# design 1

Design 1, cell classes on the final placement:
Drawn at 4 px/um. Fill, decap, tap and diode cells in grey.
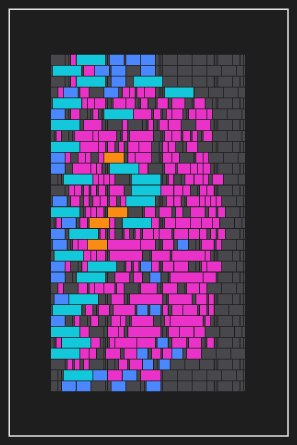

[config.mk]
export PLATFORM = sky130hd
export DESIGN_NAME = encoder_priority_arbiter_n
export DESIGN_NICKNAME = d
export VERILOG_FILES = /design/src/rtl/encoder_priority_arbiter_n_pkg.sv /design/src/rtl/encoder_priority_arbiter_n_priority_select.sv /design/src/rtl/encoder_priority_arbiter_n.sv
export SDC_FILE = /design/constraint.sdc
export NUM_CORES = 1
export LEC_CHECK = 0
export CAP_MARGIN = 20
export CORE_ASPECT_RATIO = 1.75
export CORE_MARGIN = 10
export CORE_UTILIZATION = 50
export DETAILED_ROUTE_END_ITERATION = 7
export GPL_ROUTABILITY_DRIVEN = 0
export MAX_ROUTING_LAYER = met4
export PLACE_DENSITY = 0.76
export SYNTH_ARGS = -nofsm -noshare
export SYNTH_HDL_FRONTEND = slang
export SYNTH_SLANG_ARGS = --single-unit
[constraint.sdc]
create_clock -name clk -period 3.8 [get_ports clk]
set_input_delay 0.76 -clock clk [delete_from_list [all_inputs] [get_ports clk]]
set_output_delay 0.76 -clock clk [all_outputs]
set_load 0.02 [all_outputs]
[src/rtl/encoder_priority_arbiter_n_pkg.sv]
// Shared types and helpers for the registered priority encoder/arbiter.
// Widest request vector the onehot helper can produce is MAX_N.
package encoder_pkg;

    localparam int MAX_N = 64;

    typedef enum logic [0:0] {
        IDLE  = 1'b0,
        OFFER = 1'b1
    } state_t;

    function automatic logic [MAX_N-1:0] onehot(input int idx);
        return MAX_N'(1) << idx;
    endfunction

endpackage

[src/rtl/encoder_priority_arbiter_n_priority_select.sv]
// Combinational wrap-around search: walks the pending vector downward from
// i_start, wrapping from index 0 to N-1, and reports the first set bit.
module priority_select #(
    parameter  int N = 8,
    localparam int W = $clog2(N)
) (
    input  logic [N-1:0] i_pending,
    input  logic [W-1:0] i_start,
    output logic [W-1:0] o_index,
    output logic         o_found
);

    int w_j;

    // Only the first hit along the search order is kept.
    always_comb begin
        o_index = '0;
        o_found = 1'b0;
        w_j     = 0;
        for (int k = 0; k < N; k++) begin
            w_j = int'(i_start) - k;
            if (w_j < 0) begin
                w_j = w_j + N;
            end
            if (!o_found && i_pending[w_j]) begin
                o_index = W'(w_j);
                o_found = 1'b1;
            end
        end
    end

endmodule

[src/rtl/encoder_priority_arbiter_n.sv]
// Registered N-input active-low priority encoder with fixed or round-robin
// arbitration, a valid/ack grant handshake and chainable cascade outputs.
module encoder_priority_arbiter_n
    import encoder_pkg::*;
#(
    parameter  int N         = 8,
    parameter  int EDGE_MODE = 0,
    localparam int W         = $clog2(N)
) (
    input  logic         clk,
    input  logic         rst,
    input  logic         enable_in_,
    input  logic [N-1:0] req_i_,
    input  logic         rr_mode,
    input  logic         ack_i,
    output logic [W-1:0] code_o,
    output logic         valid_o,
    output logic [N-1:0] pending_o,
    output logic         group_signal_,
    output logic         enable_out_
);

    logic [N-1:0] r_smp;
    logic [N-1:0] r_smpD;
    logic [W-1:0] r_ptr;
    state_t       r_state;

    logic [N-1:0] w_set;
    logic [N-1:0] w_clr;
    logic         w_accept;
    logic [W-1:0] w_start;
    logic [W-1:0] w_winner;
    logic         w_found;

    assign w_accept = valid_o & ack_i & ~enable_in_;
    assign w_clr    = w_accept ? N'(onehot(int'(code_o))) : '0;
    assign w_start  = rr_mode ? r_ptr : W'(N - 1);

    // Edge mode only sets a bit on the cycle the request first goes low.
    always_comb begin
        w_set = '0;
        if (!enable_in_) begin
            w_set = (EDGE_MODE != 0) ? (r_smp & ~r_smpD) : r_smp;
        end
    end

    priority_select #(.N(N)) u_select (
        .i_pending (pending_o),
        .i_start   (w_start),
        .o_index   (w_winner),
        .o_found   (w_found)
    );

    // A bit set in the same cycle it is acknowledged stays pending.
    always_ff @(posedge clk) begin
        if (rst) begin
            r_smp     <= '0;
            r_smpD    <= '0;
            pending_o <= '0;
            r_ptr     <= W'(N - 1);
        end else begin
            r_smp     <= ~req_i_;
            r_smpD    <= r_smp;
            pending_o <= (pending_o & ~w_clr) | w_set;
            if (w_accept && rr_mode) begin
                r_ptr <= (code_o == '0) ? W'(N - 1) : code_o - W'(1);
            end
        end
    end

    // Once offered, a grant is held until accepted or withdrawn by disable.
    always_ff @(posedge clk) begin
        if (rst) begin
            r_state <= IDLE;
            code_o  <= '0;
            valid_o <= 1'b0;
        end else begin
            case (r_state)
                IDLE: begin
                    if (!enable_in_ && w_found) begin
                        code_o  <= w_winner;
                        valid_o <= 1'b1;
                        r_state <= OFFER;
                    end
                end
                OFFER: begin
                    if (enable_in_ || ack_i) begin
                        valid_o <= 1'b0;
                        r_state <= IDLE;
                    end
                end
                default: begin
                    valid_o <= 1'b0;
                    r_state <= IDLE;
                end
            endcase
        end
    end

    always_ff @(posedge clk) begin
        if (rst) begin
            group_signal_ <= 1'b1;
            enable_out_   <= 1'b1;
        end else begin
            group_signal_ <= ~(~enable_in_ & (|pending_o));
            enable_out_   <= ~(~enable_in_ & ~(|pending_o) & ~valid_o);
        end
    end

endmodule

# design 2

==> config.mk <==
export PLATFORM = sky130hd
export DESIGN_NAME = rom_stream_reader
export DESIGN_NICKNAME = d
export VERILOG_FILES = /design/src/rtl/rom_stream_reader.sv
export SDC_FILE = /design/constraint.sdc
export NUM_CORES = 1
export LEC_CHECK = 0
export CORE_MARGIN = 10
export CORE_UTILIZATION = 52
export DETAILED_ROUTE_END_ITERATION = 6
export PLACE_DENSITY = 0.79
export SLEW_MARGIN = 15
export SYNTH_ARGS = -nofsm -noshare
export SYNTH_HDL_FRONTEND = slang
export SYNTH_SLANG_ARGS = --single-unit
==> constraint.sdc <==
create_clock -name i_clk -period 3.8 [get_ports i_clk]
set_clock_uncertainty 0.2 [all_clocks]
set_input_delay 0.76 -clock i_clk [delete_from_list [all_inputs] [get_ports i_clk]]
set_output_delay 0.76 -clock i_clk [all_outputs]
set_load 0.02 [all_outputs]
==> src/rtl/rom_stream_reader.sv <==
// rom_stream_reader: walks a 1-cycle-latency image ROM and streams its words.
// Define ROM_STREAM_LOOP_EN for continuous back-to-back frames.
module rom_stream_reader #(
  parameter  int DATA_WIDTH = 9,
  parameter  int DEPTH      = 19090,
  localparam int DEPTH_BITS = $clog2(DEPTH)
) (
  input  logic                  i_clk,
  input  logic                  i_rst_n,
  input  logic                  i_start,
  input  logic                  i_abort,
  output logic                  o_busy,
  output logic                  o_done,
  output logic [DEPTH_BITS-1:0] o_rom_addr,
  input  logic [DATA_WIDTH-1:0] i_rom_data,
  output logic [DATA_WIDTH-1:0] o_data,
  output logic                  o_valid,
  input  logic                  i_ready,
  output logic                  o_first,
  output logic                  o_last
);

  localparam logic [DEPTH_BITS-1:0] LAST_ADDR =
    DEPTH_BITS'(DEPTH - 1);
  localparam int EW = DATA_WIDTH + 2;

  typedef enum logic [1:0] {
    S_IDLE,
    S_ISSUE,
    S_DRAIN
  } state_t;

  state_t          r_state;
  logic            r_pending;
  logic            r_tag_first;
  logic            r_tag_last;
  logic [1:0]      r_count;
  logic            r_wr_ptr;
  logic            r_rd_ptr;
  logic [EW-1:0]   r_mem [2];

  logic [EW-1:0]   w_head;
  logic            w_pop;
  logic            w_issue;
  logic            w_last_hs;
  logic [2:0]      w_level;

  assign o_valid   = (r_count != 2'd0);
  assign w_head    = r_mem[r_rd_ptr];
  assign o_data    = o_valid ? w_head[EW-1:2] : '0;
  assign o_first   = o_valid & w_head[1];
  assign o_last    = o_valid & w_head[0];
  assign w_pop     = o_valid & i_ready;
  assign w_last_hs = w_pop & o_last;

  // Words in flight after this edge: never let it exceed the 2 FIFO slots.
  assign w_level = 3'(r_count) + 3'(r_pending) - 3'(w_pop);
  assign w_issue = (r_state == S_ISSUE) && (w_level < 3'd2);

  always_ff @(posedge i_clk or negedge i_rst_n) begin
    if (!i_rst_n) begin
      r_state     <= S_IDLE;
      r_pending   <= 1'b0;
      r_tag_first <= 1'b0;
      r_tag_last  <= 1'b0;
      o_rom_addr  <= '0;
      o_busy      <= 1'b0;
      o_done      <= 1'b0;
    end else if (i_abort) begin
      r_state     <= S_IDLE;
      r_pending   <= 1'b0;
      r_tag_first <= 1'b0;
      r_tag_last  <= 1'b0;
      o_rom_addr  <= '0;
      o_busy      <= 1'b0;
      o_done      <= 1'b0;
    end else begin
      r_pending <= w_issue;
      o_done    <= w_last_hs;
      if (w_issue) begin
        r_tag_first <= (o_rom_addr == '0);
        r_tag_last  <= (o_rom_addr == LAST_ADDR);
        o_rom_addr  <= (o_rom_addr == LAST_ADDR) ?
                       '0 : o_rom_addr + 1'b1;
      end
      unique case (r_state)
        S_IDLE: begin
          if (i_start) begin
            r_state    <= S_ISSUE;
            o_busy     <= 1'b1;
            o_rom_addr <= '0;
          end
        end
        S_ISSUE: begin
`ifndef ROM_STREAM_LOOP_EN
          if (w_issue && (o_rom_addr == LAST_ADDR))
            r_state <= S_DRAIN;
`endif
        end
        S_DRAIN: begin
          if (w_last_hs) begin
            r_state <= S_IDLE;
            o_busy  <= 1'b0;
          end
        end
        default: r_state <= S_IDLE;
      endcase
    end
  end

  always_ff @(posedge i_clk or negedge i_rst_n) begin
    if (!i_rst_n) begin
      r_count  <= 2'd0;
      r_wr_ptr <= 1'b0;
      r_rd_ptr <= 1'b0;
      for (int i = 0; i < 2; i++)
        r_mem[i] <= '0;
    end else if (i_abort) begin
      r_count  <= 2'd0;
      r_wr_ptr <= 1'b0;
      r_rd_ptr <= 1'b0;
    end else begin
      if (r_pending) begin
        r_mem[r_wr_ptr] <= {i_rom_data, r_tag_first, r_tag_last};
        r_wr_ptr        <= ~r_wr_ptr;
      end
      if (w_pop)
        r_rd_ptr <= ~r_rd_ptr;
      r_count <= r_count + 2'(r_pending) - 2'(w_pop);
    end
  end

endmodule
# design 3

$ cat config.mk
export PLATFORM = sky130hd
export DESIGN_NAME = ha_array_row_accum_seq
export DESIGN_NICKNAME = d
export VERILOG_FILES = /design/src/rtl/ha_array_row_accum_seq.sv
export SDC_FILE = /design/constraint.sdc
export NUM_CORES = 1
export LEC_CHECK = 0
export CORE_ASPECT_RATIO = 1.75
export CORE_UTILIZATION = 47
export DETAILED_ROUTE_END_ITERATION = 10
export GPL_ROUTABILITY_DRIVEN = 0
export PLACE_DENSITY = 0.87
export SLEW_MARGIN = 15
export SYNTH_ARGS = -nofsm -noshare
export SYNTH_HDL_FRONTEND = slang
export SYNTH_SLANG_ARGS = --single-unit
$ cat constraint.sdc
create_clock -name clk -period 5 [get_ports clk]
set_input_delay 1.5 -clock clk [delete_from_list [all_inputs] [get_ports clk]]
set_output_delay 1.5 -clock clk [all_outputs]
set_load 0.05 [all_outputs]
$ cat src/rtl/ha_array_row_accum_seq.sv
// Sequencer around an unsigned 8x8 ha_array partial-product stage: captures the
// four row (b, t) vectors and reduces them one row per cycle into a saturated 16-bit product.
module ha_array_row_accum_seq #(
    parameter int TAG_W = 4,
    parameter int ROWS  = 4
) (
    input  logic             clk,
    input  logic             rst_n,
    input  logic             in_valid,
    output logic             in_ready,
    input  logic [7:0]       in_x,
    input  logic [7:0]       in_y,
    input  logic [TAG_W-1:0] in_tag,
    input  logic [3:0]       row_en,
    output logic [7:0]       mul_x,
    output logic [7:0]       mul_y,
    input  logic [6:0]       ha0_b,
    input  logic [6:0]       ha1_b,
    input  logic [6:0]       ha2_b,
    input  logic [6:0]       ha3_b,
    input  logic [8:0]       ha0_t,
    input  logic [8:0]       ha1_t,
    input  logic [8:0]       ha2_t,
    input  logic [8:0]       ha3_t,
    output logic             out_valid,
    input  logic             out_ready,
    output logic [15:0]      out_p,
    output logic             out_sat,
    output logic [TAG_W-1:0] out_tag,
    output logic             busy
);

    typedef enum logic [1:0] {
        IDLE = 2'd0,
        CAPT = 2'd1,
        ACC  = 2'd2,
        DONE = 2'd3
    } state_t;

    state_t           state_r;
    state_t           state_s;
    logic [7:0]       mul_x_r;
    logic [7:0]       mul_y_r;
    logic [TAG_W-1:0] tag_r;
    logic [3:0]       en_r;
    logic [6:0]       b_snap_r [ROWS];
    logic [8:0]       t_snap_r [ROWS];
    logic [6:0]       b_in_s   [ROWS];
    logic [8:0]       t_in_s   [ROWS];
    logic [1:0]       idx_r;
    logic [16:0]      acc_r;
    logic [16:0]      contrib_s;
    logic [16:0]      acc_sum_s;
    logic             out_valid_r;
    logic [15:0]      out_p_r;
    logic             out_sat_r;
    logic [TAG_W-1:0] out_tag_r;
    logic             in_ready_r;
    logic             busy_r;

    // Weighted contribution of one row: (t + 4*b) placed at bit 2r, or zero when disabled.
    function automatic logic [16:0] row_contrib(input logic [6:0] b, input logic [8:0] t,
                                                input logic [1:0] r, input logic en);
        logic [9:0]  row_val;
        logic [16:0] shifted;
        row_val = {1'b0, t} + {1'b0, b, 2'b00};
        shifted = {7'd0, row_val} << {r, 1'b0};
        return en ? shifted : 17'd0;
    endfunction

    assign b_in_s[0] = ha0_b;
    assign b_in_s[1] = ha1_b;
    assign b_in_s[2] = ha2_b;
    assign b_in_s[3] = ha3_b;
    assign t_in_s[0] = ha0_t;
    assign t_in_s[1] = ha1_t;
    assign t_in_s[2] = ha2_t;
    assign t_in_s[3] = ha3_t;

    assign contrib_s = row_contrib(b_snap_r[idx_r], t_snap_r[idx_r], idx_r, en_r[idx_r]);
    assign acc_sum_s = acc_r + contrib_s;

    // Next-state logic for the operation sequencer.
    always_comb begin
        state_s = state_r;
        case (state_r)
            IDLE: begin
                if (in_valid) begin
                    state_s = CAPT;
                end else begin
                    state_s = IDLE;
                end
            end
            CAPT: state_s = ACC;
            ACC: begin
                if (idx_r == 2'(ROWS - 1)) begin
                    state_s = DONE;
                end else begin
                    state_s = ACC;
                end
            end
            DONE: begin
                if (out_ready) begin
                    state_s = IDLE;
                end else begin
                    state_s = DONE;
                end
            end
            default: state_s = IDLE;
        endcase
    end

    // State register plus handshake flags registered from the next state.
    always_ff @(posedge clk or negedge rst_n) begin
        if (!rst_n) begin
            state_r    <= IDLE;
            in_ready_r <= 1'b1;
            busy_r     <= 1'b0;
        end else begin
            state_r    <= state_s;
            in_ready_r <= (state_s == IDLE);
            busy_r     <= (state_s != IDLE);
        end
    end

    // Operand capture, row snapshot, serial accumulation and result registers.
    always_ff @(posedge clk or negedge rst_n) begin
        if (!rst_n) begin
            mul_x_r     <= 8'd0;
            mul_y_r     <= 8'd0;
            tag_r       <= '0;
            en_r        <= 4'd0;
            idx_r       <= 2'd0;
            acc_r       <= 17'd0;
            out_valid_r <= 1'b0;
            out_p_r     <= 16'd0;
            out_sat_r   <= 1'b0;
            out_tag_r   <= '0;
            for (int r = 0; r < ROWS; r++) begin
                b_snap_r[r] <= 7'd0;
                t_snap_r[r] <= 9'd0;
            end
        end else begin
            case (state_r)
                IDLE: begin
                    if (in_valid) begin
                        mul_x_r <= in_x;
                        mul_y_r <= in_y;
                        tag_r   <= in_tag;
                        en_r    <= row_en;
                        acc_r   <= 17'd0;
                        idx_r   <= 2'd0;
                    end
                end
                CAPT: begin
                    for (int r = 0; r < ROWS; r++) begin
                        b_snap_r[r] <= b_in_s[r];
                        t_snap_r[r] <= t_in_s[r];
                    end
                    idx_r <= 2'd0;
                end
                ACC: begin
                    acc_r <= acc_sum_s;
                    idx_r <= idx_r + 2'd1;
                    // The last row's sum goes straight into the result registers.
                    if (idx_r == 2'(ROWS - 1)) begin
                        out_valid_r <= 1'b1;
                        out_p_r     <= acc_sum_s[16] ? 16'hFFFF : acc_sum_s[15:0];
                        out_sat_r   <= acc_sum_s[16];
                        out_tag_r   <= tag_r;
                    end
                end
                DONE: begin
                    if (out_ready) begin
                        out_valid_r <= 1'b0;
                    end
                end
                default: out_valid_r <= 1'b0;
            endcase
        end
    end

    assign in_ready  = in_ready_r;
    assign busy      = busy_r;
    assign mul_x     = mul_x_r;
    assign mul_y     = mul_y_r;
    assign out_valid = out_valid_r;
    assign out_p     = out_p_r;
    assign out_sat   = out_sat_r;
    assign out_tag   = out_tag_r;

endmodule

# design 4

--- config.mk ---
export PLATFORM = sky130hd
export DESIGN_NAME = uart_tx_fifo
export DESIGN_NICKNAME = d
export VERILOG_FILES = /design/src/rtl/uart_pkg.sv /design/src/rtl/uart_sync_fifo.sv /design/src/rtl/uart_tx_fifo.sv
export SDC_FILE = /design/constraint.sdc
export NUM_CORES = 1
export LEC_CHECK = 0
export CORE_AREA = 2 2 150 152
export CTS_BUF_LIST = sky130_fd_sc_hd__clkbuf_8
export DETAILED_ROUTE_END_ITERATION = 7
export DIE_AREA = 0 0 152 154
export PLACE_DENSITY = 0.56
export SLEW_MARGIN = 20
export SYNTH_ARGS = -nofsm -noshare
export SYNTH_HDL_FRONTEND = slang
export SYNTH_HIERARCHICAL = 1
export SYNTH_SLANG_ARGS = --single-unit
--- constraint.sdc ---
create_clock -name clk -period 3.76 [get_ports clk]
set_clock_uncertainty 0.1 [all_clocks]
set_input_delay 0.752 -clock clk [delete_from_list [all_inputs] [get_ports clk]]
set_output_delay 0.752 -clock clk [all_outputs]
set_load 0.02 [all_outputs]
--- src/rtl/uart_pkg.sv ---
// Shared types and constants for the UART transmit path and the formatters
// that feed it.
package uart_pkg;

    typedef enum logic [2:0] {
        IDLE,
        START,
        DATA,
        PARITY,
        STOP
    } state_t;

    localparam int PAR_NONE = 0;
    localparam int PAR_ODD  = 1;
    localparam int PAR_EVEN = 2;

    // 100 MHz system clock at 115200 baud
    localparam int CLKS_PER_BIT_115200 = 868;

    localparam logic [7:0] ASCII_ZERO = 8'h30;
    localparam logic [7:0] ASCII_HASH = 8'h23;
    localparam logic [7:0] ASCII_DASH = 8'h2D;
    localparam logic [7:0] ASCII_DOT  = 8'h2E;
    localparam logic [7:0] ASCII_LF   = 8'h0A;

    // Decimal digit 0..9 to its ASCII character
    function automatic logic [7:0] ascii_digit(input logic [3:0] d);
        return ASCII_ZERO + {4'h0, d};
    endfunction

endpackage

--- src/rtl/uart_sync_fifo.sv ---
// Single-clock FIFO with a show-ahead head: dout always presents the oldest
// entry, so a pop simply advances past it. Pop when empty and push when full
// are dropped without side effects.
module uart_sync_fifo
    import uart_pkg::*;
#(
    parameter int WIDTH = 8,
    parameter int DEPTH = 16
) (
    input  logic                     clk,
    input  logic                     reset,
    input  logic                     push,
    input  logic                     pop,
    input  logic [WIDTH-1:0]         din,
    output logic [WIDTH-1:0]         dout,
    output logic [$clog2(DEPTH):0]   count,
    output logic                     full,
    output logic                     empty
);

    localparam int AW = $clog2(DEPTH);

    logic [WIDTH-1:0] mem [DEPTH];
    logic [AW-1:0]    wr_ptr;
    logic [AW-1:0]    rd_ptr;
    logic             push_ok;
    logic             pop_ok;

    assign full    = (count == (AW+1)'(DEPTH));
    assign empty   = (count == '0);
    assign push_ok = push && !full;
    assign pop_ok  = pop && !empty;
    assign dout    = mem[rd_ptr];

    // Storage array; contents need no reset because count gates visibility
    always_ff @(posedge clk) begin
        if (push_ok) begin
            mem[wr_ptr] <= din;
        end
    end

    // Pointers wrap naturally since DEPTH is a power of two
    always_ff @(posedge clk) begin
        if (reset) begin
            wr_ptr <= '0;
            rd_ptr <= '0;
            count  <= '0;
        end else begin
            if (push_ok) begin
                wr_ptr <= wr_ptr + 1'b1;
            end
            if (pop_ok) begin
                rd_ptr <= rd_ptr + 1'b1;
            end
            case ({push_ok, pop_ok})
                2'b10:   count <= count + 1'b1;
                2'b01:   count <= count - 1'b1;
                default: count <= count;
            endcase
        end
    end

endmodule

--- src/rtl/uart_tx_fifo.sv ---
// Buffered UART transmitter: bytes arrive over a valid/ready stream into a
// FIFO and are serialised LSB first with configurable data width, parity and
// stop bits. Frames run back-to-back; tx_enable gates only frame starts.
//
//   state  | meaning
//   -------+-----------------------------------------------------------
//   IDLE   | line high, waiting for a queued byte and tx_enable
//   START  | start bit (low) for one bit time
//   DATA   | data bits LSB first, bit_idx = bit on the line
//   PARITY | parity bit captured when the byte was loaded
//   STOP   | line high for STOP_BITS bit times, may chain into START
module uart_tx_fifo
    import uart_pkg::*;
#(
    parameter int CLKS_PER_BIT = CLKS_PER_BIT_115200,
    parameter int DATA_BITS    = 8,
    parameter int PARITY       = PAR_NONE,
    parameter int STOP_BITS    = 1,
    parameter int FIFO_DEPTH   = 16
) (
    input  logic                          clk,
    input  logic                          reset,
    input  logic                          s_valid,
    output logic                          s_ready,
    input  logic [DATA_BITS-1:0]          s_data,
    input  logic                          tx_enable,
    output logic                          tx_out,
    output logic                          busy,
    output logic [$clog2(FIFO_DEPTH):0]   fifo_count
);

    localparam int CNT_W = $clog2(CLKS_PER_BIT * STOP_BITS);
    localparam int IDX_W = $clog2(DATA_BITS);

    localparam logic [CNT_W-1:0] BIT_LAST  = CNT_W'(CLKS_PER_BIT - 1);
    localparam logic [CNT_W-1:0] STOP_LAST = CNT_W'(CLKS_PER_BIT * STOP_BITS - 1);
    localparam logic [IDX_W-1:0] IDX_LAST  = IDX_W'(DATA_BITS - 1);

    if (CLKS_PER_BIT < 2) begin : g_bad_clks_per_bit
        $error("uart_tx_fifo: CLKS_PER_BIT must be at least 2");
    end
    if (DATA_BITS < 5 || DATA_BITS > 9) begin : g_bad_data_bits
        $error("uart_tx_fifo: DATA_BITS must be 5..9");
    end
    if (PARITY != PAR_NONE && PARITY != PAR_ODD && PARITY != PAR_EVEN) begin : g_bad_parity
        $error("uart_tx_fifo: PARITY must be 0 (none), 1 (odd) or 2 (even)");
    end
    if (STOP_BITS != 1 && STOP_BITS != 2) begin : g_bad_stop_bits
        $error("uart_tx_fifo: STOP_BITS must be 1 or 2");
    end
    if (FIFO_DEPTH < 2 || (FIFO_DEPTH & (FIFO_DEPTH - 1)) != 0) begin : g_bad_fifo_depth
        $error("uart_tx_fifo: FIFO_DEPTH must be a power of two, at least 2");
    end

    state_t               state;
    state_t               state_n;
    logic [CNT_W-1:0]     baud_cnt;
    logic [CNT_W-1:0]     baud_cnt_n;
    logic [IDX_W-1:0]     bit_idx;
    logic [IDX_W-1:0]     bit_idx_n;
    logic [DATA_BITS-1:0] sh;
    logic [DATA_BITS-1:0] sh_n;
    logic                 par_bit;
    logic                 par_bit_n;
    logic                 tx_n;
    logic                 start_frame;

    logic                 fifo_pop;
    logic                 fifo_full;
    logic                 fifo_empty;
    logic [DATA_BITS-1:0] fifo_dout;
    logic                 par_calc;
    logic                 bit_done;

    uart_sync_fifo #(
        .WIDTH (DATA_BITS),
        .DEPTH (FIFO_DEPTH)
    ) u_fifo (
        .clk   (clk),
        .reset (reset),
        .push  (s_valid && s_ready),
        .pop   (fifo_pop),
        .din   (s_data),
        .dout  (fifo_dout),
        .count (fifo_count),
        .full  (fifo_full),
        .empty (fifo_empty)
    );

    assign s_ready  = !fifo_full;
    assign busy     = (state != IDLE) || (fifo_count != '0);
    assign bit_done = (baud_cnt == BIT_LAST);
    assign par_calc = (PARITY == PAR_ODD) ? ~^fifo_dout : ^fifo_dout;

    // Next-state, baud timing and next line level; tx_out is registered from tx_n
    always_comb begin
        state_n     = state;
        baud_cnt_n  = baud_cnt;
        bit_idx_n   = bit_idx;
        sh_n        = sh;
        par_bit_n   = par_bit;
        tx_n        = tx_out;
        start_frame = 1'b0;
        fifo_pop    = 1'b0;

        case (state)
            IDLE: begin
                tx_n = 1'b1;
                if (!fifo_empty && tx_enable) begin
                    start_frame = 1'b1;
                end
            end
            START: begin
                if (bit_done) begin
                    state_n    = DATA;
                    baud_cnt_n = '0;
                    bit_idx_n  = '0;
                    tx_n       = sh[0];
                end else begin
                    baud_cnt_n = baud_cnt + 1'b1;
                end
            end
            DATA: begin
                if (bit_done) begin
                    baud_cnt_n = '0;
                    if (bit_idx == IDX_LAST) begin
                        if (PARITY != PAR_NONE) begin
                            state_n = uart_pkg::PARITY;
                            tx_n    = par_bit;
                        end else begin
                            state_n = STOP;
                            tx_n    = 1'b1;
                        end
                    end else begin
                        bit_idx_n = bit_idx + 1'b1;
                        sh_n      = sh >> 1;
                        tx_n      = sh[1];
                    end
                end else begin
                    baud_cnt_n = baud_cnt + 1'b1;
                end
            end
            uart_pkg::PARITY: begin
                if (bit_done) begin
                    state_n    = STOP;
                    baud_cnt_n = '0;
                    tx_n       = 1'b1;
                end else begin
                    baud_cnt_n = baud_cnt + 1'b1;
                end
            end
            STOP: begin
                if (baud_cnt == STOP_LAST) begin
                    baud_cnt_n = '0;
                    if (!fifo_empty && tx_enable) begin
                        start_frame = 1'b1;
                    end else begin
                        state_n = IDLE;
                        tx_n    = 1'b1;
                    end
                end else begin
                    baud_cnt_n = baud_cnt + 1'b1;
                end
            end
            default: begin
                state_n = IDLE;
                tx_n    = 1'b1;
            end
        endcase

        // Shared frame load from IDLE or straight out of STOP
        if (start_frame) begin
            fifo_pop   = 1'b1;
            state_n    = START;
            baud_cnt_n = '0;
            bit_idx_n  = '0;
            sh_n       = fifo_dout;
            par_bit_n  = par_calc;
            tx_n       = 1'b0;
        end
    end

    // State, timing and line registers; reset aborts any frame in flight
    always_ff @(posedge clk) begin
        if (reset) begin
            state    <= IDLE;
            baud_cnt <= '0;
            bit_idx  <= '0;
            sh       <= '0;
            par_bit  <= 1'b0;
            tx_out   <= 1'b1;
        end else begin
            state    <= state_n;
            baud_cnt <= baud_cnt_n;
            bit_idx  <= bit_idx_n;
            sh       <= sh_n;
            par_bit  <= par_bit_n;
            tx_out   <= tx_n;
        end
    end

endmodule

Design 4, pin map:
Drawn at 2 px/um. Pins as bars across the die edge, other pins in grey.
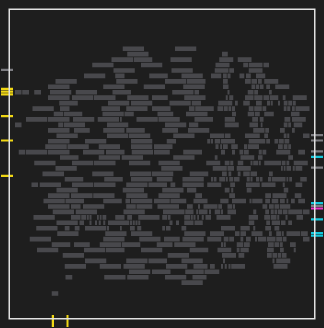
| colour | port | pins | direction | edge |
|---|---|---|---|---|
| cyan | `fifo_count` | 5 | output | right |
| magenta | `s_valid` | 1 | input | right |
| yellow | `s_data` | 8 | input | 6 left, 2 bottom |
all pins by edge: 11 right, 7 left, 2 bottom

Design 4, met2 routing:
Drawn at 2 px/um. Cells faint in the background.
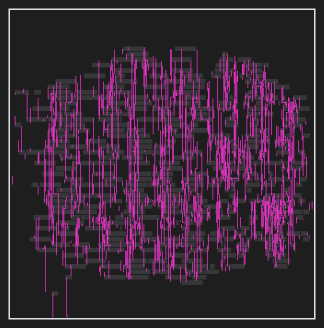
longest straight run: 60.2 um
main direction: vertical
wire length on this layer: 7230 um
share of all routed wire: 50%

==> run summary, design 4 <==
Summary of the current implementation state.

- For the sequential group, total power comes out at 2280 uW.
- The post-synth design cell area is 0.007468 mm^2, for reference.
- The area taken by flip-flops and latches is 0.004686 mm^2, for reference.
- The internal portion of the total power is 3362 uW.
- The sequential cell area fraction in the yosys report is 62.72%, for reference.
- The count of plain and timing-repair buffers is 39, for reference.
- The fraction of cell area in non-clock buffers is 4.195%, for reference.
- The worst ir drop on vdd is 0.0002441 V, for reference.
- Per the layout area report, the combinational fraction of cell area is 30.37%.
- The sequential share of power is 47.3%, for reference.
- The area share of and/or/nand/nor cells after synthesis is 8.963%, for reference.
- The clock tree cell share of total cell area is 4.968%, for reference.
- The run finished with clean final reports.
- In this run, the combinational gates consume 24.4% of the power.
- The post-synthesis cell type with the largest instance count is edfxtp_1, for reference.
- The registers reported with the highest flop counts are u_fifo/mem (128), baud_cnt (10), sh (8).
- The type of element capturing the critical path is a flop, for reference.
- The kind of cell with the highest combined delay on the critical path is simple AND/OR/NAND/NOR gates, for reference.
- Looking at the critical path, the highest net fanout was 11.
- Per the final report, max-transition violations number 0.
- The total via count in the routed design is 4138, for reference.
- Counting the buffers created by CTS gives 17.
Design 3, pin map:
Drawn at 2 px/um. Pins as bars across the die edge, other pins in grey.
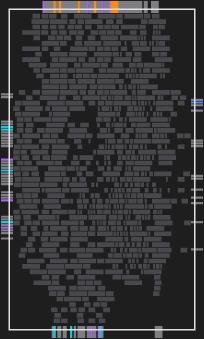
| colour | port | pins | direction | edge |
|---|---|---|---|---|
| cyan | `ha1_b` | 7 | input | 4 left, 3 bottom |
| purple | `ha0_t` | 9 | input | 4 top, 3 left, 2 bottom |
| orange | `in_y` | 8 | input | top |
| blue | `out_sat` | 1 | output | right |
all pins by edge: 60 top, 34 left, 24 bottom, 14 right

Design 3, met2 routing:
Drawn at 3 px/um. Cells faint in the background.
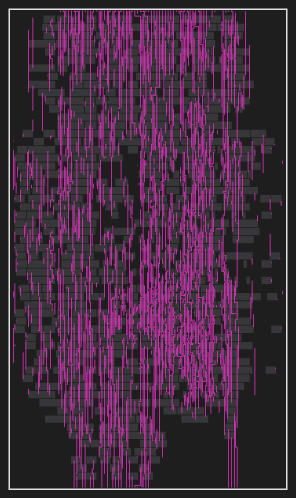
main direction: vertical
nets with wire on the layer: 743
wire length on this layer: 8740 um
longest straight run: 54.1 um

==> run summary, design 3 <==
Summary of the current implementation state.

- The run finished with clean final reports.
- The fraction of cell area in non-clock buffers is 16.15%, for reference.
- The HPWL reported at the end of detailed placement is 11570 um, for reference.
- The area taken by sequential standard cells is reported as 0.003331 mm^2.
- Global routing consumed, on the met1 layer, 25.55% of the routing resources.
- The y dimension of the die is 159.5 um, for reference.
- The number of setup buffers added after CTS is 0.
- The area share of and/or/nand/nor cells after synthesis is 7.608%, for reference.
- For this run, global-route usage on met2 was measured as 41.55%.
- The post-cts gate resize count is 1, for reference.
- TritonCTS built the clock tree.
- According to the floorplan report, the total die area is 0.01467 mm^2.
- Looking at the critical path, the single cell with the biggest stage delay is mux4_2.
- The clock latency of the later-clocked register in the worst-skew pair is 0.41 ns, for reference.
- Multiplexer cells account for 21.19% of the synthesized area.
- The clock network accounts for 18.3% of the total power.
- The internal power of the cells totals 3748 uW.
- The total via count in the routed design is 4952, for reference.
- The most common cell after layout, fill and taps aside is dfrtp_1, for reference.
- The cell count listed in synth_stat.txt is 560, for reference.
- The timing report gives the clock slew at the launch and capture registers of the worst setup and hold paths as 0.06 ns.
- Signal routing reaches up to met4.
- The largest clock skew in the final design is 0.01049 ns, for reference.
- The commonest cells after synthesis are dfrtp_1, mux2_2, nand2_1, nor2_1, o21ai_0.
- The post-placement cell area is 0.008117 mm^2.
- The reg-to-reg critical path endpoint is out_p[9], for reference.
- The maximum number of pins on one net before global-route repair is 79, for reference.
- The number of enable-type register cells in the synthesized netlist is 0, for reference.
- The setup slack of the most critical reg-to-reg path is 0.25 ns, for reference.
- The critical setup path kind is reg -> reg, for reference.
Design 1, clock distribution:
Drawn at 6 px/um.
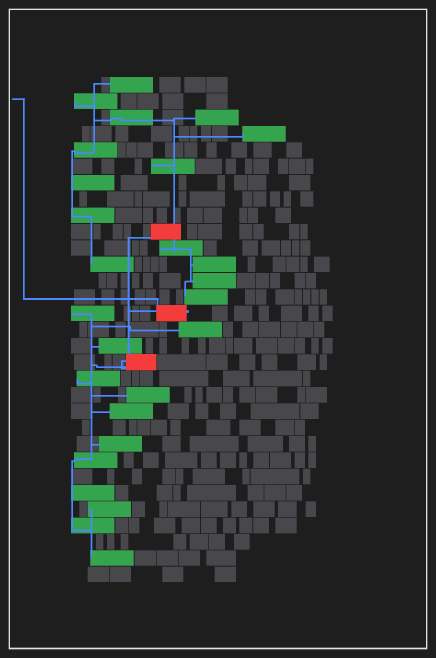
[blue] clock wires | length: 311 um
[red] clock drivers | count: 3
[green] flip-flops | count: 26
routed clock nets: 4

Design 1, pin map:
Drawn at 2 px/um. Pins as bars across the die edge, other pins in grey.
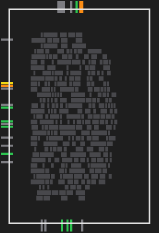
| colour | port | pins | direction | edge |
|---|---|---|---|---|
| orange | `code_o` | 3 | output | 2 top, 1 left |
| yellow | `group_signal_` | 1 | output | left |
| green | `pending_o` | 8 | output | 4 left, 3 bottom, 1 top |

## Picture notes: 'cell classes on the final placement' of design 1
| colour | class | cells | share of their area |
|---|---|---|---|
| orange | clock drivers and dummy loads | 4 | 2.3% |
| cyan | flops | 26 | 21% |
| blue | other buffers and delay cells | 36 | 14% |
| magenta | combinational and other logic | 222 | 62% |

==> run summary, design 1 <==
Summary of the current implementation state.

- The width of the die is 69.32 um, for reference.
- Counting endpoints that fail hold in the final report gives 0.
- The floorplan-stage core utilization is 51.77%, for reference.
- For the worst flop-to-flop path, the logic depth is 8.
- The synthesized design contains 0 enable-type register cells.
- TritonCTS built the clock tree.
- The setup slack of the most critical reg-to-reg path is 1.00 ns, for reference.
- The static leakage is 0.0009803 uW, for reference.
- The sequential share of power is 47.1%, for reference.
- The biggest area consumer among cell classes is multi-input combinational cells, for reference.
- The largest registers in the layout are pending_o (8), r_smp (8).
- Nets still carrying antenna violations after routing amount to 0.
- The depth of the critical timing path with buffers and inverters included is 9, for reference.
- The flow ran to the end, and the final reports show no timing, DRC or antenna violations.
- Per the layout report, the design carries 36 non-clock buffers.
- Measured against its own limit, the worst slew margin works out to 47.34%.
- The combinational fraction of the cell area is 59.16%, for reference.
- Per STA, the worst path is made up of clkdlybuf4s50_1 -> nor2b_4 -> inv_6 -> ha_1 -> mux4_2 -> or4_4 -> o31a_1 -> o211ai_1 -> o32ai_2.
- Counting flops with an async set or reset pin after synthesis yields a share of 0%.
Design 2, clock distribution:
Drawn at 6 px/um.
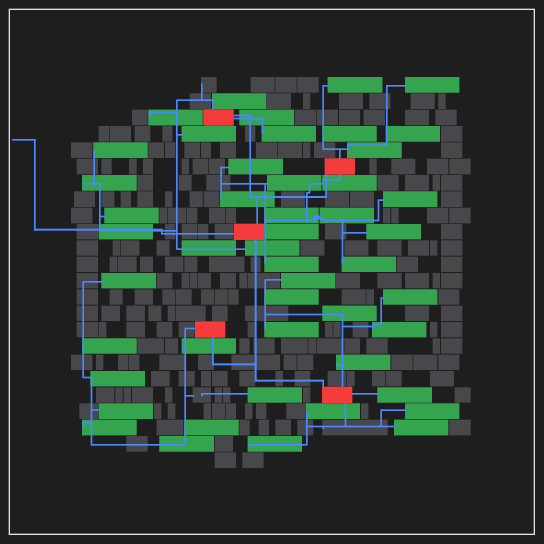
[green] flip-flops | count: 48
[blue] clock wires | length: 549 um
[red] clock drivers | count: 5
routed clock nets: 6

==> run summary, design 2 <==
Summary of the current implementation state.

- The run finished with clean final reports.
- The sequential logic power is 688 uW, for reference.
- Looking at the worst setup and hold paths, the clock pins of their registers show a slew of 0.09 ns.
- The commonest register cell after synthesis is dfrtp_1, for reference.
- The cell area reported after detailed placement is 0.002899 mm^2, for reference.
- The y dimension of the die is 87.28 um, for reference.
- In the routed design, unresolved DRC markers number 0.
- By area, sequential cells come first.
- In the final report, the number of endpoints failing setup comes to 0.
- After global routing the overflow that remains totals 0.
- The yosys stat chip area is 0.002354 mm^2, for reference.
- The fraction of synthesized cell area in xor and xnor cells is 4.040%, for reference.
- The count of plain and timing-repair buffers is 55, for reference.
- The number of antenna diodes in the final layout is 0.
- The area fraction in full adders, half adders and majority gates is 3.509%, for reference.
- The initial antenna violation count came to 0.
- For this design the static power due to leakage is 0.001273 uW.
- The power per cell area is 535.5 mW/mm^2, for reference.
- The number of multi-input logic gates is 147, for reference.
- The power drawn by the combinational cells is 561 uW, for reference.
- The highest net fanout along the worst path is 7, for reference.
- The commonest cells after synthesis are dfrtp_1, nor2_1, mux2_2, a21oi_1, mux2i_1.
- The uppermost metal layer occupied by signal nets is met4, for reference.
- Combinational cells account for 34.6% of the total power.
- Yosys reported a register bit count of 48.
- The global placement routability congestion is 0.7675, for reference.
- The area of the core is 0.004354 mm^2, for reference.
- Looking at the gate-level netlist, the highest instance count belongs to dfrtp_1.
- The number of buffers and inverters on the critical path is 3.
- The power group with the largest share is registers, for reference.
- The tool flagged a number of max-cap violations equal to 0.
- The area taken by flip-flops and latches is 0.001201 mm^2, for reference.
- The met2 layer usage reported by global route is 22.09%, for reference.
- The cell count after synthesis is 211, for reference.
- The layout report lists the multi-input gate area as 0.001104 mm^2.
- The count of nets left with antenna violations once routing finished came out at 0.
- The total of hold buffers inserted after clock tree synthesis is 0, for reference.
- The most common cell after layout, fill and taps aside is dfrtp_1, for reference.
- In this run the layout overhead on the synthesized area is reported as 28.76%.
- 43 I/O pins were placed.

==> notes/layouts.md <==
Pictures saved along the way, in no particular order.

Clock wiring as the flow saved it.
picture 1
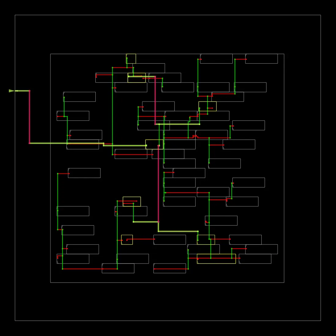
picture 2
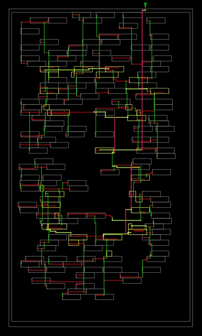
picture 3
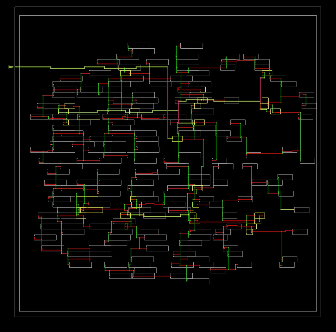
- picture 3 = design 4
- picture 2 = design 3
- picture 1 = design 2
Of these, fewest sequential cells: picture 1


# design 5

Design 5, clock distribution:
Drawn at 12 px/um.
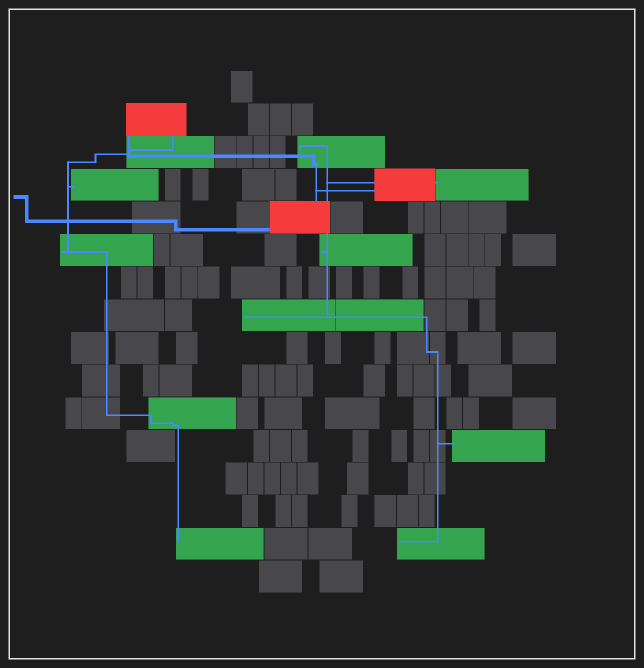

### config.mk
export PLATFORM = sky130hd
export DESIGN_NAME = pulse_burst_generator
export DESIGN_NICKNAME = d
export VERILOG_FILES = /design/src/rtl/pulse_link_pkg.sv /design/src/rtl/mod_n_counter.sv /design/src/rtl/pulse_burst_generator.sv
export SDC_FILE = /design/constraint.sdc
export NUM_CORES = 1
export LEC_CHECK = 0
export ABC_AREA = 1
export CAP_MARGIN = 25
export CORE_AREA = 4 4 48 50
export CTS_BUF_LIST = sky130_fd_sc_hd__clkbuf_8 sky130_fd_sc_hd__clkbuf_16
export CTS_CLUSTER_SIZE = 24
export DETAILED_ROUTE_END_ITERATION = 10
export DIE_AREA = 0 0 52 54
export GPL_ROUTABILITY_DRIVEN = 0
export PLACE_DENSITY = 0.66
export SYNTH_ARGS = -nofsm -noshare
export SYNTH_HDL_FRONTEND = slang
export SYNTH_SLANG_ARGS = --single-unit
### constraint.sdc
create_clock -name clk -period 1.5 [get_ports clk]
set_clock_uncertainty 0.05 [all_clocks]
set_input_delay 0.225 -clock clk [delete_from_list [all_inputs] [get_ports clk]]
set_output_delay 0.225 -clock clk [all_outputs]
set_load 0.01 [all_outputs]
### src/rtl/pulse_link_pkg.sv
// Shared definitions for the pulse-count link: FSM encoding, default widths, counter sizing.
package pulse_link_pkg;

  localparam logic [1:0] ST_IDLE  = 2'd0;
  localparam logic [1:0] ST_PULSE = 2'd1;
  localparam logic [1:0] ST_GAP   = 2'd2;
  localparam logic [1:0] ST_DONE  = 2'd3;

  localparam int DEF_CNT_W = 4;
  localparam int DEF_DIV   = 3;

  // Width needed to hold 0..n-1, never less than one bit.
  function automatic int cnt_width(input int n);
    return (n > 1) ? $clog2(n) : 1;
  endfunction

endpackage

### src/rtl/mod_n_counter.sv
// Wrapping counter 0..N-1 with synchronous clear; at_max flags the terminal count.
module mod_n_counter #(
  parameter int N = 2,
  parameter int W = 1
) (
  input  logic         clk,
  input  logic         reset,
  input  logic         clr,
  input  logic         en,
  output logic [W-1:0] count,
  output logic         at_max
);

  assign at_max = (count == W'(N - 1));

  always_ff @(posedge clk) begin
    if (reset || clr) begin
      count <= '0;
    end else if (en) begin
      count <= at_max ? '0 : count + W'(1);
    end
  end

endmodule

### src/rtl/pulse_burst_generator.sv
// Emits a requested number of single-cycle pulses separated by a fixed gap,
// marking every DIV-th pulse; all outputs decode from registered state.
module pulse_burst_generator
  import pulse_link_pkg::*;
#(
  parameter int CNT_W      = DEF_CNT_W,
  parameter int GAP_CYCLES = 1,
  parameter int DIV        = DEF_DIV
) (
  input  logic             clk,
  input  logic             reset,
  input  logic             req_valid,
  output logic             req_ready,
  input  logic [CNT_W-1:0] req_len,
  output logic             pulse_out,
  output logic             mark_out,
  output logic             busy,
  output logic             done,
  output logic [CNT_W-1:0] sent_cnt
);

  localparam int MARK_W = cnt_width(DIV);
  localparam int GAP_W  = cnt_width(GAP_CYCLES);

  logic [1:0]       state;
  logic [CNT_W-1:0] len_q;
  logic             accept;
  logic             last_pulse;
  logic [MARK_W-1:0] mark_count;
  logic             mark_at_max;
  logic [GAP_W-1:0] gap_count;
  logic             gap_at_max;
  logic             unused_counts;

  assign accept     = req_valid && (state == ST_IDLE);
  assign last_pulse = ((sent_cnt + CNT_W'(1)) == len_q);

  mod_n_counter #(.N(DIV), .W(MARK_W)) u_mark_cnt (
    .clk    (clk),
    .reset  (reset),
    .clr    (accept),
    .en     (state == ST_PULSE),
    .count  (mark_count),
    .at_max (mark_at_max)
  );

  // The gap timer wraps to zero as it leaves GAP, so every gap starts from zero.
  generate
    if (GAP_CYCLES > 0) begin : g_gap
      mod_n_counter #(.N(GAP_CYCLES), .W(GAP_W)) u_gap_cnt (
        .clk    (clk),
        .reset  (reset),
        .clr    (accept),
        .en     (state == ST_GAP),
        .count  (gap_count),
        .at_max (gap_at_max)
      );
    end else begin : g_no_gap
      assign gap_count  = '0;
      assign gap_at_max = 1'b1;
    end
  endgenerate

  assign unused_counts = ^{mark_count, gap_count};

  always_ff @(posedge clk) begin
    if (reset) begin
      state    <= ST_IDLE;
      len_q    <= '0;
      sent_cnt <= '0;
    end else begin
      case (state)
        ST_IDLE: begin
          if (req_valid) begin
            len_q    <= req_len;
            sent_cnt <= '0;
            state    <= (req_len != '0) ? ST_PULSE : ST_DONE;
          end
        end
        ST_PULSE: begin
          sent_cnt <= sent_cnt + CNT_W'(1);
          if (last_pulse)           state <= ST_DONE;
          else if (GAP_CYCLES == 0) state <= ST_PULSE;
          else                      state <= ST_GAP;
        end
        ST_GAP: begin
          if (gap_at_max) state <= ST_PULSE;
        end
        default: state <= ST_IDLE;
      endcase
    end
  end

  assign req_ready = (state == ST_IDLE);
  assign busy      = (state != ST_IDLE);
  assign pulse_out = (state == ST_PULSE);
  assign mark_out  = (state == ST_PULSE) && mark_at_max;
  assign done      = (state == ST_DONE);

endmodule
# design 6

## config.mk

```make
export PLATFORM = sky130hd
export DESIGN_NAME = clock_monitor
export DESIGN_NICKNAME = d
export VERILOG_FILES = /design/src/rtl/clock_monitor_pkg.sv /design/src/rtl/clock_monitor_sync.sv /design/src/rtl/clock_monitor.sv
export SDC_FILE = /design/constraint.sdc
export NUM_CORES = 1
export LEC_CHECK = 0
export CAP_MARGIN = 30
export CORE_MARGIN = 2
export CORE_UTILIZATION = 25
export DETAILED_ROUTE_END_ITERATION = 7
export PLACE_DENSITY_LB_ADDON = 0.25
export RECOVER_POWER = 100
export SKIP_CTS_REPAIR_TIMING = 1
export SLEW_MARGIN = 20
export SYNTH_ARGS = -nofsm -noshare
export SYNTH_HDL_FRONTEND = slang
export SYNTH_HIERARCHICAL = 1
export SYNTH_SLANG_ARGS = --single-unit
```

## constraint.sdc

```tcl
create_clock -name clock -period 2.3 [get_ports clock]
set_input_delay 0.69 -clock clock [delete_from_list [all_inputs] [get_ports clock]]
set_output_delay 0.69 -clock clock [all_outputs]
set_load 0.01 [all_outputs]
```

## src/rtl/clock_monitor_pkg.sv

```systemverilog
// Shared definitions for the clock monitor: edge-count FSM states and the
// saturation helper used by the period and high-time counters.
package clock_monitor_pkg;

  typedef enum logic [1:0] {
    MEAS_IDLE  = 2'd0,
    MEAS_COUNT = 2'd1,
    MEAS_DONE  = 2'd2
  } meas_state_e;

  // Widest counter the saturation helper can judge.
  localparam int unsigned SAT_MAX_W = 64;
  // All-ones value; a counter of width W saturates at the low W bits of this.
  localparam logic [SAT_MAX_W-1:0] SAT_ONES = {SAT_MAX_W{1'b1}};

  // True when the low 'width' bits of value are all ones (counter overflow).
  function automatic logic is_saturated(input logic [SAT_MAX_W-1:0] value,
                                        input int unsigned width);
    return value == (SAT_ONES >> (SAT_MAX_W - width));
  endfunction

endpackage

```

## src/rtl/clock_monitor_sync.sv

```systemverilog
// Synchronizer chain for the observed clock. SYNC_STAGES flops, all cleared
// by the synchronous reset so the monitor restarts from a known low level.
module clock_monitor_sync #(
  parameter int SYNC_STAGES = 2
) (
  input  logic clock,
  input  logic reset,
  input  logic d,
  output logic q
);

  logic [SYNC_STAGES-1:0] chain;

  // Shift the asynchronous input through the chain
  always_ff @(posedge clock) begin
    if (reset) chain <= '0;
    else       chain <= {chain[SYNC_STAGES-2:0], d};
  end

  assign q = chain[SYNC_STAGES-1];

endmodule

```

## src/rtl/clock_monitor.sv

```systemverilog
// clock_monitor: samples mon_clk in the clock domain, measures its period and
// high time, counts a requested number of rising edges, and (when the macro
// CLOCK_MONITOR_STOP_DETECT_EN is defined) flags a stopped clock and aborts
// an in-flight count. Without the macro, stopped and meas_err are tied low.
//
// Handshake: meas_start is a single-cycle request honoured only while idle;
// meas_busy is high for the whole count, meas_done pulses for one cycle at
// completion and meas_err is meaningful in that same cycle.
module clock_monitor #(
  parameter int SYNC_STAGES    = 2,
  parameter int CNT_W          = 16,
  parameter int EDGE_W         = 32,
  parameter int TIMEOUT_CYCLES = 1024
) (
  input  logic              clock,
  input  logic              reset,
  input  logic              mon_clk,
  input  logic              meas_start,
  input  logic [EDGE_W-1:0] meas_num_edges,
  output logic              meas_busy,
  output logic              meas_done,
  output logic              meas_err,
  output logic [EDGE_W-1:0] edge_count,
  output logic [CNT_W-1:0]  period,
  output logic [CNT_W-1:0]  high_time,
  output logic              period_valid,
  output logic              stopped
);

  import clock_monitor_pkg::*;

  // Reject illegal configurations at elaboration.
  if (SYNC_STAGES < 2) begin : g_bad_sync_stages
    $error("clock_monitor: SYNC_STAGES must be 2 or more");
  end
  if (TIMEOUT_CYCLES < 1) begin : g_bad_timeout
    $error("clock_monitor: TIMEOUT_CYCLES must be at least 1");
  end

  localparam logic [CNT_W-1:0]  CNT_ONE  = CNT_W'(1);
  localparam logic [EDGE_W-1:0] EDGE_ONE = EDGE_W'(1);

  logic              sync_lvl;
  logic              hist;
  logic              rise;
  logic              fall;
  logic              stop_event;
  logic              seen_rise;
  logic              per_sat;
  logic              hi_sat;
  logic [CNT_W-1:0]  per_cnt;
  logic [CNT_W-1:0]  hi_cnt;
  logic [EDGE_W-1:0] target;
  meas_state_e       state;
  meas_state_e       next_state;

  clock_monitor_sync #(
    .SYNC_STAGES(SYNC_STAGES)
  ) u_sync (
    .clock(clock),
    .reset(reset),
    .d    (mon_clk),
    .q    (sync_lvl)
  );

  assign rise    = sync_lvl & ~hist;
  assign fall    = ~sync_lvl & hist;
  assign per_sat = is_saturated(64'(per_cnt), CNT_W);
  assign hi_sat  = is_saturated(64'(hi_cnt), CNT_W);

  // Period / high-time measurement; the first rise after (re)start only arms it
  always_ff @(posedge clock) begin
    if (reset) begin
      hist         <= 1'b0;
      per_cnt      <= '0;
      hi_cnt       <= '0;
      seen_rise    <= 1'b0;
      period       <= '0;
      high_time    <= '0;
      period_valid <= 1'b0;
    end else begin
      hist <= sync_lvl;
      if (rise) begin
        hi_cnt <= '0;
        if (seen_rise) begin
          period       <= per_cnt;
          per_cnt      <= CNT_ONE;
          period_valid <= 1'b1;
        end else begin
          per_cnt   <= '0;
          seen_rise <= 1'b1;
        end
      end else begin
        if (!per_sat) per_cnt <= per_cnt + CNT_ONE;
        if (sync_lvl && !hi_sat) hi_cnt <= hi_cnt + CNT_ONE;
        if (fall && seen_rise) high_time <= hi_cnt;
        // A stopped clock invalidates the measurement and re-arms it
        if (stop_event) begin
          period_valid <= 1'b0;
          seen_rise    <= 1'b0;
        end
      end
    end
  end

`ifdef CLOCK_MONITOR_STOP_DETECT_EN
  localparam int TO_W = $clog2(TIMEOUT_CYCLES + 1);
  localparam logic [TO_W-1:0] TO_LIMIT = TO_W'(TIMEOUT_CYCLES);
  localparam logic [TO_W-1:0] TO_LAST  = TO_W'(TIMEOUT_CYCLES - 1);

  logic [TO_W-1:0] to_cnt;

  // Cycles since the last rise, holding at the limit so the stop fires once
  always_ff @(posedge clock) begin
    if (reset)                  to_cnt <= '0;
    else if (rise)              to_cnt <= '0;
    else if (to_cnt != TO_LIMIT) to_cnt <= to_cnt + TO_W'(1);
  end

  assign stop_event = ~rise & (to_cnt == TO_LAST);

  // Stopped flag and abort status for the edge count
  always_ff @(posedge clock) begin
    if (reset) begin
      stopped  <= 1'b0;
      meas_err <= 1'b0;
    end else begin
      if (rise)            stopped <= 1'b0;
      else if (stop_event) stopped <= 1'b1;
      if (state == MEAS_COUNT && next_state == MEAS_DONE) meas_err <= stop_event;
      else if (state == MEAS_IDLE && meas_start)          meas_err <= 1'b0;
    end
  end
`else
  assign stop_event = 1'b0;
  assign stopped    = 1'b0;
  assign meas_err   = 1'b0;
`endif

  // Edge counter and latched target for the current request
  always_ff @(posedge clock) begin
    if (reset) begin
      edge_count <= '0;
      target     <= '0;
    end else if (state == MEAS_IDLE && meas_start) begin
      edge_count <= '0;
      target     <= meas_num_edges;
    end else if (state == MEAS_COUNT && rise) begin
      edge_count <= edge_count + EDGE_ONE;
    end
  end

  // FSM state register
  always_ff @(posedge clock) begin
    if (reset) state <= MEAS_IDLE;
    else       state <= next_state;
  end

  // FSM next state: a zero request completes straight away
  always_comb begin
    next_state = state;
    case (state)
      MEAS_IDLE: begin
        if (meas_start) begin
          next_state = (meas_num_edges == '0) ? MEAS_DONE : MEAS_COUNT;
        end
      end
      MEAS_COUNT: begin
        if (rise && ((edge_count + EDGE_ONE) == target)) next_state = MEAS_DONE;
        else if (stop_event)                            next_state = MEAS_DONE;
      end
      MEAS_DONE: next_state = MEAS_IDLE;
      default:   next_state = MEAS_IDLE;
    endcase
  end

  // FSM outputs decoded from the registered state
  always_comb begin
    meas_busy = (state == MEAS_COUNT);
    meas_done = (state == MEAS_DONE);
  end

endmodule

```

# design 7

`config.mk`:
```
export PLATFORM = sky130hd
export DESIGN_NAME = rv_if_stage
export DESIGN_NICKNAME = d
export VERILOG_FILES = /design/src/rtl/rv_if_stage.sv
export SDC_FILE = /design/constraint.sdc
export NUM_CORES = 1
export LEC_CHECK = 0
export CORE_ASPECT_RATIO = 2
export CORE_MARGIN = 4
export CORE_UTILIZATION = 52
export CTS_CLUSTER_SIZE = 8
export DETAILED_ROUTE_END_ITERATION = 10
export GPL_TIMING_DRIVEN = 0
export PLACE_DENSITY = 0.73
export SLEW_MARGIN = 10
export SYNTH_ARGS = -nofsm -noshare
export SYNTH_HDL_FRONTEND = slang
export SYNTH_SLANG_ARGS = --single-unit
```
`constraint.sdc`:
```
create_clock -name i_if_clk -period 11 [get_ports i_if_clk]
set_input_delay 1.1 -clock i_if_clk [delete_from_list [all_inputs] [get_ports i_if_clk]]
set_output_delay 1.1 -clock i_if_clk [all_outputs]
set_load 0.01 [all_outputs]
```
`src/rtl/rv_if_stage.sv`:
```
// rv_if_stage: RV32I instruction-fetch stage.
// Owns the fetch PC. Issues in-order requests to a variable-latency
// instruction memory. Responses are buffered in a 3-entry {pc, instr}
// queue, and the head of that queue is loaded into the IF/ID register.
// A redirect from EX restarts fetch at a new target. Responses that are
// still in flight at that point are counted and dropped when they arrive.
module rv_if_stage #(
    parameter int                XLEN      = 32,
    parameter logic [XLEN-1:0]   RESET_PC  = '0,
    parameter logic [31:0]       NOP_INSTR = 32'h0000_0013
) (
    input  logic            i_if_clk,
    input  logic            i_if_rst,
    input  logic            i_if_stall,
    input  logic            i_if_flush,
    input  logic            i_if_redirect,
    input  logic [XLEN-1:0] i_if_redirect_pc,
    output logic            o_if_imem_req,
    output logic [XLEN-1:0] o_if_imem_addr,
    input  logic            i_if_imem_ready,
    input  logic            i_if_imem_rvalid,
    input  logic [31:0]     i_if_imem_rdata,
    output logic [XLEN-1:0] o_if_id_pc,
    output logic [31:0]     o_if_id_instr
);

    localparam int DEPTH = 3;

    typedef struct packed {
        logic [XLEN-1:0] pc;
        logic [31:0]     instr;
    } ibuf_ent_t;

    // Fetch-side state
    logic [XLEN-1:0] fetch_pc;
    logic [1:0]      ofl;                 // accepted, not yet answered
    logic [1:0]      drp;                 // in-flight answers to discard
    logic [XLEN-1:0] tag_q   [DEPTH];     // request PCs, oldest at [0]
    logic [XLEN-1:0] tag_nxt [DEPTH];

    // Instruction buffer, oldest at [0]
    ibuf_ent_t       buf_q   [DEPTH];
    ibuf_ent_t       buf_nxt [DEPTH];
    logic [1:0]      cnt;

    // IF/ID register
    logic [XLEN-1:0] id_pc;
    logic [31:0]     id_instr;

    // Handshake terms
    logic            credit_ok;
    logic            acc;
    logic            rsp;
    logic            push;
    logic            pop;
    logic [1:0]      ofl_nxt;
    logic [1:0]      tag_wr;
    logic [1:0]      buf_wr;

    // Requests are limited by credit. An in-flight slot and a buffered
    // slot each use one credit, so an accepted request always has room
    // to land in the buffer.
    always_comb begin
        credit_ok = ({1'b0, ofl} + {1'b0, cnt}) < 3'd3;
        acc       = o_if_imem_req && i_if_imem_ready;
        rsp       = i_if_imem_rvalid && (ofl != 2'd0);
        push      = rsp && (drp == 2'd0) && !i_if_redirect;
        pop       = !i_if_flush && !i_if_stall && (cnt != 2'd0) && !i_if_redirect;
        ofl_nxt   = ofl + {1'b0, acc} - {1'b0, rsp};
        tag_wr    = ofl - {1'b0, rsp};
        buf_wr    = cnt - {1'b0, pop};
    end

    // The request is suppressed during reset and in a redirect cycle.
    always_comb begin
        o_if_imem_req  = !i_if_rst && !i_if_redirect && credit_ok;
        o_if_imem_addr = fetch_pc;
    end

    // Next contents of the tag queue: shift out on a response, append on acceptance.
    always_comb begin
        for (int i = 0; i < DEPTH; i++) tag_nxt[i] = tag_q[i];
        if (rsp) begin
            for (int i = 0; i < DEPTH - 1; i++) tag_nxt[i] = tag_q[i+1];
        end
        for (int i = 0; i < DEPTH; i++) begin
            if (acc && (tag_wr == 2'(i))) tag_nxt[i] = fetch_pc;
        end
    end

    // Next contents of the buffer: shift out on a pop, append a kept response.
    always_comb begin
        for (int i = 0; i < DEPTH; i++) buf_nxt[i] = buf_q[i];
        if (pop) begin
            for (int i = 0; i < DEPTH - 1; i++) buf_nxt[i] = buf_q[i+1];
        end
        for (int i = 0; i < DEPTH; i++) begin
            if (push && (buf_wr == 2'(i))) begin
                buf_nxt[i].pc    = tag_q[0];
                buf_nxt[i].instr = i_if_imem_rdata;
            end
        end
    end

    // Update the fetch PC and the in-flight/discard counters. A redirect wins over acceptance.
    always_ff @(posedge i_if_clk) begin
        if (i_if_rst) begin
            fetch_pc <= RESET_PC;
            ofl      <= 2'd0;
            drp      <= 2'd0;
        end else begin
            ofl <= ofl_nxt;
            if (i_if_redirect) begin
                fetch_pc <= i_if_redirect_pc;
                drp      <= ofl_nxt;
            end else begin
                if (acc) fetch_pc <= fetch_pc + XLEN'(4);
                if (rsp && (drp != 2'd0)) drp <= drp - 2'd1;
            end
        end
    end

    // Update the payload storage. Validity is tracked by ofl and cnt, so this storage needs no reset.
    always_ff @(posedge i_if_clk) begin
        for (int i = 0; i < DEPTH; i++) begin
            tag_q[i] <= tag_nxt[i];
            buf_q[i] <= buf_nxt[i];
        end
    end

    // Update the buffer occupancy. A redirect empties the buffer, and that includes a response arriving in the same cycle.
    always_ff @(posedge i_if_clk) begin
        if (i_if_rst)           cnt <= 2'd0;
        else if (i_if_redirect) cnt <= 2'd0;
        else                    cnt <= cnt + {1'b0, push} - {1'b0, pop};
    end

    // Update the IF/ID register. A flush loads a bubble, a stall holds, otherwise the register takes the buffer head or a bubble.
    always_ff @(posedge i_if_clk) begin
        if (i_if_rst) begin
            id_pc    <= '0;
            id_instr <= NOP_INSTR;
        end else if (i_if_flush) begin
            id_pc    <= '0;
            id_instr <= NOP_INSTR;
        end else if (!i_if_stall) begin
            if (pop) begin
                id_pc    <= buf_q[0].pc;
                id_instr <= buf_q[0].instr;
            end else begin
                id_pc    <= '0;
                id_instr <= NOP_INSTR;
            end
        end
    end

    assign o_if_id_pc    = id_pc;
    assign o_if_id_instr = id_instr;

endmodule

```
# design 8

**src/rtl/log_quantizer_stage.sv**
```systemverilog
// log_quantizer_stage: 2-stage valid/ready pipeline mapping a magnitude and its leading-one
// position to a {exponent, mantissa} log code. Define LOGQ_ROUND_EN for round-to-nearest-even.
module log_quantizer_stage #(
  parameter int MANT_BITS = 4,
  localparam int CODE_W = 6 + MANT_BITS
) (
  input  logic              clk,
  input  logic              rst_n,
  input  logic              inValid,
  output logic              inReady,
  input  logic [31:0]       inWord,
  input  logic [5:0]        locationOfOne,
  output logic              outValid,
  input  logic              outReady,
  output logic [CODE_W-1:0] outCode,
  output logic [15:0]       satCount
);

  logic                 s1Valid;
  logic [31:0]          s1Word;
  logic [5:0]           s1Loc;
  logic                 adv1;
  logic                 adv2;
  logic [31:0]          n;
  logic [MANT_BITS-1:0] mant;
  logic                 roundUp;
  logic [MANT_BITS:0]   mantSum;
  logic [5:0]           expNext;
  logic [MANT_BITS-1:0] mantNext;
  logic                 satNext;
  logic [CODE_W-1:0]    codeNext;
  logic                 unusedBits;

  assign adv2    = !outValid || outReady;
  assign adv1    = !s1Valid || adv2;
  assign inReady = adv1;

  always_ff @(posedge clk or negedge rst_n) begin
    if (!rst_n) begin
      s1Valid <= 1'b0;
      s1Word  <= 32'd0;
      s1Loc   <= 6'd0;
    end else if (adv1) begin
      s1Valid <= inValid;
      if (inValid) begin
        s1Word <= inWord;
        s1Loc  <= locationOfOne;
      end
    end
  end

  // Normalise so the leading one lands on bit 31; the mantissa is what follows it.
  assign n    = s1Word << (6'd32 - s1Loc);
  assign mant = n[30 -: MANT_BITS];

`ifdef LOGQ_ROUND_EN
  logic guardBit;
  logic stickyBit;
  assign guardBit   = n[30-MANT_BITS];
  assign stickyBit  = |n[29-MANT_BITS:0];
  assign roundUp    = guardBit & (stickyBit | mant[0]);
  assign unusedBits = n[31];
`else
  assign roundUp    = 1'b0;
  assign unusedBits = ^{n[31], n[30-MANT_BITS:0]};
`endif

  // A rounding carry out of the mantissa bumps the exponent; at L=32 it pins to the max code.
  always_comb begin
    mantSum  = {1'b0, mant} + {{MANT_BITS{1'b0}}, roundUp};
    expNext  = s1Loc;
    mantNext = mantSum[MANT_BITS-1:0];
    satNext  = 1'b0;
    if (s1Loc == 6'd0) begin
      expNext  = 6'd0;
      mantNext = '0;
    end else if (mantSum[MANT_BITS]) begin
      if (s1Loc == 6'd32) begin
        expNext  = 6'd32;
        mantNext = '1;
        satNext  = 1'b1;
      end else begin
        expNext = s1Loc + 6'd1;
      end
    end
    codeNext = {expNext, mantNext};
  end

  always_ff @(posedge clk or negedge rst_n) begin
    if (!rst_n) begin
      outValid <= 1'b0;
      outCode  <= '0;
      satCount <= 16'd0;
    end else if (adv2) begin
      outValid <= s1Valid;
      if (s1Valid) begin
        outCode <= codeNext;
        if (satNext && (satCount != 16'hFFFF)) begin
          satCount <= satCount + 16'd1;
        end
      end
    end
  end

endmodule

```
**config.mk**
```make
export PLATFORM = sky130hd
export DESIGN_NAME = log_quantizer_stage
export DESIGN_NICKNAME = d
export VERILOG_FILES = /design/src/rtl/log_quantizer_stage.sv
export SDC_FILE = /design/constraint.sdc
export NUM_CORES = 1
export LEC_CHECK = 0
export ABC_AREA = 1
export CORE_MARGIN = 1.5
export CORE_UTILIZATION = 50
export CTS_CLUSTER_DIAMETER = 40
export DETAILED_ROUTE_END_ITERATION = 7
export GPL_TIMING_DRIVEN = 1
export PLACE_DENSITY = 0.91
export SLEW_MARGIN = 20
export SYNTH_ARGS = -nofsm -noshare
export SYNTH_HDL_FRONTEND = slang
export SYNTH_SLANG_ARGS = --single-unit
export TNS_END_PERCENT = 100
```
**constraint.sdc**
```tcl
create_clock -name clk -period 2.3 [get_ports clk]
set_input_delay 0.46 -clock clk [delete_from_list [all_inputs] [get_ports clk]]
set_output_delay 0.46 -clock clk [all_outputs]
set_load 0.005 [all_outputs]
```
Design 8, clock wiring as the flow saved it:
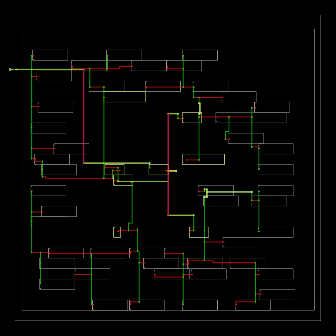
total of clock buffers placed in the layout: 5
sequential cell count of the final layout: 49
number of sinks handled by clock tree synthesis: 49
Clock Skew: 0.004268 ns
clk latency late pin: 0.30 ns

==> run summary, design 8 <==
Summary of the current implementation state.

- The timing report lists the critical path depth as 4 cells.
- The flow ran to the end, and the final reports show no timing, DRC or antenna violations.
- Yosys reports a chip area of 0.002953 mm^2.
- The worst register-to-register path depth is 14.
- The routed design uses 3019 um of met2 wire.
- Per the cell usage report, the commonest logic cells after layout are nand2_1, nand3_1, clkdlybuf4s50_1, dfrtp_1, mux2_2.
- After layout, the worst setup slack is 0.2247 ns.
- The fraction of synthesized cell area in xor and xnor cells is 0.5932%, for reference.
- The portion of synthesized area spent on multiplexers is 11.44%.
- The final timing report counts setup violations totalling 0.
- By area, multi-input combinational cells come first.
- Yosys mapped a number of flops with a built-in enable equal to 0.
- The clock network consumes a total of 720 uW.
- The number of warnings printed during yosys synthesis is 0, for reference.
- Cells fill 64.30% of the core in the end.
- The power report lists the sequential group at 1130 uW.
- Summing internal, switching and leakage power gives 3040 uW.
- The worst min-delay path class is in -> async, for reference.
- The length of the first detailed-routing pass in iterations is 5, for reference.
- The static leakage is 0.001719 uW, for reference.
- The maximum number of pins on one net before global-route repair is 50, for reference.
- Per the repair_timing log after CTS, setup buffers inserted total 0.
- The wire length reported by the detailed router is 6110 um, for reference.
- The register with the most flip-flops in the layout has 31 of them.
- By count the netlist is led by nand2_1, nand3_1, dfrtp_1, mux2_2, buf_4.
- The floorplan report gives the top-level pin count as 70.
- The via count of the first global-routing pass is 2543, for reference.
- After technology mapping, the gate count stands at 380.
- The number of placed instances, taps included, is 490.
- The power report attributes to the clock group a share of 23.7%.
- The clock tree root driver cell is clkbuf_8, for reference.
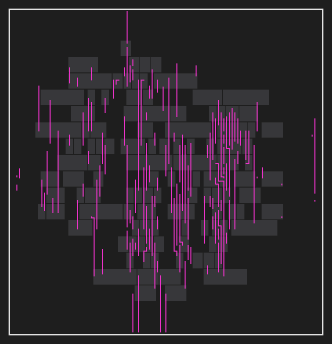
Design 5: met2 routing
Drawn at 6 px/um. Cells faint in the background.
wire length on this layer: 666 um
longest straight run: 18.4 um
main direction: vertical
nets with wire on the layer: 105

Design 5, pin map:
Drawn at 4 px/um. Pins as bars across the die edge, other pins in grey.
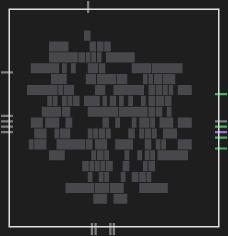
| colour | port | pins | direction | edge |
|---|---|---|---|---|
| green | `sent_cnt` | 4 | output | right |
| purple | `pulse_out` | 1 | output | right |
all pins by edge: 6 right, 5 left, 4 bottom, 1 top

About 'clock distribution' of design 5:
[green] flip-flops | count: 12
[blue] clock wires | length: 175 um
[red] clock drivers | count: 3
routed clock nets: 4

==> run summary, design 5 <==
Summary of the current implementation state.

- The critical path's largest stage delay is 0.56 ns, for reference.
- The worst ir drop on vdd is 0.0005360 V, for reference.
- The count of cells in the finished layout, fillers not included, comes to 146.
- The flow ran to the end, and the final reports show no timing, DRC or antenna violations.
- For reference, the top cells by area after synthesis are dfxtp_1, nand2_1, inv_1, nand3_1, a21oi_1.
- The detailed router reports a met2 wire length of 666 um.
- The multi-input combinational cells in the finished layout cover a total of 317.8 um^2.
- The met2 layer usage reported by global route is 21.13%, for reference.
- The post-synth design cell area is 621.8 um^2, for reference.
- The worst reg2reg path depth is 9, for reference.
- Net switching is 26.92% of the power.
- After Yosys synthesis, full adders, half adders and majority gates account for 2.012% of the synthesized area.
- The net count after synthesis is 101.
- In the final layout, the share of cells above drive strength 1 is 20.17%.
- In the synthesized netlist, mux cells make up 0% of the area.
- STA puts the critical path data arrival time at 1.19 ns.
- 16 I/O pins were placed.
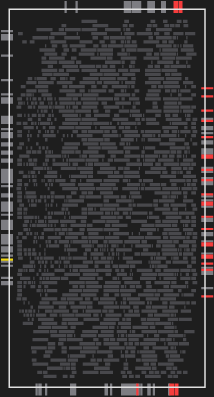
Design 7: pin map
Drawn at 1.5 px/um. Pins as bars across the die edge, other pins in grey.
| colour | port | pins | direction | edge |
|---|---|---|---|---|
| red | `o_if_id_instr` | 32 | output | 21 right, 6 bottom, 5 top |
| yellow | `i_if_imem_rvalid` | 1 | input | left |
all pins by edge: 60 left, 48 right, 34 bottom, 26 top

Design 7, clock distribution:
Drawn at 3 px/um.
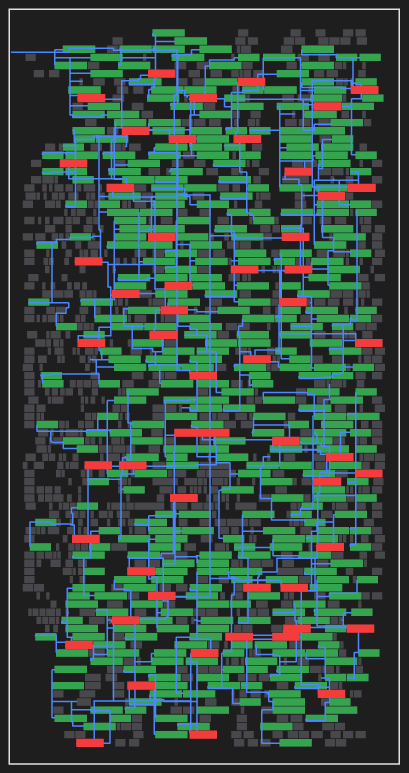
[red] clock drivers | count: 54
[blue] clock wires | length: 4960 um
[green] flip-flops | count: 390
flops lie: widely spread
routed clock nets: 55

==> run summary, design 7 <==
Summary of the current implementation state.

- The final worst-path cycle share is 47.29%, for reference.
- The setup slack of the most critical reg-to-reg path is 6.35 ns, for reference.
- The sequential logic power is 1860 uW, for reference.
- The iteration-0 DRC count of the detailed router is 472, for reference.
- The number of H-tree levels is 2, for reference.
- In this run, power in the clock network comes to 1540 uW.
- Hold timing on the final database bottoms out at a slack of 0.4591 ns.
- The sequential share of power is 49.0%, for reference.
- The post-synth register bit count is 390.
- The DRC violation count after routing is 0, for reference.
- The first-pass GRT wire length is 52930 um, for reference.
- In the final report, the number of pins over their slew limit comes to 0.
- The synth_stat.txt file lists the number of cells as 1026.
- The area share of the largest cell type after synthesis is 56.30%, for reference.
- The via count of the first global-routing pass came to 9866.
- For reference, the top cells by count after synthesis are edfxtp_1, mux2_2, dfxtp_1, nor2_1, a22oi_1.
- In this run, the combinational gates consume 10.3% of the power.
- The number of fillers in the final layout is 2101, for reference.
- The row count is 88, for reference.
- The detailed route wirelength on metal3 is 1664 um, for reference.
- STA classifies the critical path startpoint as a primary input.
- At the pin with the least slew margin, the transition time is 0.9411 ns.
- The number of hold violations in the final report is 0, for reference.
- The post-synthesis async set-or-reset flop share is 0%, for reference.
- OpenSTA, run right after detailed placement, puts the worst setup slack at 5.216 ns.
- In this run the count of I/O pins placed on the die edge is 168.
- The area taken by flip-flops and latches is 0.01069 mm^2, for reference.
- The run finished with clean final reports.
- The cell area reported after detailed placement is 0.01758 mm^2, for reference.
- The clock network is responsible for 40.6% of the overall power.
- The uppermost metal layer occupied by signal nets is met4, for reference.
- The number of clock buffers inserted by TritonCTS is 54, for reference.
- Non-clock buffers make up 10.48% of the layout cell area.
- The worst reg2reg path depth is 11, for reference.
- For this run, global-route usage on met1 was measured as 22.31%.
Design 6, pin map:
Drawn at 1.5 px/um. Pins as bars across the die edge, other pins in grey.
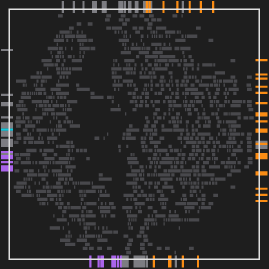
| colour | port | pins | direction | edge |
|---|---|---|---|---|
| orange | `edge_count` | 32 | output | 20 right, 7 top, 5 bottom |
| cyan | `reset` | 1 | input | left |
| purple | `period` | 16 | output | 9 bottom, 7 left |

==> run summary, design 6 <==
Summary of the current implementation state.

- The run finished, with violations left.
- The final reports fail on negative setup slack.
- The static leakage is 0.003442 uW, for reference.
- The slowest stage of the critical path belongs to the cell or4_4.
- The final setup violation count is 2, for reference.
- The clock network power is 2640 uW, for reference.
- The floorplan step defined a core boundary enclosing 0.02584 mm^2.
- The highest clock frequency the design can meet is 423.9 MHz, for reference.
- The summed negative setup slack over all endpoints is -0.09060 ns, for reference.
- Tap insertion was completed with 335 tapcells.
- The total congestion overflow after global routing is 0, for reference.
- Global routing used 18.58% of the available met1 tracks.
- The via count of the first global-routing pass is 6231, for reference.
- In the post-route analysis, the smallest setup slack over all paths is -0.05895 ns.
- The finished design was reported to have a net count of 1046.
- The count of non-CTS inverters in the layout is 8, for reference.
- The switching fraction of total power is 24.91%, for reference.
- In this run the cell area measured after placement is 0.008606 mm^2.
- Setup repair after global routing could not meet its margin everywhere.
- The required time reported for the critical path endpoint is 2.59 ns, for reference.
- The biggest area consumer among cell classes is multi-input combinational cells, for reference.
- The area of the chip is 0.02747 mm^2, for reference.

# design 9

Design 9, cell classes on the final placement:
Drawn at 4 px/um. Fill, decap, tap and diode cells in grey.
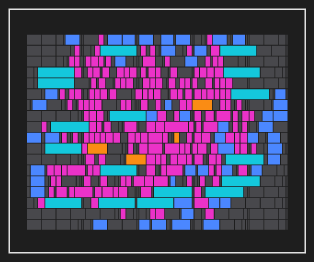

$ cat src/rtl/param_usr_if.sv
// Handshake/data bundle for param_usr: mode/data/burst request in, register and status out.
interface param_usr_if #(
    parameter int unsigned WIDTH = 8,
    parameter int unsigned CNT_W = 4
);
    logic [2:0]       mode;
    logic [WIDTH-1:0] pload;
    logic             lftin;
    logic             rghtin;
    logic             start;
    logic [CNT_W-1:0] count;
    logic [WIDTH-1:0] out;
    logic             busy;
    logic             done;
    logic             sout_r;
    logic             sout_l;

    modport master (
        output mode, pload, lftin, rghtin, start, count,
        input  out, busy, done, sout_r, sout_l
    );

    modport slave (
        input  mode, pload, lftin, rghtin, start, count,
        output out, busy, done, sout_r, sout_l
    );
endinterface

$ cat src/rtl/param_usr.sv
// Universal shift register with single-step modes and counted shift bursts.
module param_usr #(
    parameter int unsigned WIDTH = 8,
    parameter int unsigned CNT_W = 4
) (
    input  logic       clk,
    input  logic       rst,
    param_usr_if.slave bus
);
    typedef enum logic [2:0] {
        M_HOLD = 3'b000,
        M_SHR  = 3'b001,
        M_SHL  = 3'b010,
        M_LOAD = 3'b011,
        M_ROR  = 3'b100,
        M_ROL  = 3'b101,
        M_ASR  = 3'b110,
        M_RSV  = 3'b111
    } mode_t;

    typedef enum logic {
        S_IDLE,
        S_BURST
    } state_t;

    state_t           r_state;
    mode_t            r_mode;
    logic [CNT_W-1:0] r_cnt;
    logic [WIDTH-1:0] r_out;
    logic             r_done;

    mode_t            w_mode;
    logic             w_shift_cls;
    logic [WIDTH-1:0] w_live_next;
    logic [WIDTH-1:0] w_burst_next;

    function automatic logic [WIDTH-1:0] f_step(
        input mode_t            m,
        input logic [WIDTH-1:0] v,
        input logic             lft,
        input logic             rgt,
        input logic [WIDTH-1:0] pl
    );
        logic [WIDTH-1:0] n;
        n = v;
        case (m)
            M_SHR:   n = {rgt, v[WIDTH-1:1]};
            M_SHL:   n = {v[WIDTH-2:0], lft};
            M_LOAD:  n = pl;
            M_ROR:   n = {v[0], v[WIDTH-1:1]};
            M_ROL:   n = {v[WIDTH-2:0], v[WIDTH-1]};
            M_ASR:   n = {v[WIDTH-1], v[WIDTH-1:1]};
            default: n = v;
        endcase
        return n;
    endfunction

    assign w_mode = mode_t'(bus.mode);

    always_comb begin
        w_shift_cls = 1'b0;
        case (w_mode)
            M_SHR, M_SHL, M_ROR, M_ROL, M_ASR: w_shift_cls = 1'b1;
            default:                           w_shift_cls = 1'b0;
        endcase
    end

    // Bursts use the latched mode but live serial inputs at every step.
    assign w_live_next  = f_step(w_mode, r_out, bus.lftin, bus.rghtin, bus.pload);
    assign w_burst_next = f_step(r_mode, r_out, bus.lftin, bus.rghtin, bus.pload);

    always_ff @(posedge clk or posedge rst) begin
        if (rst) begin
            r_state <= S_IDLE;
            r_mode  <= M_HOLD;
            r_cnt   <= '0;
            r_out   <= '0;
            r_done  <= 1'b0;
        end else begin
            r_done <= 1'b0;
            case (r_state)
                S_IDLE: begin
                    if (bus.start && w_shift_cls) begin
                        r_mode <= w_mode;
                        if (bus.count == '0) begin
                            r_done <= 1'b1;
                        end else begin
                            r_cnt   <= bus.count;
                            r_state <= S_BURST;
                        end
                    end else begin
                        r_out <= w_live_next;
                    end
                end
                S_BURST: begin
                    r_out <= w_burst_next;
                    r_cnt <= r_cnt - 1'b1;
                    if (r_cnt == CNT_W'(1)) begin
                        r_state <= S_IDLE;
                        r_done  <= 1'b1;
                    end
                end
                default: r_state <= S_IDLE;
            endcase
        end
    end

    assign bus.out    = r_out;
    assign bus.busy   = (r_state == S_BURST);
    assign bus.done   = r_done;
    assign bus.sout_r = r_out[0];
    assign bus.sout_l = r_out[WIDTH-1];
endmodule

$ cat src/flat_wrapper.sv
// flat-port wrapper written by rule: the top's interface ports become plain ports
module param_usr_flat 
#(
    parameter int unsigned WIDTH = 8,
    parameter int unsigned CNT_W = 4
)
  (clk, rst, bus_mode, bus_pload, bus_lftin, bus_rghtin, bus_start, bus_count, bus_out, bus_busy, bus_done, bus_sout_r, bus_sout_l);
  param_usr_if #(.WIDTH(WIDTH), .CNT_W(CNT_W)) bus_i ();
  input  logic clk;
  input  logic rst;
  input wire logic [$bits(bus_i.mode)-1:0] bus_mode;
  input wire logic [$bits(bus_i.pload)-1:0] bus_pload;
  input wire logic [$bits(bus_i.lftin)-1:0] bus_lftin;
  input wire logic [$bits(bus_i.rghtin)-1:0] bus_rghtin;
  input wire logic [$bits(bus_i.start)-1:0] bus_start;
  input wire logic [$bits(bus_i.count)-1:0] bus_count;
  output wire logic [$bits(bus_i.out)-1:0] bus_out;
  output wire logic [$bits(bus_i.busy)-1:0] bus_busy;
  output wire logic [$bits(bus_i.done)-1:0] bus_done;
  output wire logic [$bits(bus_i.sout_r)-1:0] bus_sout_r;
  output wire logic [$bits(bus_i.sout_l)-1:0] bus_sout_l;
  assign bus_i.mode = bus_mode;
  assign bus_i.pload = bus_pload;
  assign bus_i.lftin = bus_lftin;
  assign bus_i.rghtin = bus_rghtin;
  assign bus_i.start = bus_start;
  assign bus_i.count = bus_count;
  assign bus_out = bus_i.out;
  assign bus_busy = bus_i.busy;
  assign bus_done = bus_i.done;
  assign bus_sout_r = bus_i.sout_r;
  assign bus_sout_l = bus_i.sout_l;
  param_usr #(.WIDTH(WIDTH), .CNT_W(CNT_W)) u_core (.clk(clk), .rst(rst), .bus(bus_i));
endmodule
$ cat config.mk
export PLATFORM = sky130hd
export DESIGN_NAME = param_usr_flat
export DESIGN_NICKNAME = d
export VERILOG_FILES = /design/src/rtl/param_usr_if.sv /design/src/rtl/param_usr.sv /design/src/flat_wrapper.sv
export SDC_FILE = /design/constraint.sdc
export NUM_CORES = 1
export LEC_CHECK = 0
export ABC_AREA = 1
export CORE_ASPECT_RATIO = 0.8
export CORE_MARGIN = 4
export CORE_UTILIZATION = 40
export DETAILED_ROUTE_END_ITERATION = 6
export GPL_TIMING_DRIVEN = 0
export MAX_ROUTING_LAYER = met4
export PLACE_DENSITY = 0.75
export SYNTH_ARGS = -nofsm -noshare
export SYNTH_HDL_FRONTEND = slang
export SYNTH_SLANG_ARGS = --single-unit
$ cat constraint.sdc
create_clock -name clk -period 1.5 [get_ports clk]
set_clock_uncertainty 0.1 [all_clocks]
set_input_delay 0.15 -clock clk [delete_from_list [all_inputs] [get_ports clk]]
set_output_delay 0.15 -clock clk [all_outputs]
set_load 0.03 [all_outputs]
# design 10

$ cat config.mk
export PLATFORM = sky130hd
export DESIGN_NAME = serial_adder_n
export DESIGN_NICKNAME = d
export VERILOG_FILES = /design/src/rtl/serial_adder_pkg.sv /design/src/rtl/serial_adder_n_piso.sv /design/src/rtl/serial_adder_n.sv
export SDC_FILE = /design/constraint.sdc
export NUM_CORES = 1
export LEC_CHECK = 0
export CAP_MARGIN = 25
export CORE_MARGIN = 5
export CORE_UTILIZATION = 59
export DETAILED_ROUTE_END_ITERATION = 10
export PLACE_DENSITY = 0.78
export SLEW_MARGIN = 20
export SYNTH_ARGS = -nofsm -noshare
export SYNTH_HDL_FRONTEND = slang
export SYNTH_SLANG_ARGS = --single-unit
$ cat constraint.sdc
create_clock -name clk -period 3.79 [get_ports clk]
set_input_delay 1.137 -clock clk [delete_from_list [all_inputs] [get_ports clk]]
set_output_delay 1.137 -clock clk [all_outputs]
set_load 0.05 [all_outputs]
$ cat src/rtl/serial_adder_pkg.sv
// serial_adder_pkg: state encoding and width limit shared by the serial adder files.
package serial_adder_pkg;
    localparam int MAX_WIDTH = 32;
    typedef enum logic [1:0] {IDLE, LOAD, CALC, SEND} state_e;
endpackage

$ cat src/rtl/serial_adder_n_piso.sv
// sa_piso: parallel-load, MSB-first shift register; clear beats load, load beats shift.
module sa_piso #(
    parameter int W = 9
) (
    input  logic         clk,
    input  logic         rst,
    input  logic         clr_i,
    input  logic         load_i,
    input  logic         shift_i,
    input  logic [W-1:0] data_i,
    output logic         msb_o
);
    logic [W-1:0] data_q, data_d;

    always_comb data_d = clr_i ? '0 : load_i ? data_i : shift_i ? data_q << 1 : data_q;

    always_ff @(posedge clk) begin
        if (rst) data_q <= '0;
        else     data_q <= data_d;
    end

    assign msb_o = data_q[W-1];
endmodule

$ cat src/rtl/serial_adder_n.sv
// serial_adder_n: MSB-first bit-serial add/subtract producing a WIDTH+1-bit serial result frame.
// Define SERIAL_ADDER_SAT_EN to saturate on carry (add) or borrow (subtract).
module serial_adder_n
    import serial_adder_pkg::*;
#(
    parameter int WIDTH = 8
) (
    input  logic clk,
    input  logic rst,
    input  logic en_i,
    input  logic sub_i,
    input  logic ina,
    input  logic inb,
    output logic busy_o,
    output logic en_o,
    output logic out
);
    localparam int CW = $clog2(WIDTH + 2);
    localparam logic [CW-1:0] LAST_IN  = CW'(WIDTH - 1);
    localparam logic [CW-1:0] LAST_OUT = CW'(WIDTH);

    state_e           state_q, state_d;
    logic [CW-1:0]    cnt_q, cnt_d;
    logic [WIDTH-1:0] a_q, a_d, b_q, b_d;
    logic             sub_q, sub_d, en_q, en_d, out_q, out_d;
    logic [WIDTH:0]   raw, res;
    logic             cap, load, shift, msb;

    assign raw = sub_q ? {1'b0, a_q} - {1'b0, b_q} : {1'b0, a_q} + {1'b0, b_q};
`ifdef SERIAL_ADDER_SAT_EN
    assign res = !raw[WIDTH] ? raw : sub_q ? '0 : {1'b0, {WIDTH{1'b1}}};
`else
    assign res = raw;
`endif

    // one counter serves both phases: bits captured in LOAD, bits sent in SEND
    always_comb begin
        state_d = state_q;
        cnt_d   = cnt_q;
        sub_d   = sub_q;
        cap     = 1'b0;
        load    = 1'b0;
        shift   = 1'b0;
        case (state_q)
            IDLE: if (en_i) begin
                cap     = 1'b1;
                sub_d   = sub_i;
                cnt_d   = CW'(1);
                state_d = (WIDTH == 1) ? CALC : LOAD;
            end
            LOAD: begin
                cap     = 1'b1;
                cnt_d   = (cnt_q == LAST_IN) ? '0 : cnt_q + 1'b1;
                state_d = (cnt_q == LAST_IN) ? CALC : LOAD;
            end
            CALC: begin
                load    = 1'b1;
                cnt_d   = '0;
                state_d = SEND;
            end
            SEND: begin
                shift   = 1'b1;
                cnt_d   = (cnt_q == LAST_OUT) ? '0 : cnt_q + 1'b1;
                state_d = (cnt_q == LAST_OUT) ? IDLE : SEND;
            end
        endcase
        a_d   = cap ? (a_q << 1) | WIDTH'(ina) : a_q;
        b_d   = cap ? (b_q << 1) | WIDTH'(inb) : b_q;
        en_d  = (state_q == SEND);
        out_d = (state_q == SEND) && msb;
    end

    always_ff @(posedge clk) begin
        if (rst) begin
            state_q <= IDLE;
            cnt_q   <= '0;
            a_q     <= '0;
            b_q     <= '0;
            sub_q   <= 1'b0;
            en_q    <= 1'b0;
            out_q   <= 1'b0;
        end else begin
            state_q <= state_d;
            cnt_q   <= cnt_d;
            a_q     <= a_d;
            b_q     <= b_d;
            sub_q   <= sub_d;
            en_q    <= en_d;
            out_q   <= out_d;
        end
    end

    sa_piso #(.W(WIDTH + 1)) u_piso (
        .clk    (clk),
        .rst    (rst),
        .clr_i  (state_q == IDLE),
        .load_i (load),
        .shift_i(shift),
        .data_i (res),
        .msb_o  (msb)
    );

    assign busy_o = (state_q != IDLE);
    assign en_o   = en_q;
    assign out    = out_q;
endmodule
# design 11

==> config.mk <==
export PLATFORM = sky130hd
export DESIGN_NAME = lsu_mem_ctrl_flat
export DESIGN_NICKNAME = d
export VERILOG_FILES = /design/src/rtl/mem_pkg.sv /design/src/rtl/lsu_mem_ctrl_if.sv /design/src/rtl/lsu_align.sv /design/src/rtl/lsu_mem_ctrl.sv /design/src/flat_wrapper.sv
export SDC_FILE = /design/constraint.sdc
export NUM_CORES = 1
export LEC_CHECK = 0
export ABC_CLOCK_PERIOD_IN_PS = 2300
export CORE_MARGIN = 8
export CORE_UTILIZATION = 41
export CTS_CLUSTER_SIZE = 16
export DETAILED_ROUTE_END_ITERATION = 16
export PLACE_DENSITY = 0.77
export SLEW_MARGIN = 20
export SYNTH_ARGS = -nofsm -noshare
export SYNTH_HDL_FRONTEND = slang
export SYNTH_SLANG_ARGS = --single-unit
==> constraint.sdc <==
create_clock -name clk -period 2.3 [get_ports clk]
set_input_delay 0.69 -clock clk [delete_from_list [all_inputs] [get_ports clk]]
set_output_delay 0.69 -clock clk [all_outputs]
set_load 0.005 [all_outputs]
==> src/rtl/mem_pkg.sv <==
// Shared definitions for the load/store controller: funct3 encodings, FSM
// states and the request legality check.
package mem_pkg;

    localparam logic [2:0] F3_B  = 3'b000;
    localparam logic [2:0] F3_H  = 3'b001;
    localparam logic [2:0] F3_W  = 3'b010;
    localparam logic [2:0] F3_BU = 3'b100;
    localparam logic [2:0] F3_HU = 3'b101;

    typedef enum logic [1:0] {
        IDLE,
        ACCESS,
        RESP
    } lsu_state_e;

    // Unsigned variants exist only for loads; H needs even and W word-aligned addresses.
    function automatic logic access_err(input logic       we,
                                        input logic [2:0] funct3,
                                        input logic [1:0] addr_lo);
        logic err;
        case (funct3)
            F3_B:    err = 1'b0;
            F3_H:    err = addr_lo[0];
            F3_W:    err = |addr_lo;
            F3_BU:   err = we;
            F3_HU:   err = we | addr_lo[0];
            default: err = 1'b1;
        endcase
        return err;
    endfunction

endpackage

==> src/rtl/lsu_mem_ctrl_if.sv <==
// Request/response and data-memory bus of the load/store controller.
interface lsu_mem_ctrl_if #(
    parameter int ADDR_W = 12
);
    logic              req_valid;
    logic              req_ready;
    logic              req_we;
    logic [2:0]        req_funct3;
    logic [ADDR_W-1:0] req_addr;
    logic [31:0]       req_wdata;
    logic              rsp_valid;
    logic [31:0]       rsp_rdata;
    logic              rsp_err;
    logic [3:0]        mem_we;
    logic [ADDR_W-3:0] mem_addr;
    logic [31:0]       mem_wdata;
    logic [31:0]       mem_rdata;

    modport slave (
        input  req_valid, req_we, req_funct3, req_addr, req_wdata, mem_rdata,
        output req_ready, rsp_valid, rsp_rdata, rsp_err, mem_we, mem_addr, mem_wdata
    );

    modport master (
        output req_valid, req_we, req_funct3, req_addr, req_wdata, mem_rdata,
        input  req_ready, rsp_valid, rsp_rdata, rsp_err, mem_we, mem_addr, mem_wdata
    );

endinterface

==> src/rtl/lsu_align.sv <==
// Combinational lane steering: store replication with byte enables, and load
// lane selection with sign or zero extension.
module lsu_align
    import mem_pkg::*;
(
    input  logic [2:0]  funct3_i,
    input  logic [1:0]  addr_lo_i,
    input  logic [31:0] wdata_i,
    input  logic [31:0] rdata_i,
    output logic [3:0]  be_o,
    output logic [31:0] wdata_o,
    output logic [31:0] rdata_o
);
    logic [7:0]  byte_v;
    logic [15:0] half_v;

    assign byte_v = rdata_i[{addr_lo_i, 3'b000} +: 8];
    assign half_v = rdata_i[{addr_lo_i[1], 4'b0000} +: 16];

    // NOTE: every output gets a default before the case so no path can infer a latch.
    always_comb begin
        be_o    = 4'b0000;
        wdata_o = wdata_i;
        rdata_o = rdata_i;
        case (funct3_i)
            F3_B, F3_BU: begin
                be_o    = 4'b0001 << addr_lo_i;
                wdata_o = {4{wdata_i[7:0]}};
                rdata_o = {{24{byte_v[7] & (funct3_i == F3_B)}}, byte_v};
            end
            F3_H, F3_HU: begin
                be_o    = addr_lo_i[1] ? 4'b1100 : 4'b0011;
                wdata_o = {2{wdata_i[15:0]}};
                rdata_o = {{16{half_v[15] & (funct3_i == F3_H)}}, half_v};
            end
            F3_W:    be_o = 4'b1111;
            default: ;
        endcase
    end

endmodule

==> src/rtl/lsu_mem_ctrl.sv <==
// Load/store controller between the MEM stage and a word-addressed data memory
// with a fixed read latency; lane steering is delegated to lsu_align.
module lsu_mem_ctrl
    import mem_pkg::*;
#(
    parameter int ADDR_W      = 12,
    parameter int MEM_LATENCY = 1
) (
    input logic           clk,
    input logic           rst_n,
    lsu_mem_ctrl_if.slave bus
);
    localparam int CNT_W = 4;

    lsu_state_e        state_q, state_d;
    logic              we_q, we_d;
    logic [2:0]        funct3_q, funct3_d;
    logic [1:0]        addr_lo_q, addr_lo_d;
    logic [CNT_W-1:0]  cnt_q, cnt_d;
    logic [3:0]        mem_we_q, mem_we_d;
    logic [ADDR_W-3:0] mem_addr_q, mem_addr_d;
    logic [31:0]       mem_wdata_q, mem_wdata_d;
    logic [31:0]       rsp_rdata_q, rsp_rdata_d;
    logic              rsp_err_q, rsp_err_d;

    logic              idle;
    logic [2:0]        align_funct3;
    logic [1:0]        align_addr_lo;
    logic [3:0]        store_be;
    logic [31:0]       store_data;
    logic [31:0]       load_data;

    assign idle = (state_q == IDLE);
    // The aligner steers the incoming store while idle and extracts the latched load later.
    assign align_funct3  = idle ? bus.req_funct3    : funct3_q;
    assign align_addr_lo = idle ? bus.req_addr[1:0] : addr_lo_q;

    lsu_align u_align (
        .funct3_i  (align_funct3),
        .addr_lo_i (align_addr_lo),
        .wdata_i   (bus.req_wdata),
        .rdata_i   (bus.mem_rdata),
        .be_o      (store_be),
        .wdata_o   (store_data),
        .rdata_o   (load_data)
    );

    always_comb begin
        state_d     = state_q;
        we_d        = we_q;
        funct3_d    = funct3_q;
        addr_lo_d   = addr_lo_q;
        cnt_d       = cnt_q;
        mem_we_d    = 4'b0000;
        mem_addr_d  = mem_addr_q;
        mem_wdata_d = mem_wdata_q;
        rsp_rdata_d = rsp_rdata_q;
        rsp_err_d   = rsp_err_q;
        case (state_q)
            IDLE: begin
                if (bus.req_valid) begin
                    we_d      = bus.req_we;
                    funct3_d  = bus.req_funct3;
                    addr_lo_d = bus.req_addr[1:0];
                    cnt_d     = '0;
                    if (access_err(bus.req_we, bus.req_funct3, bus.req_addr[1:0])) begin
                        state_d     = RESP;
                        rsp_err_d   = 1'b1;
                        rsp_rdata_d = '0;
                    end else begin
                        state_d    = ACCESS;
                        mem_addr_d = bus.req_addr[ADDR_W-1:2];
                        if (bus.req_we) begin
                            mem_we_d    = store_be;
                            mem_wdata_d = store_data;
                        end
                    end
                end
            end
            ACCESS: begin
                if (we_q) begin
                    state_d     = RESP;
                    rsp_err_d   = 1'b0;
                    rsp_rdata_d = '0;
                end else if (cnt_q == CNT_W'(MEM_LATENCY)) begin
                    state_d     = RESP;
                    rsp_err_d   = 1'b0;
                    rsp_rdata_d = load_data;
                end else begin
                    cnt_d = cnt_q + 1'b1;
                end
            end
            RESP:    state_d = IDLE;
            default: state_d = IDLE;
        endcase
    end

    // NOTE: sequential state uses non-blocking assignments so every flop samples pre-edge values.
    always_ff @(posedge clk or negedge rst_n) begin
        if (!rst_n) begin
            state_q     <= IDLE;
            we_q        <= 1'b0;
            funct3_q    <= 3'b000;
            addr_lo_q   <= 2'b00;
            cnt_q       <= '0;
            mem_we_q    <= 4'b0000;
            mem_addr_q  <= '0;
            mem_wdata_q <= '0;
            rsp_rdata_q <= '0;
            rsp_err_q   <= 1'b0;
        end else begin
            state_q     <= state_d;
            we_q        <= we_d;
            funct3_q    <= funct3_d;
            addr_lo_q   <= addr_lo_d;
            cnt_q       <= cnt_d;
            mem_we_q    <= mem_we_d;
            mem_addr_q  <= mem_addr_d;
            mem_wdata_q <= mem_wdata_d;
            rsp_rdata_q <= rsp_rdata_d;
            rsp_err_q   <= rsp_err_d;
        end
    end

    assign bus.req_ready = idle;
    assign bus.rsp_valid = (state_q == RESP);
    assign bus.rsp_rdata = rsp_rdata_q;
    assign bus.rsp_err   = rsp_err_q;
    assign bus.mem_we    = mem_we_q;
    assign bus.mem_addr  = mem_addr_q;
    assign bus.mem_wdata = mem_wdata_q;

endmodule

==> src/flat_wrapper.sv <==
// flat-port wrapper written by rule: the top's interface ports become plain ports
module lsu_mem_ctrl_flat import mem_pkg::*;
#(
    parameter int ADDR_W      = 12,
    parameter int MEM_LATENCY = 1
)
  (clk, rst_n, bus_req_valid, bus_req_we, bus_req_funct3, bus_req_addr, bus_req_wdata, bus_mem_rdata, bus_req_ready, bus_rsp_valid, bus_rsp_rdata, bus_rsp_err, bus_mem_we, bus_mem_addr, bus_mem_wdata);
  lsu_mem_ctrl_if #(.ADDR_W(ADDR_W)) bus_i ();
  input logic clk;
  input logic rst_n;
  input wire logic [$bits(bus_i.req_valid)-1:0] bus_req_valid;
  input wire logic [$bits(bus_i.req_we)-1:0] bus_req_we;
  input wire logic [$bits(bus_i.req_funct3)-1:0] bus_req_funct3;
  input wire logic [$bits(bus_i.req_addr)-1:0] bus_req_addr;
  input wire logic [$bits(bus_i.req_wdata)-1:0] bus_req_wdata;
  input wire logic [$bits(bus_i.mem_rdata)-1:0] bus_mem_rdata;
  output wire logic [$bits(bus_i.req_ready)-1:0] bus_req_ready;
  output wire logic [$bits(bus_i.rsp_valid)-1:0] bus_rsp_valid;
  output wire logic [$bits(bus_i.rsp_rdata)-1:0] bus_rsp_rdata;
  output wire logic [$bits(bus_i.rsp_err)-1:0] bus_rsp_err;
  output wire logic [$bits(bus_i.mem_we)-1:0] bus_mem_we;
  output wire logic [$bits(bus_i.mem_addr)-1:0] bus_mem_addr;
  output wire logic [$bits(bus_i.mem_wdata)-1:0] bus_mem_wdata;
  assign bus_i.req_valid = bus_req_valid;
  assign bus_i.req_we = bus_req_we;
  assign bus_i.req_funct3 = bus_req_funct3;
  assign bus_i.req_addr = bus_req_addr;
  assign bus_i.req_wdata = bus_req_wdata;
  assign bus_i.mem_rdata = bus_mem_rdata;
  assign bus_req_ready = bus_i.req_ready;
  assign bus_rsp_valid = bus_i.rsp_valid;
  assign bus_rsp_rdata = bus_i.rsp_rdata;
  assign bus_rsp_err = bus_i.rsp_err;
  assign bus_mem_we = bus_i.mem_we;
  assign bus_mem_addr = bus_i.mem_addr;
  assign bus_mem_wdata = bus_i.mem_wdata;
  lsu_mem_ctrl #(.ADDR_W(ADDR_W), .MEM_LATENCY(MEM_LATENCY)) u_core (.clk(clk), .rst_n(rst_n), .bus(bus_i));
endmodule
Design 9, pin map:
Drawn at 4 px/um. Pins as bars across the die edge, other pins in grey.
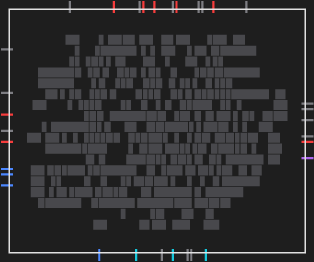
| colour | port | pins | direction | edge |
|---|---|---|---|---|
| red | `bus_pload` | 8 | input | 5 top, 2 left, 1 right |
| blue | `bus_count` | 4 | input | 3 left, 1 bottom |
| purple | `bus_sout_r` | 1 | output | right |
| cyan | `bus_mode` | 3 | input | bottom |
all pins by edge: 11 top, 8 left, 7 bottom, 6 right

## Picture notes: 'cell classes on the final placement' of design 9
| colour | class | cells | share of their area |
|---|---|---|---|
| magenta | combinational and other logic | 192 | 51% |
| blue | other buffers and delay cells | 48 | 23% |
| orange | clock drivers and dummy loads | 4 | 2.4% |
| cyan | flops | 17 | 23% |

==> run summary, design 9 <==
Summary of the current implementation state.

- The synthesis-to-layout area growth is 38.15%, for reference.
- For reference, the top cells by area after synthesis are dfrtp_1, nand2_1, a21oi_1, nor2_1, nand3_1.
- The routed design has 4047 um of wire.
- The total of hold buffers inserted after clock tree synthesis is 0, for reference.
- The post-route report lists met1 wire length as 1813 um.
- Looking at the cell usage after synthesis, the top flip-flop cell is dfrtp_1.
- The critical path ends at u_core.bus.out[0].
- The top logic cell family in the synthesized netlist is simple AND/OR/NAND/NOR gates, for reference.
- The sequential cell area fraction in the yosys report is 30.88%, for reference.
- The number of port buffers is 29, for reference.
- All stages included, the depth of the critical timing path comes to 8.
- The via count of the first global-routing pass is 1326, for reference.
- Per the finish-stage timing summary, setup violations number 7.
- Listed in order, past its start point the critical path passes inv_1 -> nand2_1 -> nand3_2 -> nor2_2 -> nor3_4 -> inv_2 -> nand2_1 -> nand2_1.
- Tap insertion was completed with 40 tapcells.
- The HPWL reported at the end of detailed placement is 2744 um, for reference.
- The setup slack of the most critical reg-to-reg path is -0.03 ns, for reference.
- The flop share of the area is 22.75%, for reference.
- Cells fill 59.51% of the core in the end.
- Setup repair after global routing could not meet its margin everywhere.
- The checks that failed: negative setup slack.
- The internal power of the cells totals 1968 uW.
- The footprint of the multi-input gates is 844.6 um^2, for reference.
- The final timing report gives a worst setup slack of -0.02616 ns.
- At the end of the flow, the number of nets in the layout was 284.
- The number of warnings printed during yosys synthesis is 0, for reference.
- The run finished, with violations left.
- The number of top-level pins is 32, for reference.
- At floorplan, the net count of the design was reported as 238.
- Leaving out the clock tree, the finished layout contains an inverter count of 26.
- Of the total synthesized cell area, the portion taken by AND-OR and OR-AND cells is 18.07%.
- The final-layout worst hold slack is 0.06218 ns, for reference.
- 166 cells are multi-input combinational gates.
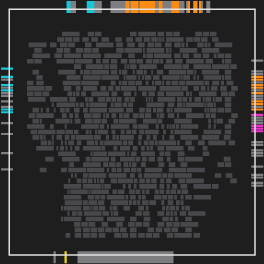
Design 11: pin map
Drawn at 2 px/um. Pins as bars across the die edge, other pins in grey.
| colour | port | pins | direction | edge |
|---|---|---|---|---|
| magenta | `bus_mem_we` | 4 | output | right |
| orange | `bus_req_wdata` | 32 | input | 24 top, 8 right |
| cyan | `bus_req_addr` | 12 | input | 6 left, 6 top |
| yellow | `rst_n` | 1 | input | bottom |

Design 11, clock wiring as the flow saved it:
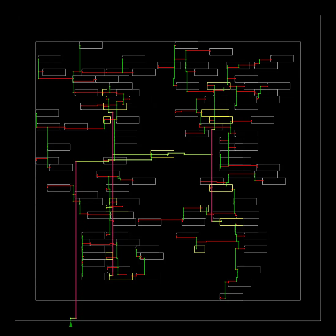
sequential cell count of the final layout: 91
number of sinks handled by clock tree synthesis: 91

==> run summary, design 11 <==
Summary of the current implementation state.

- The first global-routing pass estimated 24240 um of wire.
- The synthesis run shows the most used standard cells to be dfrtp_1, nand2_1, o21ai_0, mux2i_1, mux2_2.
- The fraction of synthesized cell area in xor and xnor cells is 0.3790%, for reference.
- The number of maximum-capacitance violations recorded for the run is 0.
- The class occupying the most area after layout is reported as sequential cells.
- The wire length reported by the detailed router is 15490 um, for reference.
- The antenna cell count is 1, for reference.
- Entering global routing, the biggest net connects 49 pins.
- The commonest register cell after synthesis is dfrtp_1, for reference.
- The power share of the combinational group is 45.0%, for reference.
- The routed design could run at a clock period as short as 2.209 ns.
- The chip occupies 0.01493 mm^2.
- The switching power is 2349 uW, for reference.
- The initial antenna violation count is 0, for reference.
- The DRC violation count after routing is 0, for reference.
- The final max-slew violation count is 0, for reference.
- For met3 alone, demand over resource in global routing was 3.517%.
- The wire length on met1 is 5856 um, for reference.
- The total nets after synthesis is 524, for reference.
- The synthesis-to-layout area growth is 54.06%, for reference.
- Global routing consumed, on the met2 layer, 34.88% of the routing resources.
- Yosys reports the multiplexer fraction of the synthesized area as 11.97%.
- The launch point of the critical path is u_core.state_q[0], for reference.
- The number of placed instances, taps included is 756, for reference.
- The tap cell count is 140, for reference.
- The final antenna-violating net count is 0, for reference.
- The script extracted a total leakage power of 0.003172 uW.
- Among all stages on the critical path, the maximum delay recorded is 0.51 ns.
- Max fanout on the critical path was recorded as 16.
- Per the final report, the share of cell area in non-clock buffers is 29.08%.
- Warnings raised by the tools during the run amount to 27.
- Combinational power for this build is 3180 uW.
- After filler insertion, the fill cell instance count of the layout stands at 858.
- The timing report notes that buffer and inverter cells on the critical path total 2.
- The core region is 0.01094 mm^2.
- Leaving out buffers and inverters, the combinational logic in the layout accounts for 0.002263 mm^2.
- The yosys stat chip area is 0.004622 mm^2, for reference.
- The sequential cell area fraction in the yosys report is 49.27%, for reference.
- Headroom to the max-slew limit came out at 56.30%.
- After routing the design area is 0.007121 mm^2.
- The data arrival time of the worst path is 1.52 ns, for reference.
- In this run, power in the clock network comes to 1490 uW.
- The detailed-route vias per instance is 5.671, for reference.
- The run finished with clean final reports.
- The fraction of layout cells with a size suffix above 1 is 18.40%, for reference.
Design 10, clock wiring as the flow saved it:
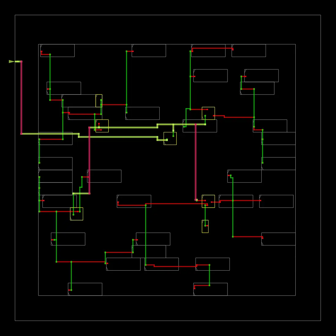
CTS buffer count: 5
clock group total power: 183 uW
total of clock buffers placed in the layout: 7
number of sinks handled by clock tree synthesis: 34
clk latency late pin: 0.33 ns

==> run summary, design 10 <==
Summary of the current implementation state.

- Together, buffers and inverters on the worst path number 3.
- The fraction of cell area in non-clock buffers is 5.839%, for reference.
- In the Yosys report the total cell count is 238.
- The DRC violation count after routing is 0, for reference.
- After global routing the overflow that remains totals 0.
- Per the OpenROAD floorplan log, the height of the die is 66.18 um.
- Per the layout report, the design carries 271 filler cells.
- Counting distinct cell types in the post-synthesis netlist gives 42.
- The post-synthesis async set-or-reset flop share is 0%, for reference.
- After Yosys synthesis, XOR and XNOR cells account for 4.234% of the synthesized area.
- The report lists the power per cell area as 348.3 mW/mm^2.
- The cell sequence reported for the critical path is buf_4 -> nor2_1 -> inv_1 -> clkdlybuf4s50_1.
- The start of the worst register-to-register path is b_q[2], for reference.
- The summed negative setup slack over all endpoints is 0 ns, for reference.
- Entering global routing, the biggest net connects 35 pins.
- The tap cell count is 44, for reference.
- Summing all flip-flop and latch instances after layout gives 680.7 um^2.
- At the worst endpoint, the arrival time is 1.90 ns.
- The routed design uses 1605 um of met2 wire.
- The wire length reported by the detailed router is 3622 um, for reference.
- The run finished with clean final reports.

==> screenshots <==
Clock distribution.
panel A
Drawn at 4 px/um.
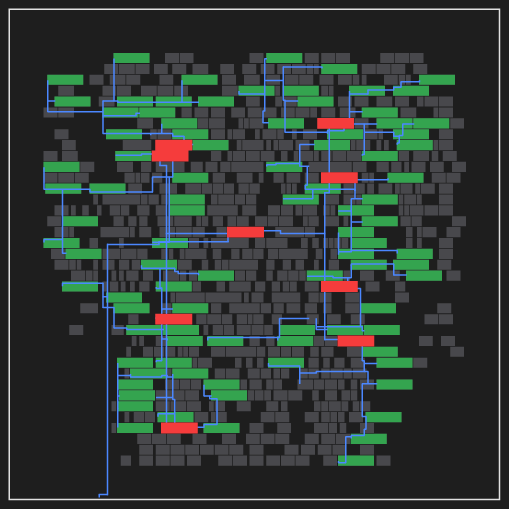
panel B
Drawn at 8 px/um.
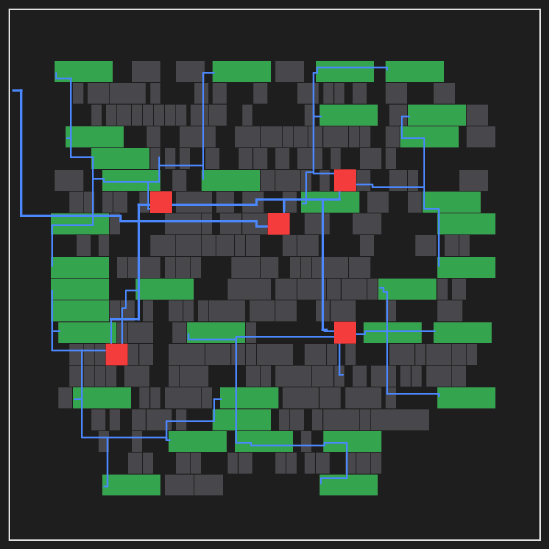
panel C
Drawn at 8 px/um.
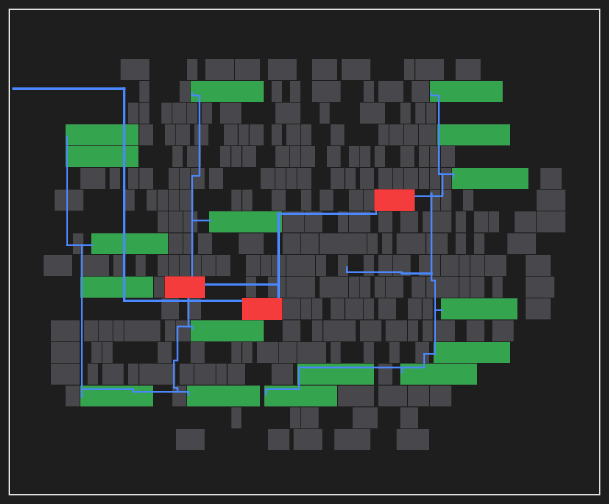
design 11 -> panel A
design 10 -> panel B
design 9 -> panel C
- largest die: panel A
- most sequential cells: panel A


# design 12

Design 12, pin map:
Drawn at 2 px/um. Pins as bars across the die edge, other pins in grey.
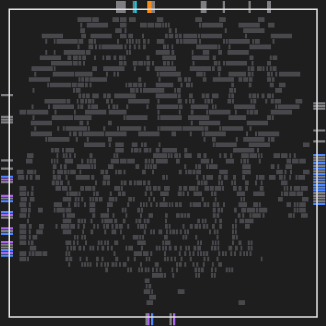

$ cat src/rtl/accumulator_bank.sv
// accumulator_bank: NACC signed accumulators with LOAD/ADD/SUB/CLR, saturating
// arithmetic, sticky per-accumulator overflow flags and one combinational read port.
module accumulator_bank #(
  parameter int unsigned DW         = 16,
  parameter int unsigned IW         = 8,
  parameter int unsigned NACC       = 4,
  parameter bit          IMM_SIGNED = 1'b1
) (
  input  logic                    clk,
  input  logic                    rstn,
  input  logic                    loadacc,
  input  logic [1:0]              selacc,
  input  logic [1:0]              mode,
  input  logic [$clog2(NACC)-1:0] wr_sel,
  input  logic [IW-1:0]           immediate,
  input  logic [DW-1:0]           rd_data,
  input  logic [DW-1:0]           res_out,
  input  logic [$clog2(NACC)-1:0] rd_sel,
  output logic [DW-1:0]           acc_data,
  output logic                    acc_zero,
  output logic                    acc_neg,
  output logic                    acc_ovf,
  output logic                    op_done
);

  localparam int unsigned AW = $clog2(NACC);

  localparam logic [1:0] MODE_LOAD = 2'b00;
  localparam logic [1:0] MODE_ADD  = 2'b01;
  localparam logic [1:0] MODE_SUB  = 2'b10;
  localparam logic [1:0] MODE_CLR  = 2'b11;

  localparam logic [DW-1:0] SAT_MAX = {1'b0, {(DW-1){1'b1}}};
  localparam logic [DW-1:0] SAT_MIN = {1'b1, {(DW-1){1'b0}}};

  logic [DW-1:0]   acc_q [NACC];
  logic [NACC-1:0] ovf_q;

  logic [DW-1:0] imm_ext;
  logic [DW-1:0] src;
  logic [DW-1:0] acc_cur;
  logic [DW-1:0] sum;
  logic [DW-1:0] diff;
  logic [DW-1:0] sat_val;
  logic          add_ovf;
  logic          sub_ovf;
  logic [DW-1:0] acc_nxt;
  logic          ovf_nxt;
  logic [AW-1:0] wr_idx;

  assign wr_idx = wr_sel;

  // Immediate widening: sign- or zero-extension chosen at elaboration.
  if (IMM_SIGNED) begin : g_sext
    assign imm_ext = DW'($signed(immediate));
  end else begin : g_zext
    assign imm_ext = DW'(immediate);
  end

  // Operand source mux.
  always_comb begin
    src = res_out;
    case (selacc)
      2'b00:   src = imm_ext;
      2'b01:   src = rd_data;
      default: src = res_out;
    endcase
  end

  // Next value of the targeted accumulator; overflow judged from operand/result sign bits.
  always_comb begin
    acc_cur = acc_q[wr_idx];
    sum     = acc_cur + src;
    diff    = acc_cur - src;
    add_ovf = (acc_cur[DW-1] == src[DW-1]) && (sum[DW-1]  != acc_cur[DW-1]);
    sub_ovf = (acc_cur[DW-1] != src[DW-1]) && (diff[DW-1] != acc_cur[DW-1]);
    sat_val = acc_cur[DW-1] ? SAT_MIN : SAT_MAX;
    acc_nxt = acc_cur;
    ovf_nxt = ovf_q[wr_idx];
    case (mode)
      MODE_LOAD: begin
        acc_nxt = src;
        ovf_nxt = 1'b0;
      end
      MODE_ADD: begin
        acc_nxt = add_ovf ? sat_val : sum;
        if (add_ovf) ovf_nxt = 1'b1;
      end
      MODE_SUB: begin
        acc_nxt = sub_ovf ? sat_val : diff;
        if (sub_ovf) ovf_nxt = 1'b1;
      end
      MODE_CLR: begin
        acc_nxt = '0;
        ovf_nxt = 1'b0;
      end
      default: begin
        acc_nxt = acc_cur;
      end
    endcase
  end

  // Accumulator/flag storage; reset wins over any operation in the same cycle.
  always_ff @(posedge clk) begin
    if (rstn) begin
      for (int i = 0; i < int'(NACC); i++) acc_q[i] <= '0;
      ovf_q   <= '0;
      op_done <= 1'b0;
    end else begin
      op_done <= loadacc;
      if (loadacc) begin
        acc_q[wr_idx] <= acc_nxt;
        ovf_q[wr_idx] <= ovf_nxt;
      end
    end
  end

  // Read port reflects stored state only; no bypass of an in-flight write.
  always_comb begin
    acc_data = acc_q[rd_sel];
    acc_zero = (acc_data == '0);
    acc_neg  = acc_data[DW-1];
    acc_ovf  = ovf_q[rd_sel];
  end

endmodule

$ cat config.mk
export PLATFORM = sky130hd
export DESIGN_NAME = accumulator_bank
export DESIGN_NICKNAME = d
export VERILOG_FILES = /design/src/rtl/accumulator_bank.sv
export SDC_FILE = /design/constraint.sdc
export NUM_CORES = 1
export LEC_CHECK = 0
export ABC_AREA = 1
export CORE_MARGIN = 3
export CORE_UTILIZATION = 29
export CTS_BUF_LIST = sky130_fd_sc_hd__clkbuf_8 sky130_fd_sc_hd__clkbuf_16
export CTS_CLUSTER_SIZE = 20
export DETAILED_ROUTE_END_ITERATION = 6
export PLACE_DENSITY = 0.46
export REMOVE_ABC_BUFFERS = 1
export SLEW_MARGIN = 5
export SYNTH_ARGS = -nofsm -noshare
export SYNTH_HDL_FRONTEND = slang
export SYNTH_SLANG_ARGS = --single-unit
$ cat constraint.sdc
create_clock -name clk -period 8.2 [get_ports clk]
set_clock_uncertainty 0.2 [all_clocks]
set_input_delay 2.46 -clock clk [delete_from_list [all_inputs] [get_ports clk]]
set_output_delay 2.46 -clock clk [all_outputs]
set_load 0.01 [all_outputs]
# design 13

## config.mk

```make
export PLATFORM = sky130hd
export DESIGN_NAME = fetch_ctrl
export DESIGN_NICKNAME = d
export VERILOG_FILES = /design/src/rtl/fetch_pkg.sv /design/src/rtl/fetch_skid_buf.sv /design/src/rtl/fetch_ctrl.sv
export SDC_FILE = /design/constraint.sdc
export NUM_CORES = 1
export LEC_CHECK = 0
export CAP_MARGIN = 25
export CORE_MARGIN = 3
export CORE_UTILIZATION = 30
export DETAILED_ROUTE_END_ITERATION = 10
export GPL_TIMING_DRIVEN = 0
export PLACE_DENSITY = 0.64
export SLEW_MARGIN = 20
export SYNTH_ARGS = -nofsm -noshare
export SYNTH_HDL_FRONTEND = slang
export SYNTH_SLANG_ARGS = --single-unit
```

## constraint.sdc

```tcl
create_clock -name clk -period 3.41 [get_ports clk]
set_input_delay 0.682 -clock clk [delete_from_list [all_inputs] [get_ports clk]]
set_output_delay 0.682 -clock clk [all_outputs]
set_load 0.02 [all_outputs]
```

## src/rtl/fetch_pkg.sv

```systemverilog
// Shared types and defaults for the instruction-fetch sequencer.
package fetch_pkg;

    localparam int unsigned PC_W    = 8;
    localparam int unsigned INSTR_W = 32;

    localparam logic [PC_W-1:0]    DEF_RESET_PC  = 8'h00;
    localparam int unsigned        DEF_PC_STEP   = 4;
    localparam logic [INSTR_W-1:0] DEF_HALT_WORD = 32'hFFFF_FFFF;

    typedef enum logic [1:0] {
        IDLE   = 2'd0,
        FETCH  = 2'd1,
        HALTED = 2'd2
    } fetch_state_e;

    typedef struct packed {
        logic [INSTR_W-1:0] instr;
        logic [PC_W-1:0]    pc;
    } fetch_word_t;

    // Instructions are word aligned; drop the byte-offset bits.
    function automatic logic [PC_W-1:0] align_pc(input logic [PC_W-1:0] pc);
        return {pc[PC_W-1:2], 2'b00};
    endfunction

endpackage

```

## src/rtl/fetch_skid_buf.sv

```systemverilog
// One-entry holding buffer for a returned fetch word that the consumer could not take.
module fetch_skid_buf
    import fetch_pkg::*;
(
    input  logic        clk,
    input  logic        rst,
    input  logic        flush,
    input  logic        wr_en,
    input  fetch_word_t wr_word,
    input  logic        rd_en,
    output logic        valid,
    output fetch_word_t word
);

    logic        valid_q;
    logic        valid_d;
    fetch_word_t word_q;
    fetch_word_t word_d;

    // A write in the same cycle as a read replaces the drained entry; flush wins.
    always_comb begin
        valid_d = valid_q;
        word_d  = word_q;
        if (rd_en) begin
            valid_d = 1'b0;
        end
        if (wr_en) begin
            valid_d = 1'b1;
            word_d  = wr_word;
        end
        if (flush) begin
            valid_d = 1'b0;
        end
    end

    always_ff @(posedge clk) begin
        if (rst) begin
            valid_q <= 1'b0;
            word_q  <= '0;
        end else begin
            valid_q <= valid_d;
            word_q  <= word_d;
        end
    end

    assign valid = valid_q;
    assign word  = word_q;

endmodule

```

## src/rtl/fetch_ctrl.sv

```systemverilog
// Instruction-fetch sequencer: owns the PC, tracks one in-flight read, buffers one
// returned word, squashes on redirect and stops on the halt instruction.
module fetch_ctrl
    import fetch_pkg::*;
#(
    parameter logic [PC_W-1:0]    RESET_PC  = DEF_RESET_PC,
    parameter logic [PC_W-1:0]    PC_STEP   = PC_W'(DEF_PC_STEP),
    parameter logic [INSTR_W-1:0] HALT_WORD = DEF_HALT_WORD
) (
    input  logic               clk,
    input  logic               rst,
    input  logic               run,
    output logic [PC_W-1:0]    imem_pc,
    input  logic [INSTR_W-1:0] imem_instr,
    input  logic               redirect_valid,
    input  logic [PC_W-1:0]    redirect_pc,
    output logic               out_valid,
    input  logic               out_ready,
    output logic [INSTR_W-1:0] out_instr,
    output logic [PC_W-1:0]    out_pc,
    output logic               halted
);

    fetch_state_e    state_q;
    fetch_state_e    state_d;
    logic [PC_W-1:0] pc_q;
    logic [PC_W-1:0] pc_d;
    logic [PC_W-1:0] req_pc_q;
    logic [PC_W-1:0] req_pc_d;
    logic            inflight_q;
    logic            inflight_d;

    logic            resp;
    logic            skid_valid;
    fetch_word_t     skid_word;
    fetch_word_t     resp_word;
    logic            skid_wr;
    logic            skid_rd;
    logic            skid_flush;
    logic            skid_next;
    logic            xfer;
    logic            halt_xfer;
    logic            issue;

    assign resp      = inflight_q;
    assign resp_word = '{instr: imem_instr, pc: req_pc_q};

    // The skid entry is always older than the memory response, so it goes first.
    always_comb begin
        out_valid = (skid_valid | resp) & ~redirect_valid;
        out_instr = '0;
        out_pc    = '0;
        if (skid_valid) begin
            out_instr = skid_word.instr;
            out_pc    = skid_word.pc;
        end else if (resp) begin
            out_instr = resp_word.instr;
            out_pc    = resp_word.pc;
        end
    end

    assign xfer       = out_valid & out_ready;
    assign halt_xfer  = xfer & (out_instr == HALT_WORD);
    assign skid_wr    = resp & (skid_valid | ~out_ready);
    assign skid_rd    = skid_valid & out_ready;
    assign skid_flush = redirect_valid | halt_xfer;
    assign skid_next  = (skid_valid & (~out_ready | resp)) |
                        (~skid_valid & resp & ~out_ready);

    // Only issue when the returning word is guaranteed a home next cycle.
    assign issue = (state_q == FETCH) & run & ~redirect_valid & ~skid_next & ~halt_xfer;

    fetch_skid_buf u_skid (
        .clk     (clk),
        .rst     (rst),
        .flush   (skid_flush),
        .wr_en   (skid_wr),
        .wr_word (resp_word),
        .rd_en   (skid_rd),
        .valid   (skid_valid),
        .word    (skid_word)
    );

    always_comb begin
        state_d    = state_q;
        pc_d       = pc_q;
        req_pc_d   = req_pc_q;
        inflight_d = issue;

        if (issue) begin
            req_pc_d = pc_q;
            pc_d     = pc_q + PC_STEP;
        end

        case (state_q)
            IDLE:    if (run) state_d = FETCH;
            FETCH:   if (!run) state_d = IDLE;
            HALTED:  if (redirect_valid) state_d = run ? FETCH : IDLE;
            default: state_d = IDLE;
        endcase

        // A delivered halt stops fetch even if it drained after run dropped.
        if (halt_xfer) begin
            state_d    = HALTED;
            inflight_d = 1'b0;
        end

        if (redirect_valid) begin
            pc_d       = align_pc(redirect_pc);
            inflight_d = 1'b0;
        end
    end

    always_ff @(posedge clk) begin
        if (rst) begin
            state_q    <= IDLE;
            pc_q       <= RESET_PC;
            req_pc_q   <= '0;
            inflight_q <= 1'b0;
        end else begin
            state_q    <= state_d;
            pc_q       <= pc_d;
            req_pc_q   <= req_pc_d;
            inflight_q <= inflight_d;
        end
    end

    assign imem_pc = pc_q;
    assign halted  = (state_q == HALTED);

endmodule

```

Design 12, clock wiring as the flow saved it:
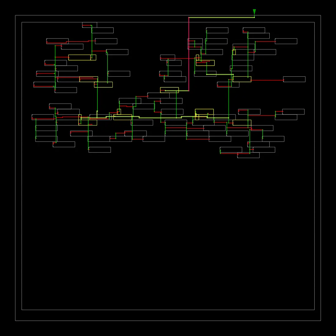
number of sinks handled by clock tree synthesis: 69
clock group total power: 372 uW

## Picture notes: 'pin map' of design 12
| colour | port | pins | direction | edge |
|---|---|---|---|---|
| blue | `rd_data` | 16 | input | 9 right, 6 left, 1 bottom |
| cyan | `op_done` | 1 | output | top |
| orange | `wr_sel` | 2 | input | top |
| purple | `immediate` | 8 | input | 6 left, 2 bottom |
all pins by edge: 24 right, 24 left, 18 top, 5 bottom

==> run summary, design 12 <==
Summary of the current implementation state.

- The horizontal die dimension reported for this design is 153.1 um.
- After detailed routing, the average wire length per cell comes to 17.33 um.
- The number of placed instances, taps included is 1232, for reference.
- The number of clock buffers inserted by TritonCTS is 9, for reference.
- The endpoint identified for the worst register-to-register timing path is acc_q[1][1].
- The worst path uses 90.81% of the clock period.
- Clock buffers in the final layout number 9.
- After detailed routing, the number of remaining DRC violations is 0.
- STA lists the startpoint of the worst register-to-register path as acc_q[3][2].
- The floorplan-stage core utilization is 29.66%, for reference.
- The worst reg2reg path depth is 22, for reference.
- Across all register-to-register paths, the minimum setup slack is 3.83 ns.
- After synthesis, the largest family of logic cells by area is simple AND/OR/NAND/NOR gates.
- The area share of the largest cell type after synthesis is 30.63%, for reference.
- The flow ran to the end, and the final reports show no timing, DRC or antenna violations.
- Max fanout on the critical path was recorded as 26.
- Global routing consumed, on the met2 layer, 28.96% of the routing resources.
- After synthesis, the most frequently instantiated cells are nand2_1, nor2_1, inv_1, edfxtp_1, nand3_1.
- Detailed-route iteration 0 reported a violation count of 449.
- The via count of the first global-routing pass is 5832, for reference.
- The worst path meets setup with 0.7538 ns of slack.
Design 13, clock wiring as the flow saved it:
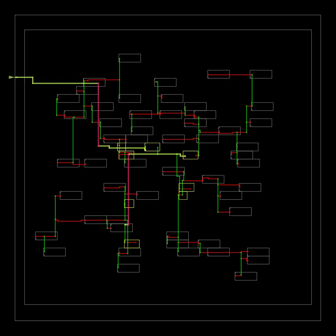
CTS buffer count: 5
Clock Skew: 0.01084 ns
number of sinks handled by clock tree synthesis: 54
total of clock buffers placed in the layout: 5
sequential cell count of the final layout: 54

Design 13, cell classes on the final placement:
Drawn at 4 px/um. Fill, decap, tap and diode cells in grey.
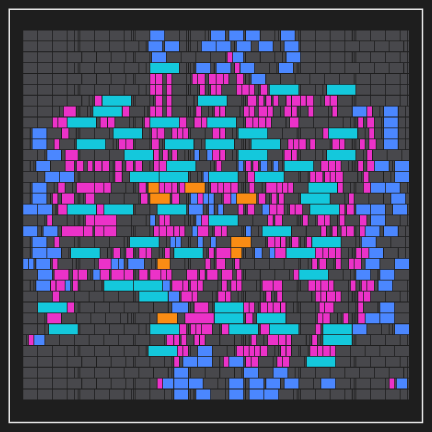
| colour | class | cells | share of their area |
|---|---|---|---|
| magenta | combinational and other logic | 329 | 41% |
| cyan | flops | 54 | 29% |
| blue | other buffers and delay cells | 123 | 28% |
| orange | clock drivers and dummy loads | 8 | 2.4% |

==> run summary, design 13 <==
Summary of the current implementation state.

- The global routing usage on met1 is 21.69%, for reference.
- Of the total standard cell area in the layout, the multi-input combinational portion is 39.76%.
- Summing the sequential cell areas from Yosys gives 38.37% of the chip area.
- In the final layout, the fill cell count is 932.
- The launch point of the critical path was reported as u_skid.valid.
- Per the layout report, the design carries 3 non-clock inverters.
- In this run the most critical hold path is launched from u_skid.word[37].
- The final worst-path cycle share is 94.75%, for reference.
- The clock edge transition at the registers on the reported setup and hold paths is 0.09 ns, for reference.
- The number of buffers inserted by post-CTS setup repair is 0, for reference.
- The min-delay analysis places its worst path in the category reg -> reg.
- The most used routing layer in global routing is met2, for reference.
- The worst slew margin relative to its limit is 61.78%, for reference.
- The met3 routing resource usage after global routing is 2.774%, for reference.
- The worst ir drop on vdd is 0.0001788 V, for reference.
- The area of the core is 0.008934 mm^2, for reference.
- The flow ran to the end, and the final reports show no timing, DRC or antenna violations.
- For this design, the CTS-stage hold fixing added 0 buffers.
- The antenna cell count is 0, for reference.
- Measured on the final layout, buffering overhead outside the clock network stands at 26.58%.
- The row count is 34, for reference.
- Once detailed placement completed, the half-perimeter wirelength came to 6956 um.
- STA classifies the critical path startpoint as a flop.
- Per report_power, the top consumer among the power groups is registers.
- The power report lists the combinational group at 138 uW.
- Per the detail_route report, routed wire per instance is 15.01 um.
- By area the synthesized netlist is led by dfxtp_1, nand2_1, a21oi_1, o21ai_0, clkbuf_1.
- The area fraction in full adders, half adders and majority gates is 0.4440%, for reference.
- The power per cell area is 294.7 mW/mm^2, for reference.
- The critical setup path kind is reg -> out, for reference.
- The part of the total power dissipated in the clock network is 32.0%, for reference.
- The shortest period the worst path allows is 3.231 ns, for reference.
- The register with the most flip-flops in the layout has 38 of them.
- The stage logs contain a warning count of 28.
- The synthesized netlist devotes 0% of its cell area to XOR and XNOR gates.
- The power report lists the sequential group at 648 uW.
- Leaving out filler cells and counting taps, the final layout contains 622.

==> layout pictures side by side <==
Clock distribution.
image #1
Drawn at 6 px/um.
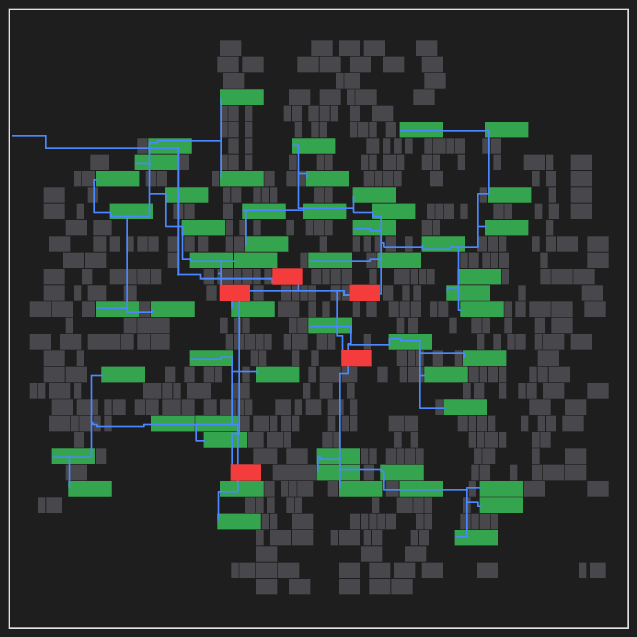
image #2
Drawn at 4 px/um.
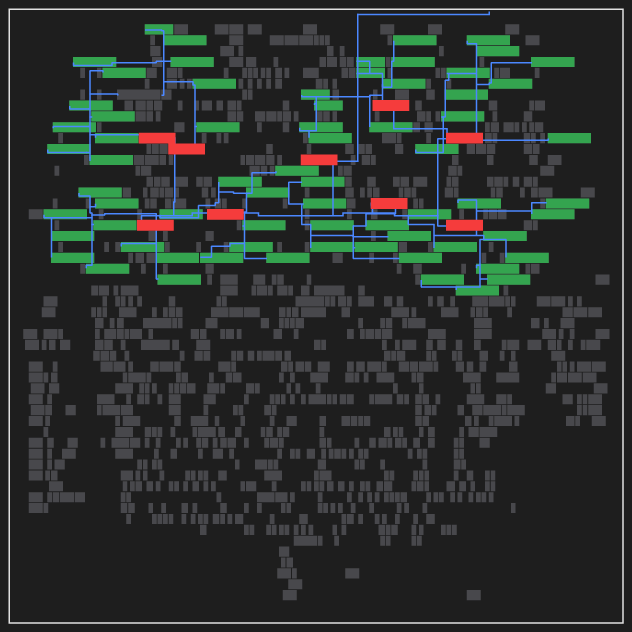
image #1 -> design 13
image #2 -> design 12


# design 14

Design 14, clock distribution:
Drawn at 3 px/um.
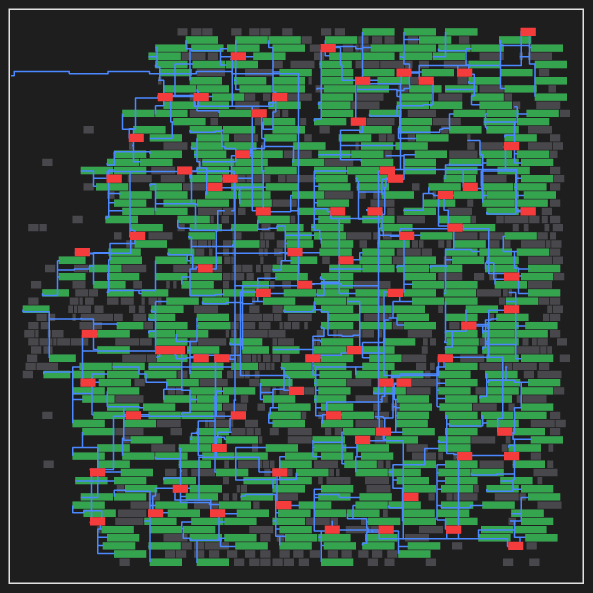

<file path="config.mk">
export PLATFORM = sky130hd
export DESIGN_NAME = dump_buffer
export DESIGN_NICKNAME = d
export VERILOG_FILES = /design/src/rtl/dump_buffer_pkg.sv /design/src/rtl/dump_fifo.sv /design/src/rtl/dump_buffer.sv
export SDC_FILE = /design/constraint.sdc
export NUM_CORES = 1
export LEC_CHECK = 0
export CORE_MARGIN = 4
export CORE_UTILIZATION = 55
export CTS_BUF_LIST = sky130_fd_sc_hd__clkbuf_2 sky130_fd_sc_hd__clkbuf_4 sky130_fd_sc_hd__clkbuf_8
export DETAILED_ROUTE_END_ITERATION = 7
export HOLD_SLACK_MARGIN = 0.03
export PLACE_DENSITY_LB_ADDON = 0.25
export SETUP_SLACK_MARGIN = 0.5
export SLEW_MARGIN = 5
export SYNTH_ARGS = -nofsm -noshare
export SYNTH_HDL_FRONTEND = slang
export SYNTH_SLANG_ARGS = --single-unit
</file>
<file path="constraint.sdc">
create_clock -name clk -period 8.2 [get_ports clk]
set_input_delay 2.05 -clock clk [delete_from_list [all_inputs] [get_ports clk]]
set_output_delay 2.05 -clock clk [all_outputs]
set_load 0.01 [all_outputs]
</file>
<file path="src/rtl/dump_buffer_pkg.sv">
// Shared constants and types for the correlator dump capture path.
package dump_buffer_pkg;

    // Accumulator / output word / epoch width used when no override is given.
    localparam int ACC_WIDTH_DEFAULT = 16;

    // Each captured dump streams out as this many words.
    localparam int WORD_COUNT = 7;

    // Word index (out_sel) values, in streaming order.
    localparam logic [2:0] SEL_EPOCH = 3'd0;
    localparam logic [2:0] SEL_IE    = 3'd1;
    localparam logic [2:0] SEL_IP    = 3'd2;
    localparam logic [2:0] SEL_IL    = 3'd3;
    localparam logic [2:0] SEL_QE    = 3'd4;
    localparam logic [2:0] SEL_QP    = 3'd5;
    localparam logic [2:0] SEL_QL    = 3'd6;

    // Read side: nothing to offer, or streaming the head entry.
    typedef enum logic {
        RD_EMPTY  = 1'b0,
        RD_STREAM = 1'b1
    } rd_state_t;

    // Word index after an accepted word: wraps to the epoch word after QL.
    function automatic logic [2:0] next_idx(input logic [2:0] idx);
        return (idx == SEL_QL) ? SEL_EPOCH : idx + 3'd1;
    endfunction

endpackage

</file>
<file path="src/rtl/dump_fifo.sv">
// Register-array FIFO holding whole dump entries; the head is read
// combinationally so the word mux downstream sees it without latency.
module dump_fifo #(
    parameter int WIDTH = 112,
    parameter int DEPTH = 4
) (
    input  logic                       clk,
    input  logic                       reset_n,
    input  logic                       push,
    input  logic                       pop,
    input  logic [WIDTH-1:0]           wr_data,
    output logic [WIDTH-1:0]           rd_data,
    output logic [$clog2(DEPTH):0]     level,
    output logic                       full,
    output logic                       empty
);

    localparam int AW = $clog2(DEPTH);
    localparam int LW = AW + 1;

    logic [WIDTH-1:0] mem [DEPTH];
    logic [AW-1:0]    wr_ptr_reg;
    logic [AW-1:0]    rd_ptr_reg;
    logic [LW-1:0]    count_reg;
    logic             push_ok;
    logic             pop_ok;

    // A push into a full FIFO or a pop from an empty one is ignored.
    assign push_ok = push & ~full;
    assign pop_ok  = pop & ~empty;

    assign full    = (count_reg == LW'(DEPTH));
    assign empty   = (count_reg == '0);
    assign level   = count_reg;
    assign rd_data = mem[rd_ptr_reg];

    // Entry storage; contents need no reset since pointers define validity.
    always_ff @(posedge clk) begin
        if (push_ok) begin
            mem[wr_ptr_reg] <= wr_data;
        end
    end

    // Pointers and occupancy; DEPTH is a power of two so pointers wrap freely.
    always_ff @(posedge clk or negedge reset_n) begin
        if (!reset_n) begin
            wr_ptr_reg <= '0;
            rd_ptr_reg <= '0;
            count_reg  <= '0;
        end else begin
            if (push_ok) begin
                wr_ptr_reg <= wr_ptr_reg + AW'(1);
            end
            if (pop_ok) begin
                rd_ptr_reg <= rd_ptr_reg + AW'(1);
            end
            if (push_ok && !pop_ok) begin
                count_reg <= count_reg + LW'(1);
            end else if (pop_ok && !push_ok) begin
                count_reg <= count_reg - LW'(1);
            end
        end
    end

endmodule

</file>
<file path="src/rtl/dump_buffer.sv">
// Snapshots the six correlator accumulators plus an epoch tag on every
// dump and streams each snapshot out as seven words over valid/ready.
module dump_buffer
    import dump_buffer_pkg::*;
#(
    parameter int ACC_WIDTH = ACC_WIDTH_DEFAULT,
    parameter int DEPTH     = 4
) (
    input  logic                       clk,
    input  logic                       reset_n,
    input  logic                       dump,
    input  logic [ACC_WIDTH-1:0]       i_early,
    input  logic [ACC_WIDTH-1:0]       i_prompt,
    input  logic [ACC_WIDTH-1:0]       i_late,
    input  logic [ACC_WIDTH-1:0]       q_early,
    input  logic [ACC_WIDTH-1:0]       q_prompt,
    input  logic [ACC_WIDTH-1:0]       q_late,
    output logic [ACC_WIDTH-1:0]       out_data,
    output logic [2:0]                 out_sel,
    output logic                       out_last,
    output logic                       out_valid,
    input  logic                       out_ready,
    output logic [$clog2(DEPTH):0]     level,
    output logic                       overflow,
    input  logic                       overflow_clear
);

    localparam int W      = ACC_WIDTH;
    localparam int ENTRY_W = WORD_COUNT * W;

    logic [W-1:0]       epoch_reg;
    logic [2:0]         idx_reg;
    logic               overflow_reg;
    logic [ENTRY_W-1:0] wr_entry;
    logic [ENTRY_W-1:0] head_entry;
    logic               fifo_full;
    logic               fifo_empty;
    logic               push;
    logic               pop;
    logic               handshake;
    rd_state_t          rd_state;
    logic [W-1:0]       word_arr [8];

    // Epoch occupies the top word so word k sits at slice (6-k).
    assign wr_entry = {epoch_reg, i_early, i_prompt, i_late, q_early, q_prompt, q_late};

    // Full is sampled before the edge, so a dump is dropped even when the
    // head's last word leaves in the same cycle.
    assign push      = dump & ~fifo_full;
    assign handshake = out_valid & out_ready;
    assign pop       = handshake & (idx_reg == SEL_QL);
    assign rd_state  = fifo_empty ? RD_EMPTY : RD_STREAM;
    assign overflow  = overflow_reg;

    dump_fifo #(
        .WIDTH (ENTRY_W),
        .DEPTH (DEPTH)
    ) u_fifo (
        .clk     (clk),
        .reset_n (reset_n),
        .push    (push),
        .pop     (pop),
        .wr_data (wr_entry),
        .rd_data (head_entry),
        .level   (level),
        .full    (fifo_full),
        .empty   (fifo_empty)
    );

    // Split the head entry into words; index 7 never selects real data.
    generate
        for (genvar gi = 0; gi < 8; gi++) begin : g_words
            if (gi < WORD_COUNT) begin : g_real
                assign word_arr[gi] = head_entry[(WORD_COUNT-1-gi)*W +: W];
            end else begin : g_pad
                assign word_arr[gi] = '0;
            end
        end
    endgenerate

    // Output word mux; everything reads zero while nothing is buffered.
    always_comb begin
        out_valid = 1'b0;
        out_sel   = SEL_EPOCH;
        out_last  = 1'b0;
        out_data  = '0;
        case (rd_state)
            RD_STREAM: begin
                out_valid = 1'b1;
                out_sel   = idx_reg;
                out_last  = (idx_reg == SEL_QL);
                out_data  = word_arr[idx_reg];
            end
            default: begin
            end
        endcase
    end

    // Epoch counts every dump, dropped or not; stored value is pre-increment.
    always_ff @(posedge clk or negedge reset_n) begin
        if (!reset_n) begin
            epoch_reg <= '0;
        end else if (dump) begin
            epoch_reg <= epoch_reg + W'(1);
        end
    end

    // Word index advances on each accepted word and wraps when the entry pops.
    always_ff @(posedge clk or negedge reset_n) begin
        if (!reset_n) begin
            idx_reg <= SEL_EPOCH;
        end else if (handshake) begin
            idx_reg <= next_idx(idx_reg);
        end
    end

    // Sticky drop flag; a drop in the same cycle as a clear keeps it set.
    always_ff @(posedge clk or negedge reset_n) begin
        if (!reset_n) begin
            overflow_reg <= 1'b0;
        end else if (dump && fifo_full) begin
            overflow_reg <= 1'b1;
        end else if (overflow_clear) begin
            overflow_reg <= 1'b0;
        end
    end

endmodule

</file>
# design 15

**src/rtl/core_pmp_loader.sv**
```systemverilog
// core_pmp_loader: boot-time sequencer that copies a region table into the
// PMP CSR block. Every pmpaddr and packed pmpcfg write is read back and
// compared. The result is a done pulse or a sticky err.
module core_pmp_loader #(
  parameter int ADDR_WIDTH  = 56,
  parameter int NUM_REGIONS = 8
) (
  input  logic                  g_clk,
  input  logic                  g_resetn,
  input  logic                  start,
  output logic                  busy,
  output logic                  done,
  output logic                  err,
  output logic [6:0]            err_idx,
  output logic                  tbl_req,
  output logic [5:0]            tbl_idx,
  input  logic                  tbl_ack,
  input  logic [ADDR_WIDTH-1:0] tbl_addr,
  input  logic [7:0]            tbl_cfg,
  output logic                  csr_en,
  output logic                  csr_wr,
  output logic                  csr_wr_set,
  output logic                  csr_wr_clr,
  output logic [11:0]           csr_addr,
  output logic [63:0]           csr_wdata,
  input  logic [63:0]           csr_rdata
);

  // Index of the last region. It is clamped so that NUM_REGIONS=0 still
  // elaborates; that case never leaves IDLE for FETCH.
  localparam int         LAST_I = (NUM_REGIONS > 0) ? NUM_REGIONS - 1 : 0;
  localparam logic [5:0] LAST   = LAST_I[5:0];

  typedef enum logic [2:0] {
    S_IDLE, S_FETCH, S_WADDR, S_RADDR, S_WCFG, S_RCFG, S_DONE
  } state_e;

  state_e                state_q, state_d;
  logic [5:0]            i_q, i_d;
  logic [ADDR_WIDTH-1:0] addr_q, addr_d;
  logic [63:0]           shadow_q, shadow_d;
  logic                  err_q, err_d;
  logic [6:0]            err_idx_q, err_idx_d;
  logic [63:0]           addr_ext;

  // The loader never uses the set or clear CSR write forms.
  assign csr_wr_set = 1'b0;
  assign csr_wr_clr = 1'b0;
  assign busy       = (state_q != S_IDLE);
  assign err        = err_q;
  assign err_idx    = err_idx_q;

  // Zero-extend the captured address to the CSR data width.
  always_comb begin
    addr_ext = '0;
    addr_ext[ADDR_WIDTH-1:0] = addr_q;
  end

  // Next-state logic and per-state CSR/table drive.
  always_comb begin
    state_d   = state_q;
    i_d       = i_q;
    addr_d    = addr_q;
    shadow_d  = shadow_q;
    err_d     = err_q;
    err_idx_d = err_idx_q;
    done      = 1'b0;
    tbl_req   = 1'b0;
    tbl_idx   = '0;
    csr_en    = 1'b0;
    csr_wr    = 1'b0;
    csr_addr  = '0;
    csr_wdata = '0;
    case (state_q)
      S_IDLE: begin
        if (start) begin
          if (NUM_REGIONS == 0) begin
            state_d = S_DONE;
          end else begin
            err_d     = 1'b0;
            err_idx_d = '0;
            i_d       = '0;
            shadow_d  = '0;
            state_d   = S_FETCH;
          end
        end
      end
      S_FETCH: begin
        tbl_req = 1'b1;
        tbl_idx = i_q;
        if (tbl_ack) begin
          addr_d                          = tbl_addr;
          shadow_d[{i_q[2:0], 3'b000} +: 8] = tbl_cfg;
          state_d                         = S_WADDR;
        end
      end
      S_WADDR: begin
        csr_en    = 1'b1;
        csr_wr    = 1'b1;
        csr_addr  = 12'h3B0 + {6'b0, i_q};
        csr_wdata = addr_ext;
        state_d   = S_RADDR;
      end
      S_RADDR: begin
        csr_en   = 1'b1;
        csr_addr = 12'h3B0 + {6'b0, i_q};
        if (csr_rdata[ADDR_WIDTH-1:0] != addr_q) begin
          err_d     = 1'b1;
          err_idx_d = {1'b0, i_q};
          state_d   = S_IDLE;
        end else if (i_q[2:0] == 3'd7 || i_q == LAST) begin
          state_d = S_WCFG;
        end else begin
          i_d     = i_q + 6'd1;
          state_d = S_FETCH;
        end
      end
      S_WCFG: begin
        // The cfg word follows its addresses, so a lock bit set here
        // cannot block any address write of the same group.
        csr_en    = 1'b1;
        csr_wr    = 1'b1;
        csr_addr  = 12'h3A0 + {8'b0, i_q[5:3], 1'b0};
        csr_wdata = shadow_q;
        state_d   = S_RCFG;
      end
      S_RCFG: begin
        csr_en   = 1'b1;
        csr_addr = 12'h3A0 + {8'b0, i_q[5:3], 1'b0};
        if (csr_rdata != shadow_q) begin
          err_d     = 1'b1;
          err_idx_d = {1'b1, 3'b000, i_q[5:3]};
          state_d   = S_IDLE;
        end else if (i_q == LAST) begin
          state_d = S_DONE;
        end else begin
          shadow_d = '0;
          i_d      = i_q + 6'd1;
          state_d  = S_FETCH;
        end
      end
      S_DONE: begin
        done    = 1'b1;
        state_d = S_IDLE;
      end
      default: state_d = S_IDLE;
    endcase
  end

  // State and datapath registers.
  always_ff @(posedge g_clk or negedge g_resetn) begin
    if (!g_resetn) begin
      state_q   <= S_IDLE;
      i_q       <= '0;
      addr_q    <= '0;
      shadow_q  <= '0;
      err_q     <= 1'b0;
      err_idx_q <= '0;
    end else begin
      state_q   <= state_d;
      i_q       <= i_d;
      addr_q    <= addr_d;
      shadow_q  <= shadow_d;
      err_q     <= err_d;
      err_idx_q <= err_idx_d;
    end
  end

endmodule

```
**config.mk**
```make
export PLATFORM = sky130hd
export DESIGN_NAME = core_pmp_loader
export DESIGN_NICKNAME = d
export VERILOG_FILES = /design/src/rtl/core_pmp_loader.sv
export SDC_FILE = /design/constraint.sdc
export NUM_CORES = 1
export LEC_CHECK = 0
export CORE_ASPECT_RATIO = 0.5
export CORE_UTILIZATION = 44
export DETAILED_ROUTE_END_ITERATION = 16
export PLACE_DENSITY_LB_ADDON = 0.15
export SLEW_MARGIN = 20
export SYNTH_ARGS = -nofsm -noshare
export SYNTH_HDL_FRONTEND = slang
export SYNTH_SLANG_ARGS = --single-unit
export TNS_END_PERCENT = 1
```
**constraint.sdc**
```tcl
create_clock -name g_clk -period 2.3 [get_ports g_clk]
set_input_delay 0.69 -clock g_clk [delete_from_list [all_inputs] [get_ports g_clk]]
set_output_delay 0.69 -clock g_clk [all_outputs]
set_load 0.01 [all_outputs]
```
# design 16

--- src/rtl/cpu_types_pkg.sv ---
// rtl/cpu_types_pkg.sv - shared types and constants for the forwarding/hazard slice
package cpu_types_pkg;

  localparam int DEF_REGW = 5;
  localparam int DEF_NFWD = 2;
  localparam int DEF_SELW = $clog2(DEF_NFWD + 1);

  typedef logic [DEF_REGW-1:0] regbits_t;
  typedef logic [DEF_SELW-1:0] fwd_sel_t;

  // Select 0 reads the register file; stage k is encoded as FWD_STG0 + k.
  localparam fwd_sel_t FWD_REGFILE = fwd_sel_t'(0);
  localparam fwd_sel_t FWD_STG0    = fwd_sel_t'(1);

  function automatic int stage_code(input int k);
    return k + int'(FWD_STG0);
  endfunction

endpackage

--- src/rtl/fwd_prio_sel.sv ---
// rtl/fwd_prio_sel.sv - priority bypass select for one EX operand
module fwd_prio_sel
  import cpu_types_pkg::*;
#(
  parameter int NFWD = DEF_NFWD,
  parameter int REGW = DEF_REGW,
  parameter int SELW = $clog2(NFWD + 1)
) (
  input  logic [REGW-1:0]      src,
  input  logic [NFWD-1:0]      stg_wen,
  input  logic [NFWD*REGW-1:0] stg_rd,
  output logic [SELW-1:0]      sel
);

  // Walk oldest to youngest so the youngest matching producer is the last writer.
  always_comb begin
    sel = SELW'(FWD_REGFILE);
    for (int k = NFWD - 1; k >= 0; k--) begin
      if (stg_wen[k] && (stg_rd[k*REGW +: REGW] == src) && (src != '0)) begin
        sel = SELW'(stage_code(k));
      end
    end
  end

endmodule

--- src/rtl/forward_hazard_unit.sv ---
// rtl/forward_hazard_unit.sv - EX bypass selects plus long-latency scoreboard and ID stall
module forward_hazard_unit
  import cpu_types_pkg::*;
#(
  parameter  int NREAD    = 2,
  parameter  int NFWD     = DEF_NFWD,
  parameter  int REGW     = DEF_REGW,
  parameter  int MAX_PEND = 4,
  parameter  int CNTW     = 32,
  localparam int SELW     = $clog2(NFWD + 1),
  localparam int PCW      = $clog2(MAX_PEND + 1),
  localparam int NREGS    = 2 ** REGW
) (
  input  logic                   CLK,
  input  logic                   nRST,
  input  logic [NREAD*REGW-1:0]  ex_src,
  input  logic [NFWD-1:0]        stg_wen,
  input  logic [NFWD*REGW-1:0]   stg_rd,
  output logic [NREAD*SELW-1:0]  fwd_sel,
  input  logic [NREAD*REGW-1:0]  id_src,
  input  logic [NREAD-1:0]       id_src_vld,
  input  logic                   id_longlat,
  input  logic                   ex_memread,
  input  logic [REGW-1:0]        ex_rd,
  input  logic                   lat_issue,
  input  logic                   done_vld,
  input  logic [REGW-1:0]        done_rd,
  output logic                   stall,
  output logic [PCW-1:0]         pend_cnt,
  output logic [CNTW-1:0]        stall_cycles,
  output logic                   sb_err
);

  logic [NREGS-1:0] sb;
  logic             set_en;
  logic             clr_en;
  logic             cnt_inc;
  logic             cnt_dec;

  for (genvar i = 0; i < NREAD; i++) begin : g_fwd
    fwd_prio_sel #(
      .NFWD (NFWD),
      .REGW (REGW),
      .SELW (SELW)
    ) u_sel (
      .src     (ex_src[i*REGW +: REGW]),
      .stg_wen (stg_wen),
      .stg_rd  (stg_rd),
      .sel     (fwd_sel[i*SELW +: SELW])
    );
  end

  // Stall on a pending long-latency source, on load-use, or when the scoreboard is full.
  always_comb begin
    stall = 1'b0;
    for (int i = 0; i < NREAD; i++) begin
      if (id_src_vld[i] && (id_src[i*REGW +: REGW] != '0) && sb[id_src[i*REGW +: REGW]]
          && !(done_vld && (done_rd == id_src[i*REGW +: REGW]))) begin
        stall = 1'b1;
      end
      if (id_src_vld[i] && ex_memread && (ex_rd != '0)
          && (ex_rd == id_src[i*REGW +: REGW])) begin
        stall = 1'b1;
      end
    end
    if (id_longlat && (pend_cnt == PCW'(MAX_PEND)) && !(done_vld && sb[done_rd])) begin
      stall = 1'b1;
    end
  end

  // A same-register set and completion resolves in favour of the set.
  always_comb begin
    set_en  = lat_issue && (ex_rd != '0) && !stall;
    clr_en  = done_vld && !(set_en && (done_rd == ex_rd));
    cnt_inc = set_en && !sb[ex_rd];
    cnt_dec = clr_en && sb[done_rd];
  end

  // Scoreboard bits, outstanding count and sticky completion-on-clear error.
  always_ff @(posedge CLK or negedge nRST) begin
    if (!nRST) begin
      sb       <= '0;
      pend_cnt <= '0;
      sb_err   <= 1'b0;
    end else begin
      if (clr_en) begin
        sb[done_rd] <= 1'b0;
      end
      if (set_en) begin
        sb[ex_rd] <= 1'b1;
      end
      if (clr_en && !sb[done_rd]) begin
        sb_err <= 1'b1;
      end
      if (cnt_inc && !cnt_dec && (pend_cnt != PCW'(MAX_PEND))) begin
        pend_cnt <= pend_cnt + PCW'(1);
      end else if (cnt_dec && !cnt_inc) begin
        pend_cnt <= pend_cnt - PCW'(1);
      end
    end
  end

  // Saturating count of stalled cycles.
  always_ff @(posedge CLK or negedge nRST) begin
    if (!nRST) begin
      stall_cycles <= '0;
    end else if (stall && (stall_cycles != '1)) begin
      stall_cycles <= stall_cycles + CNTW'(1);
    end
  end

endmodule

--- config.mk ---
export PLATFORM = sky130hd
export DESIGN_NAME = forward_hazard_unit
export DESIGN_NICKNAME = d
export VERILOG_FILES = /design/src/rtl/cpu_types_pkg.sv /design/src/rtl/fwd_prio_sel.sv /design/src/rtl/forward_hazard_unit.sv
export SDC_FILE = /design/constraint.sdc
export NUM_CORES = 1
export LEC_CHECK = 0
export CAP_MARGIN = 10
export CORE_UTILIZATION = 49
export CTS_CLUSTER_DIAMETER = 60
export CTS_CLUSTER_SIZE = 10
export DETAILED_ROUTE_END_ITERATION = 6
export PLACE_DENSITY = 0.78
export SLEW_MARGIN = 0
export SYNTH_ARGS = -nofsm -noshare
export SYNTH_HDL_FRONTEND = slang
export SYNTH_HIERARCHICAL = 1
export SYNTH_SLANG_ARGS = --single-unit
--- constraint.sdc ---
create_clock -name CLK -period 3.2 [get_ports CLK]
set_input_delay 0.64 -clock CLK [delete_from_list [all_inputs] [get_ports CLK]]
set_output_delay 0.64 -clock CLK [all_outputs]
set_load 0.05 [all_outputs]
# design 17

[src/rtl/alu_op_sequencer.sv]
// Command front-end for the 8-bit ALU. Queues (A, B, Sel) requests, holds the operands
// to the ALU for a settle time, then returns the captured result with valid/ready.
module alu_op_sequencer #(
   parameter int FIFO_DEPTH = 4,
   parameter int SETTLE_CYC = 1,
   parameter int CNT_W      = 8
) (
   input  logic             clk,
   input  logic             rst,
   input  logic             cmd_valid,
   output logic             cmd_ready,
   input  logic [7:0]       cmd_A,
   input  logic [7:0]       cmd_B,
   input  logic [3:0]       cmd_sel,
   output logic [7:0]       alu_A,
   output logic [7:0]       alu_B,
   output logic [3:0]       alu_sel,
   input  logic [7:0]       alu_out,
   input  logic [3:0]       alu_flag,
   output logic             rsp_valid,
   input  logic             rsp_ready,
   output logic [7:0]       rsp_data,
   output logic [3:0]       rsp_flag,
   output logic             rsp_illegal,
   output logic [CNT_W-1:0] err_count,
   output logic             busy
);

   localparam int PTR_W = $clog2(FIFO_DEPTH);
   localparam int SET_W = $clog2(SETTLE_CYC + 1);

   typedef enum logic [1:0] {
      IDLE   = 2'd0,
      SETTLE = 2'd1,
      RESP   = 2'd2
   } state_t;

   state_t           state_reg;
   logic [19:0]      mem_reg [FIFO_DEPTH];
   logic [PTR_W-1:0] wr_ptr_reg;
   logic [PTR_W-1:0] rd_ptr_reg;
   logic [PTR_W:0]   count_reg;
   logic [SET_W-1:0] settle_reg;

   logic        push;
   logic        pop;
   logic        fifo_full;
   logic        fifo_empty;
   logic [19:0] head;
   logic        head_legal;
   logic        capture;
   logic        err_inc;

   assign fifo_full  = (count_reg == (PTR_W + 1)'(FIFO_DEPTH));
   assign fifo_empty = (count_reg == '0);
   assign cmd_ready  = !fifo_full;
   assign push       = cmd_valid && !fifo_full;
   assign pop        = (state_reg == IDLE) && !fifo_empty;
   assign head       = mem_reg[rd_ptr_reg];
   assign head_legal = (head[19:16] <= 4'hB);
   assign capture    = (state_reg == SETTLE) && (settle_reg == SET_W'(1));
   assign busy       = (state_reg != IDLE) || !fifo_empty;

   // Zero flag alone is a normal result; only flags [3:1] count as errors.
   assign err_inc = (pop && !head_legal) || (capture && (alu_flag[3:1] != 3'b000));

   // Entry layout: {sel, B, A}. Storage needs no reset; occupancy is tracked by count_reg.
   always_ff @(posedge clk) begin
      if (push) begin
         mem_reg[wr_ptr_reg] <= {cmd_sel, cmd_B, cmd_A};
      end
   end

   always_ff @(posedge clk or posedge rst) begin
      if (rst) begin
         state_reg   <= IDLE;
         wr_ptr_reg  <= '0;
         rd_ptr_reg  <= '0;
         count_reg   <= '0;
         settle_reg  <= '0;
         alu_A       <= '0;
         alu_B       <= '0;
         alu_sel     <= '0;
         rsp_valid   <= 1'b0;
         rsp_data    <= '0;
         rsp_flag    <= '0;
         rsp_illegal <= 1'b0;
         err_count   <= '0;
      end else begin
         if (push) begin
            wr_ptr_reg <= wr_ptr_reg + PTR_W'(1);
         end
         if (pop) begin
            rd_ptr_reg <= rd_ptr_reg + PTR_W'(1);
         end
         case ({push, pop})
            2'b10:   count_reg <= count_reg + (PTR_W + 1)'(1);
            2'b01:   count_reg <= count_reg - (PTR_W + 1)'(1);
            default: count_reg <= count_reg;
         endcase

         if (err_inc && (err_count != '1)) begin
            err_count <= err_count + CNT_W'(1);
         end

         case (state_reg)
            IDLE: begin
               if (pop) begin
                  if (head_legal) begin
                     alu_A      <= head[7:0];
                     alu_B      <= head[15:8];
                     alu_sel    <= head[19:16];
                     settle_reg <= SET_W'(SETTLE_CYC);
                     state_reg  <= SETTLE;
                  end else begin
                     // Illegal opcodes never reach the ALU; answer directly.
                     rsp_data    <= '0;
                     rsp_flag    <= '0;
                     rsp_illegal <= 1'b1;
                     rsp_valid   <= 1'b1;
                     state_reg   <= RESP;
                  end
               end
            end
            SETTLE: begin
               settle_reg <= settle_reg - SET_W'(1);
               if (capture) begin
                  rsp_data    <= alu_out;
                  rsp_flag    <= alu_flag;
                  rsp_illegal <= 1'b0;
                  rsp_valid   <= 1'b1;
                  state_reg   <= RESP;
               end
            end
            RESP: begin
               if (rsp_ready) begin
                  rsp_valid <= 1'b0;
                  state_reg <= IDLE;
               end
            end
            default: state_reg <= IDLE;
         endcase
      end
   end

endmodule

[config.mk]
export PLATFORM = sky130hd
export DESIGN_NAME = alu_op_sequencer
export DESIGN_NICKNAME = d
export VERILOG_FILES = /design/src/rtl/alu_op_sequencer.sv
export SDC_FILE = /design/constraint.sdc
export NUM_CORES = 1
export LEC_CHECK = 0
export ABC_AREA = 1
export CAP_MARGIN = 40
export CORE_AREA = 4 4 122 124
export CTS_CLUSTER_DIAMETER = 60
export DETAILED_ROUTE_END_ITERATION = 10
export DIE_AREA = 0 0 126 128
export GPL_TIMING_DRIVEN = 0
export SYNTH_ARGS = -nofsm -noshare
export SYNTH_HDL_FRONTEND = slang
export SYNTH_SLANG_ARGS = --single-unit
[constraint.sdc]
create_clock -name clk -period 3.2 [get_ports clk]
set_clock_uncertainty 0.1 [all_clocks]
set_input_delay 0.64 -clock clk [delete_from_list [all_inputs] [get_ports clk]]
set_output_delay 0.64 -clock clk [all_outputs]
set_load 0.01 [all_outputs]
Design 17, met2 routing:
Drawn at 3 px/um. Cells faint in the background.
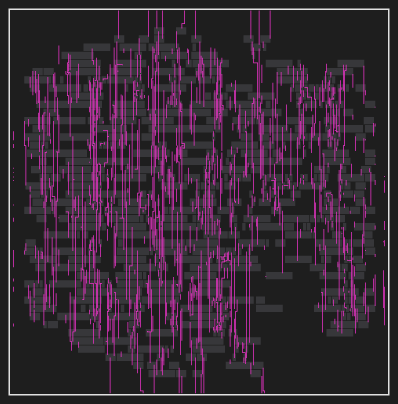
main direction: vertical
wire length on this layer: 5580 um
share of all routed wire: 48%
longest straight run: 52.5 um
nets with wire on the layer: 484

==> run summary, design 17 <==
Summary of the current implementation state.

- The flow ran to the end, and the final reports show no timing, DRC or antenna violations.
- Per the synthesis report, the simple-gate share of the synthesized area is 17.57%.
- The via count of the first global-routing pass was 3802.
- The first global-routing pass estimated 19040 um of wire.
- The number of cells on the worst reg-to-reg path is 5.
- For this design the total switching power over the nets is 2597 uW.
- For this design the static power due to leakage is 0.002931 uW.
- The fraction of layout cells with a size suffix above 1 is 13.75%, for reference.
- In the floorplan report the effective utilization is 39.41%.
- The number of flip-flops under the largest register name is 80, for reference.
- Setup repair after global routing left no endpoint under its margin.
- The internal power is 4643 uW, for reference.
- The post-synthesis average cell area is 11.48 um^2, for reference.
- The floorplan has 43 rows.
- Counting every instance in the synthesized netlist gives 473.
- In this run, distinct cell masters in the synthesized netlist total 34.
- The compound-cell area share of the yosys netlist is 6.293%, for reference.
- The area of the core is 0.01377 mm^2, for reference.
- The final-layout worst hold slack is 0.3740 ns, for reference.
- Yosys reports that the most numerous cell types are nand2_1, edfxtp_1, dfrtp_1, nor2_1, o21ai_0.
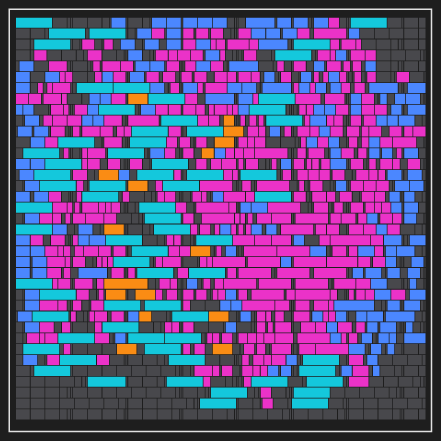
Design 16: cell classes on the final placement
Drawn at 4 px/um. Fill, decap, tap and diode cells in grey.
| colour | class | cells | share of their area |
|---|---|---|---|
| orange | clock drivers and dummy loads | 16 | 3.1% |
| magenta | combinational and other logic | 419 | 49% |
| blue | other buffers and delay cells | 186 | 25% |
| cyan | flops | 68 | 24% |

Design 16, clock wiring as the flow saved it:
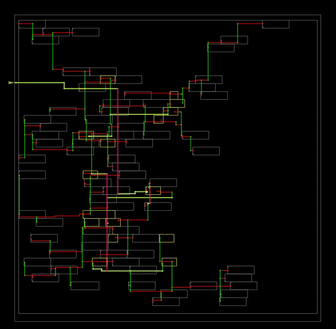
CTS buffer count: 9
number of sinks handled by clock tree synthesis: 68

==> run summary, design 16 <==
Summary of the current implementation state.

- The clock latency of the later-clocked register in the worst-skew pair is 0.35 ns, for reference.
- TritonRoute output was used to compute an average wire per cell of 20.12 um.
- The total via count in the routed design is 5175, for reference.
- The final reports fail on negative setup slack.
- The initial antenna violation count was 0.
- The power share of the combinational group is 44.7%, for reference.
- Before any placement, the netlist area is recorded as 0.005216 mm^2.
- Per the detail_route log, met2 wirelength is 7933 um.
- Per the synth stats, the proportion of register bits with asynchronous set or reset is 100.0%.
- The worst path uses 100.2% of the clock period.
- The area fraction in full adders, half adders and majority gates is 0.6237%, for reference.
- The registers reported with the highest flop counts are sb (32), stall_cycles (32), pend_cnt (3).
- The global placement routability congestion is 0.9933, for reference.
- The via count of the first global-routing pass is 5382, for reference.
- The uppermost metal layer occupied by signal nets is met4, for reference.
- The critical path in the final layout is reported with a setup slack of -0.007537 ns.
- The clock network burns 20.4% of the power.
- Among the non-sequential cells, simple AND/OR/NAND/NOR gates take the most area.
- The area growth from synthesis to layout is 40.66%.
- STA shows the worst reg2reg path with a cell count of 14.
- The internal power is 2285 uW, for reference.
- The commonest cells after synthesis are dfrtp_1, xor2_1, o31ai_1, nand2_1, xnor2_1.
- Per the finish-stage timing summary, setup violations number 1.
- The wire length on met1 is 6414 um, for reference.
- The synthesis stat section lists a flop and latch total of 68.
- Ranking logic cells in the layout by count gives the top entries buf_4, clkdlybuf4s50_1, dfrtp_1, xor2_1, o31ai_1.
- After synthesis, flip-flops and latches occupy 32.62% of the total area.
- The run finished, with violations left.
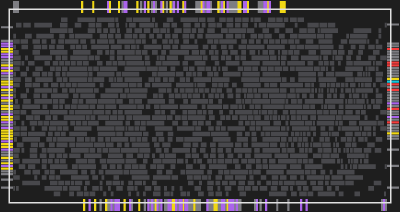
Design 15: pin map
Drawn at 2 px/um. Pins as bars across the die edge, other pins in grey.
| colour | port | pins | direction | edge |
|---|---|---|---|---|
| purple | `csr_wdata` | 64 | output | 29 bottom, 19 top, 14 left, 2 right |
| yellow | `tbl_addr` | 56 | input | 22 left, 19 top, 13 bottom, 2 right |
| red | `err_idx` | 7 | output | right |
| cyan | `tbl_ack` | 1 | input | right |
all pins by edge: 75 bottom, 61 top, 53 left, 40 right

==> run summary, design 15 <==
Summary of the current implementation state.

- In the power breakdown, the biggest contributor is combinational logic.
- The length of the first detailed-routing pass in iterations is 5, for reference.
- According to the cell report, the number of logic gates is 490.
- The initial antenna violation count was 0.
- The power share of the combinational group is 48.3%, for reference.
- The first global-routing pass estimated 49330 um of wire.
- The cell-mix breakdown from Yosys lists the XOR/XNOR area share as 13.63%.
- The flow ran to the end, but the final reports show violations.
- On met3, the global router reports a usage of 13.93%.
- The final report gives the core utilization as 77.15%.
- The power report lists the clock group at 3240 uW.
- The post-synthesis average cell area is 11.19 um^2, for reference.
- Of the total power, the share spent switching nets is 36.54%.
- The number of buffers inserted by post-CTS setup repair is 9, for reference.
- The most used routing layer in global routing is met2, for reference.
- The report lists the number of standard-cell rows as 33.
- The compound-cell area share of the yosys netlist is 17.35%, for reference.
- Of the post-synthesis cell area, the part taken by muxes is 8.111%.
- Setup violations remaining at the end of the flow were counted as 158.
- The design draws 13040 uW.
- The checks that failed: negative setup slack.
- The congestion estimate from routability-driven global placement came to 0.9726.
- The post-cts gate resize count is 364, for reference.
- The area of the core is 0.01680 mm^2, for reference.
- In this run the critical path is formed by clkdlybuf4s15_2 -> xor2_2 -> nor4_2 -> nand4_1 -> nor4_4 -> buf_4 -> o221ai_4 -> buf_6 -> nor4_4 -> buf_6 -> a22o_1.
- After detailed placement, the design holds a cell count of 1321.
- The largest area contributor in the netlist is dfrtp_1, for reference.
- Per the detail_route report, the via count comes to 7996.
- The final max-slew violation count is 0, for reference.
- The cell area reported after detailed placement is 0.01184 mm^2, for reference.
- The iteration-0 DRC count of the detailed router is 885, for reference.
- The horizontal die dimension reported for this design is 190.0 um.
- The critical path endpoint has a required time of 2.66 ns.
- Setup slack on the worst path after placement came out at -1.550 ns.
- By count the netlist is led by dfrtp_1, a22o_1, xor2_1, mux2_2, xnor2_1.
- In the post-route analysis, the smallest setup slack over all paths is -0.4922 ns.
- The sequential share of power is 26.8%, for reference.
- The clock H-tree reported by CTS has 4 levels.
- The worst reg2reg path depth is 11, for reference.
- On the worst path, the slowest cell contributes a delay of 0.38 ns.
Design 14, met2 routing:
Drawn at 2 px/um. Cells faint in the background.
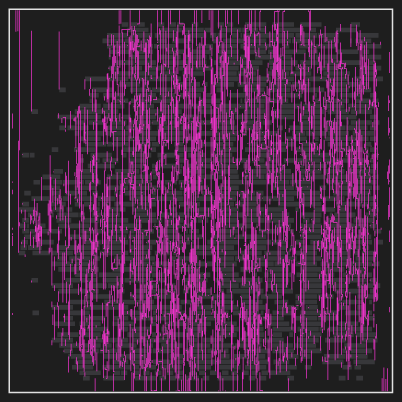
main direction: vertical
wire length on this layer: 18700 um
longest straight run: 110 um
share of all routed wire: 50%
nets with wire on the layer: 1017

About 'clock distribution' of design 14:
[red] clock drivers | count: 73
[green] flip-flops | count: 475
[blue] clock wires | length: 5200 um
routed clock nets: 74

==> run summary, design 14 <==
Summary of the current implementation state.

- The flow ran to the end, and the final reports show no timing, DRC or antenna violations.
- The sequential cell area fraction in the yosys report is 76.82%, for reference.
- The largest part of the power goes to registers.
- The area share of and/or/nand/nor cells after synthesis is 3.517%, for reference.
- After layout the clock buffers and inverters come to 6.375% of cell area.
- The flop share of the area is 65.84%, for reference.
- Per the skew report, the later register of the worst-skew pair sees a clock latency of 0.59 ns.
- The yosys stat chip area is 0.01839 mm^2, for reference.
- The power drawn by the combinational cells is 2030 uW, for reference.
- The final report gives the standard cell area, fillers excluded, as 0.02147 mm^2.
- Yosys attributes the largest share of cell area to edfxtp_1, mux4_2, dfrtp_1, mux4_1, a22oi_1.
- In this run the post-CTS setup repair buffer count came out at 0.
- Per the synthesis report, the adder-cell share of the synthesized area is 0.5170%.
- The worst setup path is launched from a flop.
- TritonCTS built the clock tree.
- The detailed route wirelength on metal3 is 2798 um, for reference.
- The detailed-routed wire length on met2 is 18700 um, for reference.
- The number of fillers in the final layout is 2175, for reference.
- The clock network is responsible for 25.1% of the overall power.
- The signal on the critical path passes through buf_4 -> mux4_1 -> a22oi_1 -> nand4_1 -> clkdlybuf4s50_1.
- The clock edge transition at the registers on the reported setup and hold paths is 0.06 ns, for reference.
- The proportion of synthesized area in mux cells is 14.71%, for reference.
- The max-cap violation count is 0, for reference.
- TritonRoute output was used to compute an average wire per cell of 25.12 um.
- The combinational fraction of the cell area is 18.51%, for reference.
- The type of element capturing the critical path is an output port, for reference.
- The count of plain and timing-repair buffers is 144, for reference.
- The setup slack of the most critical reg-to-reg path is 5.22 ns, for reference.
- Across all stage logs, warnings added up to 29.
- The number of hold violations in the final report is 0, for reference.
- The finished layout reports a core utilization of 65.50%.
- The floorplan-stage core utilization is 56.10%, for reference.
- At the end of the flow, the number of nets in the layout was 1114.
- The cell count listed in synth_stat.txt is 829, for reference.
- Per the OpenROAD floorplan log, the area of the core is 0.03278 mm^2.
- For this run, the script counts the antenna cells in the layout as 3.
- After Yosys synthesis, XOR and XNOR cells account for 1.000% of the synthesized area.
- During synthesis, Yosys emitted a total of 0 warnings.
- After synthesis the netlist holds a flip-flop and latch count of 475.
- The number of port buffers is 125, for reference.
- The synthesis report gives the async set-or-reset register share as 5.684%.
- The synthesis-to-layout area growth is 16.74%, for reference.
- The post-cts gate resize count is 0, for reference.
- The count of cells along the worst hold path is 1, for reference.

==> screenshots <==
Clock distribution.
Plate I
Drawn at 4 px/um.
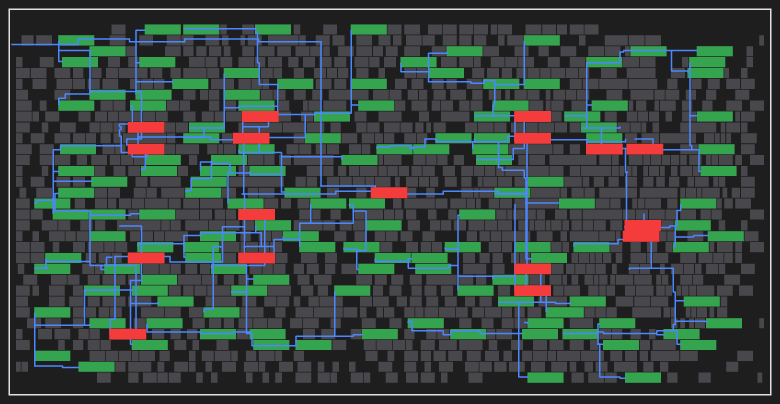
Plate II
Drawn at 4 px/um.
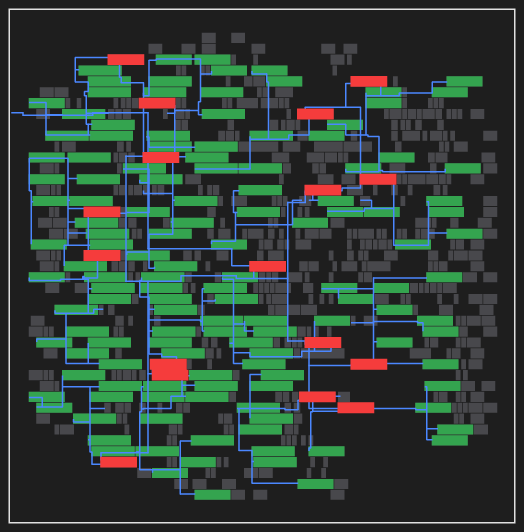
Plate III
Drawn at 6 px/um.
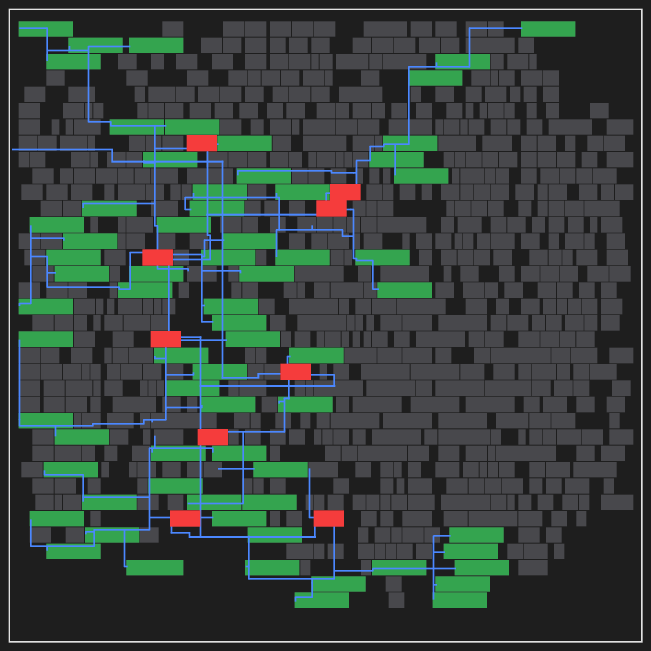
Of these, smallest die: Plate III
Of these, fewest sequential cells: Plate III
| picture | from |
|---|---|
| Plate III | design 16 |
| Plate I | design 15 |
| Plate II | design 17 |



==> screenshots <==
Clock wiring as the flow saved it.
shot_01.png
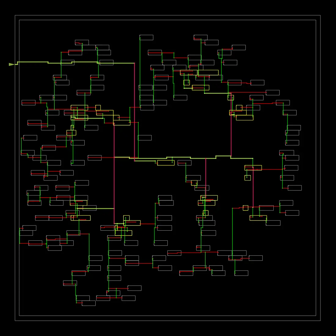
shot_02.png
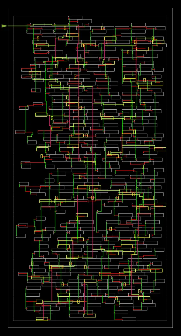
shot_03.png
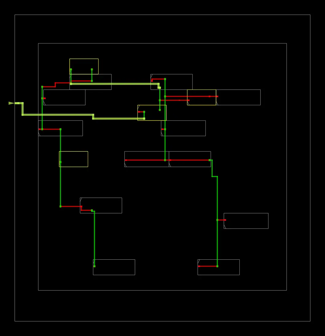
shot_04.png
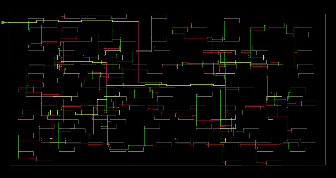
shot_05.png
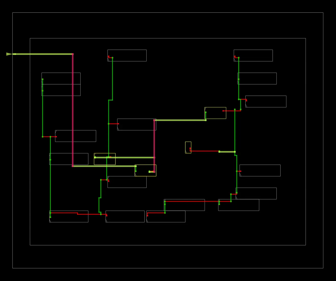
shot_06.png
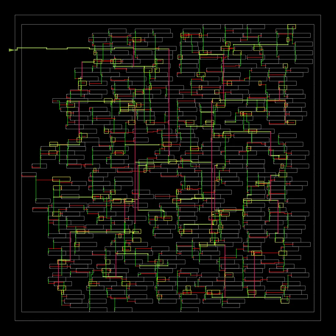
Of these, fewest sequential cells: shot_03.png
Of these, most sequential cells: shot_06.png
shot_06.png: design 14
shot_02.png: design 7
shot_01.png: design 6
shot_04.png: design 15
shot_05.png: design 9
shot_03.png: design 5


## Gallery

Pin map.
(a)
Drawn at 2 px/um. Pins as bars across the die edge, other pins in grey.
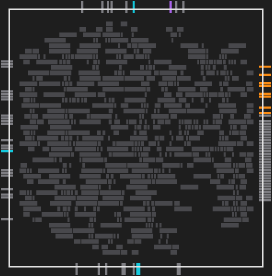
(b)
Drawn at 3 px/um. Pins as bars across the die edge, other pins in grey.
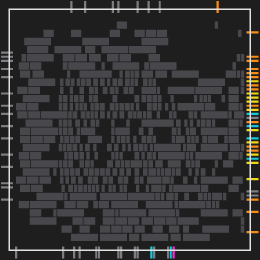
(c)
Drawn at 3 px/um. Pins as bars across the die edge, other pins in grey.
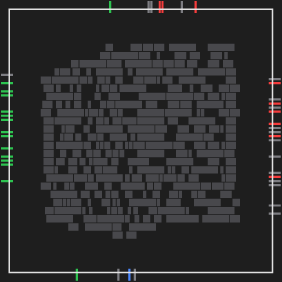
(d)
Drawn at 3 px/um. Pins as bars across the die edge, other pins in grey.
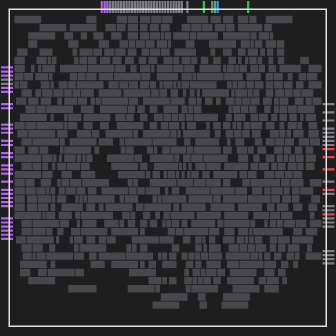
(e)
Drawn at 1.5 px/um. Pins as bars across the die edge, other pins in grey.
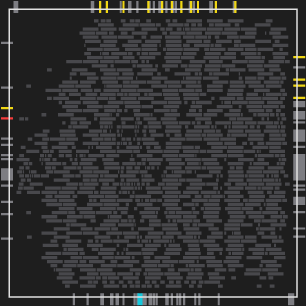
(f)
Drawn at 3 px/um. Pins as bars across the die edge, other pins in grey.
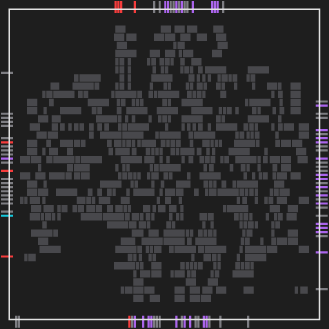
Of these, smallest die: (b)
Of these, most pins: (e)
design 14: (e)
design 2: (c)
design 8: (b)
design 13: (f)
design 16: (d)
design 17: (a)

Key to (a):
| colour | port | pins | direction | edge |
|---|---|---|---|---|
| orange | `err_count` | 8 | output | right |
| purple | `cmd_valid` | 1 | input | top |
| cyan | `cmd_sel` | 4 | input | 2 bottom, 1 top, 1 left |
all pins by edge: 39 right, 22 left, 10 bottom, 9 top

No activity file was given, so power comes from the tool's default toggle rates.
